# pkt_ingress_tagger

==> pkt_ingress_tagger/gates.png <==
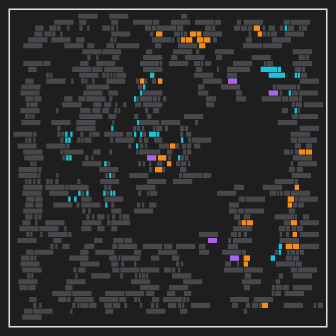

--- src/rtl/pkt_ingress_tagger.sv ---
// pkt_ingress_tagger: tags packets with their header flow ID, truncates overlong packets and
// drives the buffer write port through a registered two-entry skid buffer.
module pkt_ingress_tagger #(
  parameter int DATA_WIDTH = 32,
  parameter int SB_WIDTH   = 10,
  parameter int FLOW_LANE  = 1,
  parameter int MAX_BEATS  = 64
) (
  input  logic                  clk,
  input  logic                  rstn,
  input  logic [DATA_WIDTH-1:0] s_tdata,
  input  logic                  s_tvalid,
  output logic                  s_tready,
  input  logic                  s_tlast,
  output logic [DATA_WIDTH-1:0] m_wdata,
  output logic                  m_wvalid,
  input  logic                  m_wready,
  output logic                  m_wlast,
  output logic [SB_WIDTH-1:0]   m_wsideband,
  output logic [31:0]           stat_pkt_cnt,
  output logic [31:0]           stat_trunc_cnt,
  output logic                  trunc_pulse
);
  localparam int CW = $clog2(MAX_BEATS + 1);
  typedef enum logic [1:0] {HEAD, BODY, DROP} state_t;
  state_t state, state_n;
  logic [CW-1:0] beat_cnt, cnt_n;
  logic [7:0] flow_id, flow_n;
  logic [DATA_WIDTH-1:0] sk_data;
  logic [SB_WIDTH-1:0] sk_sb, in_sb;
  logic sk_last, sk_valid, sk_valid_n;
  logic acc, fwd, trunc, in_last, hs, load;
  always_comb begin
    acc        = s_tvalid && s_tready;
    fwd        = acc && state != DROP;
    flow_n     = state == HEAD ? s_tdata[8*FLOW_LANE +: 8] : flow_id;
    cnt_n      = state == HEAD ? CW'(1) : beat_cnt + CW'(1);
    trunc      = fwd && !s_tlast && cnt_n == CW'(MAX_BEATS);
    in_last    = s_tlast || trunc;
    in_sb      = SB_WIDTH'(flow_n);
    hs         = m_wvalid && m_wready;
    load       = hs || !m_wvalid;
    sk_valid_n = load ? 1'b0 : sk_valid || fwd;
    state_n    = !acc ? state : s_tlast ? HEAD : (state == DROP || trunc) ? DROP : BODY;
  end
  // The skid register only fills while the main register is stalled; s_tready keeps it from overflowing.
  always_ff @(posedge clk or negedge rstn) begin
    if (!rstn) begin
      state          <= HEAD;
      beat_cnt       <= '0;
      flow_id        <= '0;
      m_wdata        <= '0;
      m_wvalid       <= 1'b0;
      m_wlast        <= 1'b0;
      m_wsideband    <= '0;
      sk_data        <= '0;
      sk_sb          <= '0;
      sk_last        <= 1'b0;
      sk_valid       <= 1'b0;
      s_tready       <= 1'b0;
      trunc_pulse    <= 1'b0;
      stat_pkt_cnt   <= '0;
      stat_trunc_cnt <= '0;
    end else begin
      state <= state_n;
      if (fwd) begin
        beat_cnt <= cnt_n;
        flow_id  <= flow_n;
      end
      if (load) begin
        m_wvalid <= sk_valid || fwd;
        if (sk_valid) {m_wdata, m_wlast, m_wsideband} <= {sk_data, sk_last, sk_sb};
        else if (fwd) {m_wdata, m_wlast, m_wsideband} <= {s_tdata, in_last, in_sb};
      end else if (fwd) begin
        {sk_data, sk_last, sk_sb} <= {s_tdata, in_last, in_sb};
      end
      sk_valid       <= sk_valid_n;
      s_tready       <= state_n == DROP || !sk_valid_n;
      trunc_pulse    <= trunc;
      stat_trunc_cnt <= stat_trunc_cnt + {31'b0, trunc};
      stat_pkt_cnt   <= stat_pkt_cnt + {31'b0, hs && m_wlast};
    end
  end
endmodule

--- config.mk ---
export PLATFORM = sky130hd
export DESIGN_NAME = pkt_ingress_tagger
export DESIGN_NICKNAME = d
export VERILOG_FILES = /design/src/rtl/pkt_ingress_tagger.sv
export SDC_FILE = /design/constraint.sdc
export NUM_CORES = 1
export LEC_CHECK = 0
export ABC_CLOCK_PERIOD_IN_PS = 4100
export CORE_UTILIZATION = 35
export CTS_BUF_LIST = sky130_fd_sc_hd__clkbuf_8
export DETAILED_ROUTE_END_ITERATION = 10
export DONT_BUFFER_PORTS = 1
export GPL_TIMING_DRIVEN = 0
export PLACE_DENSITY = 0.47
export SLEW_MARGIN = 20
export SYNTH_ARGS = -nofsm -noshare
export SYNTH_HDL_FRONTEND = slang
export SYNTH_SLANG_ARGS = --single-unit
--- constraint.sdc ---
create_clock -name clk -period 4.1 [get_ports clk]
set_input_delay 1.23 -clock clk [delete_from_list [all_inputs] [get_ports clk]]
set_output_delay 1.23 -clock clk [all_outputs]
set_load 0.01 [all_outputs]
# branch_predictor_btb

### config.mk
export PLATFORM = sky130hd
export DESIGN_NAME = branch_predictor_btb
export DESIGN_NICKNAME = d
export VERILOG_FILES = /design/src/rtl/branch_predictor_btb.sv
export SDC_FILE = /design/constraint.sdc
export NUM_CORES = 2
export LEC_CHECK = 0
export CAP_MARGIN = 20
export CELL_PAD_IN_SITES_DETAIL_PLACEMENT = 2
export CELL_PAD_IN_SITES_GLOBAL_PLACEMENT = 2
export CORE_UTILIZATION = 48
export DETAILED_ROUTE_END_ITERATION = 7
export PLACE_DENSITY_LB_ADDON = 0.12
export REMOVE_ABC_BUFFERS = 1
export SYNTH_ARGS = -nofsm -noshare
export SYNTH_HDL_FRONTEND = slang
export SYNTH_SLANG_ARGS = --single-unit
### constraint.sdc
create_clock -name clk -period 105.3 [get_ports clk]
set_input_delay 21.06 -clock clk [delete_from_list [all_inputs] [get_ports clk]]
set_output_delay 21.06 -clock clk [all_outputs]
set_load 0.05 [all_outputs]
### src/rtl/branch_predictor_btb.sv
`default_nettype none
// ============================================================================
// Module      : branch_predictor_btb
// Description : Direct-mapped branch target buffer with saturating counters;
//               combinational IF-side lookup, EX-side resolve/update/stats.
// Revision    : 1.0 - initial release
// ============================================================================
module branch_predictor_btb #(
    parameter int XLEN     = 32,
    parameter int ENTRIES  = 16,
    parameter int CTR_BITS = 2,
    parameter int STAT_W   = 32,
    parameter int PRED_EN  = 1
) (
    input  logic              clk,
    input  logic              rst,
    input  logic [XLEN-1:0]   pc_IF,
    output logic              pred_taken_IF,
    output logic [XLEN-1:0]   pred_pc_IF,
    input  logic              ex_valid,
    input  logic              ex_is_ctrl,
    input  logic              ex_is_jump,
    input  logic [XLEN-1:0]   pc_EX,
    input  logic              ex_taken,
    input  logic [XLEN-1:0]   ex_target,
    input  logic              pred_taken_EX,
    input  logic [XLEN-1:0]   pred_pc_EX,
    output logic              mispredict_EX,
    output logic [XLEN-1:0]   redirect_pc_EX,
    output logic [STAT_W-1:0] ctrl_cnt,
    output logic [STAT_W-1:0] mispred_cnt
);

    localparam int c_IDX   = $clog2(ENTRIES);
    localparam int c_TAG_W = XLEN - c_IDX - 2;
    localparam logic [CTR_BITS-1:0] c_WT       = CTR_BITS'(1 << (CTR_BITS - 1));
    localparam logic [CTR_BITS-1:0] c_WNT      = c_WT - CTR_BITS'(1);
    localparam logic [CTR_BITS-1:0] c_CTR_MAX  = '1;
    localparam logic [STAT_W-1:0]   c_STAT_MAX = '1;

    logic                r_valid  [ENTRIES];
    logic [c_TAG_W-1:0]  r_tag    [ENTRIES];
    logic [XLEN-3:0]     r_target [ENTRIES];
    logic [CTR_BITS-1:0] r_ctr    [ENTRIES];
    logic [STAT_W-1:0]   r_ctrl_cnt;
    logic [STAT_W-1:0]   r_mispred_cnt;

    logic [c_IDX-1:0]    w_if_idx;
    logic [c_TAG_W-1:0]  w_if_tag;
    logic                w_if_hit;
    logic [c_IDX-1:0]    w_ex_idx;
    logic [c_TAG_W-1:0]  w_ex_tag;
    logic                w_ex_hit;
    logic                w_update;

    // IF-side lookup reads the table as it stands; an update in the same
    // cycle only becomes visible after the clock edge.
    assign w_if_idx      = pc_IF[c_IDX+1:2];
    assign w_if_tag      = pc_IF[XLEN-1:c_IDX+2];
    assign w_if_hit      = r_valid[w_if_idx] && (r_tag[w_if_idx] == w_if_tag);
    assign pred_taken_IF = (PRED_EN != 0) && !rst && w_if_hit && r_ctr[w_if_idx][CTR_BITS-1];
    assign pred_pc_IF    = pred_taken_IF ? {r_target[w_if_idx], 2'b00} : pc_IF + XLEN'(4);

    assign redirect_pc_EX = ex_taken ? ex_target : pc_EX + XLEN'(4);
    assign mispredict_EX  = ex_valid &&
                            ((ex_taken != pred_taken_EX) || (ex_taken && (ex_target != pred_pc_EX)));

    assign w_ex_idx = pc_EX[c_IDX+1:2];
    assign w_ex_tag = pc_EX[XLEN-1:c_IDX+2];
    assign w_ex_hit = r_valid[w_ex_idx] && (r_tag[w_ex_idx] == w_ex_tag);
    assign w_update = ex_valid && ex_is_ctrl;

    always_ff @(posedge clk or posedge rst) begin
        if (rst) begin
            for (int i = 0; i < ENTRIES; i++) begin
                r_valid[i]  <= 1'b0;
                r_tag[i]    <= '0;
                r_target[i] <= '0;
                r_ctr[i]    <= c_WNT;
            end
        end else if (w_update) begin
            if (ex_is_jump) begin
                r_valid[w_ex_idx]  <= 1'b1;
                r_tag[w_ex_idx]    <= w_ex_tag;
                r_target[w_ex_idx] <= ex_target[XLEN-1:2];
                r_ctr[w_ex_idx]    <= c_CTR_MAX;
            end else if (w_ex_hit) begin
                if (ex_taken) begin
                    r_target[w_ex_idx] <= ex_target[XLEN-1:2];
                    if (r_ctr[w_ex_idx] != c_CTR_MAX)
                        r_ctr[w_ex_idx] <= r_ctr[w_ex_idx] + CTR_BITS'(1);
                end else if (r_ctr[w_ex_idx] != '0) begin
                    r_ctr[w_ex_idx] <= r_ctr[w_ex_idx] - CTR_BITS'(1);
                end
            end else if (ex_taken) begin
                // Direct mapped: a taken miss evicts whatever lives at this index.
                r_valid[w_ex_idx]  <= 1'b1;
                r_tag[w_ex_idx]    <= w_ex_tag;
                r_target[w_ex_idx] <= ex_target[XLEN-1:2];
                r_ctr[w_ex_idx]    <= c_WT;
            end
        end
    end

    always_ff @(posedge clk or posedge rst) begin
        if (rst) begin
            r_ctrl_cnt    <= '0;
            r_mispred_cnt <= '0;
        end else begin
            if (w_update && (r_ctrl_cnt != c_STAT_MAX))
                r_ctrl_cnt <= r_ctrl_cnt + STAT_W'(1);
            if (mispredict_EX && (r_mispred_cnt != c_STAT_MAX))
                r_mispred_cnt <= r_mispred_cnt + STAT_W'(1);
        end
    end

    assign ctrl_cnt    = r_ctrl_cnt;
    assign mispred_cnt = r_mispred_cnt;

endmodule
`default_nettype wire

==> layout pictures side by side <==
A small window of the routed layout.
(a)
The bar under the picture is 10 µm long. Window x 24 to 49, y 24 to 49 µm. Cells in grey, sequential cells in the stronger grey; small squares are vias.
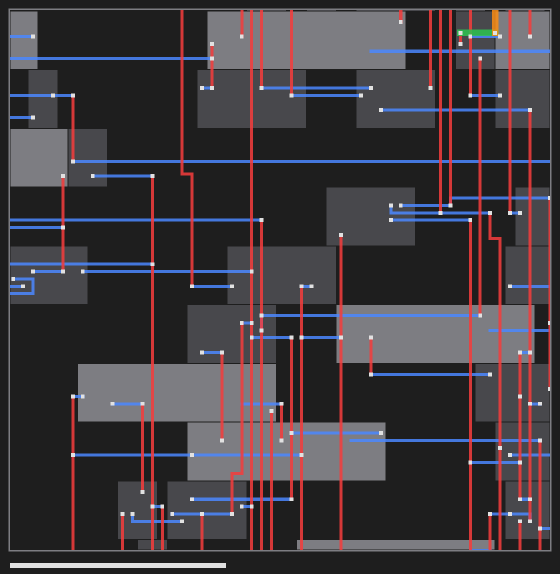
(b)
The bar under the picture is 10 µm long. Window x 71 to 96, y 71 to 96 µm. Cells in grey, sequential cells in the stronger grey; small squares are vias.
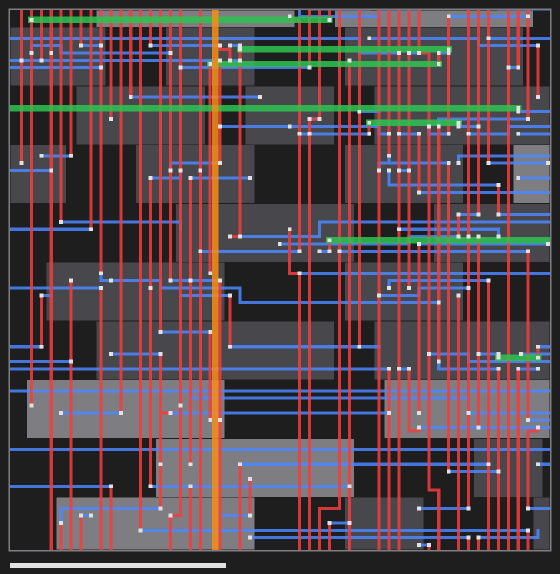
The one with the largest die is (b).
pkt_ingress_tagger: (a)
branch_predictor_btb: (b)

Key to (b):
Key: M3 = green; M2 = red; M1 = blue; M4 = orange
Netlist names of flops here include `r_tag` (4). 21 logic cells have their middle in the window. Sequential cells in the window: 4. Most frequent: mux4_2 (5), mux2_4 (5), dfrtp_1 (4).

==> branch_predictor_btb/congestion_map.png <==
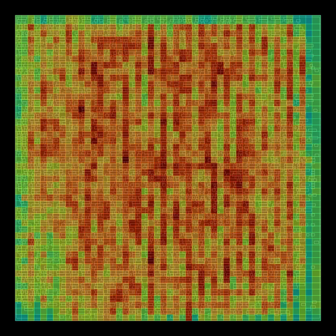
gr usage total: 0.354
met2 Use GR: 0.576

==> results.txt, branch_predictor_btb <==
Area Overhead vs Synth: 14.3%
Taps Inserted: 1,414
Outcome: finished, final reports clean
Chip height: 334 µm
Cells along the critical path: buf_8 -> buf_4 -> buf_4 -> buf_16 -> buf_4 -> nand2_1 -> nor2_1 -> and3_1 -> nand2_1 -> nor2_1 -> and4_1 -> nand3_1 -> xnor2_1 -> mux2_2 -> clkdlybuf4s50_1
Sequential share of power: 0.436
Sequential Power: 508 µW
Die ar.: 111,000 µm²
Post-synth ARST share: 1.00
CTS tree: yes
CP endpoint kind: primary output
Final Power: 1170 µW
Post-DP HPWL: 123,000 µm
Remaining routing DRC violations: 0
Reg2Reg Launch Point: r_tag[281]
Synth top cell by count: dfrtp_1
Invs w/o clock: 41
Hold path startpoint: r_ctr[26]
Clk ins delay skew pair: 0.73 ns
Final critical-path required period: 48.61 ns
GR Overflow Total: 0
## branch_predictor_btb: critical path: cells and delay by family
kind | cells | cell delay, ns
buffers and inverters | 6 | 3.74
AND/OR/NAND/NOR | 7 | 2.03
XOR/XNOR | 1 | 0.24
multiplexers | 1 | 0.20
## branch_predictor_btb: through the flow
stage                      util  hold slack (ns)  cell area (µm²)  worst slack [ns]
after detailed placement  0.517            0.461            56300             56.43
after CTS                 0.552            0.478            60200             56.39
after global routing      0.554            0.504            60400             56.24
after global placement    0.517            0.449            56300             56.59
final                     0.554            0.478            60400             56.69
after floorplan               -            0.438            51100             55.90
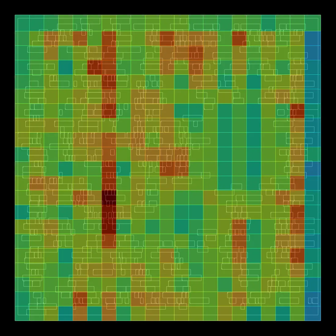
(pkt_ingress_tagger/congestion_map.png)
Most Crowded Layer GR: met2
Post-Route Utilization: 0.397
met3 Use GR: 0.0533

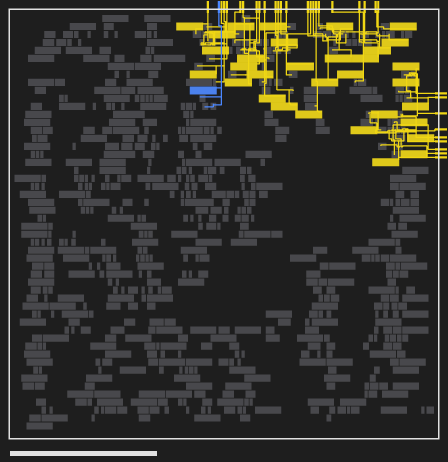
(pkt_ingress_tagger/port_trees.png)
The bar under the picture is 50 µm long.
Key: `m_wvalid` = blue [bits 1, direction output, edge top, end cells 1, buffers 0, wire 48.9 µm]; `stat_pkt_cnt` = yellow [bits 32, direction output, edge 23 top, 9 right, end cells 32, buffers 0, wire 1,060 µm]
I/O Pins: 147
IO buf count: 0

## Picture notes: pkt_ingress_tagger/gates.png
Key: nor cells = cyan [cells 40]; fa/ha/maj cells = purple [cells 5]; and/or cells = orange [cells 30]
Cell Count, Final, Fillers Out: 928
commonest non-fill, non-tap cell in the layout: dfrtp_1
fraction of area in multi-input gates: 0.361

==> results.txt, pkt_ingress_tagger <==
Yosys adder share: 0.00866
Die ar.: 21,200 µm²
Clk_skew: 0.00908 ns
Initial antenna violation count: 0
RePlAce Congestion: 0.777
Post-route ant nets: 0
Pre-CTS setup slack: 0.0403 ns
Final Power: 4210 µW
Invs w/o clock: 3
Sequential Power: 2260 µW
Antenna diodes: 0
YS warnings: 0
Crit path depth: 12
Post-Syn Area per Cell: 11.6 µm²
Seq share, synth: 0.578
Highest-power group: registers
Combinational Gates: 425
Remaining routing DRC violations: 0
First-pass GRT wire length: 26,000 µm
Initial drt markers: 209
Post-DP HPWL: 10,700 µm
Crit path max fanout: 9
Worst R2R Path Depth: 12
Met2 WL: 7660 µm
Slew margin rel.: 0.439
Clk pwr: 1360 µW
Worst setup endpoint: stat_trunc_cnt[28]
Worst Hold Class: in -> async
Sequential share of power: 0.537
Slew Limit Fails: 0
Signal buf overhead: 0.0185
Req. time, crit path: 4.44 ns
Yosys reg bits: 167
Outcome: finished, final reports clean
Synth area leaders: dfrtp_1 (58%), xnor2_1 (5.9%), mux2i_1 (5.5%)
Post-Synth XOR/XNOR Area: 0.0739
Number of enable flip-flop cells: 0
Placed Area: 7570 µm²
Critical-path top delay cell: or4_4
Combinational gate area: 2900 µm²
Pleak: 0.00349 µW
Synth top area share: 0.578
Seq/total area: 0.520
Met3 routed WL: 1030 µm
[pkt_ingress_tagger: flip-flops by register name (all words and copies together), names as in the netlist, 2 cells and up]
register        cells
m_wdata            32
flow_id             8
state               2
stat_trunc_cnt     32
stat_pkt_cnt       32
sk_sb               8
beat_cnt            7
m_wsideband         8
sk_data            32
[pkt_ingress_tagger: repair_timing]
| action | CTS | global route |
|---|---|---|
| setup buffers | 0 | 0 |
| gates resized | 0 | 1 |
| setup endpoints to repair | 0 | 3 |
| endpoints found under the hold margin | 0 | 0 |
| hold buffers | 0 | 0 |

# pci_bus_master

[src/rtl/pci_bus_master.sv]
// Single-agent PCI bus master: requests the bus, then runs one address cycle
// and a burst of 1..16 data beats. It aborts if no grant arrives within REQ_TIMEOUT cycles.
module pci_bus_master #(
  parameter int unsigned REQ_TIMEOUT = 64
) (
  input  logic       clk,
  input  logic       rst_n,
  input  logic       xfer_valid,
  input  logic [3:0] xfer_len,
  output logic       xfer_ready,
  output logic       xfer_done,
  output logic       xfer_err,
  output logic       data_beat,
  output logic [3:0] beat_idx,
  output logic       pci_req,
  input  logic       pci_grnt,
  output logic       pci_frame
);

  typedef enum logic [2:0] {StIdle, StReq, StAddr, StData, StTurn} state_e;

  localparam logic [7:0] WaitLast = 8'(REQ_TIMEOUT - 1);

  state_e     state_q, state_d;
  logic [3:0] len_q, len_d;
  logic [7:0] wait_q, wait_d;
  logic       req_q, req_d;
  logic       frame_q, frame_d;
  logic       beat_q, beat_d;
  logic [3:0] idx_q, idx_d;
  logic       done_q, done_d;
  logic       err_q, err_d;

  // The *_d values are the output levels for the cycle after the edge.
  always_comb begin
    state_d = state_q;
    len_d   = len_q;
    wait_d  = wait_q;
    req_d   = 1'b0;
    frame_d = 1'b0;
    beat_d  = 1'b0;
    idx_d   = 4'd0;
    done_d  = 1'b0;
    err_d   = 1'b0;
    unique case (state_q)
      StIdle: begin
        if (xfer_valid) begin
          len_d   = xfer_len;
          wait_d  = 8'd0;
          req_d   = 1'b1;
          state_d = StReq;
        end
      end
      StReq: begin
        // A grant sampled on the timeout edge takes priority over the abort.
        if (pci_grnt) begin
          wait_d  = 8'd0;
          frame_d = 1'b1;
          state_d = StAddr;
        end else if (wait_q == WaitLast) begin
          wait_d  = 8'd0;
          err_d   = 1'b1;
          state_d = StIdle;
        end else begin
          wait_d = wait_q + 8'd1;
          req_d  = 1'b1;
        end
      end
      StAddr: begin
        frame_d = 1'b1;
        beat_d  = 1'b1;
        state_d = StData;
      end
      StData: begin
        if (idx_q == len_q) begin
          done_d  = 1'b1;
          state_d = StTurn;
        end else begin
          frame_d = 1'b1;
          beat_d  = 1'b1;
          idx_d   = idx_q + 4'd1;
        end
      end
      StTurn: state_d = StIdle;
      default: state_d = StIdle;
    endcase
  end

  always_ff @(posedge clk or negedge rst_n) begin
    if (!rst_n) begin
      state_q <= StIdle;
      len_q   <= 4'd0;
      wait_q  <= 8'd0;
      req_q   <= 1'b0;
      frame_q <= 1'b0;
      beat_q  <= 1'b0;
      idx_q   <= 4'd0;
      done_q  <= 1'b0;
      err_q   <= 1'b0;
    end else begin
      state_q <= state_d;
      len_q   <= len_d;
      wait_q  <= wait_d;
      req_q   <= req_d;
      frame_q <= frame_d;
      beat_q  <= beat_d;
      idx_q   <= idx_d;
      done_q  <= done_d;
      err_q   <= err_d;
    end
  end

  assign xfer_ready = (state_q == StIdle);
  assign xfer_done  = done_q;
  assign xfer_err   = err_q;
  assign data_beat  = beat_q;
  assign beat_idx   = idx_q;
  assign pci_req    = req_q;
  assign pci_frame  = frame_q;

endmodule

[config.mk]
export PLATFORM = sky130hd
export DESIGN_NAME = pci_bus_master
export DESIGN_NICKNAME = d
export VERILOG_FILES = /design/src/rtl/pci_bus_master.sv
export SDC_FILE = /design/constraint.sdc
export NUM_CORES = 1
export LEC_CHECK = 0
export ABC_CLOCK_PERIOD_IN_PS = 5200
export CORE_ASPECT_RATIO = 1.25
export CORE_MARGIN = 2
export CORE_UTILIZATION = 35
export CTS_CLUSTER_SIZE = 25
export DETAILED_ROUTE_END_ITERATION = 16
export GPL_ROUTABILITY_DRIVEN = 0
export PLACE_DENSITY = 0.64
export SETUP_SLACK_MARGIN = 0.15
export SLEW_MARGIN = 10
export SYNTH_ARGS = -nofsm -noshare
export SYNTH_HDL_FRONTEND = slang
export SYNTH_SLANG_ARGS = --single-unit
[constraint.sdc]
create_clock -name clk -period 5.2 [get_ports clk]
set_clock_uncertainty 0.2 [all_clocks]
set_input_delay 0.52 -clock clk [delete_from_list [all_inputs] [get_ports clk]]
set_output_delay 0.52 -clock clk [all_outputs]
set_load 0.005 [all_outputs]
# uart_fifo_rx_controller

File: config.mk
export PLATFORM = sky130hd
export DESIGN_NAME = uart_fifo_rx_controller
export DESIGN_NICKNAME = d
export VERILOG_FILES = /design/src/rtl/uart_fifo_rx_controller.sv
export SDC_FILE = /design/constraint.sdc
export NUM_CORES = 1
export LEC_CHECK = 0
export CORE_MARGIN = 1
export CORE_UTILIZATION = 49
export DETAILED_ROUTE_END_ITERATION = 16
export PLACE_DENSITY = 0.73
export RECOVER_POWER = 100
export SLEW_MARGIN = 30
export SYNTH_ARGS = -nofsm -noshare
export SYNTH_HDL_FRONTEND = slang
export SYNTH_SLANG_ARGS = --single-unit
File: constraint.sdc
create_clock -name clk -period 1.7 [get_ports clk]
set_input_delay 0.425 -clock clk [delete_from_list [all_inputs] [get_ports clk]]
set_output_delay 0.425 -clock clk [all_outputs]
set_load 0.02 [all_outputs]
File: src/rtl/uart_fifo_rx_controller.sv
// UART RX byte strobe to FIFO write port, with a small holding buffer.
// Define UART_FIFO_RX_DROP_CNT_EN to add the o_drop_count output.
module uart_fifo_rx_controller #(
  parameter int WIDTH = 8,
  parameter int DEPTH = 4
) (
  input  logic             clk,
  input  logic             i_reset,
  input  logic             i_rx_enable,
  input  logic             i_rx_dv,
  input  logic [WIDTH-1:0] i_rx_data,
  input  logic             i_full,
  input  logic             i_clr_ovf,
  output logic             o_w_en,
  output logic [WIDTH-1:0] o_w_data,
  output logic             o_pending,
`ifdef UART_FIFO_RX_DROP_CNT_EN
  output logic [15:0]      o_drop_count,
`endif
  output logic             o_overflow
);

  localparam int AW = (DEPTH > 1) ? $clog2(DEPTH) : 1;
  localparam int CW = AW + 1;
  localparam logic [CW-1:0] FULL_CNT = CW'(DEPTH);

  typedef enum logic [1:0] {
    IDLE,
    WRITE,
    SETTLE
  } state_t;

  state_t state, state_nx;

  logic [WIDTH-1:0] mem [DEPTH];
  logic [AW-1:0]    wr_ptr, rd_ptr;
  logic [CW-1:0]    count, count_nx;
  logic             push_req, push, pop, drop;
  logic             w_en_nx;

  assign push_req = i_rx_dv && i_rx_enable;
  assign pop      = (state == WRITE);
  // A full buffer still accepts a byte when the head leaves this cycle.
  assign push     = push_req && ((count != FULL_CNT) || pop);
  assign drop     = push_req && !push;

  always_comb begin
    count_nx = count;
    if (push && !pop)
      count_nx = count + CW'(1);
    else if (pop && !push)
      count_nx = count - CW'(1);
  end

  always_comb begin
    state_nx = state;
    unique case (state)
      IDLE:    if ((count != '0) && !i_full) state_nx = WRITE;
      WRITE:   state_nx = SETTLE;
      SETTLE:  state_nx = IDLE;
      default: state_nx = IDLE;
    endcase
    w_en_nx = (state_nx == WRITE);
  end

  always_ff @(posedge clk) begin
    if (i_reset) begin
      state <= IDLE;
    end else begin
      state <= state_nx;
    end
  end

  always_ff @(posedge clk) begin
    if (!i_reset && push)
      mem[wr_ptr] <= i_rx_data;
  end

  always_ff @(posedge clk) begin
    if (i_reset) begin
      wr_ptr    <= '0;
      rd_ptr    <= '0;
      count     <= '0;
      o_w_en    <= 1'b0;
      o_w_data  <= '0;
      o_pending <= 1'b0;
    end else begin
      if (push) wr_ptr <= wr_ptr + AW'(1);
      if (pop)  rd_ptr <= rd_ptr + AW'(1);
      count     <= count_nx;
      o_w_en    <= w_en_nx;
      o_pending <= (count_nx != '0);
      if (w_en_nx)
        o_w_data <= mem[rd_ptr];
    end
  end

  always_ff @(posedge clk) begin
    if (i_reset)
      o_overflow <= 1'b0;
    else if (drop)
      o_overflow <= 1'b1;
    else if (i_clr_ovf)
      o_overflow <= 1'b0;
  end

`ifdef UART_FIFO_RX_DROP_CNT_EN
  always_ff @(posedge clk) begin
    if (i_reset)
      o_drop_count <= '0;
    else if (drop && i_clr_ovf)
      o_drop_count <= 16'd1;
    else if (i_clr_ovf)
      o_drop_count <= '0;
    else if (drop && (o_drop_count != 16'hFFFF))
      o_drop_count <= o_drop_count + 16'd1;
  end
`endif

endmodule
==> uart_fifo_rx_controller/ff_map.png <==
The bar under the picture is 20 µm long.
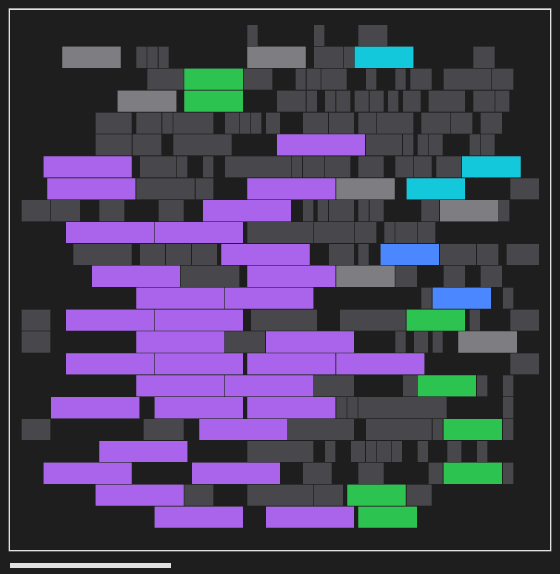
Key: `o_w_data` = green [sequential cells 8]; `mem` = purple [sequential cells 32]; `state` = blue [sequential cells 2]; `count` = cyan [sequential cells 3]
Another 7 sequential cells are not coloured.
Sequential Power: 1480 µW
Seq/total area: 0.521
Sequential Area: 1360 µm²
Post-Route Utilization: 0.648

==> results.txt, uart_fifo_rx_controller <==
Reg2reg end: o_w_data[2]
Taps Inserted: 50
I/O Pins: 25
Final setup violation count: 0
First-pass GRT wire length: 6170 µm
Remaining routing DRC violations: 0
Largest net degree at the start of global routing: 18
Final critical-path required period: 1.66 ns
CTS buffer count: 5
Sequential share of power: 0.489
Fmax: 602 MHz
Pre-CTS setup slack: -0.315 ns
FP Util: 0.515
Combinational gate area: 688 µm²
Yosys Chip Area: 2080 µm²
GR Overflow Total: 0
Setup crit start: o_w_data[2]
Reg2Reg Launch Point: count[0]
Outcome: finished, final reports clean
Worst endpoint data arrival time: 1.24 ns
Met3 routed WL: 188 µm
FFs & Latches: 52
M1 WL: 1800 µm
Cell Count, Final, Fillers Out: 244
Dominant Register Cell: edfxtp_1
Commonest non-fill, non-tap cell in the layout: edfxtp_1
Drt via density: 5.40
Final Power: 3020 µW
Max Cap Viol: 0
Fraction of area in multi-input gates: 0.264
CP endpoint kind: primary output
# Cells Yosys: 152
Combinational Gates: 88
Worst Hold Class: reg -> reg
PD cells: 1160 nW/µm²
Crit path max fanout: 2
Pleak: 0.000935 µW
Synthesized area: 2080 µm²
CTS tree: yes
Post-Syn Area per Cell: 13.7 µm²
-- uart_fifo_rx_controller: flip-flops by register name, indices dropped and copies added, names as in the netlist --
name and count:
mem 32, o_w_data 8, count 3, rd_ptr 2
state 2, wr_ptr 2, o_overflow 1, o_pending 1
o_w_en 1
-- uart_fifo_rx_controller: cell families after synthesis --
kind of cell / after synthesis / share of synthesized area
AOI/OAI and AO/OA: 19 / 0.0597
xor gates and xnor gates: 3 / 0.0127
adders and majority gates: 7 / 0.0422
buffers and inverters: 12 / 0.0229
DFF: 52 / 0.656
muxes: 9 / 0.0916
and+or+nand+nor: 50 / 0.115
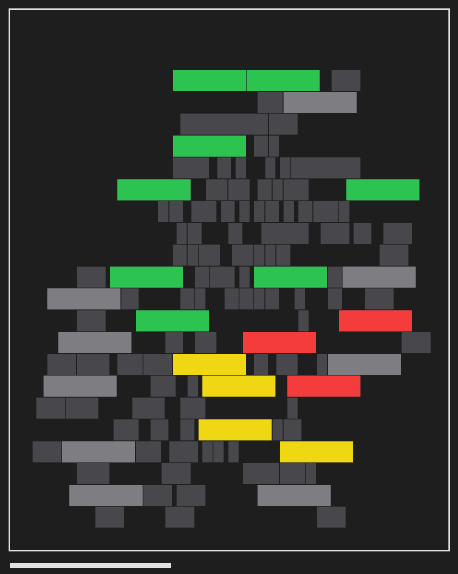
(pci_bus_master/ff_map.png)
The bar under the picture is 20 µm long.
Key: `state_q` = red [sequential cells 3]; `beat_idx` = yellow [sequential cells 4, where bottom middle]; `wait_q` = green [sequential cells 8]
Another 9 sequential cells are not coloured.
Post-Route Utilization: 0.453
Seq/total area: 0.442

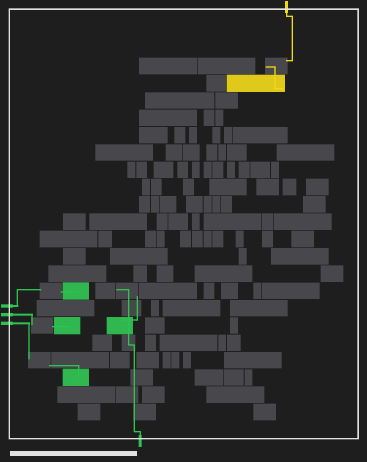
(pci_bus_master/port_trees.png)
The bar under the picture is 20 µm long.
Key: `xfer_err` = yellow [bits 1, direction output, edge top, end cells 1, buffers 1, wire 15.7 µm]; `xfer_len` = green [bits 4, direction input, edge 3 left, 1 bottom, end cells 4, buffers 4, wire 64.1 µm]
IO buf count: 17
I/O Pins: 18

==> results.txt, pci_bus_master <==
Synthesized area: 1120 µm²
Synth area leaders: dfrtp_1 (54%), nor2_1 (4.7%), mux2_1 (4.0%)
Max Cap Viol: 0
Root Buffer: clkbuf_4
Highest-power group: registers
Initial drt markers: 10
Clk ins delay skew pair: 0.31 ns
Setup slack, reg-to-reg: 3.14 ns
Signal buf overhead: 0.125
CP endpoint kind: primary output
Via Count: 820
Cell Count, Final, Fillers Out: 158
Sequential share of power: 0.455
M1 WL: 893 µm
Seq share, synth: 0.536
Invs w/o clock: 2
Multiplexer share: 0.0491
Worst endpoint data arrival time: 1.72 ns
Critical-path top delay cell: clkdlybuf4s50_1
Largest net degree at the start of global routing: 25
Outcome: finished, final reports clean
Pre-CTS setup slack: 2.67 ns
Tool warnings: 26
Placed cells: 154
Final Power: 631 µW
Yosys Chip Area: 1120 µm²
Hold Buf Count CTS: 0
Final #Nets: 133
Reg clk slew, reported paths: 0.13 ns
Met2 WL: 1000 µm
## pci_bus_master: flip-flops by register name, summed over array words and instances (netlist names)
signal / count
beat_idx: 4
data_beat: 1
len_q: 4
pci_frame: 1
pci_req: 1
state_q: 3
wait_q: 8
xfer_done: 1
xfer_err: 1
## pci_bus_master: how the worst min path moves through the flow
stage                        start          end
after detailed placement  len_q[3]     len_q[3]
after CTS                 len_q[3]     len_q[3]
after global routing      len_q[3]     len_q[3]
after global placement    len_q[1]     len_q[1]
final                     len_q[3]     len_q[3]
after floorplan              rst_n  beat_idx[0]

==> notes/layouts.md <==
Pictures saved along the way, in no particular order.

Routing congestion map.
image #1
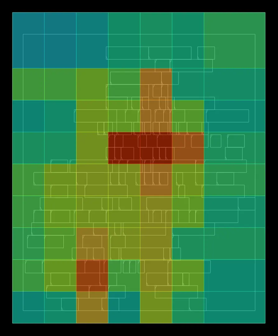
image #2
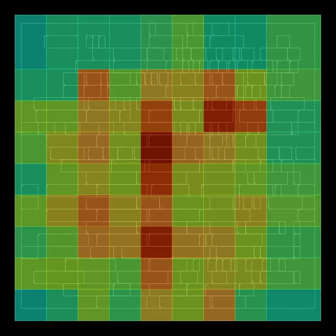
- pci_bus_master = image #1
- uart_fifo_rx_controller = image #2
Of these, highest utilization: image #2


# acc_trace_uart

==> acc_trace_uart/gates.png <==
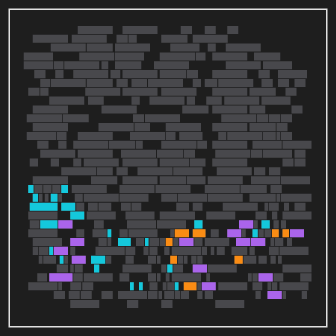

<file path="src/rtl/acc_trace_uart_pkg.sv">
// Shared definitions for the accumulator trace UART: frame constants, FSM states, FIFO entry type.
// TRACE_CY_EN widens the entry to carry the carry flag alongside acc.
package acc_trace_uart_pkg;

    localparam int   UART_DATA_BITS = 8;
    localparam logic IDLE_LEVEL     = 1'b1;

`ifdef TRACE_CY_EN
    localparam int ENTRY_W = UART_DATA_BITS + 1;
`else
    localparam int ENTRY_W = UART_DATA_BITS;
`endif

    typedef logic [ENTRY_W-1:0] entry_t;

    typedef enum logic [1:0] {
        ST_IDLE,
        ST_START,
        ST_DATA,
        ST_STOP
    } tx_state_t;

endpackage

</file>
<file path="src/rtl/acc_trace_uart_fifo.sv">
// Generic synchronous FIFO; head word is read straight from registered storage, no bypass.
// Latency: a push is visible at dout one edge later; pop and push on a full FIFO are both honoured.
// Backpressure: pushes on a full FIFO without a simultaneous pop are ignored; caller watches full.
module acc_trace_uart_fifo #(
    parameter int WIDTH = 8,
    parameter int DEPTH = 8
) (
    input  logic                     clk,
    input  logic                     rst_n,
    input  logic                     push,
    input  logic [WIDTH-1:0]         din,
    input  logic                     pop,
    output logic [WIDTH-1:0]         dout,
    output logic                     full,
    output logic                     empty,
    output logic [$clog2(DEPTH):0]   level
);

    localparam int AW = $clog2(DEPTH);

    logic [WIDTH-1:0] mem [DEPTH];
    logic [AW-1:0]    wr_ptr;
    logic [AW-1:0]    rd_ptr;
    logic             wr_en;
    logic             rd_en;

    assign full  = (level == (AW+1)'(DEPTH));
    assign empty = (level == '0);
    assign rd_en = pop && !empty;
    // A full FIFO still accepts a push when the head leaves on the same edge.
    assign wr_en = push && (!full || rd_en);
    assign dout  = mem[rd_ptr];

    always_ff @(posedge clk) begin
        if (wr_en) begin
            mem[wr_ptr] <= din;
        end
    end

    always_ff @(posedge clk or negedge rst_n) begin
        if (!rst_n) begin
            wr_ptr <= '0;
            rd_ptr <= '0;
            level  <= '0;
        end else begin
            if (wr_en) begin
                wr_ptr <= wr_ptr + AW'(1);
            end
            if (rd_en) begin
                rd_ptr <= rd_ptr + AW'(1);
            end
            case ({wr_en, rd_en})
                2'b10:   level <= level + (AW+1)'(1);
                2'b01:   level <= level - (AW+1)'(1);
                default: level <= level;
            endcase
        end
    end

endmodule

</file>
<file path="src/rtl/acc_trace_uart.sv">
// Logs every acc change (and carry changes when TRACE_CY_EN is defined) as 8N1 UART frames on tx.
// Latency: change sampled at edge N -> start bit driven from edge N+1; queued frames follow back to back.
// Backpressure: none upstream; FIFO_DEPTH entries buffered, further changes dropped with sticky overflow.
module acc_trace_uart
    import acc_trace_uart_pkg::*;
#(
    parameter int CLKS_PER_BIT = 434,
    parameter int FIFO_DEPTH   = 8
) (
    input  logic                          clk,
    input  logic                          rst_n,
    input  logic [7:0]                    acc,
    input  logic                          cy,
    output logic                          tx,
    output logic                          busy,
    output logic                          overflow,
    output logic [$clog2(FIFO_DEPTH):0]   fifo_level
);

    localparam int BAUD_W = $clog2(CLKS_PER_BIT);

    entry_t          cur;
    entry_t          prev;
    entry_t          fifo_dout;
    logic            push;
    logic            pop;
    logic            fifo_full;
    logic            fifo_empty;

    tx_state_t       state;
    logic [BAUD_W-1:0] baud_cnt;
    logic [2:0]      bit_cnt;
    logic [7:0]      shreg;
    logic            baud_last;
    logic            frame2_pend;
    logic [7:0]      frame2_dat;

`ifdef TRACE_CY_EN
    assign cur = {cy, acc};
`else
    logic unused_cy;
    assign cur       = acc;
    assign unused_cy = cy;
`endif

    assign push      = (cur != prev);
    assign baud_last = (baud_cnt == BAUD_W'(CLKS_PER_BIT - 1));
    // Pop only from IDLE or at the end of a stop bit; the carry frame of a pending event goes first.
    assign pop       = !fifo_empty &&
                       ((state == ST_IDLE) || (state == ST_STOP && baud_last && !frame2_pend));
    assign busy      = (state != ST_IDLE) || !fifo_empty;

    always_ff @(posedge clk or negedge rst_n) begin
        if (!rst_n) begin
            prev     <= '0;
            overflow <= 1'b0;
        end else begin
            prev <= cur;
            if (push && fifo_full && !pop) begin
                overflow <= 1'b1;
            end
        end
    end

    acc_trace_uart_fifo #(
        .WIDTH (ENTRY_W),
        .DEPTH (FIFO_DEPTH)
    ) u_fifo (
        .clk   (clk),
        .rst_n (rst_n),
        .push  (push),
        .din   (cur),
        .pop   (pop),
        .dout  (fifo_dout),
        .full  (fifo_full),
        .empty (fifo_empty),
        .level (fifo_level)
    );

    always_ff @(posedge clk or negedge rst_n) begin
        if (!rst_n) begin
            state       <= ST_IDLE;
            baud_cnt    <= '0;
            bit_cnt     <= '0;
            shreg       <= '0;
            tx          <= IDLE_LEVEL;
            frame2_pend <= 1'b0;
            frame2_dat  <= '0;
        end else begin
            case (state)
                ST_IDLE: begin
                    tx <= IDLE_LEVEL;
                end
                ST_START: begin
                    if (baud_last) begin
                        state    <= ST_DATA;
                        baud_cnt <= '0;
                        bit_cnt  <= '0;
                        tx       <= shreg[0];
                    end else begin
                        baud_cnt <= baud_cnt + BAUD_W'(1);
                    end
                end
                ST_DATA: begin
                    if (baud_last) begin
                        baud_cnt <= '0;
                        if (bit_cnt == 3'(UART_DATA_BITS - 1)) begin
                            state <= ST_STOP;
                            tx    <= IDLE_LEVEL;
                        end else begin
                            bit_cnt <= bit_cnt + 3'd1;
                            shreg   <= {1'b0, shreg[7:1]};
                            tx      <= shreg[1];
                        end
                    end else begin
                        baud_cnt <= baud_cnt + BAUD_W'(1);
                    end
                end
                ST_STOP: begin
                    if (baud_last) begin
                        baud_cnt <= '0;
                        if (frame2_pend) begin
                            frame2_pend <= 1'b0;
                            shreg       <= frame2_dat;
                            state       <= ST_START;
                            tx          <= ~IDLE_LEVEL;
                        end else begin
                            state <= ST_IDLE;
                            tx    <= IDLE_LEVEL;
                        end
                    end else begin
                        baud_cnt <= baud_cnt + BAUD_W'(1);
                    end
                end
                default: begin
                    state <= ST_IDLE;
                    tx    <= IDLE_LEVEL;
                end
            endcase

            // Loading a new entry overrides whatever the state arm chose above.
            if (pop) begin
                shreg    <= fifo_dout[7:0];
                state    <= ST_START;
                baud_cnt <= '0;
                tx       <= ~IDLE_LEVEL;
`ifdef TRACE_CY_EN
                frame2_pend <= 1'b1;
                frame2_dat  <= {7'b0, fifo_dout[8]};
`endif
            end
        end
    end

endmodule

</file>
<file path="config.mk">
export PLATFORM = sky130hd
export DESIGN_NAME = acc_trace_uart
export DESIGN_NICKNAME = d
export VERILOG_FILES = /design/src/rtl/acc_trace_uart_pkg.sv /design/src/rtl/acc_trace_uart_fifo.sv /design/src/rtl/acc_trace_uart.sv
export SDC_FILE = /design/constraint.sdc
export NUM_CORES = 1
export LEC_CHECK = 0
export CORE_MARGIN = 4
export CORE_UTILIZATION = 59
export DETAILED_ROUTE_END_ITERATION = 8
export PLACE_DENSITY_LB_ADDON = 0.08
export SYNTH_ARGS = -nofsm -noshare
export SYNTH_HDL_FRONTEND = slang
export SYNTH_SLANG_ARGS = --single-unit
</file>
<file path="constraint.sdc">
create_clock -name clk -period 3.06 [get_ports clk]
set_clock_uncertainty 0.15 [all_clocks]
set_input_delay 0.306 -clock clk [delete_from_list [all_inputs] [get_ports clk]]
set_output_delay 0.306 -clock clk [all_outputs]
set_load 0.005 [all_outputs]
</file>
# rc4_crack_arbiter_flat

$ cat src/rtl/rc4_crack_arbiter_if.sv
// Bundle of start/abort control, per-core search handshake and result signals
// between the RC4 crack coordinator and its environment.
interface rc4_crack_arbiter_if #(
  parameter int NUM_CORES = 4,
  parameter int KEY_W     = 24
);
  localparam int IDX_W = (NUM_CORES > 1) ? $clog2(NUM_CORES) : 1;

  logic                       start;
  logic                       abort;
  logic [NUM_CORES-1:0]       core_found;
  logic [NUM_CORES-1:0]       core_exhausted;
  logic [NUM_CORES*KEY_W-1:0] core_key;
  logic [NUM_CORES-1:0]       core_start;
  logic [NUM_CORES-1:0]       core_halt;
  logic [NUM_CORES*KEY_W-1:0] core_base;
  logic [NUM_CORES*KEY_W-1:0] core_limit;
  logic [KEY_W-1:0]           key_out;
  logic                       key_valid;
  logic [IDX_W-1:0]           winner_idx;
  logic                       busy;
  logic                       not_found;
  logic [31:0]                elapsed;

  modport master (
    output start, abort, core_found, core_exhausted, core_key,
    input  core_start, core_halt, core_base, core_limit,
           key_out, key_valid, winner_idx, busy, not_found, elapsed
  );

  modport slave (
    input  start, abort, core_found, core_exhausted, core_key,
    output core_start, core_halt, core_base, core_limit,
           key_out, key_valid, winner_idx, busy, not_found, elapsed
  );
endinterface

$ cat src/rtl/rc4_crack_arbiter.sv
// Coordinates NUM_CORES RC4 key-search cores: fixed keyspace split, launch, first-hit latch.
// Define SEARCH_TIMER_EN to build the saturating RUN-cycle counter on `elapsed`.
module rc4_crack_arbiter #(
  parameter int NUM_CORES = 4,
  parameter int KEY_W     = 24,
  parameter int SEARCH_W  = 22
) (
  input  logic                 clk,
  input  logic                 reset_n,
  rc4_crack_arbiter_if.slave   bus
);
  localparam int IDX_W    = (NUM_CORES > 1) ? $clog2(NUM_CORES) : 1;
  localparam int SPAN_LOG = SEARCH_W - $clog2(NUM_CORES);

  typedef enum logic [2:0] {S_IDLE, S_LAUNCH, S_RUN, S_FOUND, S_EXHAUST} state_e;

  state_e               state_q, state_d;
  logic [NUM_CORES-1:0] mask_q, mask_d;
  logic [KEY_W-1:0]     key_q, key_d;
  logic [IDX_W-1:0]     winner_q, winner_d;
  logic [IDX_W-1:0]     first_idx;
  logic [KEY_W-1:0]     first_key;
  logic                 any_found;

  // Each range is a power-of-two block, so base/limit are pure constants.
  for (genvar g = 0; g < NUM_CORES; g++) begin : g_range
    localparam logic [KEY_W-1:0] BASE    = KEY_W'(g) << SPAN_LOG;
    localparam logic [KEY_W-1:0] SPAN_M1 = (KEY_W'(1) << SPAN_LOG) - KEY_W'(1);
    assign bus.core_base [g*KEY_W +: KEY_W] = BASE;
    assign bus.core_limit[g*KEY_W +: KEY_W] = BASE + SPAN_M1;
  end

  assign any_found = |bus.core_found;

  // NOTE: every always_comb output gets a default first, so no path can infer a latch.
  always_comb begin
    first_idx = '0;
    first_key = '0;
    for (int i = NUM_CORES - 1; i >= 0; i--) begin
      if (bus.core_found[i]) begin
        first_idx = IDX_W'(i);
        first_key = bus.core_key[i*KEY_W +: KEY_W];
      end
    end
  end

  // NOTE: state flops use non-blocking assignments so all registers update together.
  always_ff @(posedge clk or negedge reset_n) begin
    if (!reset_n) begin
      state_q  <= S_IDLE;
      mask_q   <= '0;
      key_q    <= '0;
      winner_q <= '0;
    end else begin
      state_q  <= state_d;
      mask_q   <= mask_d;
      key_q    <= key_d;
      winner_q <= winner_d;
    end
  end

  always_comb begin
    state_d  = state_q;
    mask_d   = mask_q;
    key_d    = key_q;
    winner_d = winner_q;
    case (state_q)
      S_IDLE, S_FOUND, S_EXHAUST: begin
        if (bus.start) begin
          state_d = S_LAUNCH;
          mask_d  = '0;
        end
      end
      S_LAUNCH: state_d = S_RUN;
      S_RUN: begin
        mask_d = mask_q | bus.core_exhausted;
        // abort beats a hit, and a hit beats exhaustion in the same cycle
        if (bus.abort) begin
          state_d = S_IDLE;
        end else if (any_found) begin
          state_d  = S_FOUND;
          key_d    = first_key;
          winner_d = first_idx;
        end else if (mask_d == '1) begin
          state_d = S_EXHAUST;
        end
      end
      default: state_d = S_IDLE;
    endcase
  end

  always_comb begin
    bus.core_start = '0;
    bus.core_halt  = '1;
    bus.busy       = 1'b0;
    bus.key_valid  = 1'b0;
    bus.not_found  = 1'b0;
    case (state_q)
      S_LAUNCH: begin
        bus.core_start = '1;
        bus.core_halt  = '0;
        bus.busy       = 1'b1;
      end
      S_RUN: begin
        bus.core_halt = '0;
        bus.busy      = 1'b1;
      end
      S_FOUND:   bus.key_valid = 1'b1;
      S_EXHAUST: bus.not_found = 1'b1;
      default: ;
    endcase
  end

  assign bus.key_out    = key_q;
  assign bus.winner_idx = winner_q;

`ifdef SEARCH_TIMER_EN
  logic [31:0] elapsed_q, elapsed_d;

  always_comb begin
    elapsed_d = elapsed_q;
    if (state_q == S_LAUNCH)
      elapsed_d = '0;
    else if (state_q == S_RUN && elapsed_q != 32'hFFFF_FFFF)
      elapsed_d = elapsed_q + 32'd1;
  end

  always_ff @(posedge clk or negedge reset_n) begin
    if (!reset_n) elapsed_q <= '0;
    else          elapsed_q <= elapsed_d;
  end

  assign bus.elapsed = elapsed_q;
`else
  assign bus.elapsed = '0;
`endif
endmodule
$ cat src/flat_wrapper.sv
// flat-port wrapper written by rule: the top's interface ports become plain ports
module rc4_crack_arbiter_flat 
#(
  parameter int NUM_CORES = 4,
  parameter int KEY_W     = 24,
  parameter int SEARCH_W  = 22
)
  (clk, reset_n, bus_start, bus_abort, bus_core_found, bus_core_exhausted, bus_core_key, bus_core_start, bus_core_halt, bus_core_base, bus_core_limit, bus_key_out, bus_key_valid, bus_winner_idx, bus_busy, bus_not_found, bus_elapsed);
  rc4_crack_arbiter_if #(.NUM_CORES(NUM_CORES), .KEY_W(KEY_W)) bus_i ();
  input  logic clk;
  input  logic reset_n;
  input wire logic [$bits(bus_i.start)-1:0] bus_start;
  input wire logic [$bits(bus_i.abort)-1:0] bus_abort;
  input wire logic [$bits(bus_i.core_found)-1:0] bus_core_found;
  input wire logic [$bits(bus_i.core_exhausted)-1:0] bus_core_exhausted;
  input wire logic [$bits(bus_i.core_key)-1:0] bus_core_key;
  output wire logic [$bits(bus_i.core_start)-1:0] bus_core_start;
  output wire logic [$bits(bus_i.core_halt)-1:0] bus_core_halt;
  output wire logic [$bits(bus_i.core_base)-1:0] bus_core_base;
  output wire logic [$bits(bus_i.core_limit)-1:0] bus_core_limit;
  output wire logic [$bits(bus_i.key_out)-1:0] bus_key_out;
  output wire logic [$bits(bus_i.key_valid)-1:0] bus_key_valid;
  output wire logic [$bits(bus_i.winner_idx)-1:0] bus_winner_idx;
  output wire logic [$bits(bus_i.busy)-1:0] bus_busy;
  output wire logic [$bits(bus_i.not_found)-1:0] bus_not_found;
  output wire logic [$bits(bus_i.elapsed)-1:0] bus_elapsed;
  assign bus_i.start = bus_start;
  assign bus_i.abort = bus_abort;
  assign bus_i.core_found = bus_core_found;
  assign bus_i.core_exhausted = bus_core_exhausted;
  assign bus_i.core_key = bus_core_key;
  assign bus_core_start = bus_i.core_start;
  assign bus_core_halt = bus_i.core_halt;
  assign bus_core_base = bus_i.core_base;
  assign bus_core_limit = bus_i.core_limit;
  assign bus_key_out = bus_i.key_out;
  assign bus_key_valid = bus_i.key_valid;
  assign bus_winner_idx = bus_i.winner_idx;
  assign bus_busy = bus_i.busy;
  assign bus_not_found = bus_i.not_found;
  assign bus_elapsed = bus_i.elapsed;
  rc4_crack_arbiter #(.NUM_CORES(NUM_CORES), .KEY_W(KEY_W), .SEARCH_W(SEARCH_W)) u_core (.clk(clk), .reset_n(reset_n), .bus(bus_i));
endmodule
$ cat config.mk
export PLATFORM = sky130hd
export DESIGN_NAME = rc4_crack_arbiter_flat
export DESIGN_NICKNAME = d
export VERILOG_FILES = /design/src/rtl/rc4_crack_arbiter_if.sv /design/src/rtl/rc4_crack_arbiter.sv /design/src/flat_wrapper.sv
export SDC_FILE = /design/constraint.sdc
export NUM_CORES = 1
export LEC_CHECK = 0
export CORE_AREA = 3 3 144 146
export DETAILED_ROUTE_END_ITERATION = 10
export DIE_AREA = 0 0 147 149
export GPL_TIMING_DRIVEN = 0
export PLACE_DENSITY = 0.6
export SYNTH_ARGS = -nofsm -noshare
export SYNTH_HDL_FRONTEND = slang
export SYNTH_SLANG_ARGS = --single-unit
$ cat constraint.sdc
create_clock -name clk -period 1.8 [get_ports clk]
set_input_delay 0.36 -clock clk [delete_from_list [all_inputs] [get_ports clk]]
set_output_delay 0.36 -clock clk [all_outputs]
set_load 0.01 [all_outputs]
# im_fetch_unit

`config.mk`:
```
export PLATFORM = sky130hd
export DESIGN_NAME = im_fetch_unit
export DESIGN_NICKNAME = d
export VERILOG_FILES = /design/src/rtl/cpu_pkg.sv /design/src/rtl/fetch_buf.sv /design/src/rtl/im_fetch_unit.sv
export SDC_FILE = /design/constraint.sdc
export NUM_CORES = 1
export LEC_CHECK = 0
export CAP_MARGIN = 20
export CELL_PAD_IN_SITES_DETAIL_PLACEMENT = 0
export CELL_PAD_IN_SITES_GLOBAL_PLACEMENT = 2
export CORE_UTILIZATION = 36
export DETAILED_ROUTE_END_ITERATION = 8
export PLACE_DENSITY_LB_ADDON = 0.1
export SETUP_SLACK_MARGIN = 0.1
export SLEW_MARGIN = 20
export SYNTH_ARGS = -nofsm -noshare
export SYNTH_HDL_FRONTEND = slang
export SYNTH_SLANG_ARGS = --single-unit
```
`constraint.sdc`:
```
create_clock -name clk -period 7.5 [get_ports clk]
set_input_delay 1.125 -clock clk [delete_from_list [all_inputs] [get_ports clk]]
set_output_delay 1.125 -clock clk [all_outputs]
set_load 0.1 [all_outputs]
```
`src/rtl/cpu_pkg.sv`:
```
// Shared CPU constants and types: IM placement, fetch FSM states and
// the {pc, instr} record carried by the fetch buffer.
package cpu_pkg;
    localparam logic [31:0] RESET_PC = 32'h0000_3000;
    localparam logic [31:0] IM_BASE  = 32'h0000_3000;

    typedef enum logic [1:0] {
        ST_FETCH  = 2'd0,
        ST_HALTED = 2'd1,
        ST_FAULT  = 2'd2
    } fetch_state_e;

    typedef struct packed {
        logic [31:0] pc;
        logic [31:0] instr;
    } fetch_entry_t;
endpackage

```
`src/rtl/fetch_buf.sv`:
```
// Small synchronous FIFO of fetched {pc, instr} entries; flush wins over
// push/pop, and the head reads as zero whenever the FIFO is empty.
module fetch_buf
    import cpu_pkg::*;
#(
    parameter int DEPTH = 2,
    localparam int PW = (DEPTH > 1) ? $clog2(DEPTH) : 1,
    localparam int CW = $clog2(DEPTH + 1)
) (
    input  logic          clk,
    input  logic          rst,
    input  logic          i_push,
    input  logic          i_pop,
    input  logic          i_flush,
    input  fetch_entry_t  i_wr_data,
    output fetch_entry_t  o_head,
    output logic [CW-1:0] o_count,
    output logic          o_full,
    output logic          o_empty
);
    fetch_entry_t  r_mem [DEPTH];
    logic [PW-1:0] r_rd_ptr, r_wr_ptr;
    logic [CW-1:0] r_count;
    logic          w_do_pop, w_do_push;

    assign o_count   = r_count;
    assign o_full    = (r_count == CW'(DEPTH));
    assign o_empty   = (r_count == '0);
    assign o_head    = o_empty ? '0 : r_mem[r_rd_ptr];
    assign w_do_pop  = i_pop && !o_empty;
    // When full, the slot being popped this edge is the one overwritten.
    assign w_do_push = i_push && (!o_full || w_do_pop);

    function automatic logic [PW-1:0] ptr_inc(input logic [PW-1:0] p);
        return (p == PW'(DEPTH - 1)) ? '0 : p + PW'(1);
    endfunction

    always_ff @(posedge clk or posedge rst) begin
        if (rst) begin
            r_rd_ptr <= '0;
            r_wr_ptr <= '0;
            r_count  <= '0;
        end else if (i_flush) begin
            r_rd_ptr <= '0;
            r_wr_ptr <= '0;
            r_count  <= '0;
        end else begin
            if (w_do_push) r_wr_ptr <= ptr_inc(r_wr_ptr);
            if (w_do_pop)  r_rd_ptr <= ptr_inc(r_rd_ptr);
            if (w_do_push && !w_do_pop)      r_count <= r_count + CW'(1);
            else if (w_do_pop && !w_do_push) r_count <= r_count - CW'(1);
        end
    end

    always_ff @(posedge clk) begin
        if (!i_flush && w_do_push) r_mem[r_wr_ptr] <= i_wr_data;
    end
endmodule

```
`src/rtl/im_fetch_unit.sv`:
```
// Instruction fetch sequencer: owns the PC, addresses the combinational IM,
// buffers {pc, instr} for decode and handles redirect, halt and address faults.
module im_fetch_unit
    import cpu_pkg::*;
#(
    parameter logic [31:0] RESET_PC  = cpu_pkg::RESET_PC,
    parameter logic [31:0] IM_BASE   = cpu_pkg::IM_BASE,
    parameter int          IM_WORDS  = 1024,
    parameter int          BUF_DEPTH = 2
) (
    input  logic        clk,
    input  logic        rst,
    output logic [31:0] ImAddr_o,
    input  logic [31:0] Instr_i,
    input  logic        redirect_valid_i,
    input  logic [31:0] redirect_pc_i,
    input  logic        halt_i,
    output logic        inst_valid_o,
    output logic [31:0] inst_o,
    output logic [31:0] inst_pc_o,
    input  logic        inst_ready_i,
    output logic        fault_o,
    output logic [31:0] fault_pc_o,
    output logic        halted_o
);
    localparam int CW = $clog2(BUF_DEPTH + 1);

    fetch_state_e  r_state, w_state_nxt;
    logic [31:0]   r_pc, r_fault_pc;
    logic          r_fault;
    logic          w_pc_ok, w_pop, w_push, w_full, w_empty;
    logic [32:0]   w_pc33, w_lo33, w_hi33;
    logic [CW-1:0] w_count;
    fetch_entry_t  w_head, w_wr;

    // 33-bit bounds so IM_BASE + 4*IM_WORDS cannot wrap.
    assign w_pc33  = {1'b0, r_pc};
    assign w_lo33  = {1'b0, IM_BASE};
    assign w_hi33  = w_lo33 + 33'(4 * IM_WORDS) - 33'd4;
    assign w_pc_ok = (r_pc[1:0] == 2'b00) && (w_pc33 >= w_lo33) && (w_pc33 <= w_hi33);

    assign w_pop  = inst_valid_o && inst_ready_i;
    assign w_push = (r_state == ST_FETCH) && w_pc_ok && !redirect_valid_i && !halt_i
                    && (!w_full || w_pop);
    assign w_wr   = '{pc: r_pc, instr: Instr_i};

    fetch_buf #(.DEPTH(BUF_DEPTH)) u_buf (
        .clk       (clk),
        .rst       (rst),
        .i_push    (w_push),
        .i_pop     (w_pop),
        .i_flush   (redirect_valid_i),
        .i_wr_data (w_wr),
        .o_head    (w_head),
        .o_count   (w_count),
        .o_full    (w_full),
        .o_empty   (w_empty)
    );

    assign ImAddr_o     = r_pc;
    assign inst_valid_o = !w_empty;
    assign inst_o       = w_head.instr;
    assign inst_pc_o    = w_head.pc;
    assign fault_o      = r_fault;
    assign fault_pc_o   = r_fault_pc;
    assign halted_o     = (r_state == ST_HALTED);

    always_comb begin
        w_state_nxt = r_state;
        if (redirect_valid_i) begin
            w_state_nxt = halt_i ? ST_HALTED : ST_FETCH;
        end else begin
            case (r_state)
                ST_FETCH:  if (!w_pc_ok)     w_state_nxt = ST_FAULT;
                           else if (halt_i)  w_state_nxt = ST_HALTED;
                ST_HALTED: if (!halt_i)      w_state_nxt = ST_FETCH;
                ST_FAULT:                    w_state_nxt = ST_FAULT;
                default:                     w_state_nxt = ST_FETCH;
            endcase
        end
    end

    always_ff @(posedge clk or posedge rst) begin
        if (rst) begin
            r_state    <= ST_FETCH;
            r_pc       <= RESET_PC;
            r_fault    <= 1'b0;
            r_fault_pc <= '0;
        end else begin
            r_state <= w_state_nxt;
            if (redirect_valid_i) begin
                r_pc    <= redirect_pc_i;
                r_fault <= 1'b0;
            end else if (r_state == ST_FETCH && !w_pc_ok) begin
                r_fault    <= 1'b1;
                r_fault_pc <= r_pc;
            end else if (w_push) begin
                r_pc <= r_pc + 32'd4;
            end
        end
    end

    logic w_unused;
    assign w_unused = ^w_count;
endmodule
```
# alu_requester

### src/rtl/alu_req_pkg.sv
// alu_req_pkg: op/status encodings, FSM state constants and timer sizing shared by the ALU requester.
package alu_req_pkg;
    localparam logic [2:0] OP_NOP = 3'b000;
    localparam logic [2:0] OP_ADD = 3'b001;
    localparam logic [2:0] OP_AND = 3'b010;
    localparam logic [2:0] OP_XOR = 3'b011;

    localparam logic [1:0] ST_OK       = 2'b00;
    localparam logic [1:0] ST_NOP      = 2'b01;
    localparam logic [1:0] ST_TIMEOUT  = 2'b10;
    localparam logic [1:0] ST_MISMATCH = 2'b11;

    typedef logic [1:0] state_t;
    localparam state_t S_IDLE  = 2'd0;
    localparam state_t S_ISSUE = 2'd1;
    localparam state_t S_WAIT  = 2'd2;
    localparam state_t S_RESP  = 2'd3;

    function automatic int timer_w(input int cycles);
        return $clog2(cycles + 1);
    endfunction
endpackage

### src/rtl/alu_ref_model.sv
// alu_ref_model: combinational expected ALU result for a captured op/a/b.
module alu_ref_model
    import alu_req_pkg::*;
#(
    parameter int DATA_W = 8
) (
    input  logic [2:0]          op,
    input  logic [DATA_W-1:0]   a,
    input  logic [DATA_W-1:0]   b,
    output logic [2*DATA_W-1:0] expected
);
    logic [DATA_W:0] sum;
    assign sum = {1'b0, a} + {1'b0, b};
    assign expected = op == OP_ADD ? {{(DATA_W-1){1'b0}}, sum} :
                      op == OP_AND ? {{DATA_W{1'b0}}, a & b} :
                      op == OP_XOR ? {{DATA_W{1'b0}}, a ^ b} : '0;
endmodule

### src/rtl/alu_requester.sv
// alu_requester: initiator for the start/done ALU interface with valid/ready command and response channels.
// Define ALU_REQUESTER_CHECK_EN to check every ALU result against alu_ref_model and count mismatches.
module alu_requester
    import alu_req_pkg::*;
#(
    parameter int TIMEOUT_CYCLES = 8,
    parameter int DATA_W = 8
) (
    input  logic                clk,
    input  logic                rst_n,
    input  logic                cmd_valid,
    output logic                cmd_ready,
    input  logic [2:0]          cmd_op,
    input  logic [DATA_W-1:0]   cmd_a,
    input  logic [DATA_W-1:0]   cmd_b,
    output logic                alu_start,
    output logic [2:0]          alu_op,
    output logic [DATA_W-1:0]   alu_a,
    output logic [DATA_W-1:0]   alu_b,
    input  logic                alu_done,
    input  logic [2*DATA_W-1:0] alu_result,
    output logic                rsp_valid,
    input  logic                rsp_ready,
    output logic [2*DATA_W-1:0] rsp_result,
    output logic [1:0]          rsp_status,
    output logic [7:0]          mismatch_cnt
);
    localparam int TW = timer_w(TIMEOUT_CYCLES);

    state_t        state;
    logic [TW-1:0] timer;
    logic          mismatch;

    // Decoded from state so an async reset drops them at once.
    assign cmd_ready = rst_n && state == S_IDLE;
    assign alu_start = state == S_ISSUE;
    assign rsp_valid = state == S_RESP;

`ifdef ALU_REQUESTER_CHECK_EN
    logic [2*DATA_W-1:0] exp_result;
    alu_ref_model #(.DATA_W(DATA_W)) u_ref (
        .op(alu_op),
        .a(alu_a),
        .b(alu_b),
        .expected(exp_result)
    );
    assign mismatch = alu_result != exp_result;
    always_ff @(posedge clk or negedge rst_n) begin
        if (!rst_n)
            mismatch_cnt <= '0;
        else if (state == S_WAIT && alu_done && mismatch && mismatch_cnt != 8'hFF)
            mismatch_cnt <= mismatch_cnt + 8'd1;
    end
`else
    assign mismatch = 1'b0;
    assign mismatch_cnt = 8'd0;
`endif

    always_ff @(posedge clk or negedge rst_n) begin
        if (!rst_n) begin
            state      <= S_IDLE;
            timer      <= '0;
            alu_op     <= '0;
            alu_a      <= '0;
            alu_b      <= '0;
            rsp_result <= '0;
            rsp_status <= ST_OK;
        end else begin
            case (state)
                S_IDLE: if (cmd_valid) begin
                    alu_op <= cmd_op;
                    alu_a  <= cmd_a;
                    alu_b  <= cmd_b;
                    if (cmd_op == OP_NOP) begin
                        rsp_result <= '0;
                        rsp_status <= ST_NOP;
                        state      <= S_RESP;
                    end else begin
                        state <= S_ISSUE;
                    end
                end
                S_ISSUE: begin
                    timer <= '0;
                    state <= S_WAIT;
                end
                S_WAIT: begin
                    timer <= timer + 1'b1;
                    // A done arriving on the last allowed cycle still counts.
                    if (alu_done) begin
                        rsp_result <= alu_result;
                        rsp_status <= mismatch ? ST_MISMATCH : ST_OK;
                        state      <= S_RESP;
                    end else if (timer == TW'(TIMEOUT_CYCLES - 1)) begin
                        rsp_result <= '0;
                        rsp_status <= ST_TIMEOUT;
                        state      <= S_RESP;
                    end
                end
                S_RESP: if (rsp_ready) state <= S_IDLE;
                default: state <= S_IDLE;
            endcase
        end
    end
endmodule

### config.mk
export PLATFORM = sky130hd
export DESIGN_NAME = alu_requester
export DESIGN_NICKNAME = d
export VERILOG_FILES = /design/src/rtl/alu_req_pkg.sv /design/src/rtl/alu_ref_model.sv /design/src/rtl/alu_requester.sv
export SDC_FILE = /design/constraint.sdc
export NUM_CORES = 1
export LEC_CHECK = 0
export CORE_ASPECT_RATIO = 1.2
export CORE_MARGIN = 5
export CORE_UTILIZATION = 44
export DETAILED_ROUTE_END_ITERATION = 7
export PLACE_DENSITY = 0.83
export SLEW_MARGIN = 20
export SYNTH_ARGS = -nofsm -noshare
export SYNTH_HDL_FRONTEND = slang
export SYNTH_HIERARCHICAL = 1
export SYNTH_SLANG_ARGS = --single-unit
### constraint.sdc
create_clock -name clk -period 4.68 [get_ports clk]
set_input_delay 0.468 -clock clk [delete_from_list [all_inputs] [get_ports clk]]
set_output_delay 0.468 -clock clk [all_outputs]
set_load 0.05 [all_outputs]
==> alu_requester/ff_map.png <==
The bar under the picture is 20 µm long.
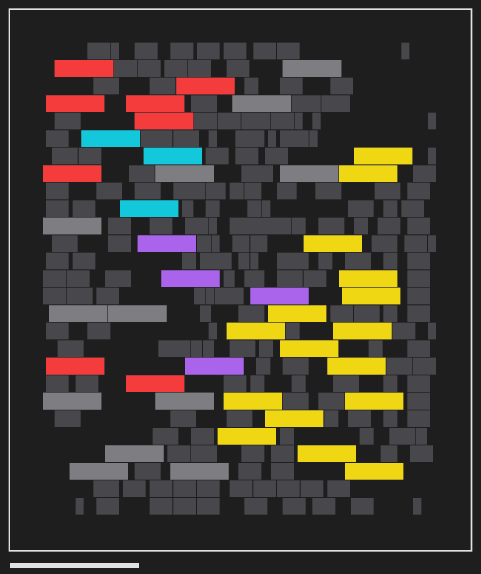
Key: `rsp_result` = yellow [sequential cells 16]; `timer` = purple [sequential cells 4, where middle]; `alu_b` = red [sequential cells 8]; `alu_op` = cyan [sequential cells 3]
Post-Route Utilization: 0.641
Seq/total area: 0.374
Sequential Area: 1080 µm²

==> results.txt, alu_requester <==
Via Count: 1,419
Worst R2R Path Depth: 5
Worst path max stage delay: 0.78 ns
IO buf count: 79
Met3 routed WL: 311 µm
And+or+nand+nor area frac: 0.0956
Top reg by flops: rsp_result
DR top layer: met4
Yosys adder share: 0.0375
Routed wire per std cell: 14.4 µm
GR Overflow Total: 0
Crit path depth: 5
Dominant Register Cell: dfrtp_1
Largest net degree at the start of global routing: 45
Synthesized area: 2000 µm²
Chip height: 83.9 µm
Final instance area: 2880 µm²
Peak VDD IR: 424 µV
Met1 usage: 0.158
Sum of negative setup slack: 0 ns
Met3 Use GR: 0.0614
Met2 Use GR: 0.258
Most Crowded Layer GR: met2
Cell family with most CP delay: AND-OR/OR-AND gates
CTS buffer count: 5
PD cells: 783 nW/µm²
Smallest setup slack after layout: 2.02 ns
Pre-CTS setup slack: 1.86 ns
Clk_skew: 0.00497 ns
Critical-path top delay cell: a221oi_4
Outcome: finished, final reports clean
Synth top cell by count: dfrtp_1
==> alu_requester: worst register-to-register path, cell delays in order (launching register included) <==
cell      delay [ns]
dfrtp_1         0.40
inv_1           0.13
ha_1            0.63
nand2b_1        0.19
a221oi_4        0.78
mux2_2          0.42
==> alu_requester: final cells by class <==
class                      instances  area, µm²  share of cell area
sequential                        43       1080               0.374
multi-input combinational         95        832               0.289
timing repair buffer              80        793               0.275
tap                               58       72.6              0.0252
clock buffer                       5       68.8              0.0239
inverter                           8       30.0              0.0104
clock inverter                     1       7.51             0.00261
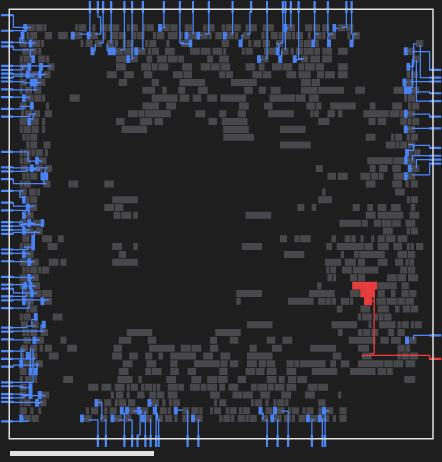
(rc4_crack_arbiter_flat/port_trees.png)
The bar under the picture is 50 µm long.
Key: `bus_core_base` = blue [bits 96, direction output, edge 45 left, 22 top, 17 bottom, 12 right, end cells 96, buffers 96, wire 1,100 µm]; `bus_abort` = red [bits 1, direction input, edge right, end cells 3, buffers 1, wire 55.0 µm]
IO buf count: 143
I/O Pins: 369

==> results.txt, rc4_crack_arbiter_flat <==
Outcome: finished, final reports clean
Slew margin rel.: 0.439
Initial antenna violation count: 0
Row Count: 51
Root Buffer: clkbuf_16
RePlAce Congestion: 0.730
Worst setup endpoint: u_core.bus.key_out[10]
Post-synth ARST share: 1.00
Seq share, synth: 0.227
Worst path max stage delay: 0.63 ns
Combinational share of power: 0.582
Placed cells: 1,053
CP endpoint kind: flop
Commonest non-fill, non-tap cell in the layout: buf_4
Die ar.: 21,900 µm²
Synth top area share: 0.475
Remaining routing DRC violations: 0
Reg clk slew, reported paths: 0.06 ns
Smallest setup slack after layout: 0.0341 ns
Area leader, netlist: buf_4
Tcrit/Tclk final: 0.981
FP Util: 0.186
Met1 usage: 0.137
Largest class: buffers
Clock Power Share: 0.193
Hold Buf Count CTS: 0
Invs w/o clock: 4
RSZ-0062 raised after global routing: yes
Met3 Use GR: 0.0349
Antenna diodes: 0
Pleak: 0.00340 µW
Peak VDD IR: 449 µV
Final WL: 13,600 µm
Worst Hold Class: in -> async
Cell family with most CP delay: simple AND/OR/NAND/NOR gates
Post-Syn Area per Cell: 8.60 µm²
Reg2reg end: u_core.bus.key_out[10]
Number of enable flip-flop cells: 0
Pre-CTS setup slack: -0.691 ns
-- rc4_crack_arbiter_flat: sequential cells by signal (all words and copies together) (netlist names) --
name	flops
u_core.bus.winner_idx	2
u_core.mask_q	4
u_core.state_q	3
u_core.bus.key_out	24
-- rc4_crack_arbiter_flat: power by group through the flow --
stage	Sequential (µW)	Clock, µW	Combinational (µW)
floorplan	1380	0	1610
global placement	1260	0	3130
detailed placement	1270	0	3170
CTS	1270	1170	3310
global route	1360	1200	3700
finish	1320	1140	3420
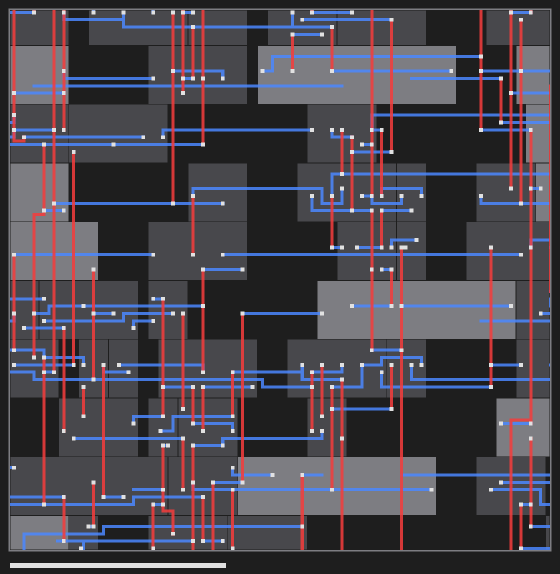
(acc_trace_uart/closeup.png)
The bar under the picture is 10 µm long. Window x 12 to 37, y 12 to 37 µm. Cells in grey, sequential cells in the stronger grey; small squares are vias.
Key: M2 = red; M1 = blue
39 logic cells have their middle in the window. Sequential cells in the window: 3.

About acc_trace_uart/gates.png:
Key: nor cells = cyan [cells 22]; fa/ha/maj cells = purple [cells 15]; and/or cells = orange [cells 8]
commonest non-fill, non-tap cell in the layout: edfxtp_1
Cell Count, Final, Fillers Out: 448
fraction of area in multi-input gates: 0.301

==> results.txt, acc_trace_uart <==
Root Buffer: clkbuf_8
Met2 WL: 4140 µm
Post-DP HPWL: 5530 µm
FP Util: 0.608
Via Count: 2,580
Die ar.: 9460 µm²
Synthesized area: 4700 µm²
Post-Syn Area per Cell: 15.6 µm²
Fin. Hold Viols: 0
PD cells: 666 nW/µm²
WHS: 0.329 ns
Critical-path top delay cell: dfrtp_1
Largest net degree at the start of global routing: 43
Final WL: 8380 µm
Top cells excl fill/tap: edfxtp_1 (64), dfrtp_1 (41), mux2i_1 (25), buf_4 (22)
DR pass1 iterations: 4
Met3 Use GR: 0.0416
Smallest setup slack after layout: 0.292 ns
Outcome: finished, final reports clean
Combinational Gates: 168
Final critical-path required period: 2.77 ns
Crit path depth: 11
Yosys Chip Area: 4700 µm²
Met3 routed WL: 384 µm
Non-CTS buffers: 40
Seq share, synth: 0.633
## acc_trace_uart: flip-flops by register name (all words and copies together), names as in the netlist
signal and flops:
prev 8, u_fifo.rd_ptr 3, bit_cnt 3, u_fifo.mem 64, u_fifo.level 4, shreg 8, state 2, baud_cnt 9
u_fifo.wr_ptr 3, tx 1, overflow 1
## acc_trace_uart: cells in the mapped netlist, types with 6 or more instances
cell / count
inv_1: 16
a21oi_1: 6
dfrtp_1: 41
nor2_1: 7
o21ai_0: 10
edfxtp_1: 64
mux2i_1: 25
nand2_1: 12
nand3_1: 8
xnor2_1: 16
mux4_2: 16
ha_1: 14
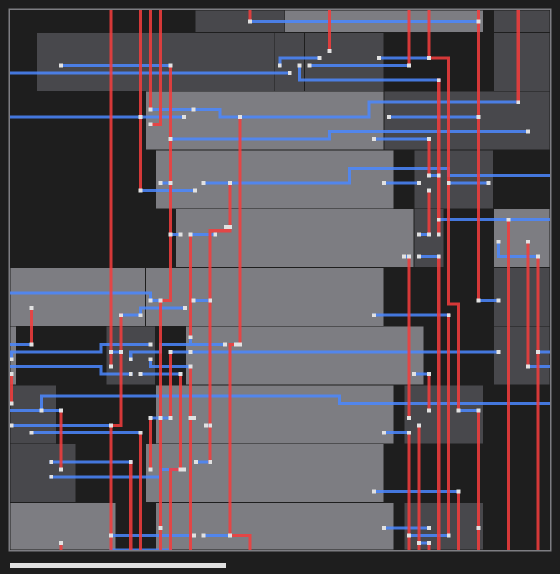
(im_fetch_unit/closeup.png)
The bar under the picture is 10 µm long. Window x 25 to 50, y 25 to 50 µm. Cells in grey, sequential cells in the stronger grey; small squares are vias.
Key: M1 = blue; M2 = red
23 logic cells have their middle in the window. Sequential cells in the window: 10. Most frequent: edfxtp_1 (8), mux2i_1 (4). Netlist names of flops here include `u_buf.r_mem` (8), `ImAddr_o` (2).

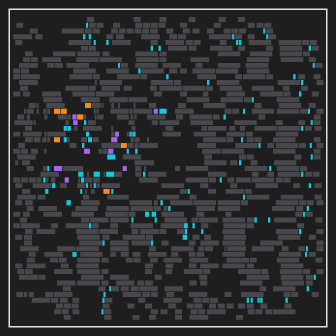
(im_fetch_unit/gates.png)
Key: xor and xnor cells = orange [cells 7]; and/or cells = purple [cells 10, where left middle]; nor cells = cyan [cells 98, where spread over the die]
fraction of area in multi-input gates: 0.199
Cell Count, Final, Fillers Out: 1,006

==> results.txt, im_fetch_unit <==
Outcome: finished, final reports clean
Smallest setup slack after layout: 3.32 ns
Initial drt markers: 194
RSZ-0062 raised after global routing: no
Gr usage total: 0.160
Sw frac: 0.346
Setup slack, reg-to-reg: 3.81 ns
Crit path max fanout: 48
M1 WL: 7780 µm
Antenna diodes: 0
Req. time, crit path: 6.38 ns
Max H-tree Level: 4
Remaining routing DRC violations: 0
First-pass GRT wire length: 26,600 µm
Area leader, netlist: edfxtp_1
Sum of negative setup slack: 0 ns
# Cells Yosys: 520
Final Power: 2880 µW
Slew Limit Fails: 0
Fin. Hold Viols: 0
GR Overflow Total: 0
Fmax: 239 MHz
Pre-CTS setup slack: 3.09 ns
Post-Route Utilization: 0.506
Met3 Use GR: 0.0369
Yosys adder share: 0.00317
RePlAce Congestion: 0.751
Met2 WL: 8810 µm
Slew margin rel.: 0.298
CP endpoint kind: primary output
Clk buf depth: 2
Peak VDD IR: 176 µV
Post-DP HPWL: 11,700 µm
[im_fetch_unit: cell type report]
type	instances	area, µm²	area share
inverters	11	42.5	0.00395
clock inverters	14	158	0.0146
clock buffers	18	429	0.0398
flip-flops and latches	199	5630	0.522
multi-input cells	286	2140	0.199
repair buffers	203	2030	0.188
well taps	275	344	0.0319
[im_fetch_unit: power by group through the flow]
stage	sequential [µW]	clock (µW)	combinational, µW
floorplan	1720	0	84.9
global placement	1310	0	692
detailed placement	1310	0	695
CTS	1290	925	697
global route	1300	968	711
finish	1290	903	692

# interboard_rx

==> interboard_rx/congestion_map.png <==
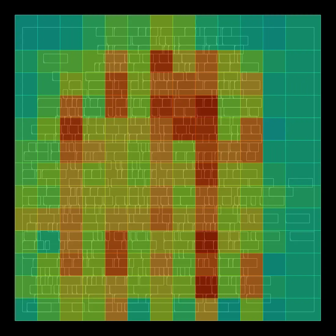

## src/rtl/interboard_pkg.sv

```systemverilog
// Shared constants, field layout and FSM encoding for the Request/Ack interboard link.
package interboard_pkg;

    localparam logic [3:0] MSG_RST = 4'd15;

    localparam int CHUNKS  = 4;
    localparam int CHUNK_W = 6;
    localparam int PKT_W   = 24;

    // Packet layout, MSB first: msg_type, move_dir, block_x, block_y, card, sel_len, 2 pad bits
    localparam int MSG_MSB  = 23;
    localparam int MSG_LSB  = 20;
    localparam int DIR_BIT  = 19;
    localparam int BX_MSB   = 18;
    localparam int BX_LSB   = 14;
    localparam int BY_MSB   = 13;
    localparam int BY_LSB   = 11;
    localparam int CARD_MSB = 10;
    localparam int CARD_LSB = 5;
    localparam int SEL_MSB  = 4;
    localparam int SEL_LSB  = 2;

    typedef enum logic [1:0] {
        WAIT_REQ,
        WAIT_REL,
        DELIVER
    } rx_state_e;

endpackage

```

## src/rtl/interboard_rx_sync2.sv

```systemverilog
// Two-flop synchroniser for a single asynchronous level; shared with the transmit side.
module sync2 (
    input  logic clk,
    input  logic rst,
    input  logic d_i,
    output logic q_o
);

    logic meta_q;
    logic sync_q;

    always_ff @(posedge clk) begin
        if (!rst) begin
            meta_q <= 1'b0;
            sync_q <= 1'b0;
        end else begin
            meta_q <= d_i;
            sync_q <= meta_q;
        end
    end

    assign q_o = sync_q;

endmodule

```

## src/rtl/interboard_rx.sv

```systemverilog
// Receive link layer: 4-phase handshake per 6-bit chunk, reassembles a 24-bit packet
// and emits a one-cycle delivery pulse with registered, held field outputs.
module interboard_rx
    import interboard_pkg::*;
#(
    parameter int unsigned TIMEOUT_CYCLES = 1_000_000
) (
    input  logic         clk,
    input  logic         rst,
    input  logic         Request_in,
    input  logic [5:0]   inter_data_in,
    output logic         Ack_out,
    output logic         interboard_en,
    output logic         interboard_rst,
    output logic [3:0]   interboard_msg_type,
    output logic         interboard_move_dir,
    output logic [4:0]   interboard_block_x,
    output logic [2:0]   interboard_block_y,
    output logic [5:0]   interboard_card,
    output logic [2:0]   interboard_sel_len,
    output logic         rx_error
);

    localparam int CNT_W = $clog2(CHUNKS);

    logic             req_s;
    rx_state_e        state_q, state_d;
    logic [CNT_W-1:0] cnt_q, cnt_d;
    logic [31:0]      wdog_q, wdog_d;
    logic [PKT_W-1:0] shreg_q, shreg_d;
    logic             timeout;
    logic             wdog_hit;

    logic       ack_q, ack_d;
    logic       en_q, en_d;
    logic       rstp_q, rstp_d;
    logic       err_q, err_d;
    logic [3:0] msg_q, msg_d;
    logic       dir_q, dir_d;
    logic [4:0] bx_q, bx_d;
    logic [2:0] by_q, by_d;
    logic [5:0] card_q, card_d;
    logic [2:0] sel_q, sel_d;

    sync2 u_req_sync (
        .clk (clk),
        .rst (rst),
        .d_i (Request_in),
        .q_o (req_s)
    );

    assign wdog_hit = (wdog_q == 32'(TIMEOUT_CYCLES - 1));

    always_ff @(posedge clk) begin
        if (!rst) begin
            state_q <= WAIT_REQ;
            cnt_q   <= '0;
            wdog_q  <= '0;
            shreg_q <= '0;
            ack_q   <= 1'b0;
            en_q    <= 1'b0;
            rstp_q  <= 1'b0;
            err_q   <= 1'b0;
            msg_q   <= '0;
            dir_q   <= 1'b0;
            bx_q    <= '0;
            by_q    <= '0;
            card_q  <= '0;
            sel_q   <= '0;
        end else begin
            state_q <= state_d;
            cnt_q   <= cnt_d;
            wdog_q  <= wdog_d;
            shreg_q <= shreg_d;
            ack_q   <= ack_d;
            en_q    <= en_d;
            rstp_q  <= rstp_d;
            err_q   <= err_d;
            msg_q   <= msg_d;
            dir_q   <= dir_d;
            bx_q    <= bx_d;
            by_q    <= by_d;
            card_q  <= card_d;
            sel_q   <= sel_d;
        end
    end

    // Chunks shift in from the bottom, so after four captures chunk 0 sits in the top bits.
    always_comb begin
        state_d = state_q;
        cnt_d   = cnt_q;
        wdog_d  = wdog_q;
        shreg_d = shreg_q;
        timeout = 1'b0;
        case (state_q)
            WAIT_REQ: begin
                if (req_s) begin
                    shreg_d = {shreg_q[PKT_W-CHUNK_W-1:0], inter_data_in};
                    state_d = WAIT_REL;
                    wdog_d  = '0;
                end else if (cnt_q == '0) begin
                    wdog_d = '0;
                end else if (wdog_hit) begin
                    timeout = 1'b1;
                    cnt_d   = '0;
                    wdog_d  = '0;
                end else begin
                    wdog_d = wdog_q + 32'd1;
                end
            end
            WAIT_REL: begin
                if (!req_s) begin
                    wdog_d = '0;
                    if (cnt_q == CNT_W'(CHUNKS - 1)) begin
                        state_d = DELIVER;
                    end else begin
                        cnt_d   = cnt_q + 1'b1;
                        state_d = WAIT_REQ;
                    end
                end else if (wdog_hit) begin
                    timeout = 1'b1;
                    cnt_d   = '0;
                    wdog_d  = '0;
                    state_d = WAIT_REQ;
                end else begin
                    wdog_d = wdog_q + 32'd1;
                end
            end
            DELIVER: begin
                cnt_d   = '0;
                wdog_d  = '0;
                state_d = WAIT_REQ;
            end
            default: begin
                cnt_d   = '0;
                wdog_d  = '0;
                state_d = WAIT_REQ;
            end
        endcase
    end

    always_comb begin
        ack_d  = ack_q;
        en_d   = 1'b0;
        rstp_d = 1'b0;
        err_d  = 1'b0;
        msg_d  = msg_q;
        dir_d  = dir_q;
        bx_d   = bx_q;
        by_d   = by_q;
        card_d = card_q;
        sel_d  = sel_q;
        case (state_q)
            WAIT_REQ: begin
                if (req_s) begin
                    ack_d = 1'b1;
                end else if (timeout) begin
                    err_d = 1'b1;
                end
            end
            WAIT_REL: begin
                if (!req_s) begin
                    ack_d = 1'b0;
                end else if (timeout) begin
                    ack_d = 1'b0;
                    err_d = 1'b1;
                end
            end
            DELIVER: begin
                msg_d = shreg_q[MSG_MSB:MSG_LSB];
                // A reset packet only reports its type; the other fields keep the last game data.
                if (shreg_q[MSG_MSB:MSG_LSB] == MSG_RST) begin
                    rstp_d = 1'b1;
                end else begin
                    en_d   = 1'b1;
                    dir_d  = shreg_q[DIR_BIT];
                    bx_d   = shreg_q[BX_MSB:BX_LSB];
                    by_d   = shreg_q[BY_MSB:BY_LSB];
                    card_d = shreg_q[CARD_MSB:CARD_LSB];
                    sel_d  = shreg_q[SEL_MSB:SEL_LSB];
                end
            end
            default: begin
                ack_d = 1'b0;
            end
        endcase
    end

    assign Ack_out             = ack_q;
    assign interboard_en       = en_q;
    assign interboard_rst      = rstp_q;
    assign rx_error            = err_q;
    assign interboard_msg_type = msg_q;
    assign interboard_move_dir = dir_q;
    assign interboard_block_x  = bx_q;
    assign interboard_block_y  = by_q;
    assign interboard_card     = card_q;
    assign interboard_sel_len  = sel_q;

endmodule

```

## config.mk

```make
export PLATFORM = sky130hd
export DESIGN_NAME = interboard_rx
export DESIGN_NICKNAME = d
export VERILOG_FILES = /design/src/rtl/interboard_pkg.sv /design/src/rtl/interboard_rx_sync2.sv /design/src/rtl/interboard_rx.sv
export SDC_FILE = /design/constraint.sdc
export NUM_CORES = 1
export LEC_CHECK = 0
export CAP_MARGIN = 5
export CORE_MARGIN = 2
export CORE_UTILIZATION = 45
export DETAILED_ROUTE_END_ITERATION = 16
export PLACE_DENSITY = 0.78
export SLEW_MARGIN = 10
export SYNTH_ARGS = -nofsm -noshare
export SYNTH_HDL_FRONTEND = slang
export SYNTH_SLANG_ARGS = --single-unit
```

## constraint.sdc

```tcl
create_clock -name clk -period 1.8 [get_ports clk]
set_clock_uncertainty 0.05 [all_clocks]
set_input_delay 0.54 -clock clk [delete_from_list [all_inputs] [get_ports clk]]
set_output_delay 0.54 -clock clk [all_outputs]
set_load 0.05 [all_outputs]
```

# fpu_issue_ctrl_flat

===== src/rtl/fpu_pkg.sv =====
// Shared types and constants for the FPU command-side sequencer.
package fpu_pkg;

  typedef enum logic [1:0] {
    IDLE  = 2'd0,
    ISSUE = 2'd1,
    WAIT  = 2'd2,
    RESP  = 2'd3
  } state_t;

  localparam int FLG_ZERO = 0;
  localparam int FLG_NAN  = 1;
  localparam int FLG_INF  = 2;
  localparam int FLG_ERR  = 3;
  localparam int FLG_TMO  = 4;
  localparam int FLAG_W   = 5;

  localparam logic [31:0] FP32_QNAN = 32'h7FC0_0000;

  // Places each flag at its named bit so callers never hand-order the vector.
  function automatic logic [FLAG_W-1:0] make_flags(input logic tmo, input logic err,
                                                    input logic inf, input logic nan,
                                                    input logic zero);
    logic [FLAG_W-1:0] f;
    f           = '0;
    f[FLG_TMO]  = tmo;
    f[FLG_ERR]  = err;
    f[FLG_INF]  = inf;
    f[FLG_NAN]  = nan;
    f[FLG_ZERO] = zero;
    return f;
  endfunction

endpackage


===== src/rtl/fpu_issue_ctrl_if.sv =====
// Command, FPU-side and response signals of the issue controller in one bundle.
interface fpu_issue_ctrl_if #(
  parameter int TAG_W = 4
);
  import fpu_pkg::*;

  logic              cmd_valid_i;
  logic              cmd_ready_o;
  logic [31:0]       cmd_a_i;
  logic [31:0]       cmd_b_i;
  logic [1:0]        cmd_mode_i;
  logic [TAG_W-1:0]  cmd_tag_i;

  logic              fpu_start_o;
  logic [31:0]       fpu_a_o;
  logic [31:0]       fpu_b_o;
  logic [1:0]        fpu_mode_o;
  logic              fpu_ready_i;
  logic              fpu_done_i;
  logic [31:0]       fpu_s_i;
  logic              fpu_zero_i;
  logic              fpu_nan_i;
  logic              fpu_inf_i;
  logic              fpu_error_i;

  logic              rsp_valid_o;
  logic              rsp_ready_i;
  logic [31:0]       rsp_s_o;
  logic [TAG_W-1:0]  rsp_tag_o;
  logic [FLAG_W-1:0] rsp_flags_o;

  // The controller itself.
  modport slave (
    input  cmd_valid_i, cmd_a_i, cmd_b_i, cmd_mode_i, cmd_tag_i,
           fpu_ready_i, fpu_done_i, fpu_s_i, fpu_zero_i, fpu_nan_i, fpu_inf_i, fpu_error_i,
           rsp_ready_i,
    output cmd_ready_o, fpu_start_o, fpu_a_o, fpu_b_o, fpu_mode_o,
           rsp_valid_o, rsp_s_o, rsp_tag_o, rsp_flags_o
  );

  // Its environment: command source, FPU core and response sink.
  modport master (
    output cmd_valid_i, cmd_a_i, cmd_b_i, cmd_mode_i, cmd_tag_i,
           fpu_ready_i, fpu_done_i, fpu_s_i, fpu_zero_i, fpu_nan_i, fpu_inf_i, fpu_error_i,
           rsp_ready_i,
    input  cmd_ready_o, fpu_start_o, fpu_a_o, fpu_b_o, fpu_mode_o,
           rsp_valid_o, rsp_s_o, rsp_tag_o, rsp_flags_o
  );

endinterface


===== src/rtl/fpu_cmd_fifo.sv =====
// Command FIFO: DEPTH entries of packed {tag, mode, b, a}, first-word fall-through head.
module fpu_cmd_fifo #(
  parameter int  DEPTH = 4,
  parameter int  WIDTH = 70,
  localparam int PTR_W = $clog2(DEPTH),
  localparam int CNT_W = PTR_W + 1
) (
  input  logic             clk,
  input  logic             rst_n,
  input  logic             push_i,
  input  logic [WIDTH-1:0] push_data_i,
  input  logic             pop_i,
  output logic [WIDTH-1:0] pop_data_o,
  output logic             full_o,
  output logic             empty_o,
  output logic [CNT_W-1:0] count_o
);

  logic [WIDTH-1:0] mem [DEPTH];
  logic [PTR_W-1:0] wr_ptr_q, rd_ptr_q;
  logic [CNT_W-1:0] count_q;
  logic             push_ok, pop_ok;

  assign full_o     = (count_q == CNT_W'(DEPTH));
  assign empty_o    = (count_q == '0);
  assign push_ok    = push_i && !full_o;   // a full FIFO refuses even when popping
  assign pop_ok     = pop_i && !empty_o;
  assign pop_data_o = mem[rd_ptr_q];
  assign count_o    = count_q;

  // NOTE: the storage array has no reset; occupancy is governed by the pointers
  // and count, so stale entries are never observable and the RAM stays a plain RAM.
  always_ff @(posedge clk) begin
    if (push_ok) mem[wr_ptr_q] <= push_data_i;
  end

  // Power-of-two depth lets the pointers wrap by natural overflow.
  always_ff @(posedge clk or negedge rst_n) begin
    if (!rst_n) begin
      wr_ptr_q <= '0;
      rd_ptr_q <= '0;
      count_q  <= '0;
    end else begin
      if (push_ok) wr_ptr_q <= wr_ptr_q + 1'b1;
      if (pop_ok)  rd_ptr_q <= rd_ptr_q + 1'b1;
      case ({push_ok, pop_ok})
        2'b10:   count_q <= count_q + 1'b1;
        2'b01:   count_q <= count_q - 1'b1;
        default: count_q <= count_q;
      endcase
    end
  end

endmodule


===== src/rtl/fpu_issue_ctrl.sv =====
// Issues buffered FPU commands one at a time, waits for Done (or a watchdog
// timeout) and hands the result back with its tag on a valid/ready port.
module fpu_issue_ctrl
  import fpu_pkg::*;
#(
  parameter int  DEPTH   = 4,
  parameter int  TAG_W   = 4,
  parameter int  TIMEOUT = 64,
  localparam int CNT_W   = $clog2(DEPTH) + 1
) (
  input  logic             clk,
  input  logic             rst_n,
  fpu_issue_ctrl_if.slave  bus,
  output logic             busy_o,
  output logic [CNT_W-1:0] count_o
);

  localparam int              ENTRY_W = 66 + TAG_W;
  localparam int              WD_W    = $clog2(TIMEOUT) + 1;
  localparam logic [WD_W-1:0] WD_LAST = WD_W'(TIMEOUT - 1);

  state_t             state_q, state_d;
  logic [WD_W-1:0]    wd_q, wd_next;
  logic               wd_expire;
  logic [31:0]        op_a_q, op_b_q;
  logic [1:0]         op_mode_q;
  logic [TAG_W-1:0]   op_tag_q;
  logic [31:0]        rsp_s_q;
  logic [FLAG_W-1:0]  rsp_flags_q;
  logic               fifo_full, fifo_empty, fifo_pop;
  logic [ENTRY_W-1:0] fifo_head;

  fpu_cmd_fifo #(
    .DEPTH (DEPTH),
    .WIDTH (ENTRY_W)
  ) u_fifo (
    .clk         (clk),
    .rst_n       (rst_n),
    .push_i      (bus.cmd_valid_i),
    .push_data_i ({bus.cmd_tag_i, bus.cmd_mode_i, bus.cmd_b_i, bus.cmd_a_i}),
    .pop_i       (fifo_pop),
    .pop_data_o  (fifo_head),
    .full_o      (fifo_full),
    .empty_o     (fifo_empty),
    .count_o     (count_o)
  );

  assign fifo_pop  = (state_q == IDLE) && !fifo_empty && bus.fpu_ready_i;
  // The counter is compared after this cycle's increment, so the response
  // lands exactly TIMEOUT cycles after the ISSUE cycle.
  assign wd_next   = wd_q + 1'b1;
  assign wd_expire = (wd_next == WD_LAST);

  always_ff @(posedge clk or negedge rst_n) begin
    if (!rst_n) state_q <= IDLE;
    else        state_q <= state_d;
  end

  // NOTE: every variable assigned here gets its default first, so no path
  // through the case can leave it unassigned and infer a latch.
  always_comb begin
    state_d = state_q;
    case (state_q)
      IDLE:  if (fifo_pop) state_d = ISSUE;
      ISSUE: state_d = WAIT;
      WAIT:  if (bus.fpu_done_i || wd_expire) state_d = RESP;
      RESP:  if (bus.rsp_ready_i) state_d = IDLE;
      default: state_d = IDLE;
    endcase
  end

  // Operands are only reloaded on a pop, so they stay frozen from ISSUE through RESP.
  always_ff @(posedge clk or negedge rst_n) begin
    if (!rst_n) begin
      wd_q        <= '0;
      op_a_q      <= '0;
      op_b_q      <= '0;
      op_mode_q   <= '0;
      op_tag_q    <= '0;
      rsp_s_q     <= '0;
      rsp_flags_q <= '0;
    end else begin
      case (state_q)
        IDLE: begin
          if (fifo_pop) begin
            op_a_q    <= fifo_head[31:0];
            op_b_q    <= fifo_head[63:32];
            op_mode_q <= fifo_head[65:64];
            op_tag_q  <= fifo_head[ENTRY_W-1:66];
          end
        end
        ISSUE: wd_q <= '0;
        WAIT: begin
          wd_q <= wd_next;
          if (bus.fpu_done_i) begin
            rsp_s_q     <= bus.fpu_s_i;
            rsp_flags_q <= make_flags(1'b0, bus.fpu_error_i, bus.fpu_inf_i,
                                      bus.fpu_nan_i, bus.fpu_zero_i);
          end else if (wd_expire) begin
            rsp_s_q     <= FP32_QNAN;
            rsp_flags_q <= make_flags(1'b1, 1'b0, 1'b0, 1'b0, 1'b0);
          end
        end
        default: ;
      endcase
    end
  end

  assign bus.cmd_ready_o = !fifo_full;
  assign bus.fpu_start_o = (state_q == ISSUE);
  assign bus.fpu_a_o     = op_a_q;
  assign bus.fpu_b_o     = op_b_q;
  assign bus.fpu_mode_o  = op_mode_q;
  assign bus.rsp_valid_o = (state_q == RESP);
  assign bus.rsp_s_o     = rsp_s_q;
  assign bus.rsp_tag_o   = op_tag_q;
  assign bus.rsp_flags_o = rsp_flags_q;
  assign busy_o          = (state_q != IDLE) || !fifo_empty;

endmodule

===== src/flat_wrapper.sv =====
// flat-port wrapper written by rule: the top's interface ports become plain ports
module fpu_issue_ctrl_flat import fpu_pkg::*;
#(
  parameter int  DEPTH   = 4,
  parameter int  TAG_W   = 4,
  parameter int  TIMEOUT = 64,
  localparam int CNT_W   = $clog2(DEPTH) + 1
)
  (clk, rst_n, busy_o, count_o, bus_cmd_valid_i, bus_cmd_a_i, bus_cmd_b_i, bus_cmd_mode_i, bus_cmd_tag_i, bus_fpu_ready_i, bus_fpu_done_i, bus_fpu_s_i, bus_fpu_zero_i, bus_fpu_nan_i, bus_fpu_inf_i, bus_fpu_error_i, bus_rsp_ready_i, bus_cmd_ready_o, bus_fpu_start_o, bus_fpu_a_o, bus_fpu_b_o, bus_fpu_mode_o, bus_rsp_valid_o, bus_rsp_s_o, bus_rsp_tag_o, bus_rsp_flags_o);
  fpu_issue_ctrl_if #(.TAG_W(TAG_W)) bus_i ();
  input  logic clk;
  input  logic rst_n;
  output logic busy_o;
  output logic [CNT_W-1:0] count_o;
  input wire logic [$bits(bus_i.cmd_valid_i)-1:0] bus_cmd_valid_i;
  input wire logic [$bits(bus_i.cmd_a_i)-1:0] bus_cmd_a_i;
  input wire logic [$bits(bus_i.cmd_b_i)-1:0] bus_cmd_b_i;
  input wire logic [$bits(bus_i.cmd_mode_i)-1:0] bus_cmd_mode_i;
  input wire logic [$bits(bus_i.cmd_tag_i)-1:0] bus_cmd_tag_i;
  input wire logic [$bits(bus_i.fpu_ready_i)-1:0] bus_fpu_ready_i;
  input wire logic [$bits(bus_i.fpu_done_i)-1:0] bus_fpu_done_i;
  input wire logic [$bits(bus_i.fpu_s_i)-1:0] bus_fpu_s_i;
  input wire logic [$bits(bus_i.fpu_zero_i)-1:0] bus_fpu_zero_i;
  input wire logic [$bits(bus_i.fpu_nan_i)-1:0] bus_fpu_nan_i;
  input wire logic [$bits(bus_i.fpu_inf_i)-1:0] bus_fpu_inf_i;
  input wire logic [$bits(bus_i.fpu_error_i)-1:0] bus_fpu_error_i;
  input wire logic [$bits(bus_i.rsp_ready_i)-1:0] bus_rsp_ready_i;
  output wire logic [$bits(bus_i.cmd_ready_o)-1:0] bus_cmd_ready_o;
  output wire logic [$bits(bus_i.fpu_start_o)-1:0] bus_fpu_start_o;
  output wire logic [$bits(bus_i.fpu_a_o)-1:0] bus_fpu_a_o;
  output wire logic [$bits(bus_i.fpu_b_o)-1:0] bus_fpu_b_o;
  output wire logic [$bits(bus_i.fpu_mode_o)-1:0] bus_fpu_mode_o;
  output wire logic [$bits(bus_i.rsp_valid_o)-1:0] bus_rsp_valid_o;
  output wire logic [$bits(bus_i.rsp_s_o)-1:0] bus_rsp_s_o;
  output wire logic [$bits(bus_i.rsp_tag_o)-1:0] bus_rsp_tag_o;
  output wire logic [$bits(bus_i.rsp_flags_o)-1:0] bus_rsp_flags_o;
  assign bus_i.cmd_valid_i = bus_cmd_valid_i;
  assign bus_i.cmd_a_i = bus_cmd_a_i;
  assign bus_i.cmd_b_i = bus_cmd_b_i;
  assign bus_i.cmd_mode_i = bus_cmd_mode_i;
  assign bus_i.cmd_tag_i = bus_cmd_tag_i;
  assign bus_i.fpu_ready_i = bus_fpu_ready_i;
  assign bus_i.fpu_done_i = bus_fpu_done_i;
  assign bus_i.fpu_s_i = bus_fpu_s_i;
  assign bus_i.fpu_zero_i = bus_fpu_zero_i;
  assign bus_i.fpu_nan_i = bus_fpu_nan_i;
  assign bus_i.fpu_inf_i = bus_fpu_inf_i;
  assign bus_i.fpu_error_i = bus_fpu_error_i;
  assign bus_i.rsp_ready_i = bus_rsp_ready_i;
  assign bus_cmd_ready_o = bus_i.cmd_ready_o;
  assign bus_fpu_start_o = bus_i.fpu_start_o;
  assign bus_fpu_a_o = bus_i.fpu_a_o;
  assign bus_fpu_b_o = bus_i.fpu_b_o;
  assign bus_fpu_mode_o = bus_i.fpu_mode_o;
  assign bus_rsp_valid_o = bus_i.rsp_valid_o;
  assign bus_rsp_s_o = bus_i.rsp_s_o;
  assign bus_rsp_tag_o = bus_i.rsp_tag_o;
  assign bus_rsp_flags_o = bus_i.rsp_flags_o;
  fpu_issue_ctrl #(.DEPTH(DEPTH), .TAG_W(TAG_W), .TIMEOUT(TIMEOUT)) u_core (.clk(clk), .rst_n(rst_n), .bus(bus_i), .busy_o(busy_o), .count_o(count_o));
endmodule

===== config.mk =====
export PLATFORM = sky130hd
export DESIGN_NAME = fpu_issue_ctrl_flat
export DESIGN_NICKNAME = d
export VERILOG_FILES = /design/src/rtl/fpu_pkg.sv /design/src/rtl/fpu_issue_ctrl_if.sv /design/src/rtl/fpu_cmd_fifo.sv /design/src/rtl/fpu_issue_ctrl.sv /design/src/flat_wrapper.sv
export SDC_FILE = /design/constraint.sdc
export NUM_CORES = 1
export LEC_CHECK = 0
export CAP_MARGIN = 20
export CORE_UTILIZATION = 40
export DETAILED_ROUTE_END_ITERATION = 8
export PLACE_DENSITY_LB_ADDON = 0.3
export SLEW_MARGIN = 0
export SYNTH_ARGS = -nofsm -noshare
export SYNTH_HDL_FRONTEND = slang
export SYNTH_SLANG_ARGS = --single-unit

===== constraint.sdc =====
create_clock -name clk -period 3.5 [get_ports clk]
set_input_delay 0.7 -clock clk [delete_from_list [all_inputs] [get_ports clk]]
set_output_delay 0.7 -clock clk [all_outputs]
set_load 0.02 [all_outputs]

# redirect_hazard_unit

`config.mk`:
```
export PLATFORM = sky130hd
export DESIGN_NAME = redirect_hazard_unit
export DESIGN_NICKNAME = d
export VERILOG_FILES = /design/src/rtl/redirect_hazard_unit.sv
export SDC_FILE = /design/constraint.sdc
export NUM_CORES = 1
export LEC_CHECK = 0
export CORE_MARGIN = 2
export CORE_UTILIZATION = 38
export DETAILED_ROUTE_END_ITERATION = 8
export GPL_TIMING_DRIVEN = 0
export PLACE_DENSITY_LB_ADDON = 0.2
export SYNTH_ARGS = -nofsm -noshare
export SYNTH_HDL_FRONTEND = slang
export SYNTH_SLANG_ARGS = --single-unit
```
`constraint.sdc`:
```
create_clock -name clk -period 2.38 [get_ports clk]
set_input_delay 0.595 -clock clk [delete_from_list [all_inputs] [get_ports clk]]
set_output_delay 0.595 -clock clk [all_outputs]
set_load 0.05 [all_outputs]
```
`src/rtl/redirect_hazard_unit.sv`:
```
// rtl/redirect_hazard_unit.sv - load-use stall, branch flush and operand redirect sequencer (optional HAZ_STATS_EN counters)
module redirect_hazard_unit #(
    parameter int REG_W = 5,
    parameter int CNT_W = 16
) (
    input  logic             clk,
    input  logic             rst_n,
    input  logic             id_valid,
    input  logic [REG_W-1:0] id_ra,
    input  logic [REG_W-1:0] id_rb,
    input  logic [REG_W-1:0] id_rd,
    input  logic             id_regwr,
    input  logic             id_load,
    input  logic             br_taken,
    output logic             stall,
    output logic             flush,
    output logic [1:0]       fwd_a,
    output logic [1:0]       fwd_b,
    output logic [CNT_W-1:0] stall_cnt,
    output logic [CNT_W-1:0] flush_cnt
);

    localparam logic [1:0] SEL_RF  = 2'b00;
    localparam logic [1:0] SEL_EX  = 2'b01;
    localparam logic [1:0] SEL_MEM = 2'b10;
    localparam logic [1:0] SEL_WB  = 2'b11;

    // Shadow pipe: {v, rd, wr, ld} per stage
    logic             r_ex_v,  r_ex_wr,  r_ex_ld;
    logic             r_mem_v, r_mem_wr, r_mem_ld;
    logic             r_wb_v,  r_wb_wr,  r_wb_ld;
    logic [REG_W-1:0] r_ex_rd, r_mem_rd, r_wb_rd;

    logic w_ex_a, w_mem_a, w_wb_a;
    logic w_ex_b, w_mem_b, w_wb_b;
    logic w_load_use;
    logic w_stall;
    logic w_flush;
    logic w_bubble;
    logic [1:0] w_fwd_a, w_fwd_b;

    // Register 0 is hardwired, so it never takes a redirected value
    function automatic logic f_match(input logic v, input logic wr,
                                     input logic [REG_W-1:0] rd,
                                     input logic [REG_W-1:0] r);
        return v && wr && (rd == r) && (r != '0);
    endfunction

    assign w_ex_a  = f_match(r_ex_v,  r_ex_wr,  r_ex_rd,  id_ra);
    assign w_mem_a = f_match(r_mem_v, r_mem_wr, r_mem_rd, id_ra);
    assign w_wb_a  = f_match(r_wb_v,  r_wb_wr,  r_wb_rd,  id_ra);
    assign w_ex_b  = f_match(r_ex_v,  r_ex_wr,  r_ex_rd,  id_rb);
    assign w_mem_b = f_match(r_mem_v, r_mem_wr, r_mem_rd, id_rb);
    assign w_wb_b  = f_match(r_wb_v,  r_wb_wr,  r_wb_rd,  id_rb);

    // Load data is only usable once the load has reached WB
    assign w_load_use = ((w_ex_a || w_ex_b) && r_ex_ld) ||
                        ((w_mem_a || w_mem_b) && r_mem_ld);

    // A taken branch makes the ID instruction wrong-path, so it wins over the stall
    assign w_flush  = br_taken && rst_n;
    assign w_stall  = w_load_use && id_valid && !br_taken && rst_n;
    assign w_bubble = w_flush || w_stall || !id_valid;

    // Redirect select: youngest non-load producer first, WB last
    always_comb begin
        w_fwd_a = SEL_RF;
        w_fwd_b = SEL_RF;
        if (id_valid && !w_stall) begin
            if (w_ex_a && !r_ex_ld)        w_fwd_a = SEL_EX;
            else if (w_mem_a && !r_mem_ld) w_fwd_a = SEL_MEM;
            else if (w_wb_a)               w_fwd_a = SEL_WB;

            if (w_ex_b && !r_ex_ld)        w_fwd_b = SEL_EX;
            else if (w_mem_b && !r_mem_ld) w_fwd_b = SEL_MEM;
            else if (w_wb_b)               w_fwd_b = SEL_WB;
        end
    end

    assign stall = w_stall;
    assign flush = w_flush;
    assign fwd_a = w_fwd_a;
    assign fwd_b = w_fwd_b;

    // Advance the shadow pipe; older stages always move on, EX takes ID or a bubble
    always_ff @(posedge clk or negedge rst_n) begin
        if (!rst_n) begin
            r_ex_v   <= 1'b0;
            r_ex_wr  <= 1'b0;
            r_ex_ld  <= 1'b0;
            r_ex_rd  <= '0;
            r_mem_v  <= 1'b0;
            r_mem_wr <= 1'b0;
            r_mem_ld <= 1'b0;
            r_mem_rd <= '0;
            r_wb_v   <= 1'b0;
            r_wb_wr  <= 1'b0;
            r_wb_ld  <= 1'b0;
            r_wb_rd  <= '0;
        end else begin
            r_wb_v   <= r_mem_v;
            r_wb_wr  <= r_mem_wr;
            r_wb_ld  <= r_mem_ld;
            r_wb_rd  <= r_mem_rd;
            r_mem_v  <= r_ex_v;
            r_mem_wr <= r_ex_wr;
            r_mem_ld <= r_ex_ld;
            r_mem_rd <= r_ex_rd;
            if (w_bubble) begin
                r_ex_v  <= 1'b0;
                r_ex_wr <= 1'b0;
                r_ex_ld <= 1'b0;
                r_ex_rd <= '0;
            end else begin
                r_ex_v  <= 1'b1;
                r_ex_wr <= id_regwr;
                r_ex_ld <= id_load;
                r_ex_rd <= id_rd;
            end
        end
    end

`ifdef HAZ_STATS_EN
    logic [CNT_W-1:0] r_stall_cnt;
    logic [CNT_W-1:0] r_flush_cnt;

    // Saturating event counters
    always_ff @(posedge clk or negedge rst_n) begin
        if (!rst_n) begin
            r_stall_cnt <= '0;
            r_flush_cnt <= '0;
        end else begin
            if (w_stall && (r_stall_cnt != {CNT_W{1'b1}}))
                r_stall_cnt <= r_stall_cnt + 1'b1;
            if (w_flush && (r_flush_cnt != {CNT_W{1'b1}}))
                r_flush_cnt <= r_flush_cnt + 1'b1;
        end
    end

    assign stall_cnt = r_stall_cnt;
    assign flush_cnt = r_flush_cnt;
`else
    assign stall_cnt = '0;
    assign flush_cnt = '0;
`endif

endmodule

```
# fpu_sig_multiplier16

<file path="config.mk">
export PLATFORM = sky130hd
export DESIGN_NAME = fpu_sig_multiplier16
export DESIGN_NICKNAME = d
export VERILOG_FILES = /design/src/rtl/fpu_sig_multiplier16.sv
export SDC_FILE = /design/constraint.sdc
export NUM_CORES = 1
export LEC_CHECK = 0
export CAP_MARGIN = 0
export CORE_MARGIN = 4
export CORE_UTILIZATION = 56
export CTS_CLUSTER_SIZE = 12
export DETAILED_ROUTE_END_ITERATION = 8
export PLACE_DENSITY = 0.84
export SYNTH_ARGS = -nofsm -noshare
export SYNTH_HDL_FRONTEND = slang
export SYNTH_SLANG_ARGS = --single-unit
</file>
<file path="constraint.sdc">
create_clock -name clock -period 3.1 [get_ports clock]
set_input_delay 0.465 -clock clock [delete_from_list [all_inputs] [get_ports clock]]
set_output_delay 0.465 -clock clock [all_outputs]
set_load 0.03 [all_outputs]
</file>
<file path="src/rtl/fpu_sig_multiplier16.sv">
// Radix-2 shift-add multiplier for FP16 significands (implicit bit included).
// Ports: clock, reset (sync, active-low), start, mulIn1/mulIn2 -> mulOut, done, busy.
module fpu_sig_multiplier16 #(
  parameter int WIDTH = 11
) (
  input  logic               clock,
  input  logic               reset,
  input  logic               start,
  input  logic [WIDTH-1:0]   mulIn1,
  input  logic [WIDTH-1:0]   mulIn2,
  output logic [2*WIDTH-1:0] mulOut,
  output logic               done,
  output logic               busy
);

  localparam int CW = (WIDTH > 1) ? $clog2(WIDTH) : 1;

  typedef enum logic [1:0] {
    IDLE,
    BUSY,
    DONE
  } state_t;

  state_t state, state_nx;

  logic [WIDTH-1:0] mcand;
  logic [WIDTH-1:0] mplr;
  logic [WIDTH-1:0] acc_hi;
  logic [WIDTH-1:0] acc_lo;
  logic [CW-1:0]    cnt;
  logic [WIDTH:0]   sum;
  logic             last;
  logic             load;

  // Partial-sum kept at WIDTH+1 bits so the carry shifts into acc_hi.
  assign sum  = {1'b0, acc_hi}
              + (mplr[0] ? {1'b0, mcand} : '0);
  assign last = (cnt == CW'(WIDTH - 1));
  assign load = start
              && ((state == IDLE) || (state == DONE));

  always_comb begin
    state_nx = state;
    unique case (state)
      IDLE: if (start) state_nx = BUSY;
      BUSY: if (last)  state_nx = DONE;
      DONE: if (start) state_nx = BUSY;
      default:         state_nx = IDLE;
    endcase
  end

  always_ff @(posedge clock) begin
    if (!reset) begin
      state <= IDLE;
    end else begin
      state <= state_nx;
    end
  end

  always_ff @(posedge clock) begin
    if (!reset) begin
      mcand  <= '0;
      mplr   <= '0;
      acc_hi <= '0;
      acc_lo <= '0;
      cnt    <= '0;
    end else if (load) begin
      mcand  <= mulIn1;
      mplr   <= mulIn2;
      acc_hi <= '0;
      acc_lo <= '0;
      cnt    <= '0;
    end else if (state == BUSY) begin
      acc_hi <= sum[WIDTH:1];
      acc_lo <= {sum[0], acc_lo[WIDTH-1:1]};
      mplr   <= mplr >> 1;
      if (!last) cnt <= cnt + 1'b1;
    end
  end

  assign busy   = (state == BUSY);
  assign done   = (state == DONE);
  // Partial sums never leak to the normalizer.
  assign mulOut = done ? {acc_hi, acc_lo} : '0;

endmodule
</file>
==> fpu_issue_ctrl_flat/gates.png <==
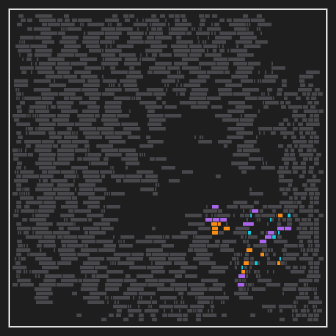
Key: fa/ha/maj cells = purple [cells 13]; nor cells = cyan [cells 9]; and/or cells = orange [cells 11]
commonest non-fill, non-tap cell in the layout: edfxtp_1
Cell Count, Final, Fillers Out: 1,708
fraction of area in multi-input gates: 0.184

==> results.txt, fpu_issue_ctrl_flat <==
Outcome: finished, final reports clean
Die ar.: 39,300 µm²
Comb group: 5580 µW
Tool warnings: 34
Clk buf depth: 3
Synth area leaders: edfxtp_1 (55%), dfrtp_1 (20%), mux4_2 (10%)
Setup crit start: u_core.state_q[0]
Placed Area: 18,300 µm²
Post-CTS Resized: 0
Met3 routed WL: 2020 µm
Distinct cell type count after synthesis: 48
Die x size: 198 µm
Invs w/o clock: 23
Clock Power Share: 0.266
Startpoint Class: flop
Internal power: 12,000 µW
Fmax: 373 MHz
Worst Hold Class: in -> async
Worst setup endpoint: busy_o
Final WL: 33,100 µm
Smallest setup slack after layout: 0.816 ns
YS warnings: 0
Met2 Use GR: 0.288
# Cells Yosys: 914
Peak VDD IR: 436 µV
FP Util: 0.408
CTS buffer count: 43
Postcts setup bufs: 0
Initial drt markers: 400
Initial antenna violation count: 2
Met1 usage: 0.225
Post-DP HPWL: 19,800 µm
DR pass1 iterations: 4
Reg clk slew, reported paths: 0.06 ns
Synth top cell by count: edfxtp_1
Taps Inserted: 511
Met3 Use GR: 0.0431
Top cells by count, synth: edfxtp_1 (280), nand2_1 (224), dfrtp_1 (123)
[fpu_issue_ctrl_flat: state kept, by name, indices dropped and copies added, names as in the netlist]
register and flops:
u_core.u_fifo.mem 280, u_core.bus.fpu_a_o 32, u_core.bus.fpu_b_o 32, u_core.bus.rsp_s_o 32
u_core.wd_q 7, u_core.bus.rsp_flags_o 5, u_core.bus.rsp_tag_o 4, u_core.u_fifo.count_o 3
u_core.bus.fpu_mode_o 2, u_core.state_q 2, u_core.u_fifo.rd_ptr_q 2, u_core.u_fifo.wr_ptr_q 2
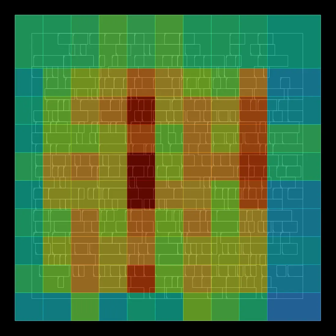
(fpu_sig_multiplier16/congestion_map.png)
met2 Use GR: 0.337
Most Crowded Layer GR: met2
Routed wire per std cell: 13.6 µm
met1 usage: 0.283

==> results.txt, fpu_sig_multiplier16 <==
Seq share, synth: 0.395
Combinational gate area: 1430 µm²
Via Count: 2,183
M1 WL: 2500 µm
Smallest setup slack after layout: 0.783 ns
Tool warnings: 27
Area Overhead vs Synth: 23.1%
Final #Nets: 389
Die ar.: 5660 µm²
Chip height: 75.2 µm
Sum of negative setup slack: 0 ns
Slew margin rel.: 0.687
Outcome: finished, final reports clean
Yosys Chip Area: 2530 µm²
Combinational share of power: 0.130
Pleak: 0.00119 µW
Synthesized area: 2530 µm²
First-pass GRT wire length: 9130 µm
Highest-power group: registers
Cells along the critical path: nor2b_1 -> buf_4 -> and2_1 -> clkdlybuf4s50_1
Clock Power Share: 0.300
-- fpu_sig_multiplier16: worst paths after layout --
path	to	cells after the start	slack [ns]	from
setup reg to reg	acc_hi[9]	8	0.85	mplr[0]
setup / recovery	mulOut[18]	4	0.78	state[0]
hold reg to reg	acc_lo[0]	2	0.45	acc_lo[0]
hold / removal	acc_lo[0]	2	0.45	acc_lo[0]
-- fpu_sig_multiplier16: kinds of logic (layout without fill, tap and decap cells) --
kind of cell,Yosys count,after routing
and+or+nand+nor,143,143
xor gates and xnor gates,11,11
buffers and inverters,22,64
AOI/OAI and AO/OA,68,68
DFF,50,50
adders and majority gates,14,14
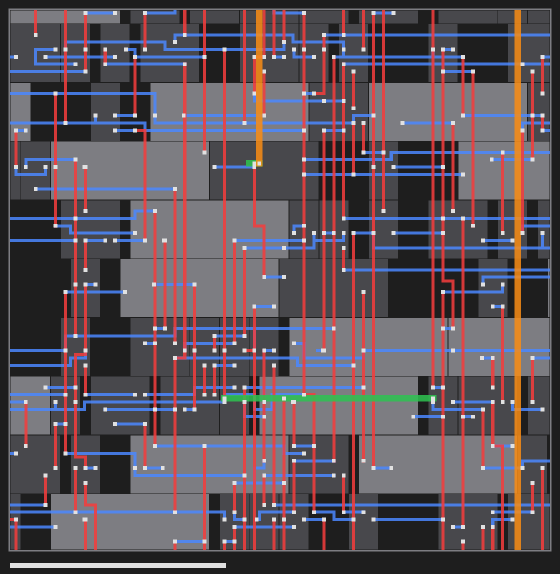
(interboard_rx/closeup.png)
The bar under the picture is 10 µm long. Window x 11 to 36, y 11 to 36 µm. Cells in grey, sequential cells in the stronger grey; small squares are vias.
Key: M4 = orange; M1 = blue; M3 = green; M2 = red
Netlist names of flops here include `shreg_q` (9), `interboard_card` (2). Most frequent: nand2_1 (29), a21boi_0 (13), dfxtp_1 (12). 58 logic cells have their middle in the window. Sequential cells in the window: 12.

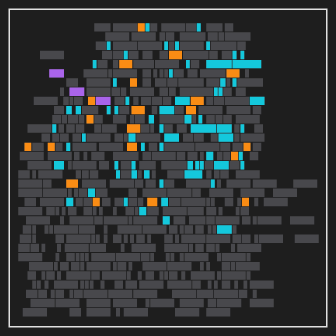
(interboard_rx/gates.png)
Key: and/or cells = orange [cells 20]; fa/ha/maj cells = purple [cells 3]; nor cells = cyan [cells 65]
Cell Count, Final, Fillers Out: 589
fraction of area in multi-input gates: 0.374
commonest non-fill, non-tap cell in the layout: nand2_1

Notes on interboard_rx/congestion_map.png above:
met3 Use GR: 0.0379
met2 Use GR: 0.324
gr usage total: 0.192

==> results.txt, interboard_rx <==
Outcome: complete, but fails checks
Failing checks: setup timing
Final Power: 3400 µW
Via Count: 3,104
Combinational share of power: 0.041
Post-Syn Area per Cell: 8.57 µm²
Taps Inserted: 102
Max Cap Viol: 0
Remaining routing DRC violations: 0
IO buf count: 34
FFs & Latches: 88
Setup crit start: wdog_q[8]
DR pass1 iterations: 4
Worst R2R Path Depth: 6
Routed wire per std cell: 14.1 µm
Post-synth ARST share: 0
RSZ-0062 raised after global routing: yes
Fin. Hold Viols: 0
Smallest setup slack after layout: -0.0475 ns
Syn_nets: 433
Signal buf overhead: 0.202
Switching power: 822 µW
Sequential share of power: 0.579
Final setup violation count: 18
[interboard_rx: worst max-delay path, delay by kind of cell (launching register included)]
family | cells | cell delay, ns
and+or+nand+nor | 4 | 1.10
DFF | 1 | 0.40
buffers and inverters | 1 | 0.12
AOI/OAI and AO/OA | 1 | 0.12
[interboard_rx: layer usage]
metal / share of wire / track usage
met4: 0.024 / 0.0737
met1: 0.43 / 0.243
met3: 0.036 / 0.0379
met2: 0.51 / 0.324
met5: 0 / 0
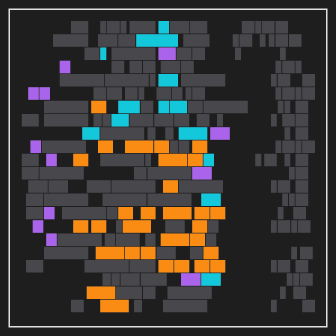
(redirect_hazard_unit/gates.png)
Key: xor and xnor cells = orange [cells 30]; and/or cells = purple [cells 12]; nor cells = cyan [cells 13]
commonest non-fill, non-tap cell in the layout: buf_4
Cell Count, Final, Fillers Out: 261
fraction of area in multi-input gates: 0.386

==> results.txt, redirect_hazard_unit <==
GR Overflow Total: 0
Area leader, netlist: dfrtp_1
Distinct cell type count after synthesis: 27
Outcome: complete, but fails checks
Reg clk slew, reported paths: 0.08 ns
Clk_buf instances: 4
Multiplexer share: 0
Synthesized area: 1400 µm²
Pre-CTS setup slack: -1.65 ns
Taps Inserted: 48
Share of layout cells above drive strength 1: 0.441
Worst Path Buf+Inv: 2
Seq share, synth: 0.411
Met3 routed WL: 218 µm
Smallest setup slack after layout: -0.511 ns
M1 WL: 1190 µm
Final setup violation count: 5
Core area: 3610 µm²
Failing checks: setup timing
[redirect_hazard_unit: per-stage QoR]
step	power, µW	hold slack, ns	utilization	setup TNS [ns]	instances
2_1_floorplan	656	0.299	-	-1.90	169
3_3_place_gp	724	0.384	0.532	-11.10	243
3_5_place_dp	728	0.389	0.532	-11.61	243
4_1_cts	978	0.320	0.583	-2.09	257
5_1_grt	1030	0.261	0.599	-2.64	261
6_report	982	0.251	0.599	-2.27	261

==> notes/layouts.md <==
Pictures saved along the way, in no particular order.

Port wiring.
picture 1
The bar under the picture is 20 µm long.
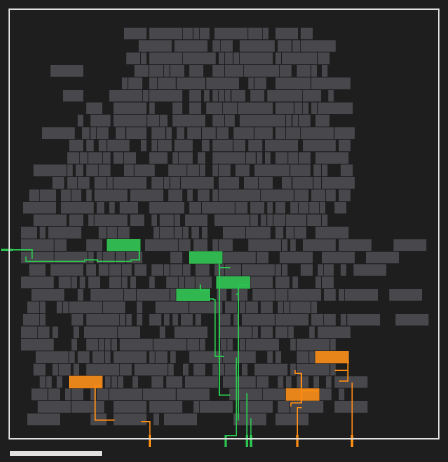
picture 2
The bar under the picture is 20 µm long.
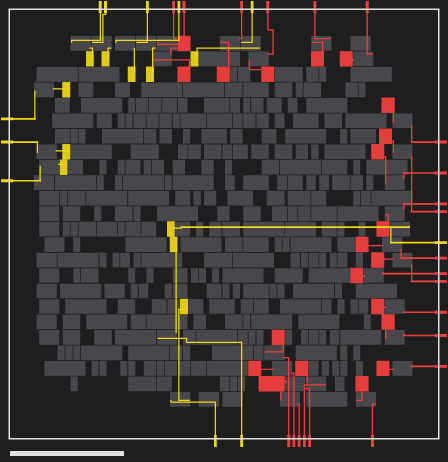
picture 3
The bar under the picture is 50 µm long.
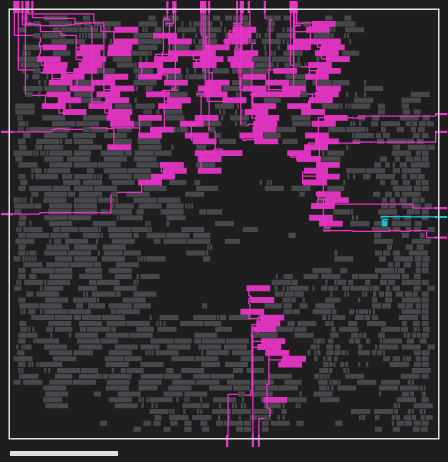
picture 4
The bar under the picture is 20 µm long.
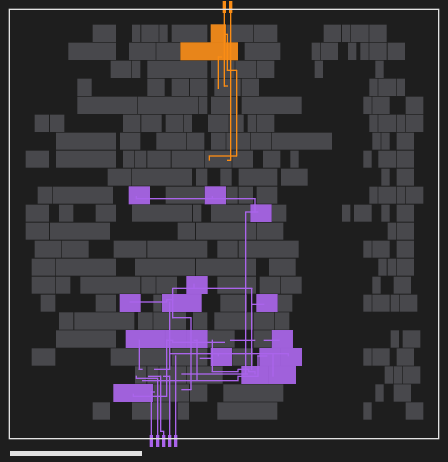
- fpu_sig_multiplier16 = picture 2
- fpu_issue_ctrl_flat = picture 3
- redirect_hazard_unit = picture 4
- interboard_rx = picture 1

Key to picture 4:
Key: `id_ra` = purple [bits 5, direction input, edge bottom, end cells 17, buffers 7, wire 274 µm]; `fwd_b` = orange [bits 2, direction output, edge top, end cells 2, buffers 2, wire 64.5 µm]


# result_readout

==> result_readout/port_trees.png <==
The bar under the picture is 20 µm long.
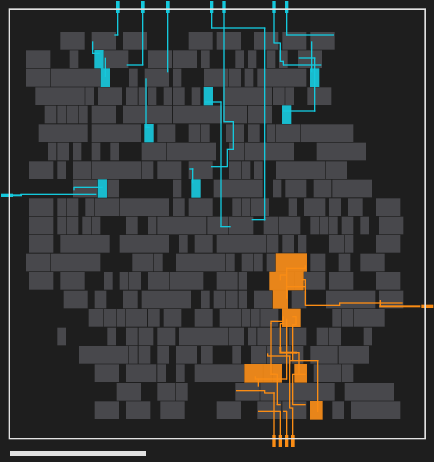

--- config.mk ---
export PLATFORM = sky130hd
export DESIGN_NAME = result_readout
export DESIGN_NICKNAME = d
export VERILOG_FILES = /design/src/rtl/result_pkg.sv /design/src/rtl/result_readout.sv
export SDC_FILE = /design/constraint.sdc
export NUM_CORES = 1
export LEC_CHECK = 0
export ABC_AREA = 0
export CAP_MARGIN = 10
export CORE_AREA = 2 2 59 61
export CTS_CLUSTER_DIAMETER = 200
export DETAILED_ROUTE_END_ITERATION = 10
export DIE_AREA = 0 0 61 63
export GPL_ROUTABILITY_DRIVEN = 0
export PLACE_DENSITY = 0.82
export RECOVER_POWER = 50
export SKIP_CTS_REPAIR_TIMING = 1
export SYNTH_ARGS = -nofsm -noshare
export SYNTH_HDL_FRONTEND = slang
export SYNTH_SLANG_ARGS = --single-unit
--- constraint.sdc ---
create_clock -name clk -period 2.9 [get_ports clk]
set_input_delay 0.87 -clock clk [delete_from_list [all_inputs] [get_ports clk]]
set_output_delay 0.87 -clock clk [all_outputs]
set_load 0.01 [all_outputs]
--- src/rtl/result_pkg.sv ---
// Shared constants and FSM encoding for the result register file readout path.
// Widths here must match the register file that feeds rf_data.
package result_pkg;

   localparam int DATA_W   = 16;
   localparam int BYTE_W   = 8;
   localparam int NUM_REGS = 16;
   localparam int SEL_W    = 4;

   typedef enum logic [2:0] {
      ST_IDLE,
      ST_FETCH,
      ST_SEND_HI,
      ST_SEND_LO,
      ST_CLEAR,
      ST_DONE
   } readout_state_t;

   // Requested counts above NUM_REGS read the whole file once.
   function automatic logic [SEL_W:0] clamp_count(input logic [SEL_W:0] n);
      if (n > (SEL_W+1)'(NUM_REGS)) begin
         return (SEL_W+1)'(NUM_REGS);
      end
      return n;
   endfunction

endpackage

--- src/rtl/result_readout.sv ---
// Sweeps a wrapping range of result registers and streams each word MSB byte first
// over a valid/ready byte interface, optionally strobing the register file clear at the end.
module result_readout
   import result_pkg::*;
(
   input  logic                clk,
   input  logic                n_rst,
   input  logic                start,
   input  logic [SEL_W-1:0]    start_sel,
   input  logic [SEL_W:0]      num_regs,
   input  logic                clear_en,
   output logic [SEL_W-1:0]    out_sel,
   input  logic [DATA_W-1:0]   rf_data,
   output logic                clear_data,
   output logic [BYTE_W-1:0]   tx_data,
   output logic                tx_valid,
   input  logic                tx_ready,
   output logic                busy,
   output logic                done
);

   readout_state_t    state_q, state_d;
   logic [SEL_W-1:0]  index_q, index_d;
   logic [SEL_W:0]    remaining_q, remaining_d;
   logic              clear_flag_q, clear_flag_d;
   logic [DATA_W-1:0] word_q, word_d;
   logic [SEL_W:0]    count_clamped;

   assign count_clamped = clamp_count(num_regs);

   always_ff @(posedge clk) begin
      if (n_rst) begin
         state_q      <= ST_IDLE;
         index_q      <= '0;
         remaining_q  <= '0;
         clear_flag_q <= 1'b0;
         word_q       <= '0;
      end else begin
         state_q      <= state_d;
         index_q      <= index_d;
         remaining_q  <= remaining_d;
         clear_flag_q <= clear_flag_d;
         word_q       <= word_d;
      end
   end

   always_comb begin
      state_d = state_q;
      case (state_q)
         ST_IDLE: begin
            if (start) begin
               state_d = (count_clamped == '0) ? ST_DONE : ST_FETCH;
            end
         end
         ST_FETCH:   state_d = ST_SEND_HI;
         ST_SEND_HI: begin
            if (tx_ready) begin
               state_d = ST_SEND_LO;
            end
         end
         ST_SEND_LO: begin
            if (tx_ready) begin
               if (remaining_q == (SEL_W+1)'(1)) begin
                  state_d = clear_flag_q ? ST_CLEAR : ST_DONE;
               end else begin
                  state_d = ST_FETCH;
               end
            end
         end
         ST_CLEAR:   state_d = ST_DONE;
         ST_DONE:    state_d = ST_IDLE;
         default:    state_d = ST_IDLE;
      endcase
   end

   // The index doubles as the read select, so it only moves on the way into FETCH
   // and out_sel naturally holds its last value everywhere else.
   always_comb begin
      index_d      = index_q;
      remaining_d  = remaining_q;
      clear_flag_d = clear_flag_q;
      word_d       = word_q;
      case (state_q)
         ST_IDLE: begin
            if (start && (count_clamped != '0)) begin
               index_d      = start_sel;
               remaining_d  = count_clamped;
               clear_flag_d = clear_en;
            end
         end
         ST_FETCH: word_d = rf_data;
         ST_SEND_LO: begin
            if (tx_ready && (remaining_q != (SEL_W+1)'(1))) begin
               remaining_d = remaining_q - (SEL_W+1)'(1);
               index_d     = index_q + SEL_W'(1);
            end
         end
         default: ;
      endcase
   end

   always_comb begin
      out_sel    = index_q;
      tx_valid   = 1'b0;
      tx_data    = '0;
      clear_data = 1'b0;
      done       = 1'b0;
      busy       = (state_q != ST_IDLE);
      case (state_q)
         ST_SEND_HI: begin
            tx_valid = 1'b1;
            tx_data  = word_q[DATA_W-1:BYTE_W];
         end
         ST_SEND_LO: begin
            tx_valid = 1'b1;
            tx_data  = word_q[BYTE_W-1:0];
         end
         ST_CLEAR: clear_data = 1'b1;
         ST_DONE:  done       = 1'b1;
         default: ;
      endcase
   end

endmodule

# pc_fetch_ctrl

<file path="src/rtl/pc_fetch_ctrl.sv">
// -----------------------------------------------------------------------------
// pc_fetch_ctrl
//
// Fetch-side program counter owner. Issues instruction requests to the
// I-cache, forwards each returned instruction (with its PC) to the decoder, and
// stalls fetch after every control-transfer instruction until the branch unit
// delivers the resolved next PC.
//
// Optional feature macro: FETCH_JAL_EN
//   defined   : JAL is resolved locally (PC += J-immediate), no branch wait
//   undefined : JAL waits for BranchResultEn like JALR
//
// Ports
//   clk            in   system clock
//   rst            in   synchronous active-high reset
//   rdy            in   global enable, 0 freezes all state
//   BranchResultEn in   resolved target valid this cycle
//   BranchAddr     in   resolved next PC (low two bits ignored)
//   FetchEn        out  I-cache request valid
//   FetchAddr      out  I-cache request address
//   InstValid      in   I-cache reply valid for FetchAddr
//   Inst           in   fetched instruction
//   DecoderStall   in   decoder cannot accept this cycle
//   InstOutEn      out  one-cycle pulse, InstOut/InstPC valid
//   InstOut        out  instruction to decoder
//   InstPC         out  PC of InstOut
//
// state       | meaning
// ------------+-----------------------------------------------------------
// FETCH       | request outstanding at PC, waiting for an I-cache reply
// HOLD        | reply captured in hold buffer, decoder is stalled
// WAIT_BRANCH | control transfer forwarded, waiting for resolved target
// -----------------------------------------------------------------------------
module pc_fetch_ctrl #(
  parameter int              ADDR_W   = 32,
  parameter int              INST_W   = 32,
  parameter logic [ADDR_W-1:0] RESET_PC = '0
) (
  input  logic              clk,
  input  logic              rst,
  input  logic              rdy,
  input  logic              BranchResultEn,
  input  logic [ADDR_W-1:0] BranchAddr,
  output logic              FetchEn,
  output logic [ADDR_W-1:0] FetchAddr,
  input  logic              InstValid,
  input  logic [INST_W-1:0] Inst,
  input  logic              DecoderStall,
  output logic              InstOutEn,
  output logic [INST_W-1:0] InstOut,
  output logic [ADDR_W-1:0] InstPC
);

  localparam logic [6:0] OP_BRANCH = 7'b1100011;
  localparam logic [6:0] OP_JALR   = 7'b1100111;
  localparam logic [6:0] OP_JAL    = 7'b1101111;

  typedef enum logic [1:0] {
    FETCH       = 2'd0,
    HOLD        = 2'd1,
    WAIT_BRANCH = 2'd2
  } state_t;

  state_t              state_q;
  logic [ADDR_W-1:0]   pc_q;
  logic                fetch_en_q;
  logic                inst_out_en_q;
  logic [INST_W-1:0]   inst_out_q;
  logic [ADDR_W-1:0]   inst_pc_q;
  logic [INST_W-1:0]   hold_q;

  // Instruction being handed to the decoder this cycle (if issue is set)
  logic [INST_W-1:0]   issue_inst;
  logic                issue;
  logic                ctrl_xfer;
  logic [ADDR_W-1:0]   pc_seq_d;

  // Redirect targets are word aligned; the low bits are dropped on purpose.
  logic                unused_branch_lo;
  assign unused_branch_lo = ^BranchAddr[1:0];

  always_comb begin
    issue_inst = (state_q == HOLD) ? hold_q : Inst;

    issue = 1'b0;
    case (state_q)
      FETCH:   issue = fetch_en_q && InstValid && !DecoderStall;
      HOLD:    issue = !DecoderStall;
      default: issue = 1'b0;
    endcase

    ctrl_xfer = 1'b0;
    if ((issue_inst[6:0] == OP_BRANCH) || (issue_inst[6:0] == OP_JALR)) begin
      ctrl_xfer = 1'b1;
    end
`ifndef FETCH_JAL_EN
    if (issue_inst[6:0] == OP_JAL) begin
      ctrl_xfer = 1'b1;
    end
`endif

    pc_seq_d = pc_q + {{(ADDR_W-3){1'b0}}, 3'd4};
`ifdef FETCH_JAL_EN
    // JAL target is fully known from the encoding, so resolve it here
    if (issue_inst[6:0] == OP_JAL) begin
      pc_seq_d = pc_q + {{(ADDR_W-21){issue_inst[31]}},
                         issue_inst[31], issue_inst[19:12], issue_inst[20],
                         issue_inst[30:21], 1'b0};
    end
`endif
  end

  always_ff @(posedge clk) begin
    if (rst) begin
      state_q       <= FETCH;
      pc_q          <= RESET_PC;
      fetch_en_q    <= 1'b0;
      inst_out_en_q <= 1'b0;
      inst_out_q    <= '0;
      inst_pc_q     <= '0;
      hold_q        <= '0;
    end else if (rdy) begin
      inst_out_en_q <= 1'b0;
      if (issue) begin
        inst_out_en_q <= 1'b1;
        inst_out_q    <= issue_inst;
        inst_pc_q     <= pc_q;
      end

      case (state_q)
        FETCH: begin
          if (fetch_en_q && InstValid && DecoderStall) begin
            hold_q     <= Inst;
            state_q    <= HOLD;
            fetch_en_q <= 1'b0;
          end else if (issue && ctrl_xfer) begin
            state_q    <= WAIT_BRANCH;
            fetch_en_q <= 1'b0;
          end else begin
            if (issue) begin
              pc_q <= pc_seq_d;
            end
            // Also raises the first request after reset release
            fetch_en_q <= 1'b1;
          end
        end

        HOLD: begin
          if (issue) begin
            if (ctrl_xfer) begin
              state_q <= WAIT_BRANCH;
            end else begin
              pc_q       <= pc_seq_d;
              state_q    <= FETCH;
              fetch_en_q <= 1'b1;
            end
          end
        end

        WAIT_BRANCH: begin
          if (BranchResultEn) begin
            pc_q       <= {BranchAddr[ADDR_W-1:2], 2'b00};
            state_q    <= FETCH;
            fetch_en_q <= 1'b1;
          end
        end

        default: begin
          state_q    <= FETCH;
          fetch_en_q <= 1'b0;
        end
      endcase
    end
  end

  // rdy gates the strobes combinationally so a frozen pipeline never handshakes
  assign FetchEn   = fetch_en_q & rdy;
  assign FetchAddr = pc_q;
  assign InstOutEn = inst_out_en_q & rdy;
  assign InstOut   = inst_out_q;
  assign InstPC    = inst_pc_q;

endmodule

</file>
<file path="config.mk">
export PLATFORM = sky130hd
export DESIGN_NAME = pc_fetch_ctrl
export DESIGN_NICKNAME = d
export VERILOG_FILES = /design/src/rtl/pc_fetch_ctrl.sv
export SDC_FILE = /design/constraint.sdc
export NUM_CORES = 1
export LEC_CHECK = 0
export ABC_CLOCK_PERIOD_IN_PS = 2250
export CORE_MARGIN = 1
export CORE_UTILIZATION = 25
export DETAILED_ROUTE_END_ITERATION = 8
export PLACE_DENSITY = 0.54
export RECOVER_POWER = 25
export SLEW_MARGIN = 40
export SYNTH_ARGS = -nofsm -noshare
export SYNTH_HDL_FRONTEND = slang
export SYNTH_SLANG_ARGS = --single-unit
</file>
<file path="constraint.sdc">
create_clock -name clk -period 2.25 [get_ports clk]
set_input_delay 0.225 -clock clk [delete_from_list [all_inputs] [get_ports clk]]
set_output_delay 0.225 -clock clk [all_outputs]
set_load 0.005 [all_outputs]
</file>
# instruction_sequencer

`config.mk`:
```
export PLATFORM = sky130hd
export DESIGN_NAME = instruction_sequencer
export DESIGN_NICKNAME = d
export VERILOG_FILES = /design/src/rtl/instruction_sequencer.sv
export SDC_FILE = /design/constraint.sdc
export NUM_CORES = 1
export LEC_CHECK = 0
export ABC_AREA = 1
export CAP_MARGIN = 10
export CELL_PAD_IN_SITES_DETAIL_PLACEMENT = 1
export CELL_PAD_IN_SITES_GLOBAL_PLACEMENT = 2
export CORE_MARGIN = 2
export CORE_UTILIZATION = 43
export CTS_CLUSTER_DIAMETER = 150
export DETAILED_ROUTE_END_ITERATION = 6
export GPL_ROUTABILITY_DRIVEN = 0
export HOLD_SLACK_MARGIN = 0.1
export PLACE_DENSITY_LB_ADDON = 0.1
export RECOVER_POWER = 50
export SETUP_SLACK_MARGIN = 0.4
export SYNTH_ARGS = -nofsm -noshare
export SYNTH_HDL_FRONTEND = slang
export SYNTH_SLANG_ARGS = --single-unit
export TNS_END_PERCENT = 20
```
`constraint.sdc`:
```
create_clock -name clock -period 3.3 [get_ports clock]
set_input_delay 0.825 -clock clock [delete_from_list [all_inputs] [get_ports clock]]
set_output_delay 0.825 -clock clock [all_outputs]
set_load 0.1 [all_outputs]
```
`src/rtl/instruction_sequencer.sv`:
```
// Instruction FIFO and issue sequencer for the 512-bit datapath.
// Holds each instruction for an opcode-dependent number of cycles.
module instruction_sequencer #(
  parameter int DEPTH      = 8,
  parameter int MEM_CYCLES = 1,
  parameter int ADD_CYCLES = 2,
  parameter int MUL_CYCLES = 4
) (
  input  logic                     clock,
  input  logic                     reset,
  input  logic                     run,
  input  logic                     flush,
  input  logic                     in_valid,
  input  logic [12:0]              in_instr,
  output logic                     in_ready,
  output logic [12:0]              instruction_Register,
  output logic                     issue,
  output logic                     busy,
  output logic                     done,
  output logic [$clog2(DEPTH):0]   count
);

  localparam int AW   = $clog2(DEPTH);
  localparam int MX1  = (ADD_CYCLES > MEM_CYCLES) ? ADD_CYCLES : MEM_CYCLES;
  localparam int MAXC = (MUL_CYCLES > MX1) ? MUL_CYCLES : MX1;
  localparam int RW   = $clog2(MAXC + 1);

  typedef enum logic {
    IDLE = 1'b0,
    EXEC = 1'b1
  } state_t;

  state_t            state, state_n;
  logic [RW-1:0]     remain, remain_n;
  logic [AW-1:0]     wr_ptr, rd_ptr;
  logic [12:0]       mem [DEPTH];
  logic [12:0]       head;
  logic              push, pop;
  logic              can_issue;

  function automatic logic [RW-1:0] occ_m1(input logic [1:0] op);
    logic [RW-1:0] r;
    unique case (op)
      2'b00:   r = RW'(MEM_CYCLES - 1);
      2'b01:   r = RW'(MEM_CYCLES - 1);
      2'b10:   r = RW'(ADD_CYCLES - 1);
      2'b11:   r = RW'(MUL_CYCLES - 1);
      default: r = '0;
    endcase
    return r;
  endfunction

  assign head      = mem[rd_ptr];
  assign in_ready  = (count != (AW+1)'(DEPTH));
  assign push      = in_valid && in_ready && !flush;
  assign can_issue = run && (count != '0) && !flush;
  assign busy      = (state == EXEC);
  assign done      = (state == EXEC) && (remain == '0);

  // Next-state, occupancy countdown and pop decision
  always_comb begin
    state_n  = state;
    remain_n = remain;
    pop      = 1'b0;
    unique case (state)
      IDLE: begin
        if (can_issue) begin
          pop      = 1'b1;
          state_n  = EXEC;
          remain_n = occ_m1(head[12:11]);
        end
      end
      EXEC: begin
        if (remain != '0) begin
          remain_n = remain - 1'b1;
        end else if (can_issue) begin
          pop      = 1'b1;
          remain_n = occ_m1(head[12:11]);
        end else begin
          state_n  = IDLE;
        end
      end
      default: begin
        state_n  = IDLE;
        remain_n = '0;
      end
    endcase
  end

  // FSM state and countdown register
  always_ff @(posedge clock or negedge reset) begin
    if (!reset) begin
      state  <= IDLE;
      remain <= '0;
    end else begin
      state  <= state_n;
      remain <= remain_n;
    end
  end

  // Issued instruction and first-cycle strobe
  always_ff @(posedge clock or negedge reset) begin
    if (!reset) begin
      instruction_Register <= 13'h0000;
      issue                <= 1'b0;
    end else begin
      issue <= pop;
      if (pop) begin
        instruction_Register <= head;
      end
    end
  end

  // FIFO storage; contents need no reset since count gates reads
  always_ff @(posedge clock) begin
    if (push) begin
      mem[wr_ptr] <= in_instr;
    end
  end

  // FIFO pointers and occupancy; flush empties and drops any push
  always_ff @(posedge clock or negedge reset) begin
    if (!reset) begin
      wr_ptr <= '0;
      rd_ptr <= '0;
      count  <= '0;
    end else if (flush) begin
      wr_ptr <= '0;
      rd_ptr <= '0;
      count  <= '0;
    end else begin
      if (push) begin
        wr_ptr <= wr_ptr + 1'b1;
      end
      if (pop) begin
        rd_ptr <= rd_ptr + 1'b1;
      end
      unique case ({push, pop})
        2'b10:   count <= count + 1'b1;
        2'b01:   count <= count - 1'b1;
        default: count <= count;
      endcase
    end
  end

endmodule

```
# interpo_coef_reader

==> config.mk <==
export PLATFORM = sky130hd
export DESIGN_NAME = interpo_coef_reader
export DESIGN_NICKNAME = d
export VERILOG_FILES = /design/src/rtl/interpo_pkg.sv /design/src/rtl/interpo_coef_fifo.sv /design/src/rtl/interpo_coef_reader.sv
export SDC_FILE = /design/constraint.sdc
export NUM_CORES = 1
export LEC_CHECK = 0
export CAP_MARGIN = 20
export CORE_MARGIN = 2
export CORE_UTILIZATION = 50
export CTS_CLUSTER_DIAMETER = 80
export DETAILED_ROUTE_END_ITERATION = 8
export PLACE_DENSITY = 0.8
export SYNTH_ARGS = -nofsm -noshare
export SYNTH_HDL_FRONTEND = slang
export SYNTH_HIERARCHICAL = 1
export SYNTH_SLANG_ARGS = --single-unit
==> constraint.sdc <==
create_clock -name clk -period 7.8 [get_ports clk]
set_clock_uncertainty 0.15 [all_clocks]
set_input_delay 2.34 -clock clk [delete_from_list [all_inputs] [get_ports clk]]
set_output_delay 2.34 -clock clk [all_outputs]
set_load 0.02 [all_outputs]
==> src/rtl/interpo_pkg.sv <==
// Shared defaults and FSM state encoding for the interpolator coefficient reader.
package interpo_pkg;

    localparam int ADDR_W_DEF = 5;
    localparam int DATA_W_DEF = 32;

    typedef enum logic [1:0] {
        ST_IDLE  = 2'd0,
        ST_READ  = 2'd1,
        ST_DRAIN = 2'd2
    } state_t;

endpackage

==> src/rtl/interpo_coef_fifo.sv <==
// Output buffer: registered head word in front of a small ring buffer; count covers both.
module interpo_coef_fifo #(
    parameter int DATA_W = 32,
    parameter int DEPTH  = 4,
    parameter int CNT_W  = $clog2(DEPTH) + 1
) (
    input  logic              clk,
    input  logic              reset,
    input  logic              push,
    input  logic [DATA_W-1:0] push_data,
    output logic [DATA_W-1:0] out_data,
    output logic              out_valid,
    input  logic              out_ready,
    output logic [CNT_W-1:0]  count
);

    localparam int PTR_W = $clog2(DEPTH);

    logic [DATA_W-1:0] mem_q [DEPTH];
    logic [PTR_W-1:0]  wr_ptr_q, wr_ptr_d;
    logic [PTR_W-1:0]  rd_ptr_q, rd_ptr_d;
    logic [CNT_W-1:0]  mem_cnt_q, mem_cnt_d;
    logic [DATA_W-1:0] head_q, head_d;
    logic              head_vld_q, head_vld_d;
    logic              pop, mem_empty, bypass, mem_we, mem_rd;

    always_comb begin
        pop        = head_vld_q & out_ready;
        mem_empty  = (mem_cnt_q == '0);
        // An empty ring lets an incoming word go straight to the head register.
        bypass     = push & mem_empty & (~head_vld_q | pop);
        mem_we     = push & ~bypass;
        mem_rd     = pop & ~mem_empty;
        head_d     = head_q;
        head_vld_d = head_vld_q;
        if (bypass) begin
            head_d     = push_data;
            head_vld_d = 1'b1;
        end else if (mem_rd) begin
            head_d = mem_q[rd_ptr_q];
        end else if (pop) begin
            head_vld_d = 1'b0;
        end
        wr_ptr_d  = wr_ptr_q + PTR_W'(mem_we);
        rd_ptr_d  = rd_ptr_q + PTR_W'(mem_rd);
        mem_cnt_d = mem_cnt_q + CNT_W'(mem_we) - CNT_W'(mem_rd);
    end

    always_ff @(posedge clk or posedge reset) begin
        if (reset) begin
            wr_ptr_q   <= '0;
            rd_ptr_q   <= '0;
            mem_cnt_q  <= '0;
            head_q     <= '0;
            head_vld_q <= 1'b0;
        end else begin
            wr_ptr_q   <= wr_ptr_d;
            rd_ptr_q   <= rd_ptr_d;
            mem_cnt_q  <= mem_cnt_d;
            head_q     <= head_d;
            head_vld_q <= head_vld_d;
        end
    end

    always_ff @(posedge clk) begin
        if (mem_we) begin
            mem_q[wr_ptr_q] <= push_data;
        end
    end

    assign out_data  = head_q;
    assign out_valid = head_vld_q;
    assign count     = mem_cnt_q + CNT_W'(head_vld_q);

endmodule

==> src/rtl/interpo_coef_reader.sv <==
// Burst reader: fetches count coefficient words from an Avalon-MM table (read latency 1)
// starting at base, wrapping the address, and streams them out over Avalon-ST.
module interpo_coef_reader
    import interpo_pkg::*;
#(
    parameter int ADDR_W     = ADDR_W_DEF,
    parameter int DATA_W     = DATA_W_DEF,
    parameter int FIFO_DEPTH = 4
) (
    input  logic                clk,
    input  logic                reset,
    input  logic                start,
    input  logic [ADDR_W-1:0]   base,
    input  logic [ADDR_W:0]     count,
    output logic                busy,
    output logic                done,
    output logic [ADDR_W-1:0]   avm_address,
    output logic                avm_chipselect,
    output logic                avm_read,
    output logic [DATA_W/8-1:0] avm_byteenable,
    input  logic [DATA_W-1:0]   avm_readdata,
    output logic [DATA_W-1:0]   src_data,
    output logic                src_valid,
    input  logic                src_ready
);

    localparam int               CNT_W   = $clog2(FIFO_DEPTH) + 1;
    localparam logic [CNT_W-1:0] DEPTH_C = CNT_W'(FIFO_DEPTH);
    localparam logic [ADDR_W:0]  ONE_C   = (ADDR_W + 1)'(1);

    state_t            state_q, state_d;
    logic [ADDR_W-1:0] addr_q, addr_d;
    logic [ADDR_W:0]   remain_q, remain_d;
    logic              inflight_q, inflight_d;
    logic              done_q, done_d;
    logic              rd_en;
    logic [CNT_W-1:0]  fifo_cnt;
    logic [CNT_W-1:0]  occ;

    always_comb begin
        state_d  = state_q;
        addr_d   = addr_q;
        remain_d = remain_q;
        done_d   = 1'b0;
        rd_en    = 1'b0;
        // Words already buffered plus the one on the bus must leave room for another.
        occ      = fifo_cnt + CNT_W'(inflight_q);
        unique case (state_q)
            ST_IDLE: begin
                if (start) begin
                    if (count != '0) begin
                        addr_d   = base;
                        remain_d = count;
                        state_d  = ST_READ;
                    end else begin
                        state_d = ST_DRAIN;
                    end
                end
            end
            ST_READ: begin
                if (occ < DEPTH_C) begin
                    rd_en    = 1'b1;
                    addr_d   = addr_q + 1'b1;
                    remain_d = remain_q - ONE_C;
                    if (remain_q == ONE_C) begin
                        state_d = ST_DRAIN;
                    end
                end
            end
            ST_DRAIN: begin
                if (!inflight_q && fifo_cnt == '0) begin
                    done_d  = 1'b1;
                    state_d = ST_IDLE;
                end
            end
            default: state_d = ST_IDLE;
        endcase
        inflight_d = rd_en;
    end

    always_ff @(posedge clk or posedge reset) begin
        if (reset) begin
            state_q    <= ST_IDLE;
            addr_q     <= '0;
            remain_q   <= '0;
            inflight_q <= 1'b0;
            done_q     <= 1'b0;
        end else begin
            state_q    <= state_d;
            addr_q     <= addr_d;
            remain_q   <= remain_d;
            inflight_q <= inflight_d;
            done_q     <= done_d;
        end
    end

    // Return data is only accepted when a read was issued in the previous cycle.
    interpo_coef_fifo #(
        .DATA_W (DATA_W),
        .DEPTH  (FIFO_DEPTH),
        .CNT_W  (CNT_W)
    ) u_fifo (
        .clk       (clk),
        .reset     (reset),
        .push      (inflight_q),
        .push_data (avm_readdata),
        .out_data  (src_data),
        .out_valid (src_valid),
        .out_ready (src_ready),
        .count     (fifo_cnt)
    );

    assign avm_address    = addr_q;
    assign avm_read       = rd_en;
    assign avm_chipselect = rd_en;
    assign avm_byteenable = '1;
    assign busy           = (state_q != ST_IDLE);
    assign done           = done_q;

endmodule

==> result_readout/congestion_map.png <==
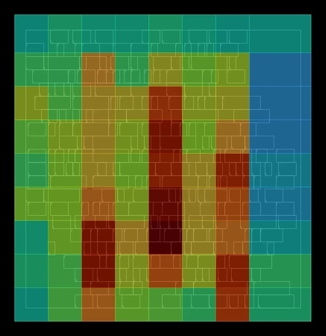
Most Crowded Layer GR: met2
gr usage total: 0.217
Routed wire per std cell: 13.6 µm
Post-Route Utilization: 0.655
met3 Use GR: 0.0497

Notes on result_readout/port_trees.png above:
Key: `tx_data` = cyan [bits 8, direction output, edge 7 top, 1 left, end cells 8, buffers 8, wire 189 µm]; `num_regs` = orange [bits 5, direction input, edge 4 bottom, 1 right, end cells 10, buffers 5, wire 145 µm]
I/O Pins: 46
IO buf count: 45

==> results.txt, result_readout <==
First-pass GRT wire length: 6470 µm
Worst setup endpoint: tx_data[5]
Synthesized area: 1560 µm²
Dominant Register Cell: dfxtp_1
FP Util: 0.482
Commonest non-fill, non-tap cell in the layout: nand2_1
Top cells excl fill/tap: nand2_1 (43), clkdlybuf4s50_1 (40), dfxtp_1 (28), a21oi_1 (26), nor2_1 (22)
Tool warnings: 27
Sequential share of power: 0.444
Reg clk slew, reported paths: 0.10 ns
Final WL: 4010 µm
Pleak: 0.000778 µW
Worst Path Buf+Inv: 1
Area Overhead vs Synth: 35.9%
Top reg by flops: word_q
WHS: 0.461 ns
Outcome: finished, final reports clean
Final instance area: 2120 µm²
Num Clock Sinks: 29
Crit path max fanout: 10
YS warnings: 0
Clk buf depth: 2
Top logic family: simple AND/OR/NAND/NOR gates
Synth top area share: 0.372
Area leader, netlist: dfxtp_1
GR Overflow Total: 0
-- result_readout: layer usage --
layer | vias to the layer above | wire length [µm] | GRT usage
li1 | 800 | - | -
met1 | 733 | 1730 | 0.292
met2 | 78 | 1890 | 0.335
met3 | 10 | 322 | 0.0497
met4 | 0 | 61 | 0.0761
met5 | - | 0 | 0
-- result_readout: cell type report --
cell class	count	area [µm²]	area share
clock buffers	7	55.1	0.0260
clock inverters	1	30.0	0.0142
inverters	9	33.8	0.0159
multi-input cells	153	868	0.410
flip-flops and latches	29	582	0.275
well taps	46	57.6	0.0272
repair buffers	51	492	0.232
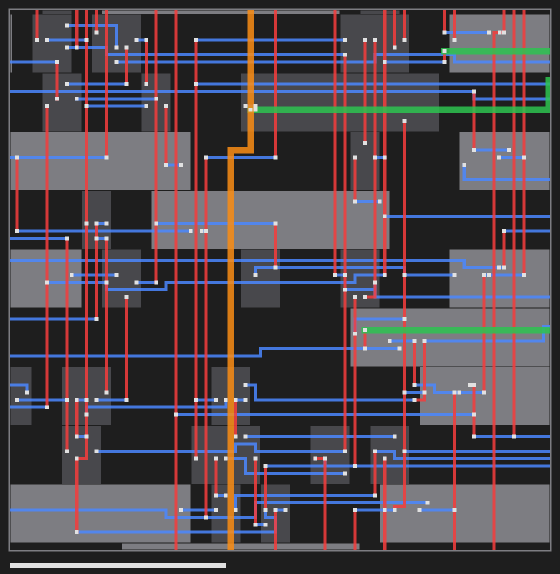
(instruction_sequencer/closeup.png)
The bar under the picture is 10 µm long. Window x 16 to 41, y 16 to 41 µm. Cells in grey, sequential cells in the stronger grey; small squares are vias.
Key: M2 = red; M4 = orange; M1 = blue; M3 = green
26 logic cells have their middle in the window. Netlist names of flops here include `mem` (6). Sequential cells in the window: 6. Most frequent: o21ai_0 (7), nor2_1 (6), edfxtp_1 (6).

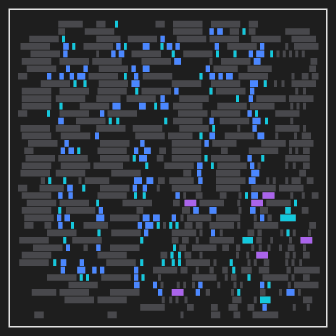
(instruction_sequencer/gates.png)
Key: aoi and oai cells = blue [cells 106]; nor cells = cyan [cells 71, where spread over the die]; fa/ha/maj cells = purple [cells 6]
fraction of area in multi-input gates: 0.205
commonest non-fill, non-tap cell in the layout: edfxtp_1
Cell Count, Final, Fillers Out: 664

==> results.txt, instruction_sequencer <==
Met1 usage: 0.281
Slew Limit Fails: 29
Final Power: 6000 µW
Hold path startpoint: instruction_Register[3]
Max Cap Viol: 1
CP dominant cell by count: inv_1
Yosys Chip Area: 5330 µm²
Multiplexer share: 0
Pleak: 0.00240 µW
Placed cells: 632
Largest net degree at the start of global routing: 55
Sum of negative setup slack: 0 ns
Failing checks: capacitance limit, slew limit
PD cells: 930 nW/µm²
Outcome: complete, but fails checks
Row Count: 40
Postcts setup bufs: 0
Worst path max stage delay: 0.60 ns
Slew margin rel.: -0.0556
Remaining routing DRC violations: 0
Setup crit start: flush
Pre-CTS setup slack: 0.497 ns
Setup slack, reg-to-reg: 1.09 ns
Worst Hold Path EP: instruction_Register[3]
Area leader, netlist: edfxtp_1
Drt via density: 5.22
Clk buf depth: 2
-- instruction_sequencer: report_power, final --
group          total (µW)  internal, µW  switching (µW)
combinational        2110           460            1650
sequential           2090          1970             115
clock                1800          1100             695
total                6000          3540            2460
-- instruction_sequencer: cell type report --
class                           instances  area share
Sequential cell                       132       0.594
Clock inverter                         14      0.0212
Inverter                               24      0.0144
Clock buffer                           18      0.0666
Timing Repair Buffer                   54      0.0666
Multi-Input combinational cell        254       0.205
Tap cell                              168      0.0326
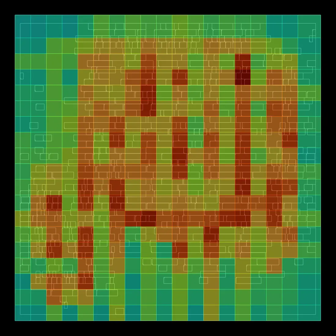
(interpo_coef_reader/congestion_map.png)
met2 Use GR: 0.347
Post-Route Utilization: 0.591

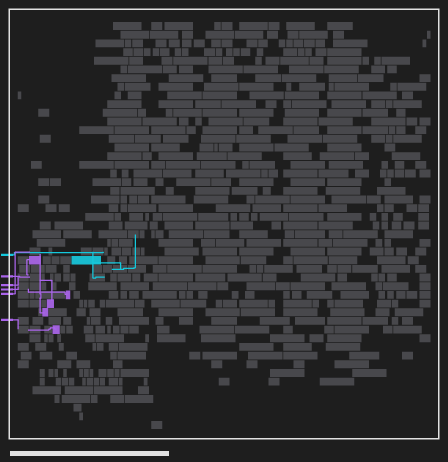
(interpo_coef_reader/port_trees.png)
The bar under the picture is 50 µm long.
Key: `src_valid` = cyan [bits 1, direction output, edge left, end cells 1, buffers 1, wire 70.8 µm]; `base` = purple [bits 5, direction input, edge left, end cells 5, buffers 5, wire 97.3 µm]
IO buf count: 88
I/O Pins: 93

==> results.txt, interpo_coef_reader <==
Outcome: finished, final reports clean
Critical-path top delay cell: clkdlybuf4s50_1
DR pass1 iterations: 5
Crit path max fanout: 17
Slew margin rel.: 0.291
Worst setup endpoint: avm_read
Final setup violation count: 0
Clock network area share: 0.0626
Cell Count, Final, Fillers Out: 816
Core area: 16,600 µm²
Top logic family: AND-OR/OR-AND gates
PD cells: 202 nW/µm²
Final #Nets: 640
Antenna diodes: 0
Startpoint Class: flop
Combinational share of power: 0.023
Slew Limit Fails: 0
CP dominant cell by count: ha_1
Post-synth ARST share: 0.301
Fmax: 175 MHz
GR Overflow Total: 0
Signal buf overhead: 0.0987
Final WL: 18,500 µm
Worst Path Buf+Inv: 1
Sequential Power: 1040 µW
Via Count: 5,240
Fin. Hold Viols: 0
CTS tree: yes
YS warnings: 6
Root Buffer: clkbuf_16
Synthesized netlist cell count: 521
Yosys Chip Area: 8480 µm²
First-pass GRT wire length: 29,500 µm
Synth area leaders: edfxtp_1 (45%), dfrtp_1 (16%), mux4_2 (6.6%)
Area Overhead vs Synth: 15.7%
Die x size: 134 µm
Seq share, synth: 0.616
Remaining routing DRC violations: 0
DR top layer: met4
Largest register FFs: 128
## interpo_coef_reader: metrics by stage
stage / util / power [µW] / cell area, µm² / hold slack [ns] / setup slack [ns]
floorplan: - / 1070 / 8490 / 0.307 / 1.79
global placement: 0.553 / 1110 / 9170 / 0.332 / 2.45
detailed placement: 0.553 / 1110 / 9170 / 0.325 / 2.30
CTS: 0.590 / 1990 / 9790 / 0.349 / 2.08
global route: 0.591 / 2030 / 9810 / 0.363 / 1.98
finish: 0.591 / 1980 / 9810 / 0.345 / 2.09
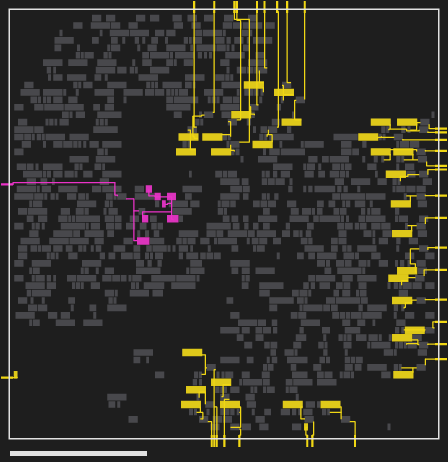
(pc_fetch_ctrl/port_trees.png)
The bar under the picture is 50 µm long.
Key: `rdy` = magenta [bits 1, direction input, edge left, end cells 8, buffers 2, wire 101 µm]; `InstPC` = yellow [bits 32, direction output, edge 14 right, 9 top, 8 bottom, 1 left, end cells 32, buffers 30, wire 758 µm]
I/O Pins: 168
IO buf count: 161

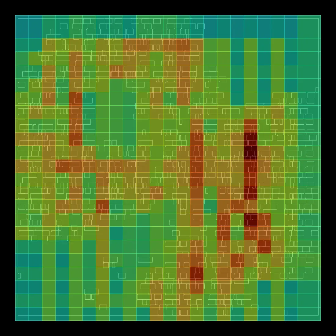
(pc_fetch_ctrl/congestion_map.png)
Routed wire per std cell: 15.9 µm
met2 Use GR: 0.258
Most Crowded Layer GR: met2
met1 usage: 0.203
gr usage total: 0.160

==> results.txt, pc_fetch_ctrl <==
Synthesized area: 5980 µm²
Reg clk slew, reported paths: 0.07 ns
Chip height: 157 µm
Clock Power Share: 0.472
Non-CTS buffers: 208
Post-synth ARST share: 0
Num Clock Sinks: 128
Share of layout cells above drive strength 1: 0.125
DR pass1 iterations: 5
Dominant Register Cell: dfxtp_1
Worst setup endpoint: FetchAddr[20]
Post-Synth XOR/XNOR Area: 0
And+or+nand+nor area frac: 0.203
Postcts setup bufs: 0
Sequential Power: 2340 µW
Highest-power group: clock
Outcome: finished, final reports clean
Sw frac: 0.281
Tcrit/Tclk final: 0.952
M1 WL: 8910 µm
Commonest non-fill, non-tap cell in the layout: nand2_1
Synth top area share: 0.429
Invs w/o clock: 9
Pre-CTS setup slack: 0.0162 ns
CTS tree: yes
Slew margin rel.: 0.491
Slew at the pin with the worst max-slew slack: 0.763 ns
WHS Path Cells: 2
Taps Inserted: 319
Cells along the critical path: inv_1 -> ha_4 -> nand4_1 -> a211oi_2 -> or3_1 -> buf_4 -> buf_4 -> nor3_1 -> o221a_2
Final #Nets: 956
Fraction of area in multi-input gates: 0.358
Setup slack, reg-to-reg: 0.11 ns
## pc_fetch_ctrl: synth_stat cells (4+ instances only)
master      n
a22oi_1     5
buf_2      15
nand3_1    10
clkbuf_1   42
nor3_1     12
mux2i_1    33
nand2_1   150
nand4_1     4
a41oi_1    10
o221a_2     6
nor4_1      6
buf_4       6
dfxtp_1   128
and3_1      4
o31a_1      4
o311ai_1   13
o32ai_1     5
nor2_1     54
a31oi_1    12
inv_1       8
o31ai_1    15
a21oi_1    76
ha_1        5
a211oi_1   36
a32oi_1     5


==> layout pictures side by side <==
Port wiring.
Plate I
The bar under the picture is 50 µm long.
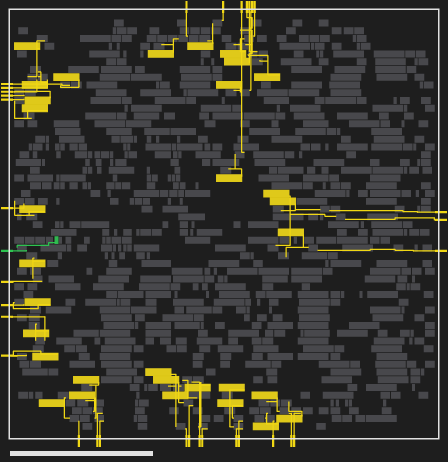
Plate II
The bar under the picture is 100 µm long.
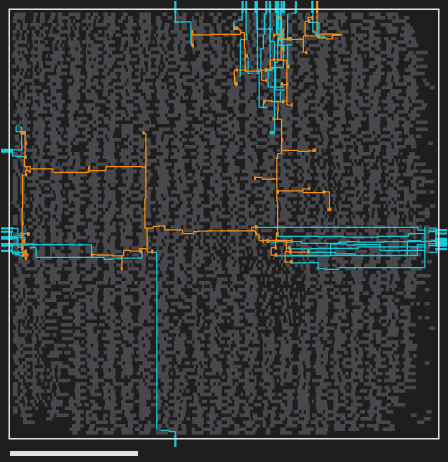
Plate III
The bar under the picture is 20 µm long.
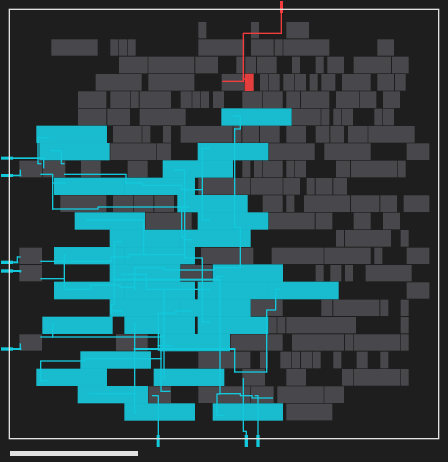
Plate IV
The bar under the picture is 20 µm long.
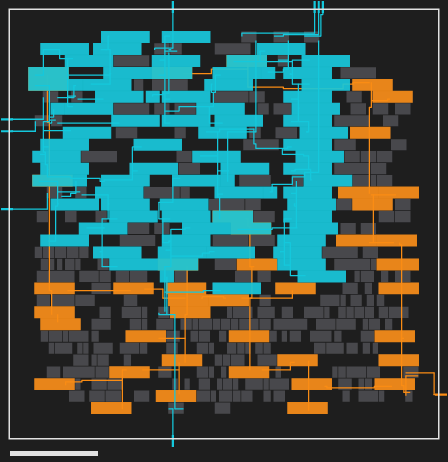
Plate V
The bar under the picture is 20 µm long.
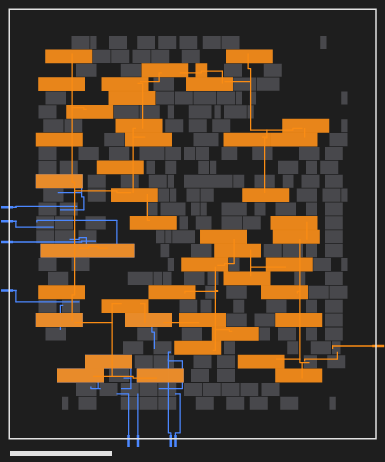
Plate VI
The bar under the picture is 20 µm long.
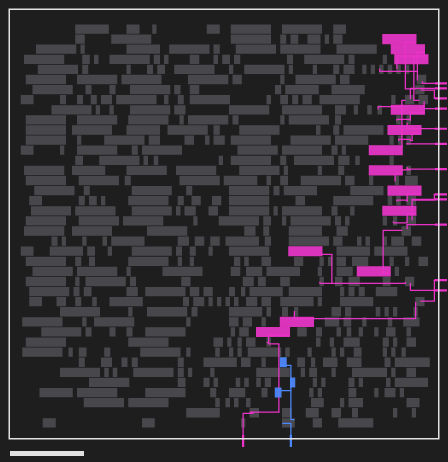
| from | picture |
|---|---|
| uart_fifo_rx_controller | Plate III |
| instruction_sequencer | Plate VI |
| im_fetch_unit | Plate I |
| acc_trace_uart | Plate IV |
| branch_predictor_btb | Plate II |
| alu_requester | Plate V |
The one with the smallest die is Plate III.
The one with the fewest cells is Plate III.


==> layout pictures side by side <==
A small window of the routed layout.
panel A
The bar under the picture is 10 µm long. Window x 6 to 31, y 6 to 31 µm. Cells in grey, sequential cells in the stronger grey; small squares are vias.
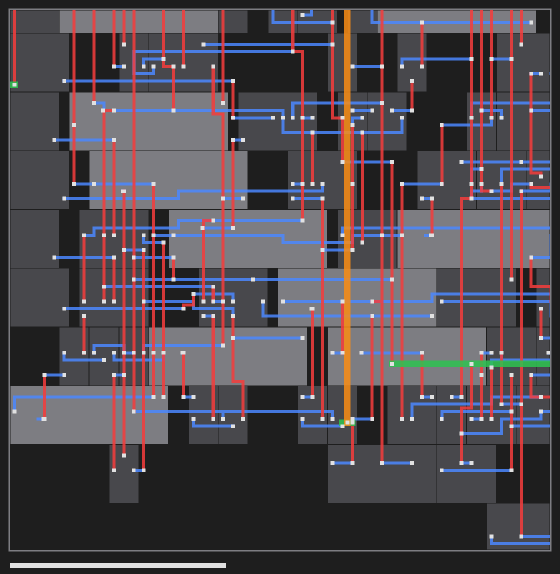
panel B
The bar under the picture is 10 µm long. Window x 4 to 29, y 4 to 29 µm. Cells in grey, sequential cells in the stronger grey; small squares are vias.
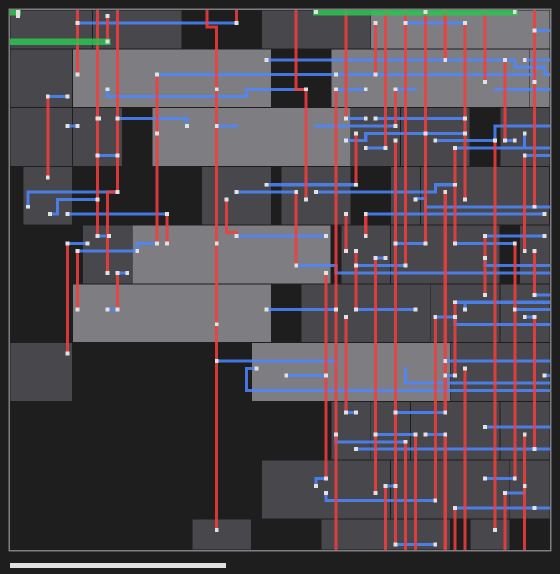
panel C
The bar under the picture is 10 µm long. Window x 3 to 28, y 3 to 28 µm. Cells in grey, sequential cells in the stronger grey; small squares are vias.
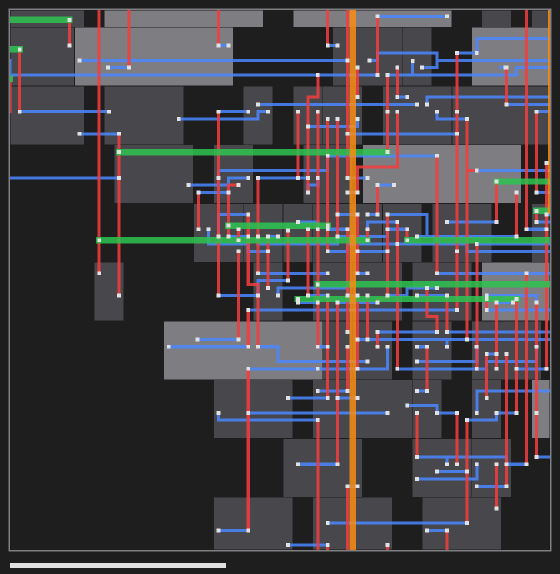
panel D
The bar under the picture is 10 µm long. Window x 4 to 29, y 4 to 29 µm. Cells in grey, sequential cells in the stronger grey; small squares are vias.
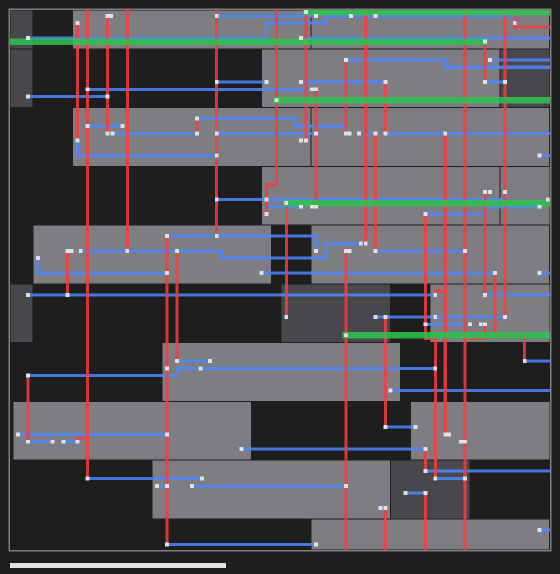
panel E
The bar under the picture is 10 µm long. Window x 5 to 30, y 8 to 33 µm. Cells in grey, sequential cells in the stronger grey; small squares are vias.
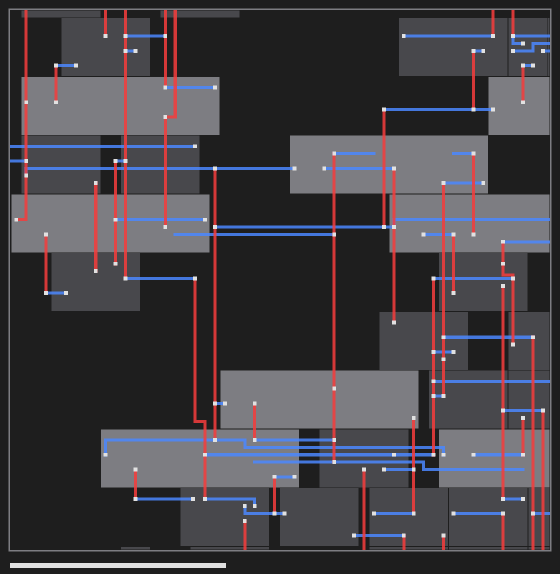
panel F
The bar under the picture is 10 µm long. Window x 21 to 46, y 21 to 46 µm. Cells in grey, sequential cells in the stronger grey; small squares are vias.
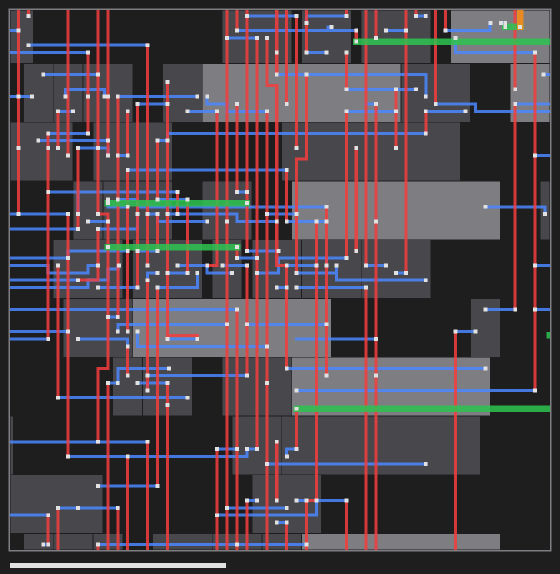
The one with the largest die is panel F.
Panel B is redirect_hazard_unit.
Panel C is result_readout.
Panel E is alu_requester.
Panel D is uart_fifo_rx_controller.
Panel A is fpu_sig_multiplier16.
Panel F is interpo_coef_reader.

Power is estimated from default activity; no workload was simulated.
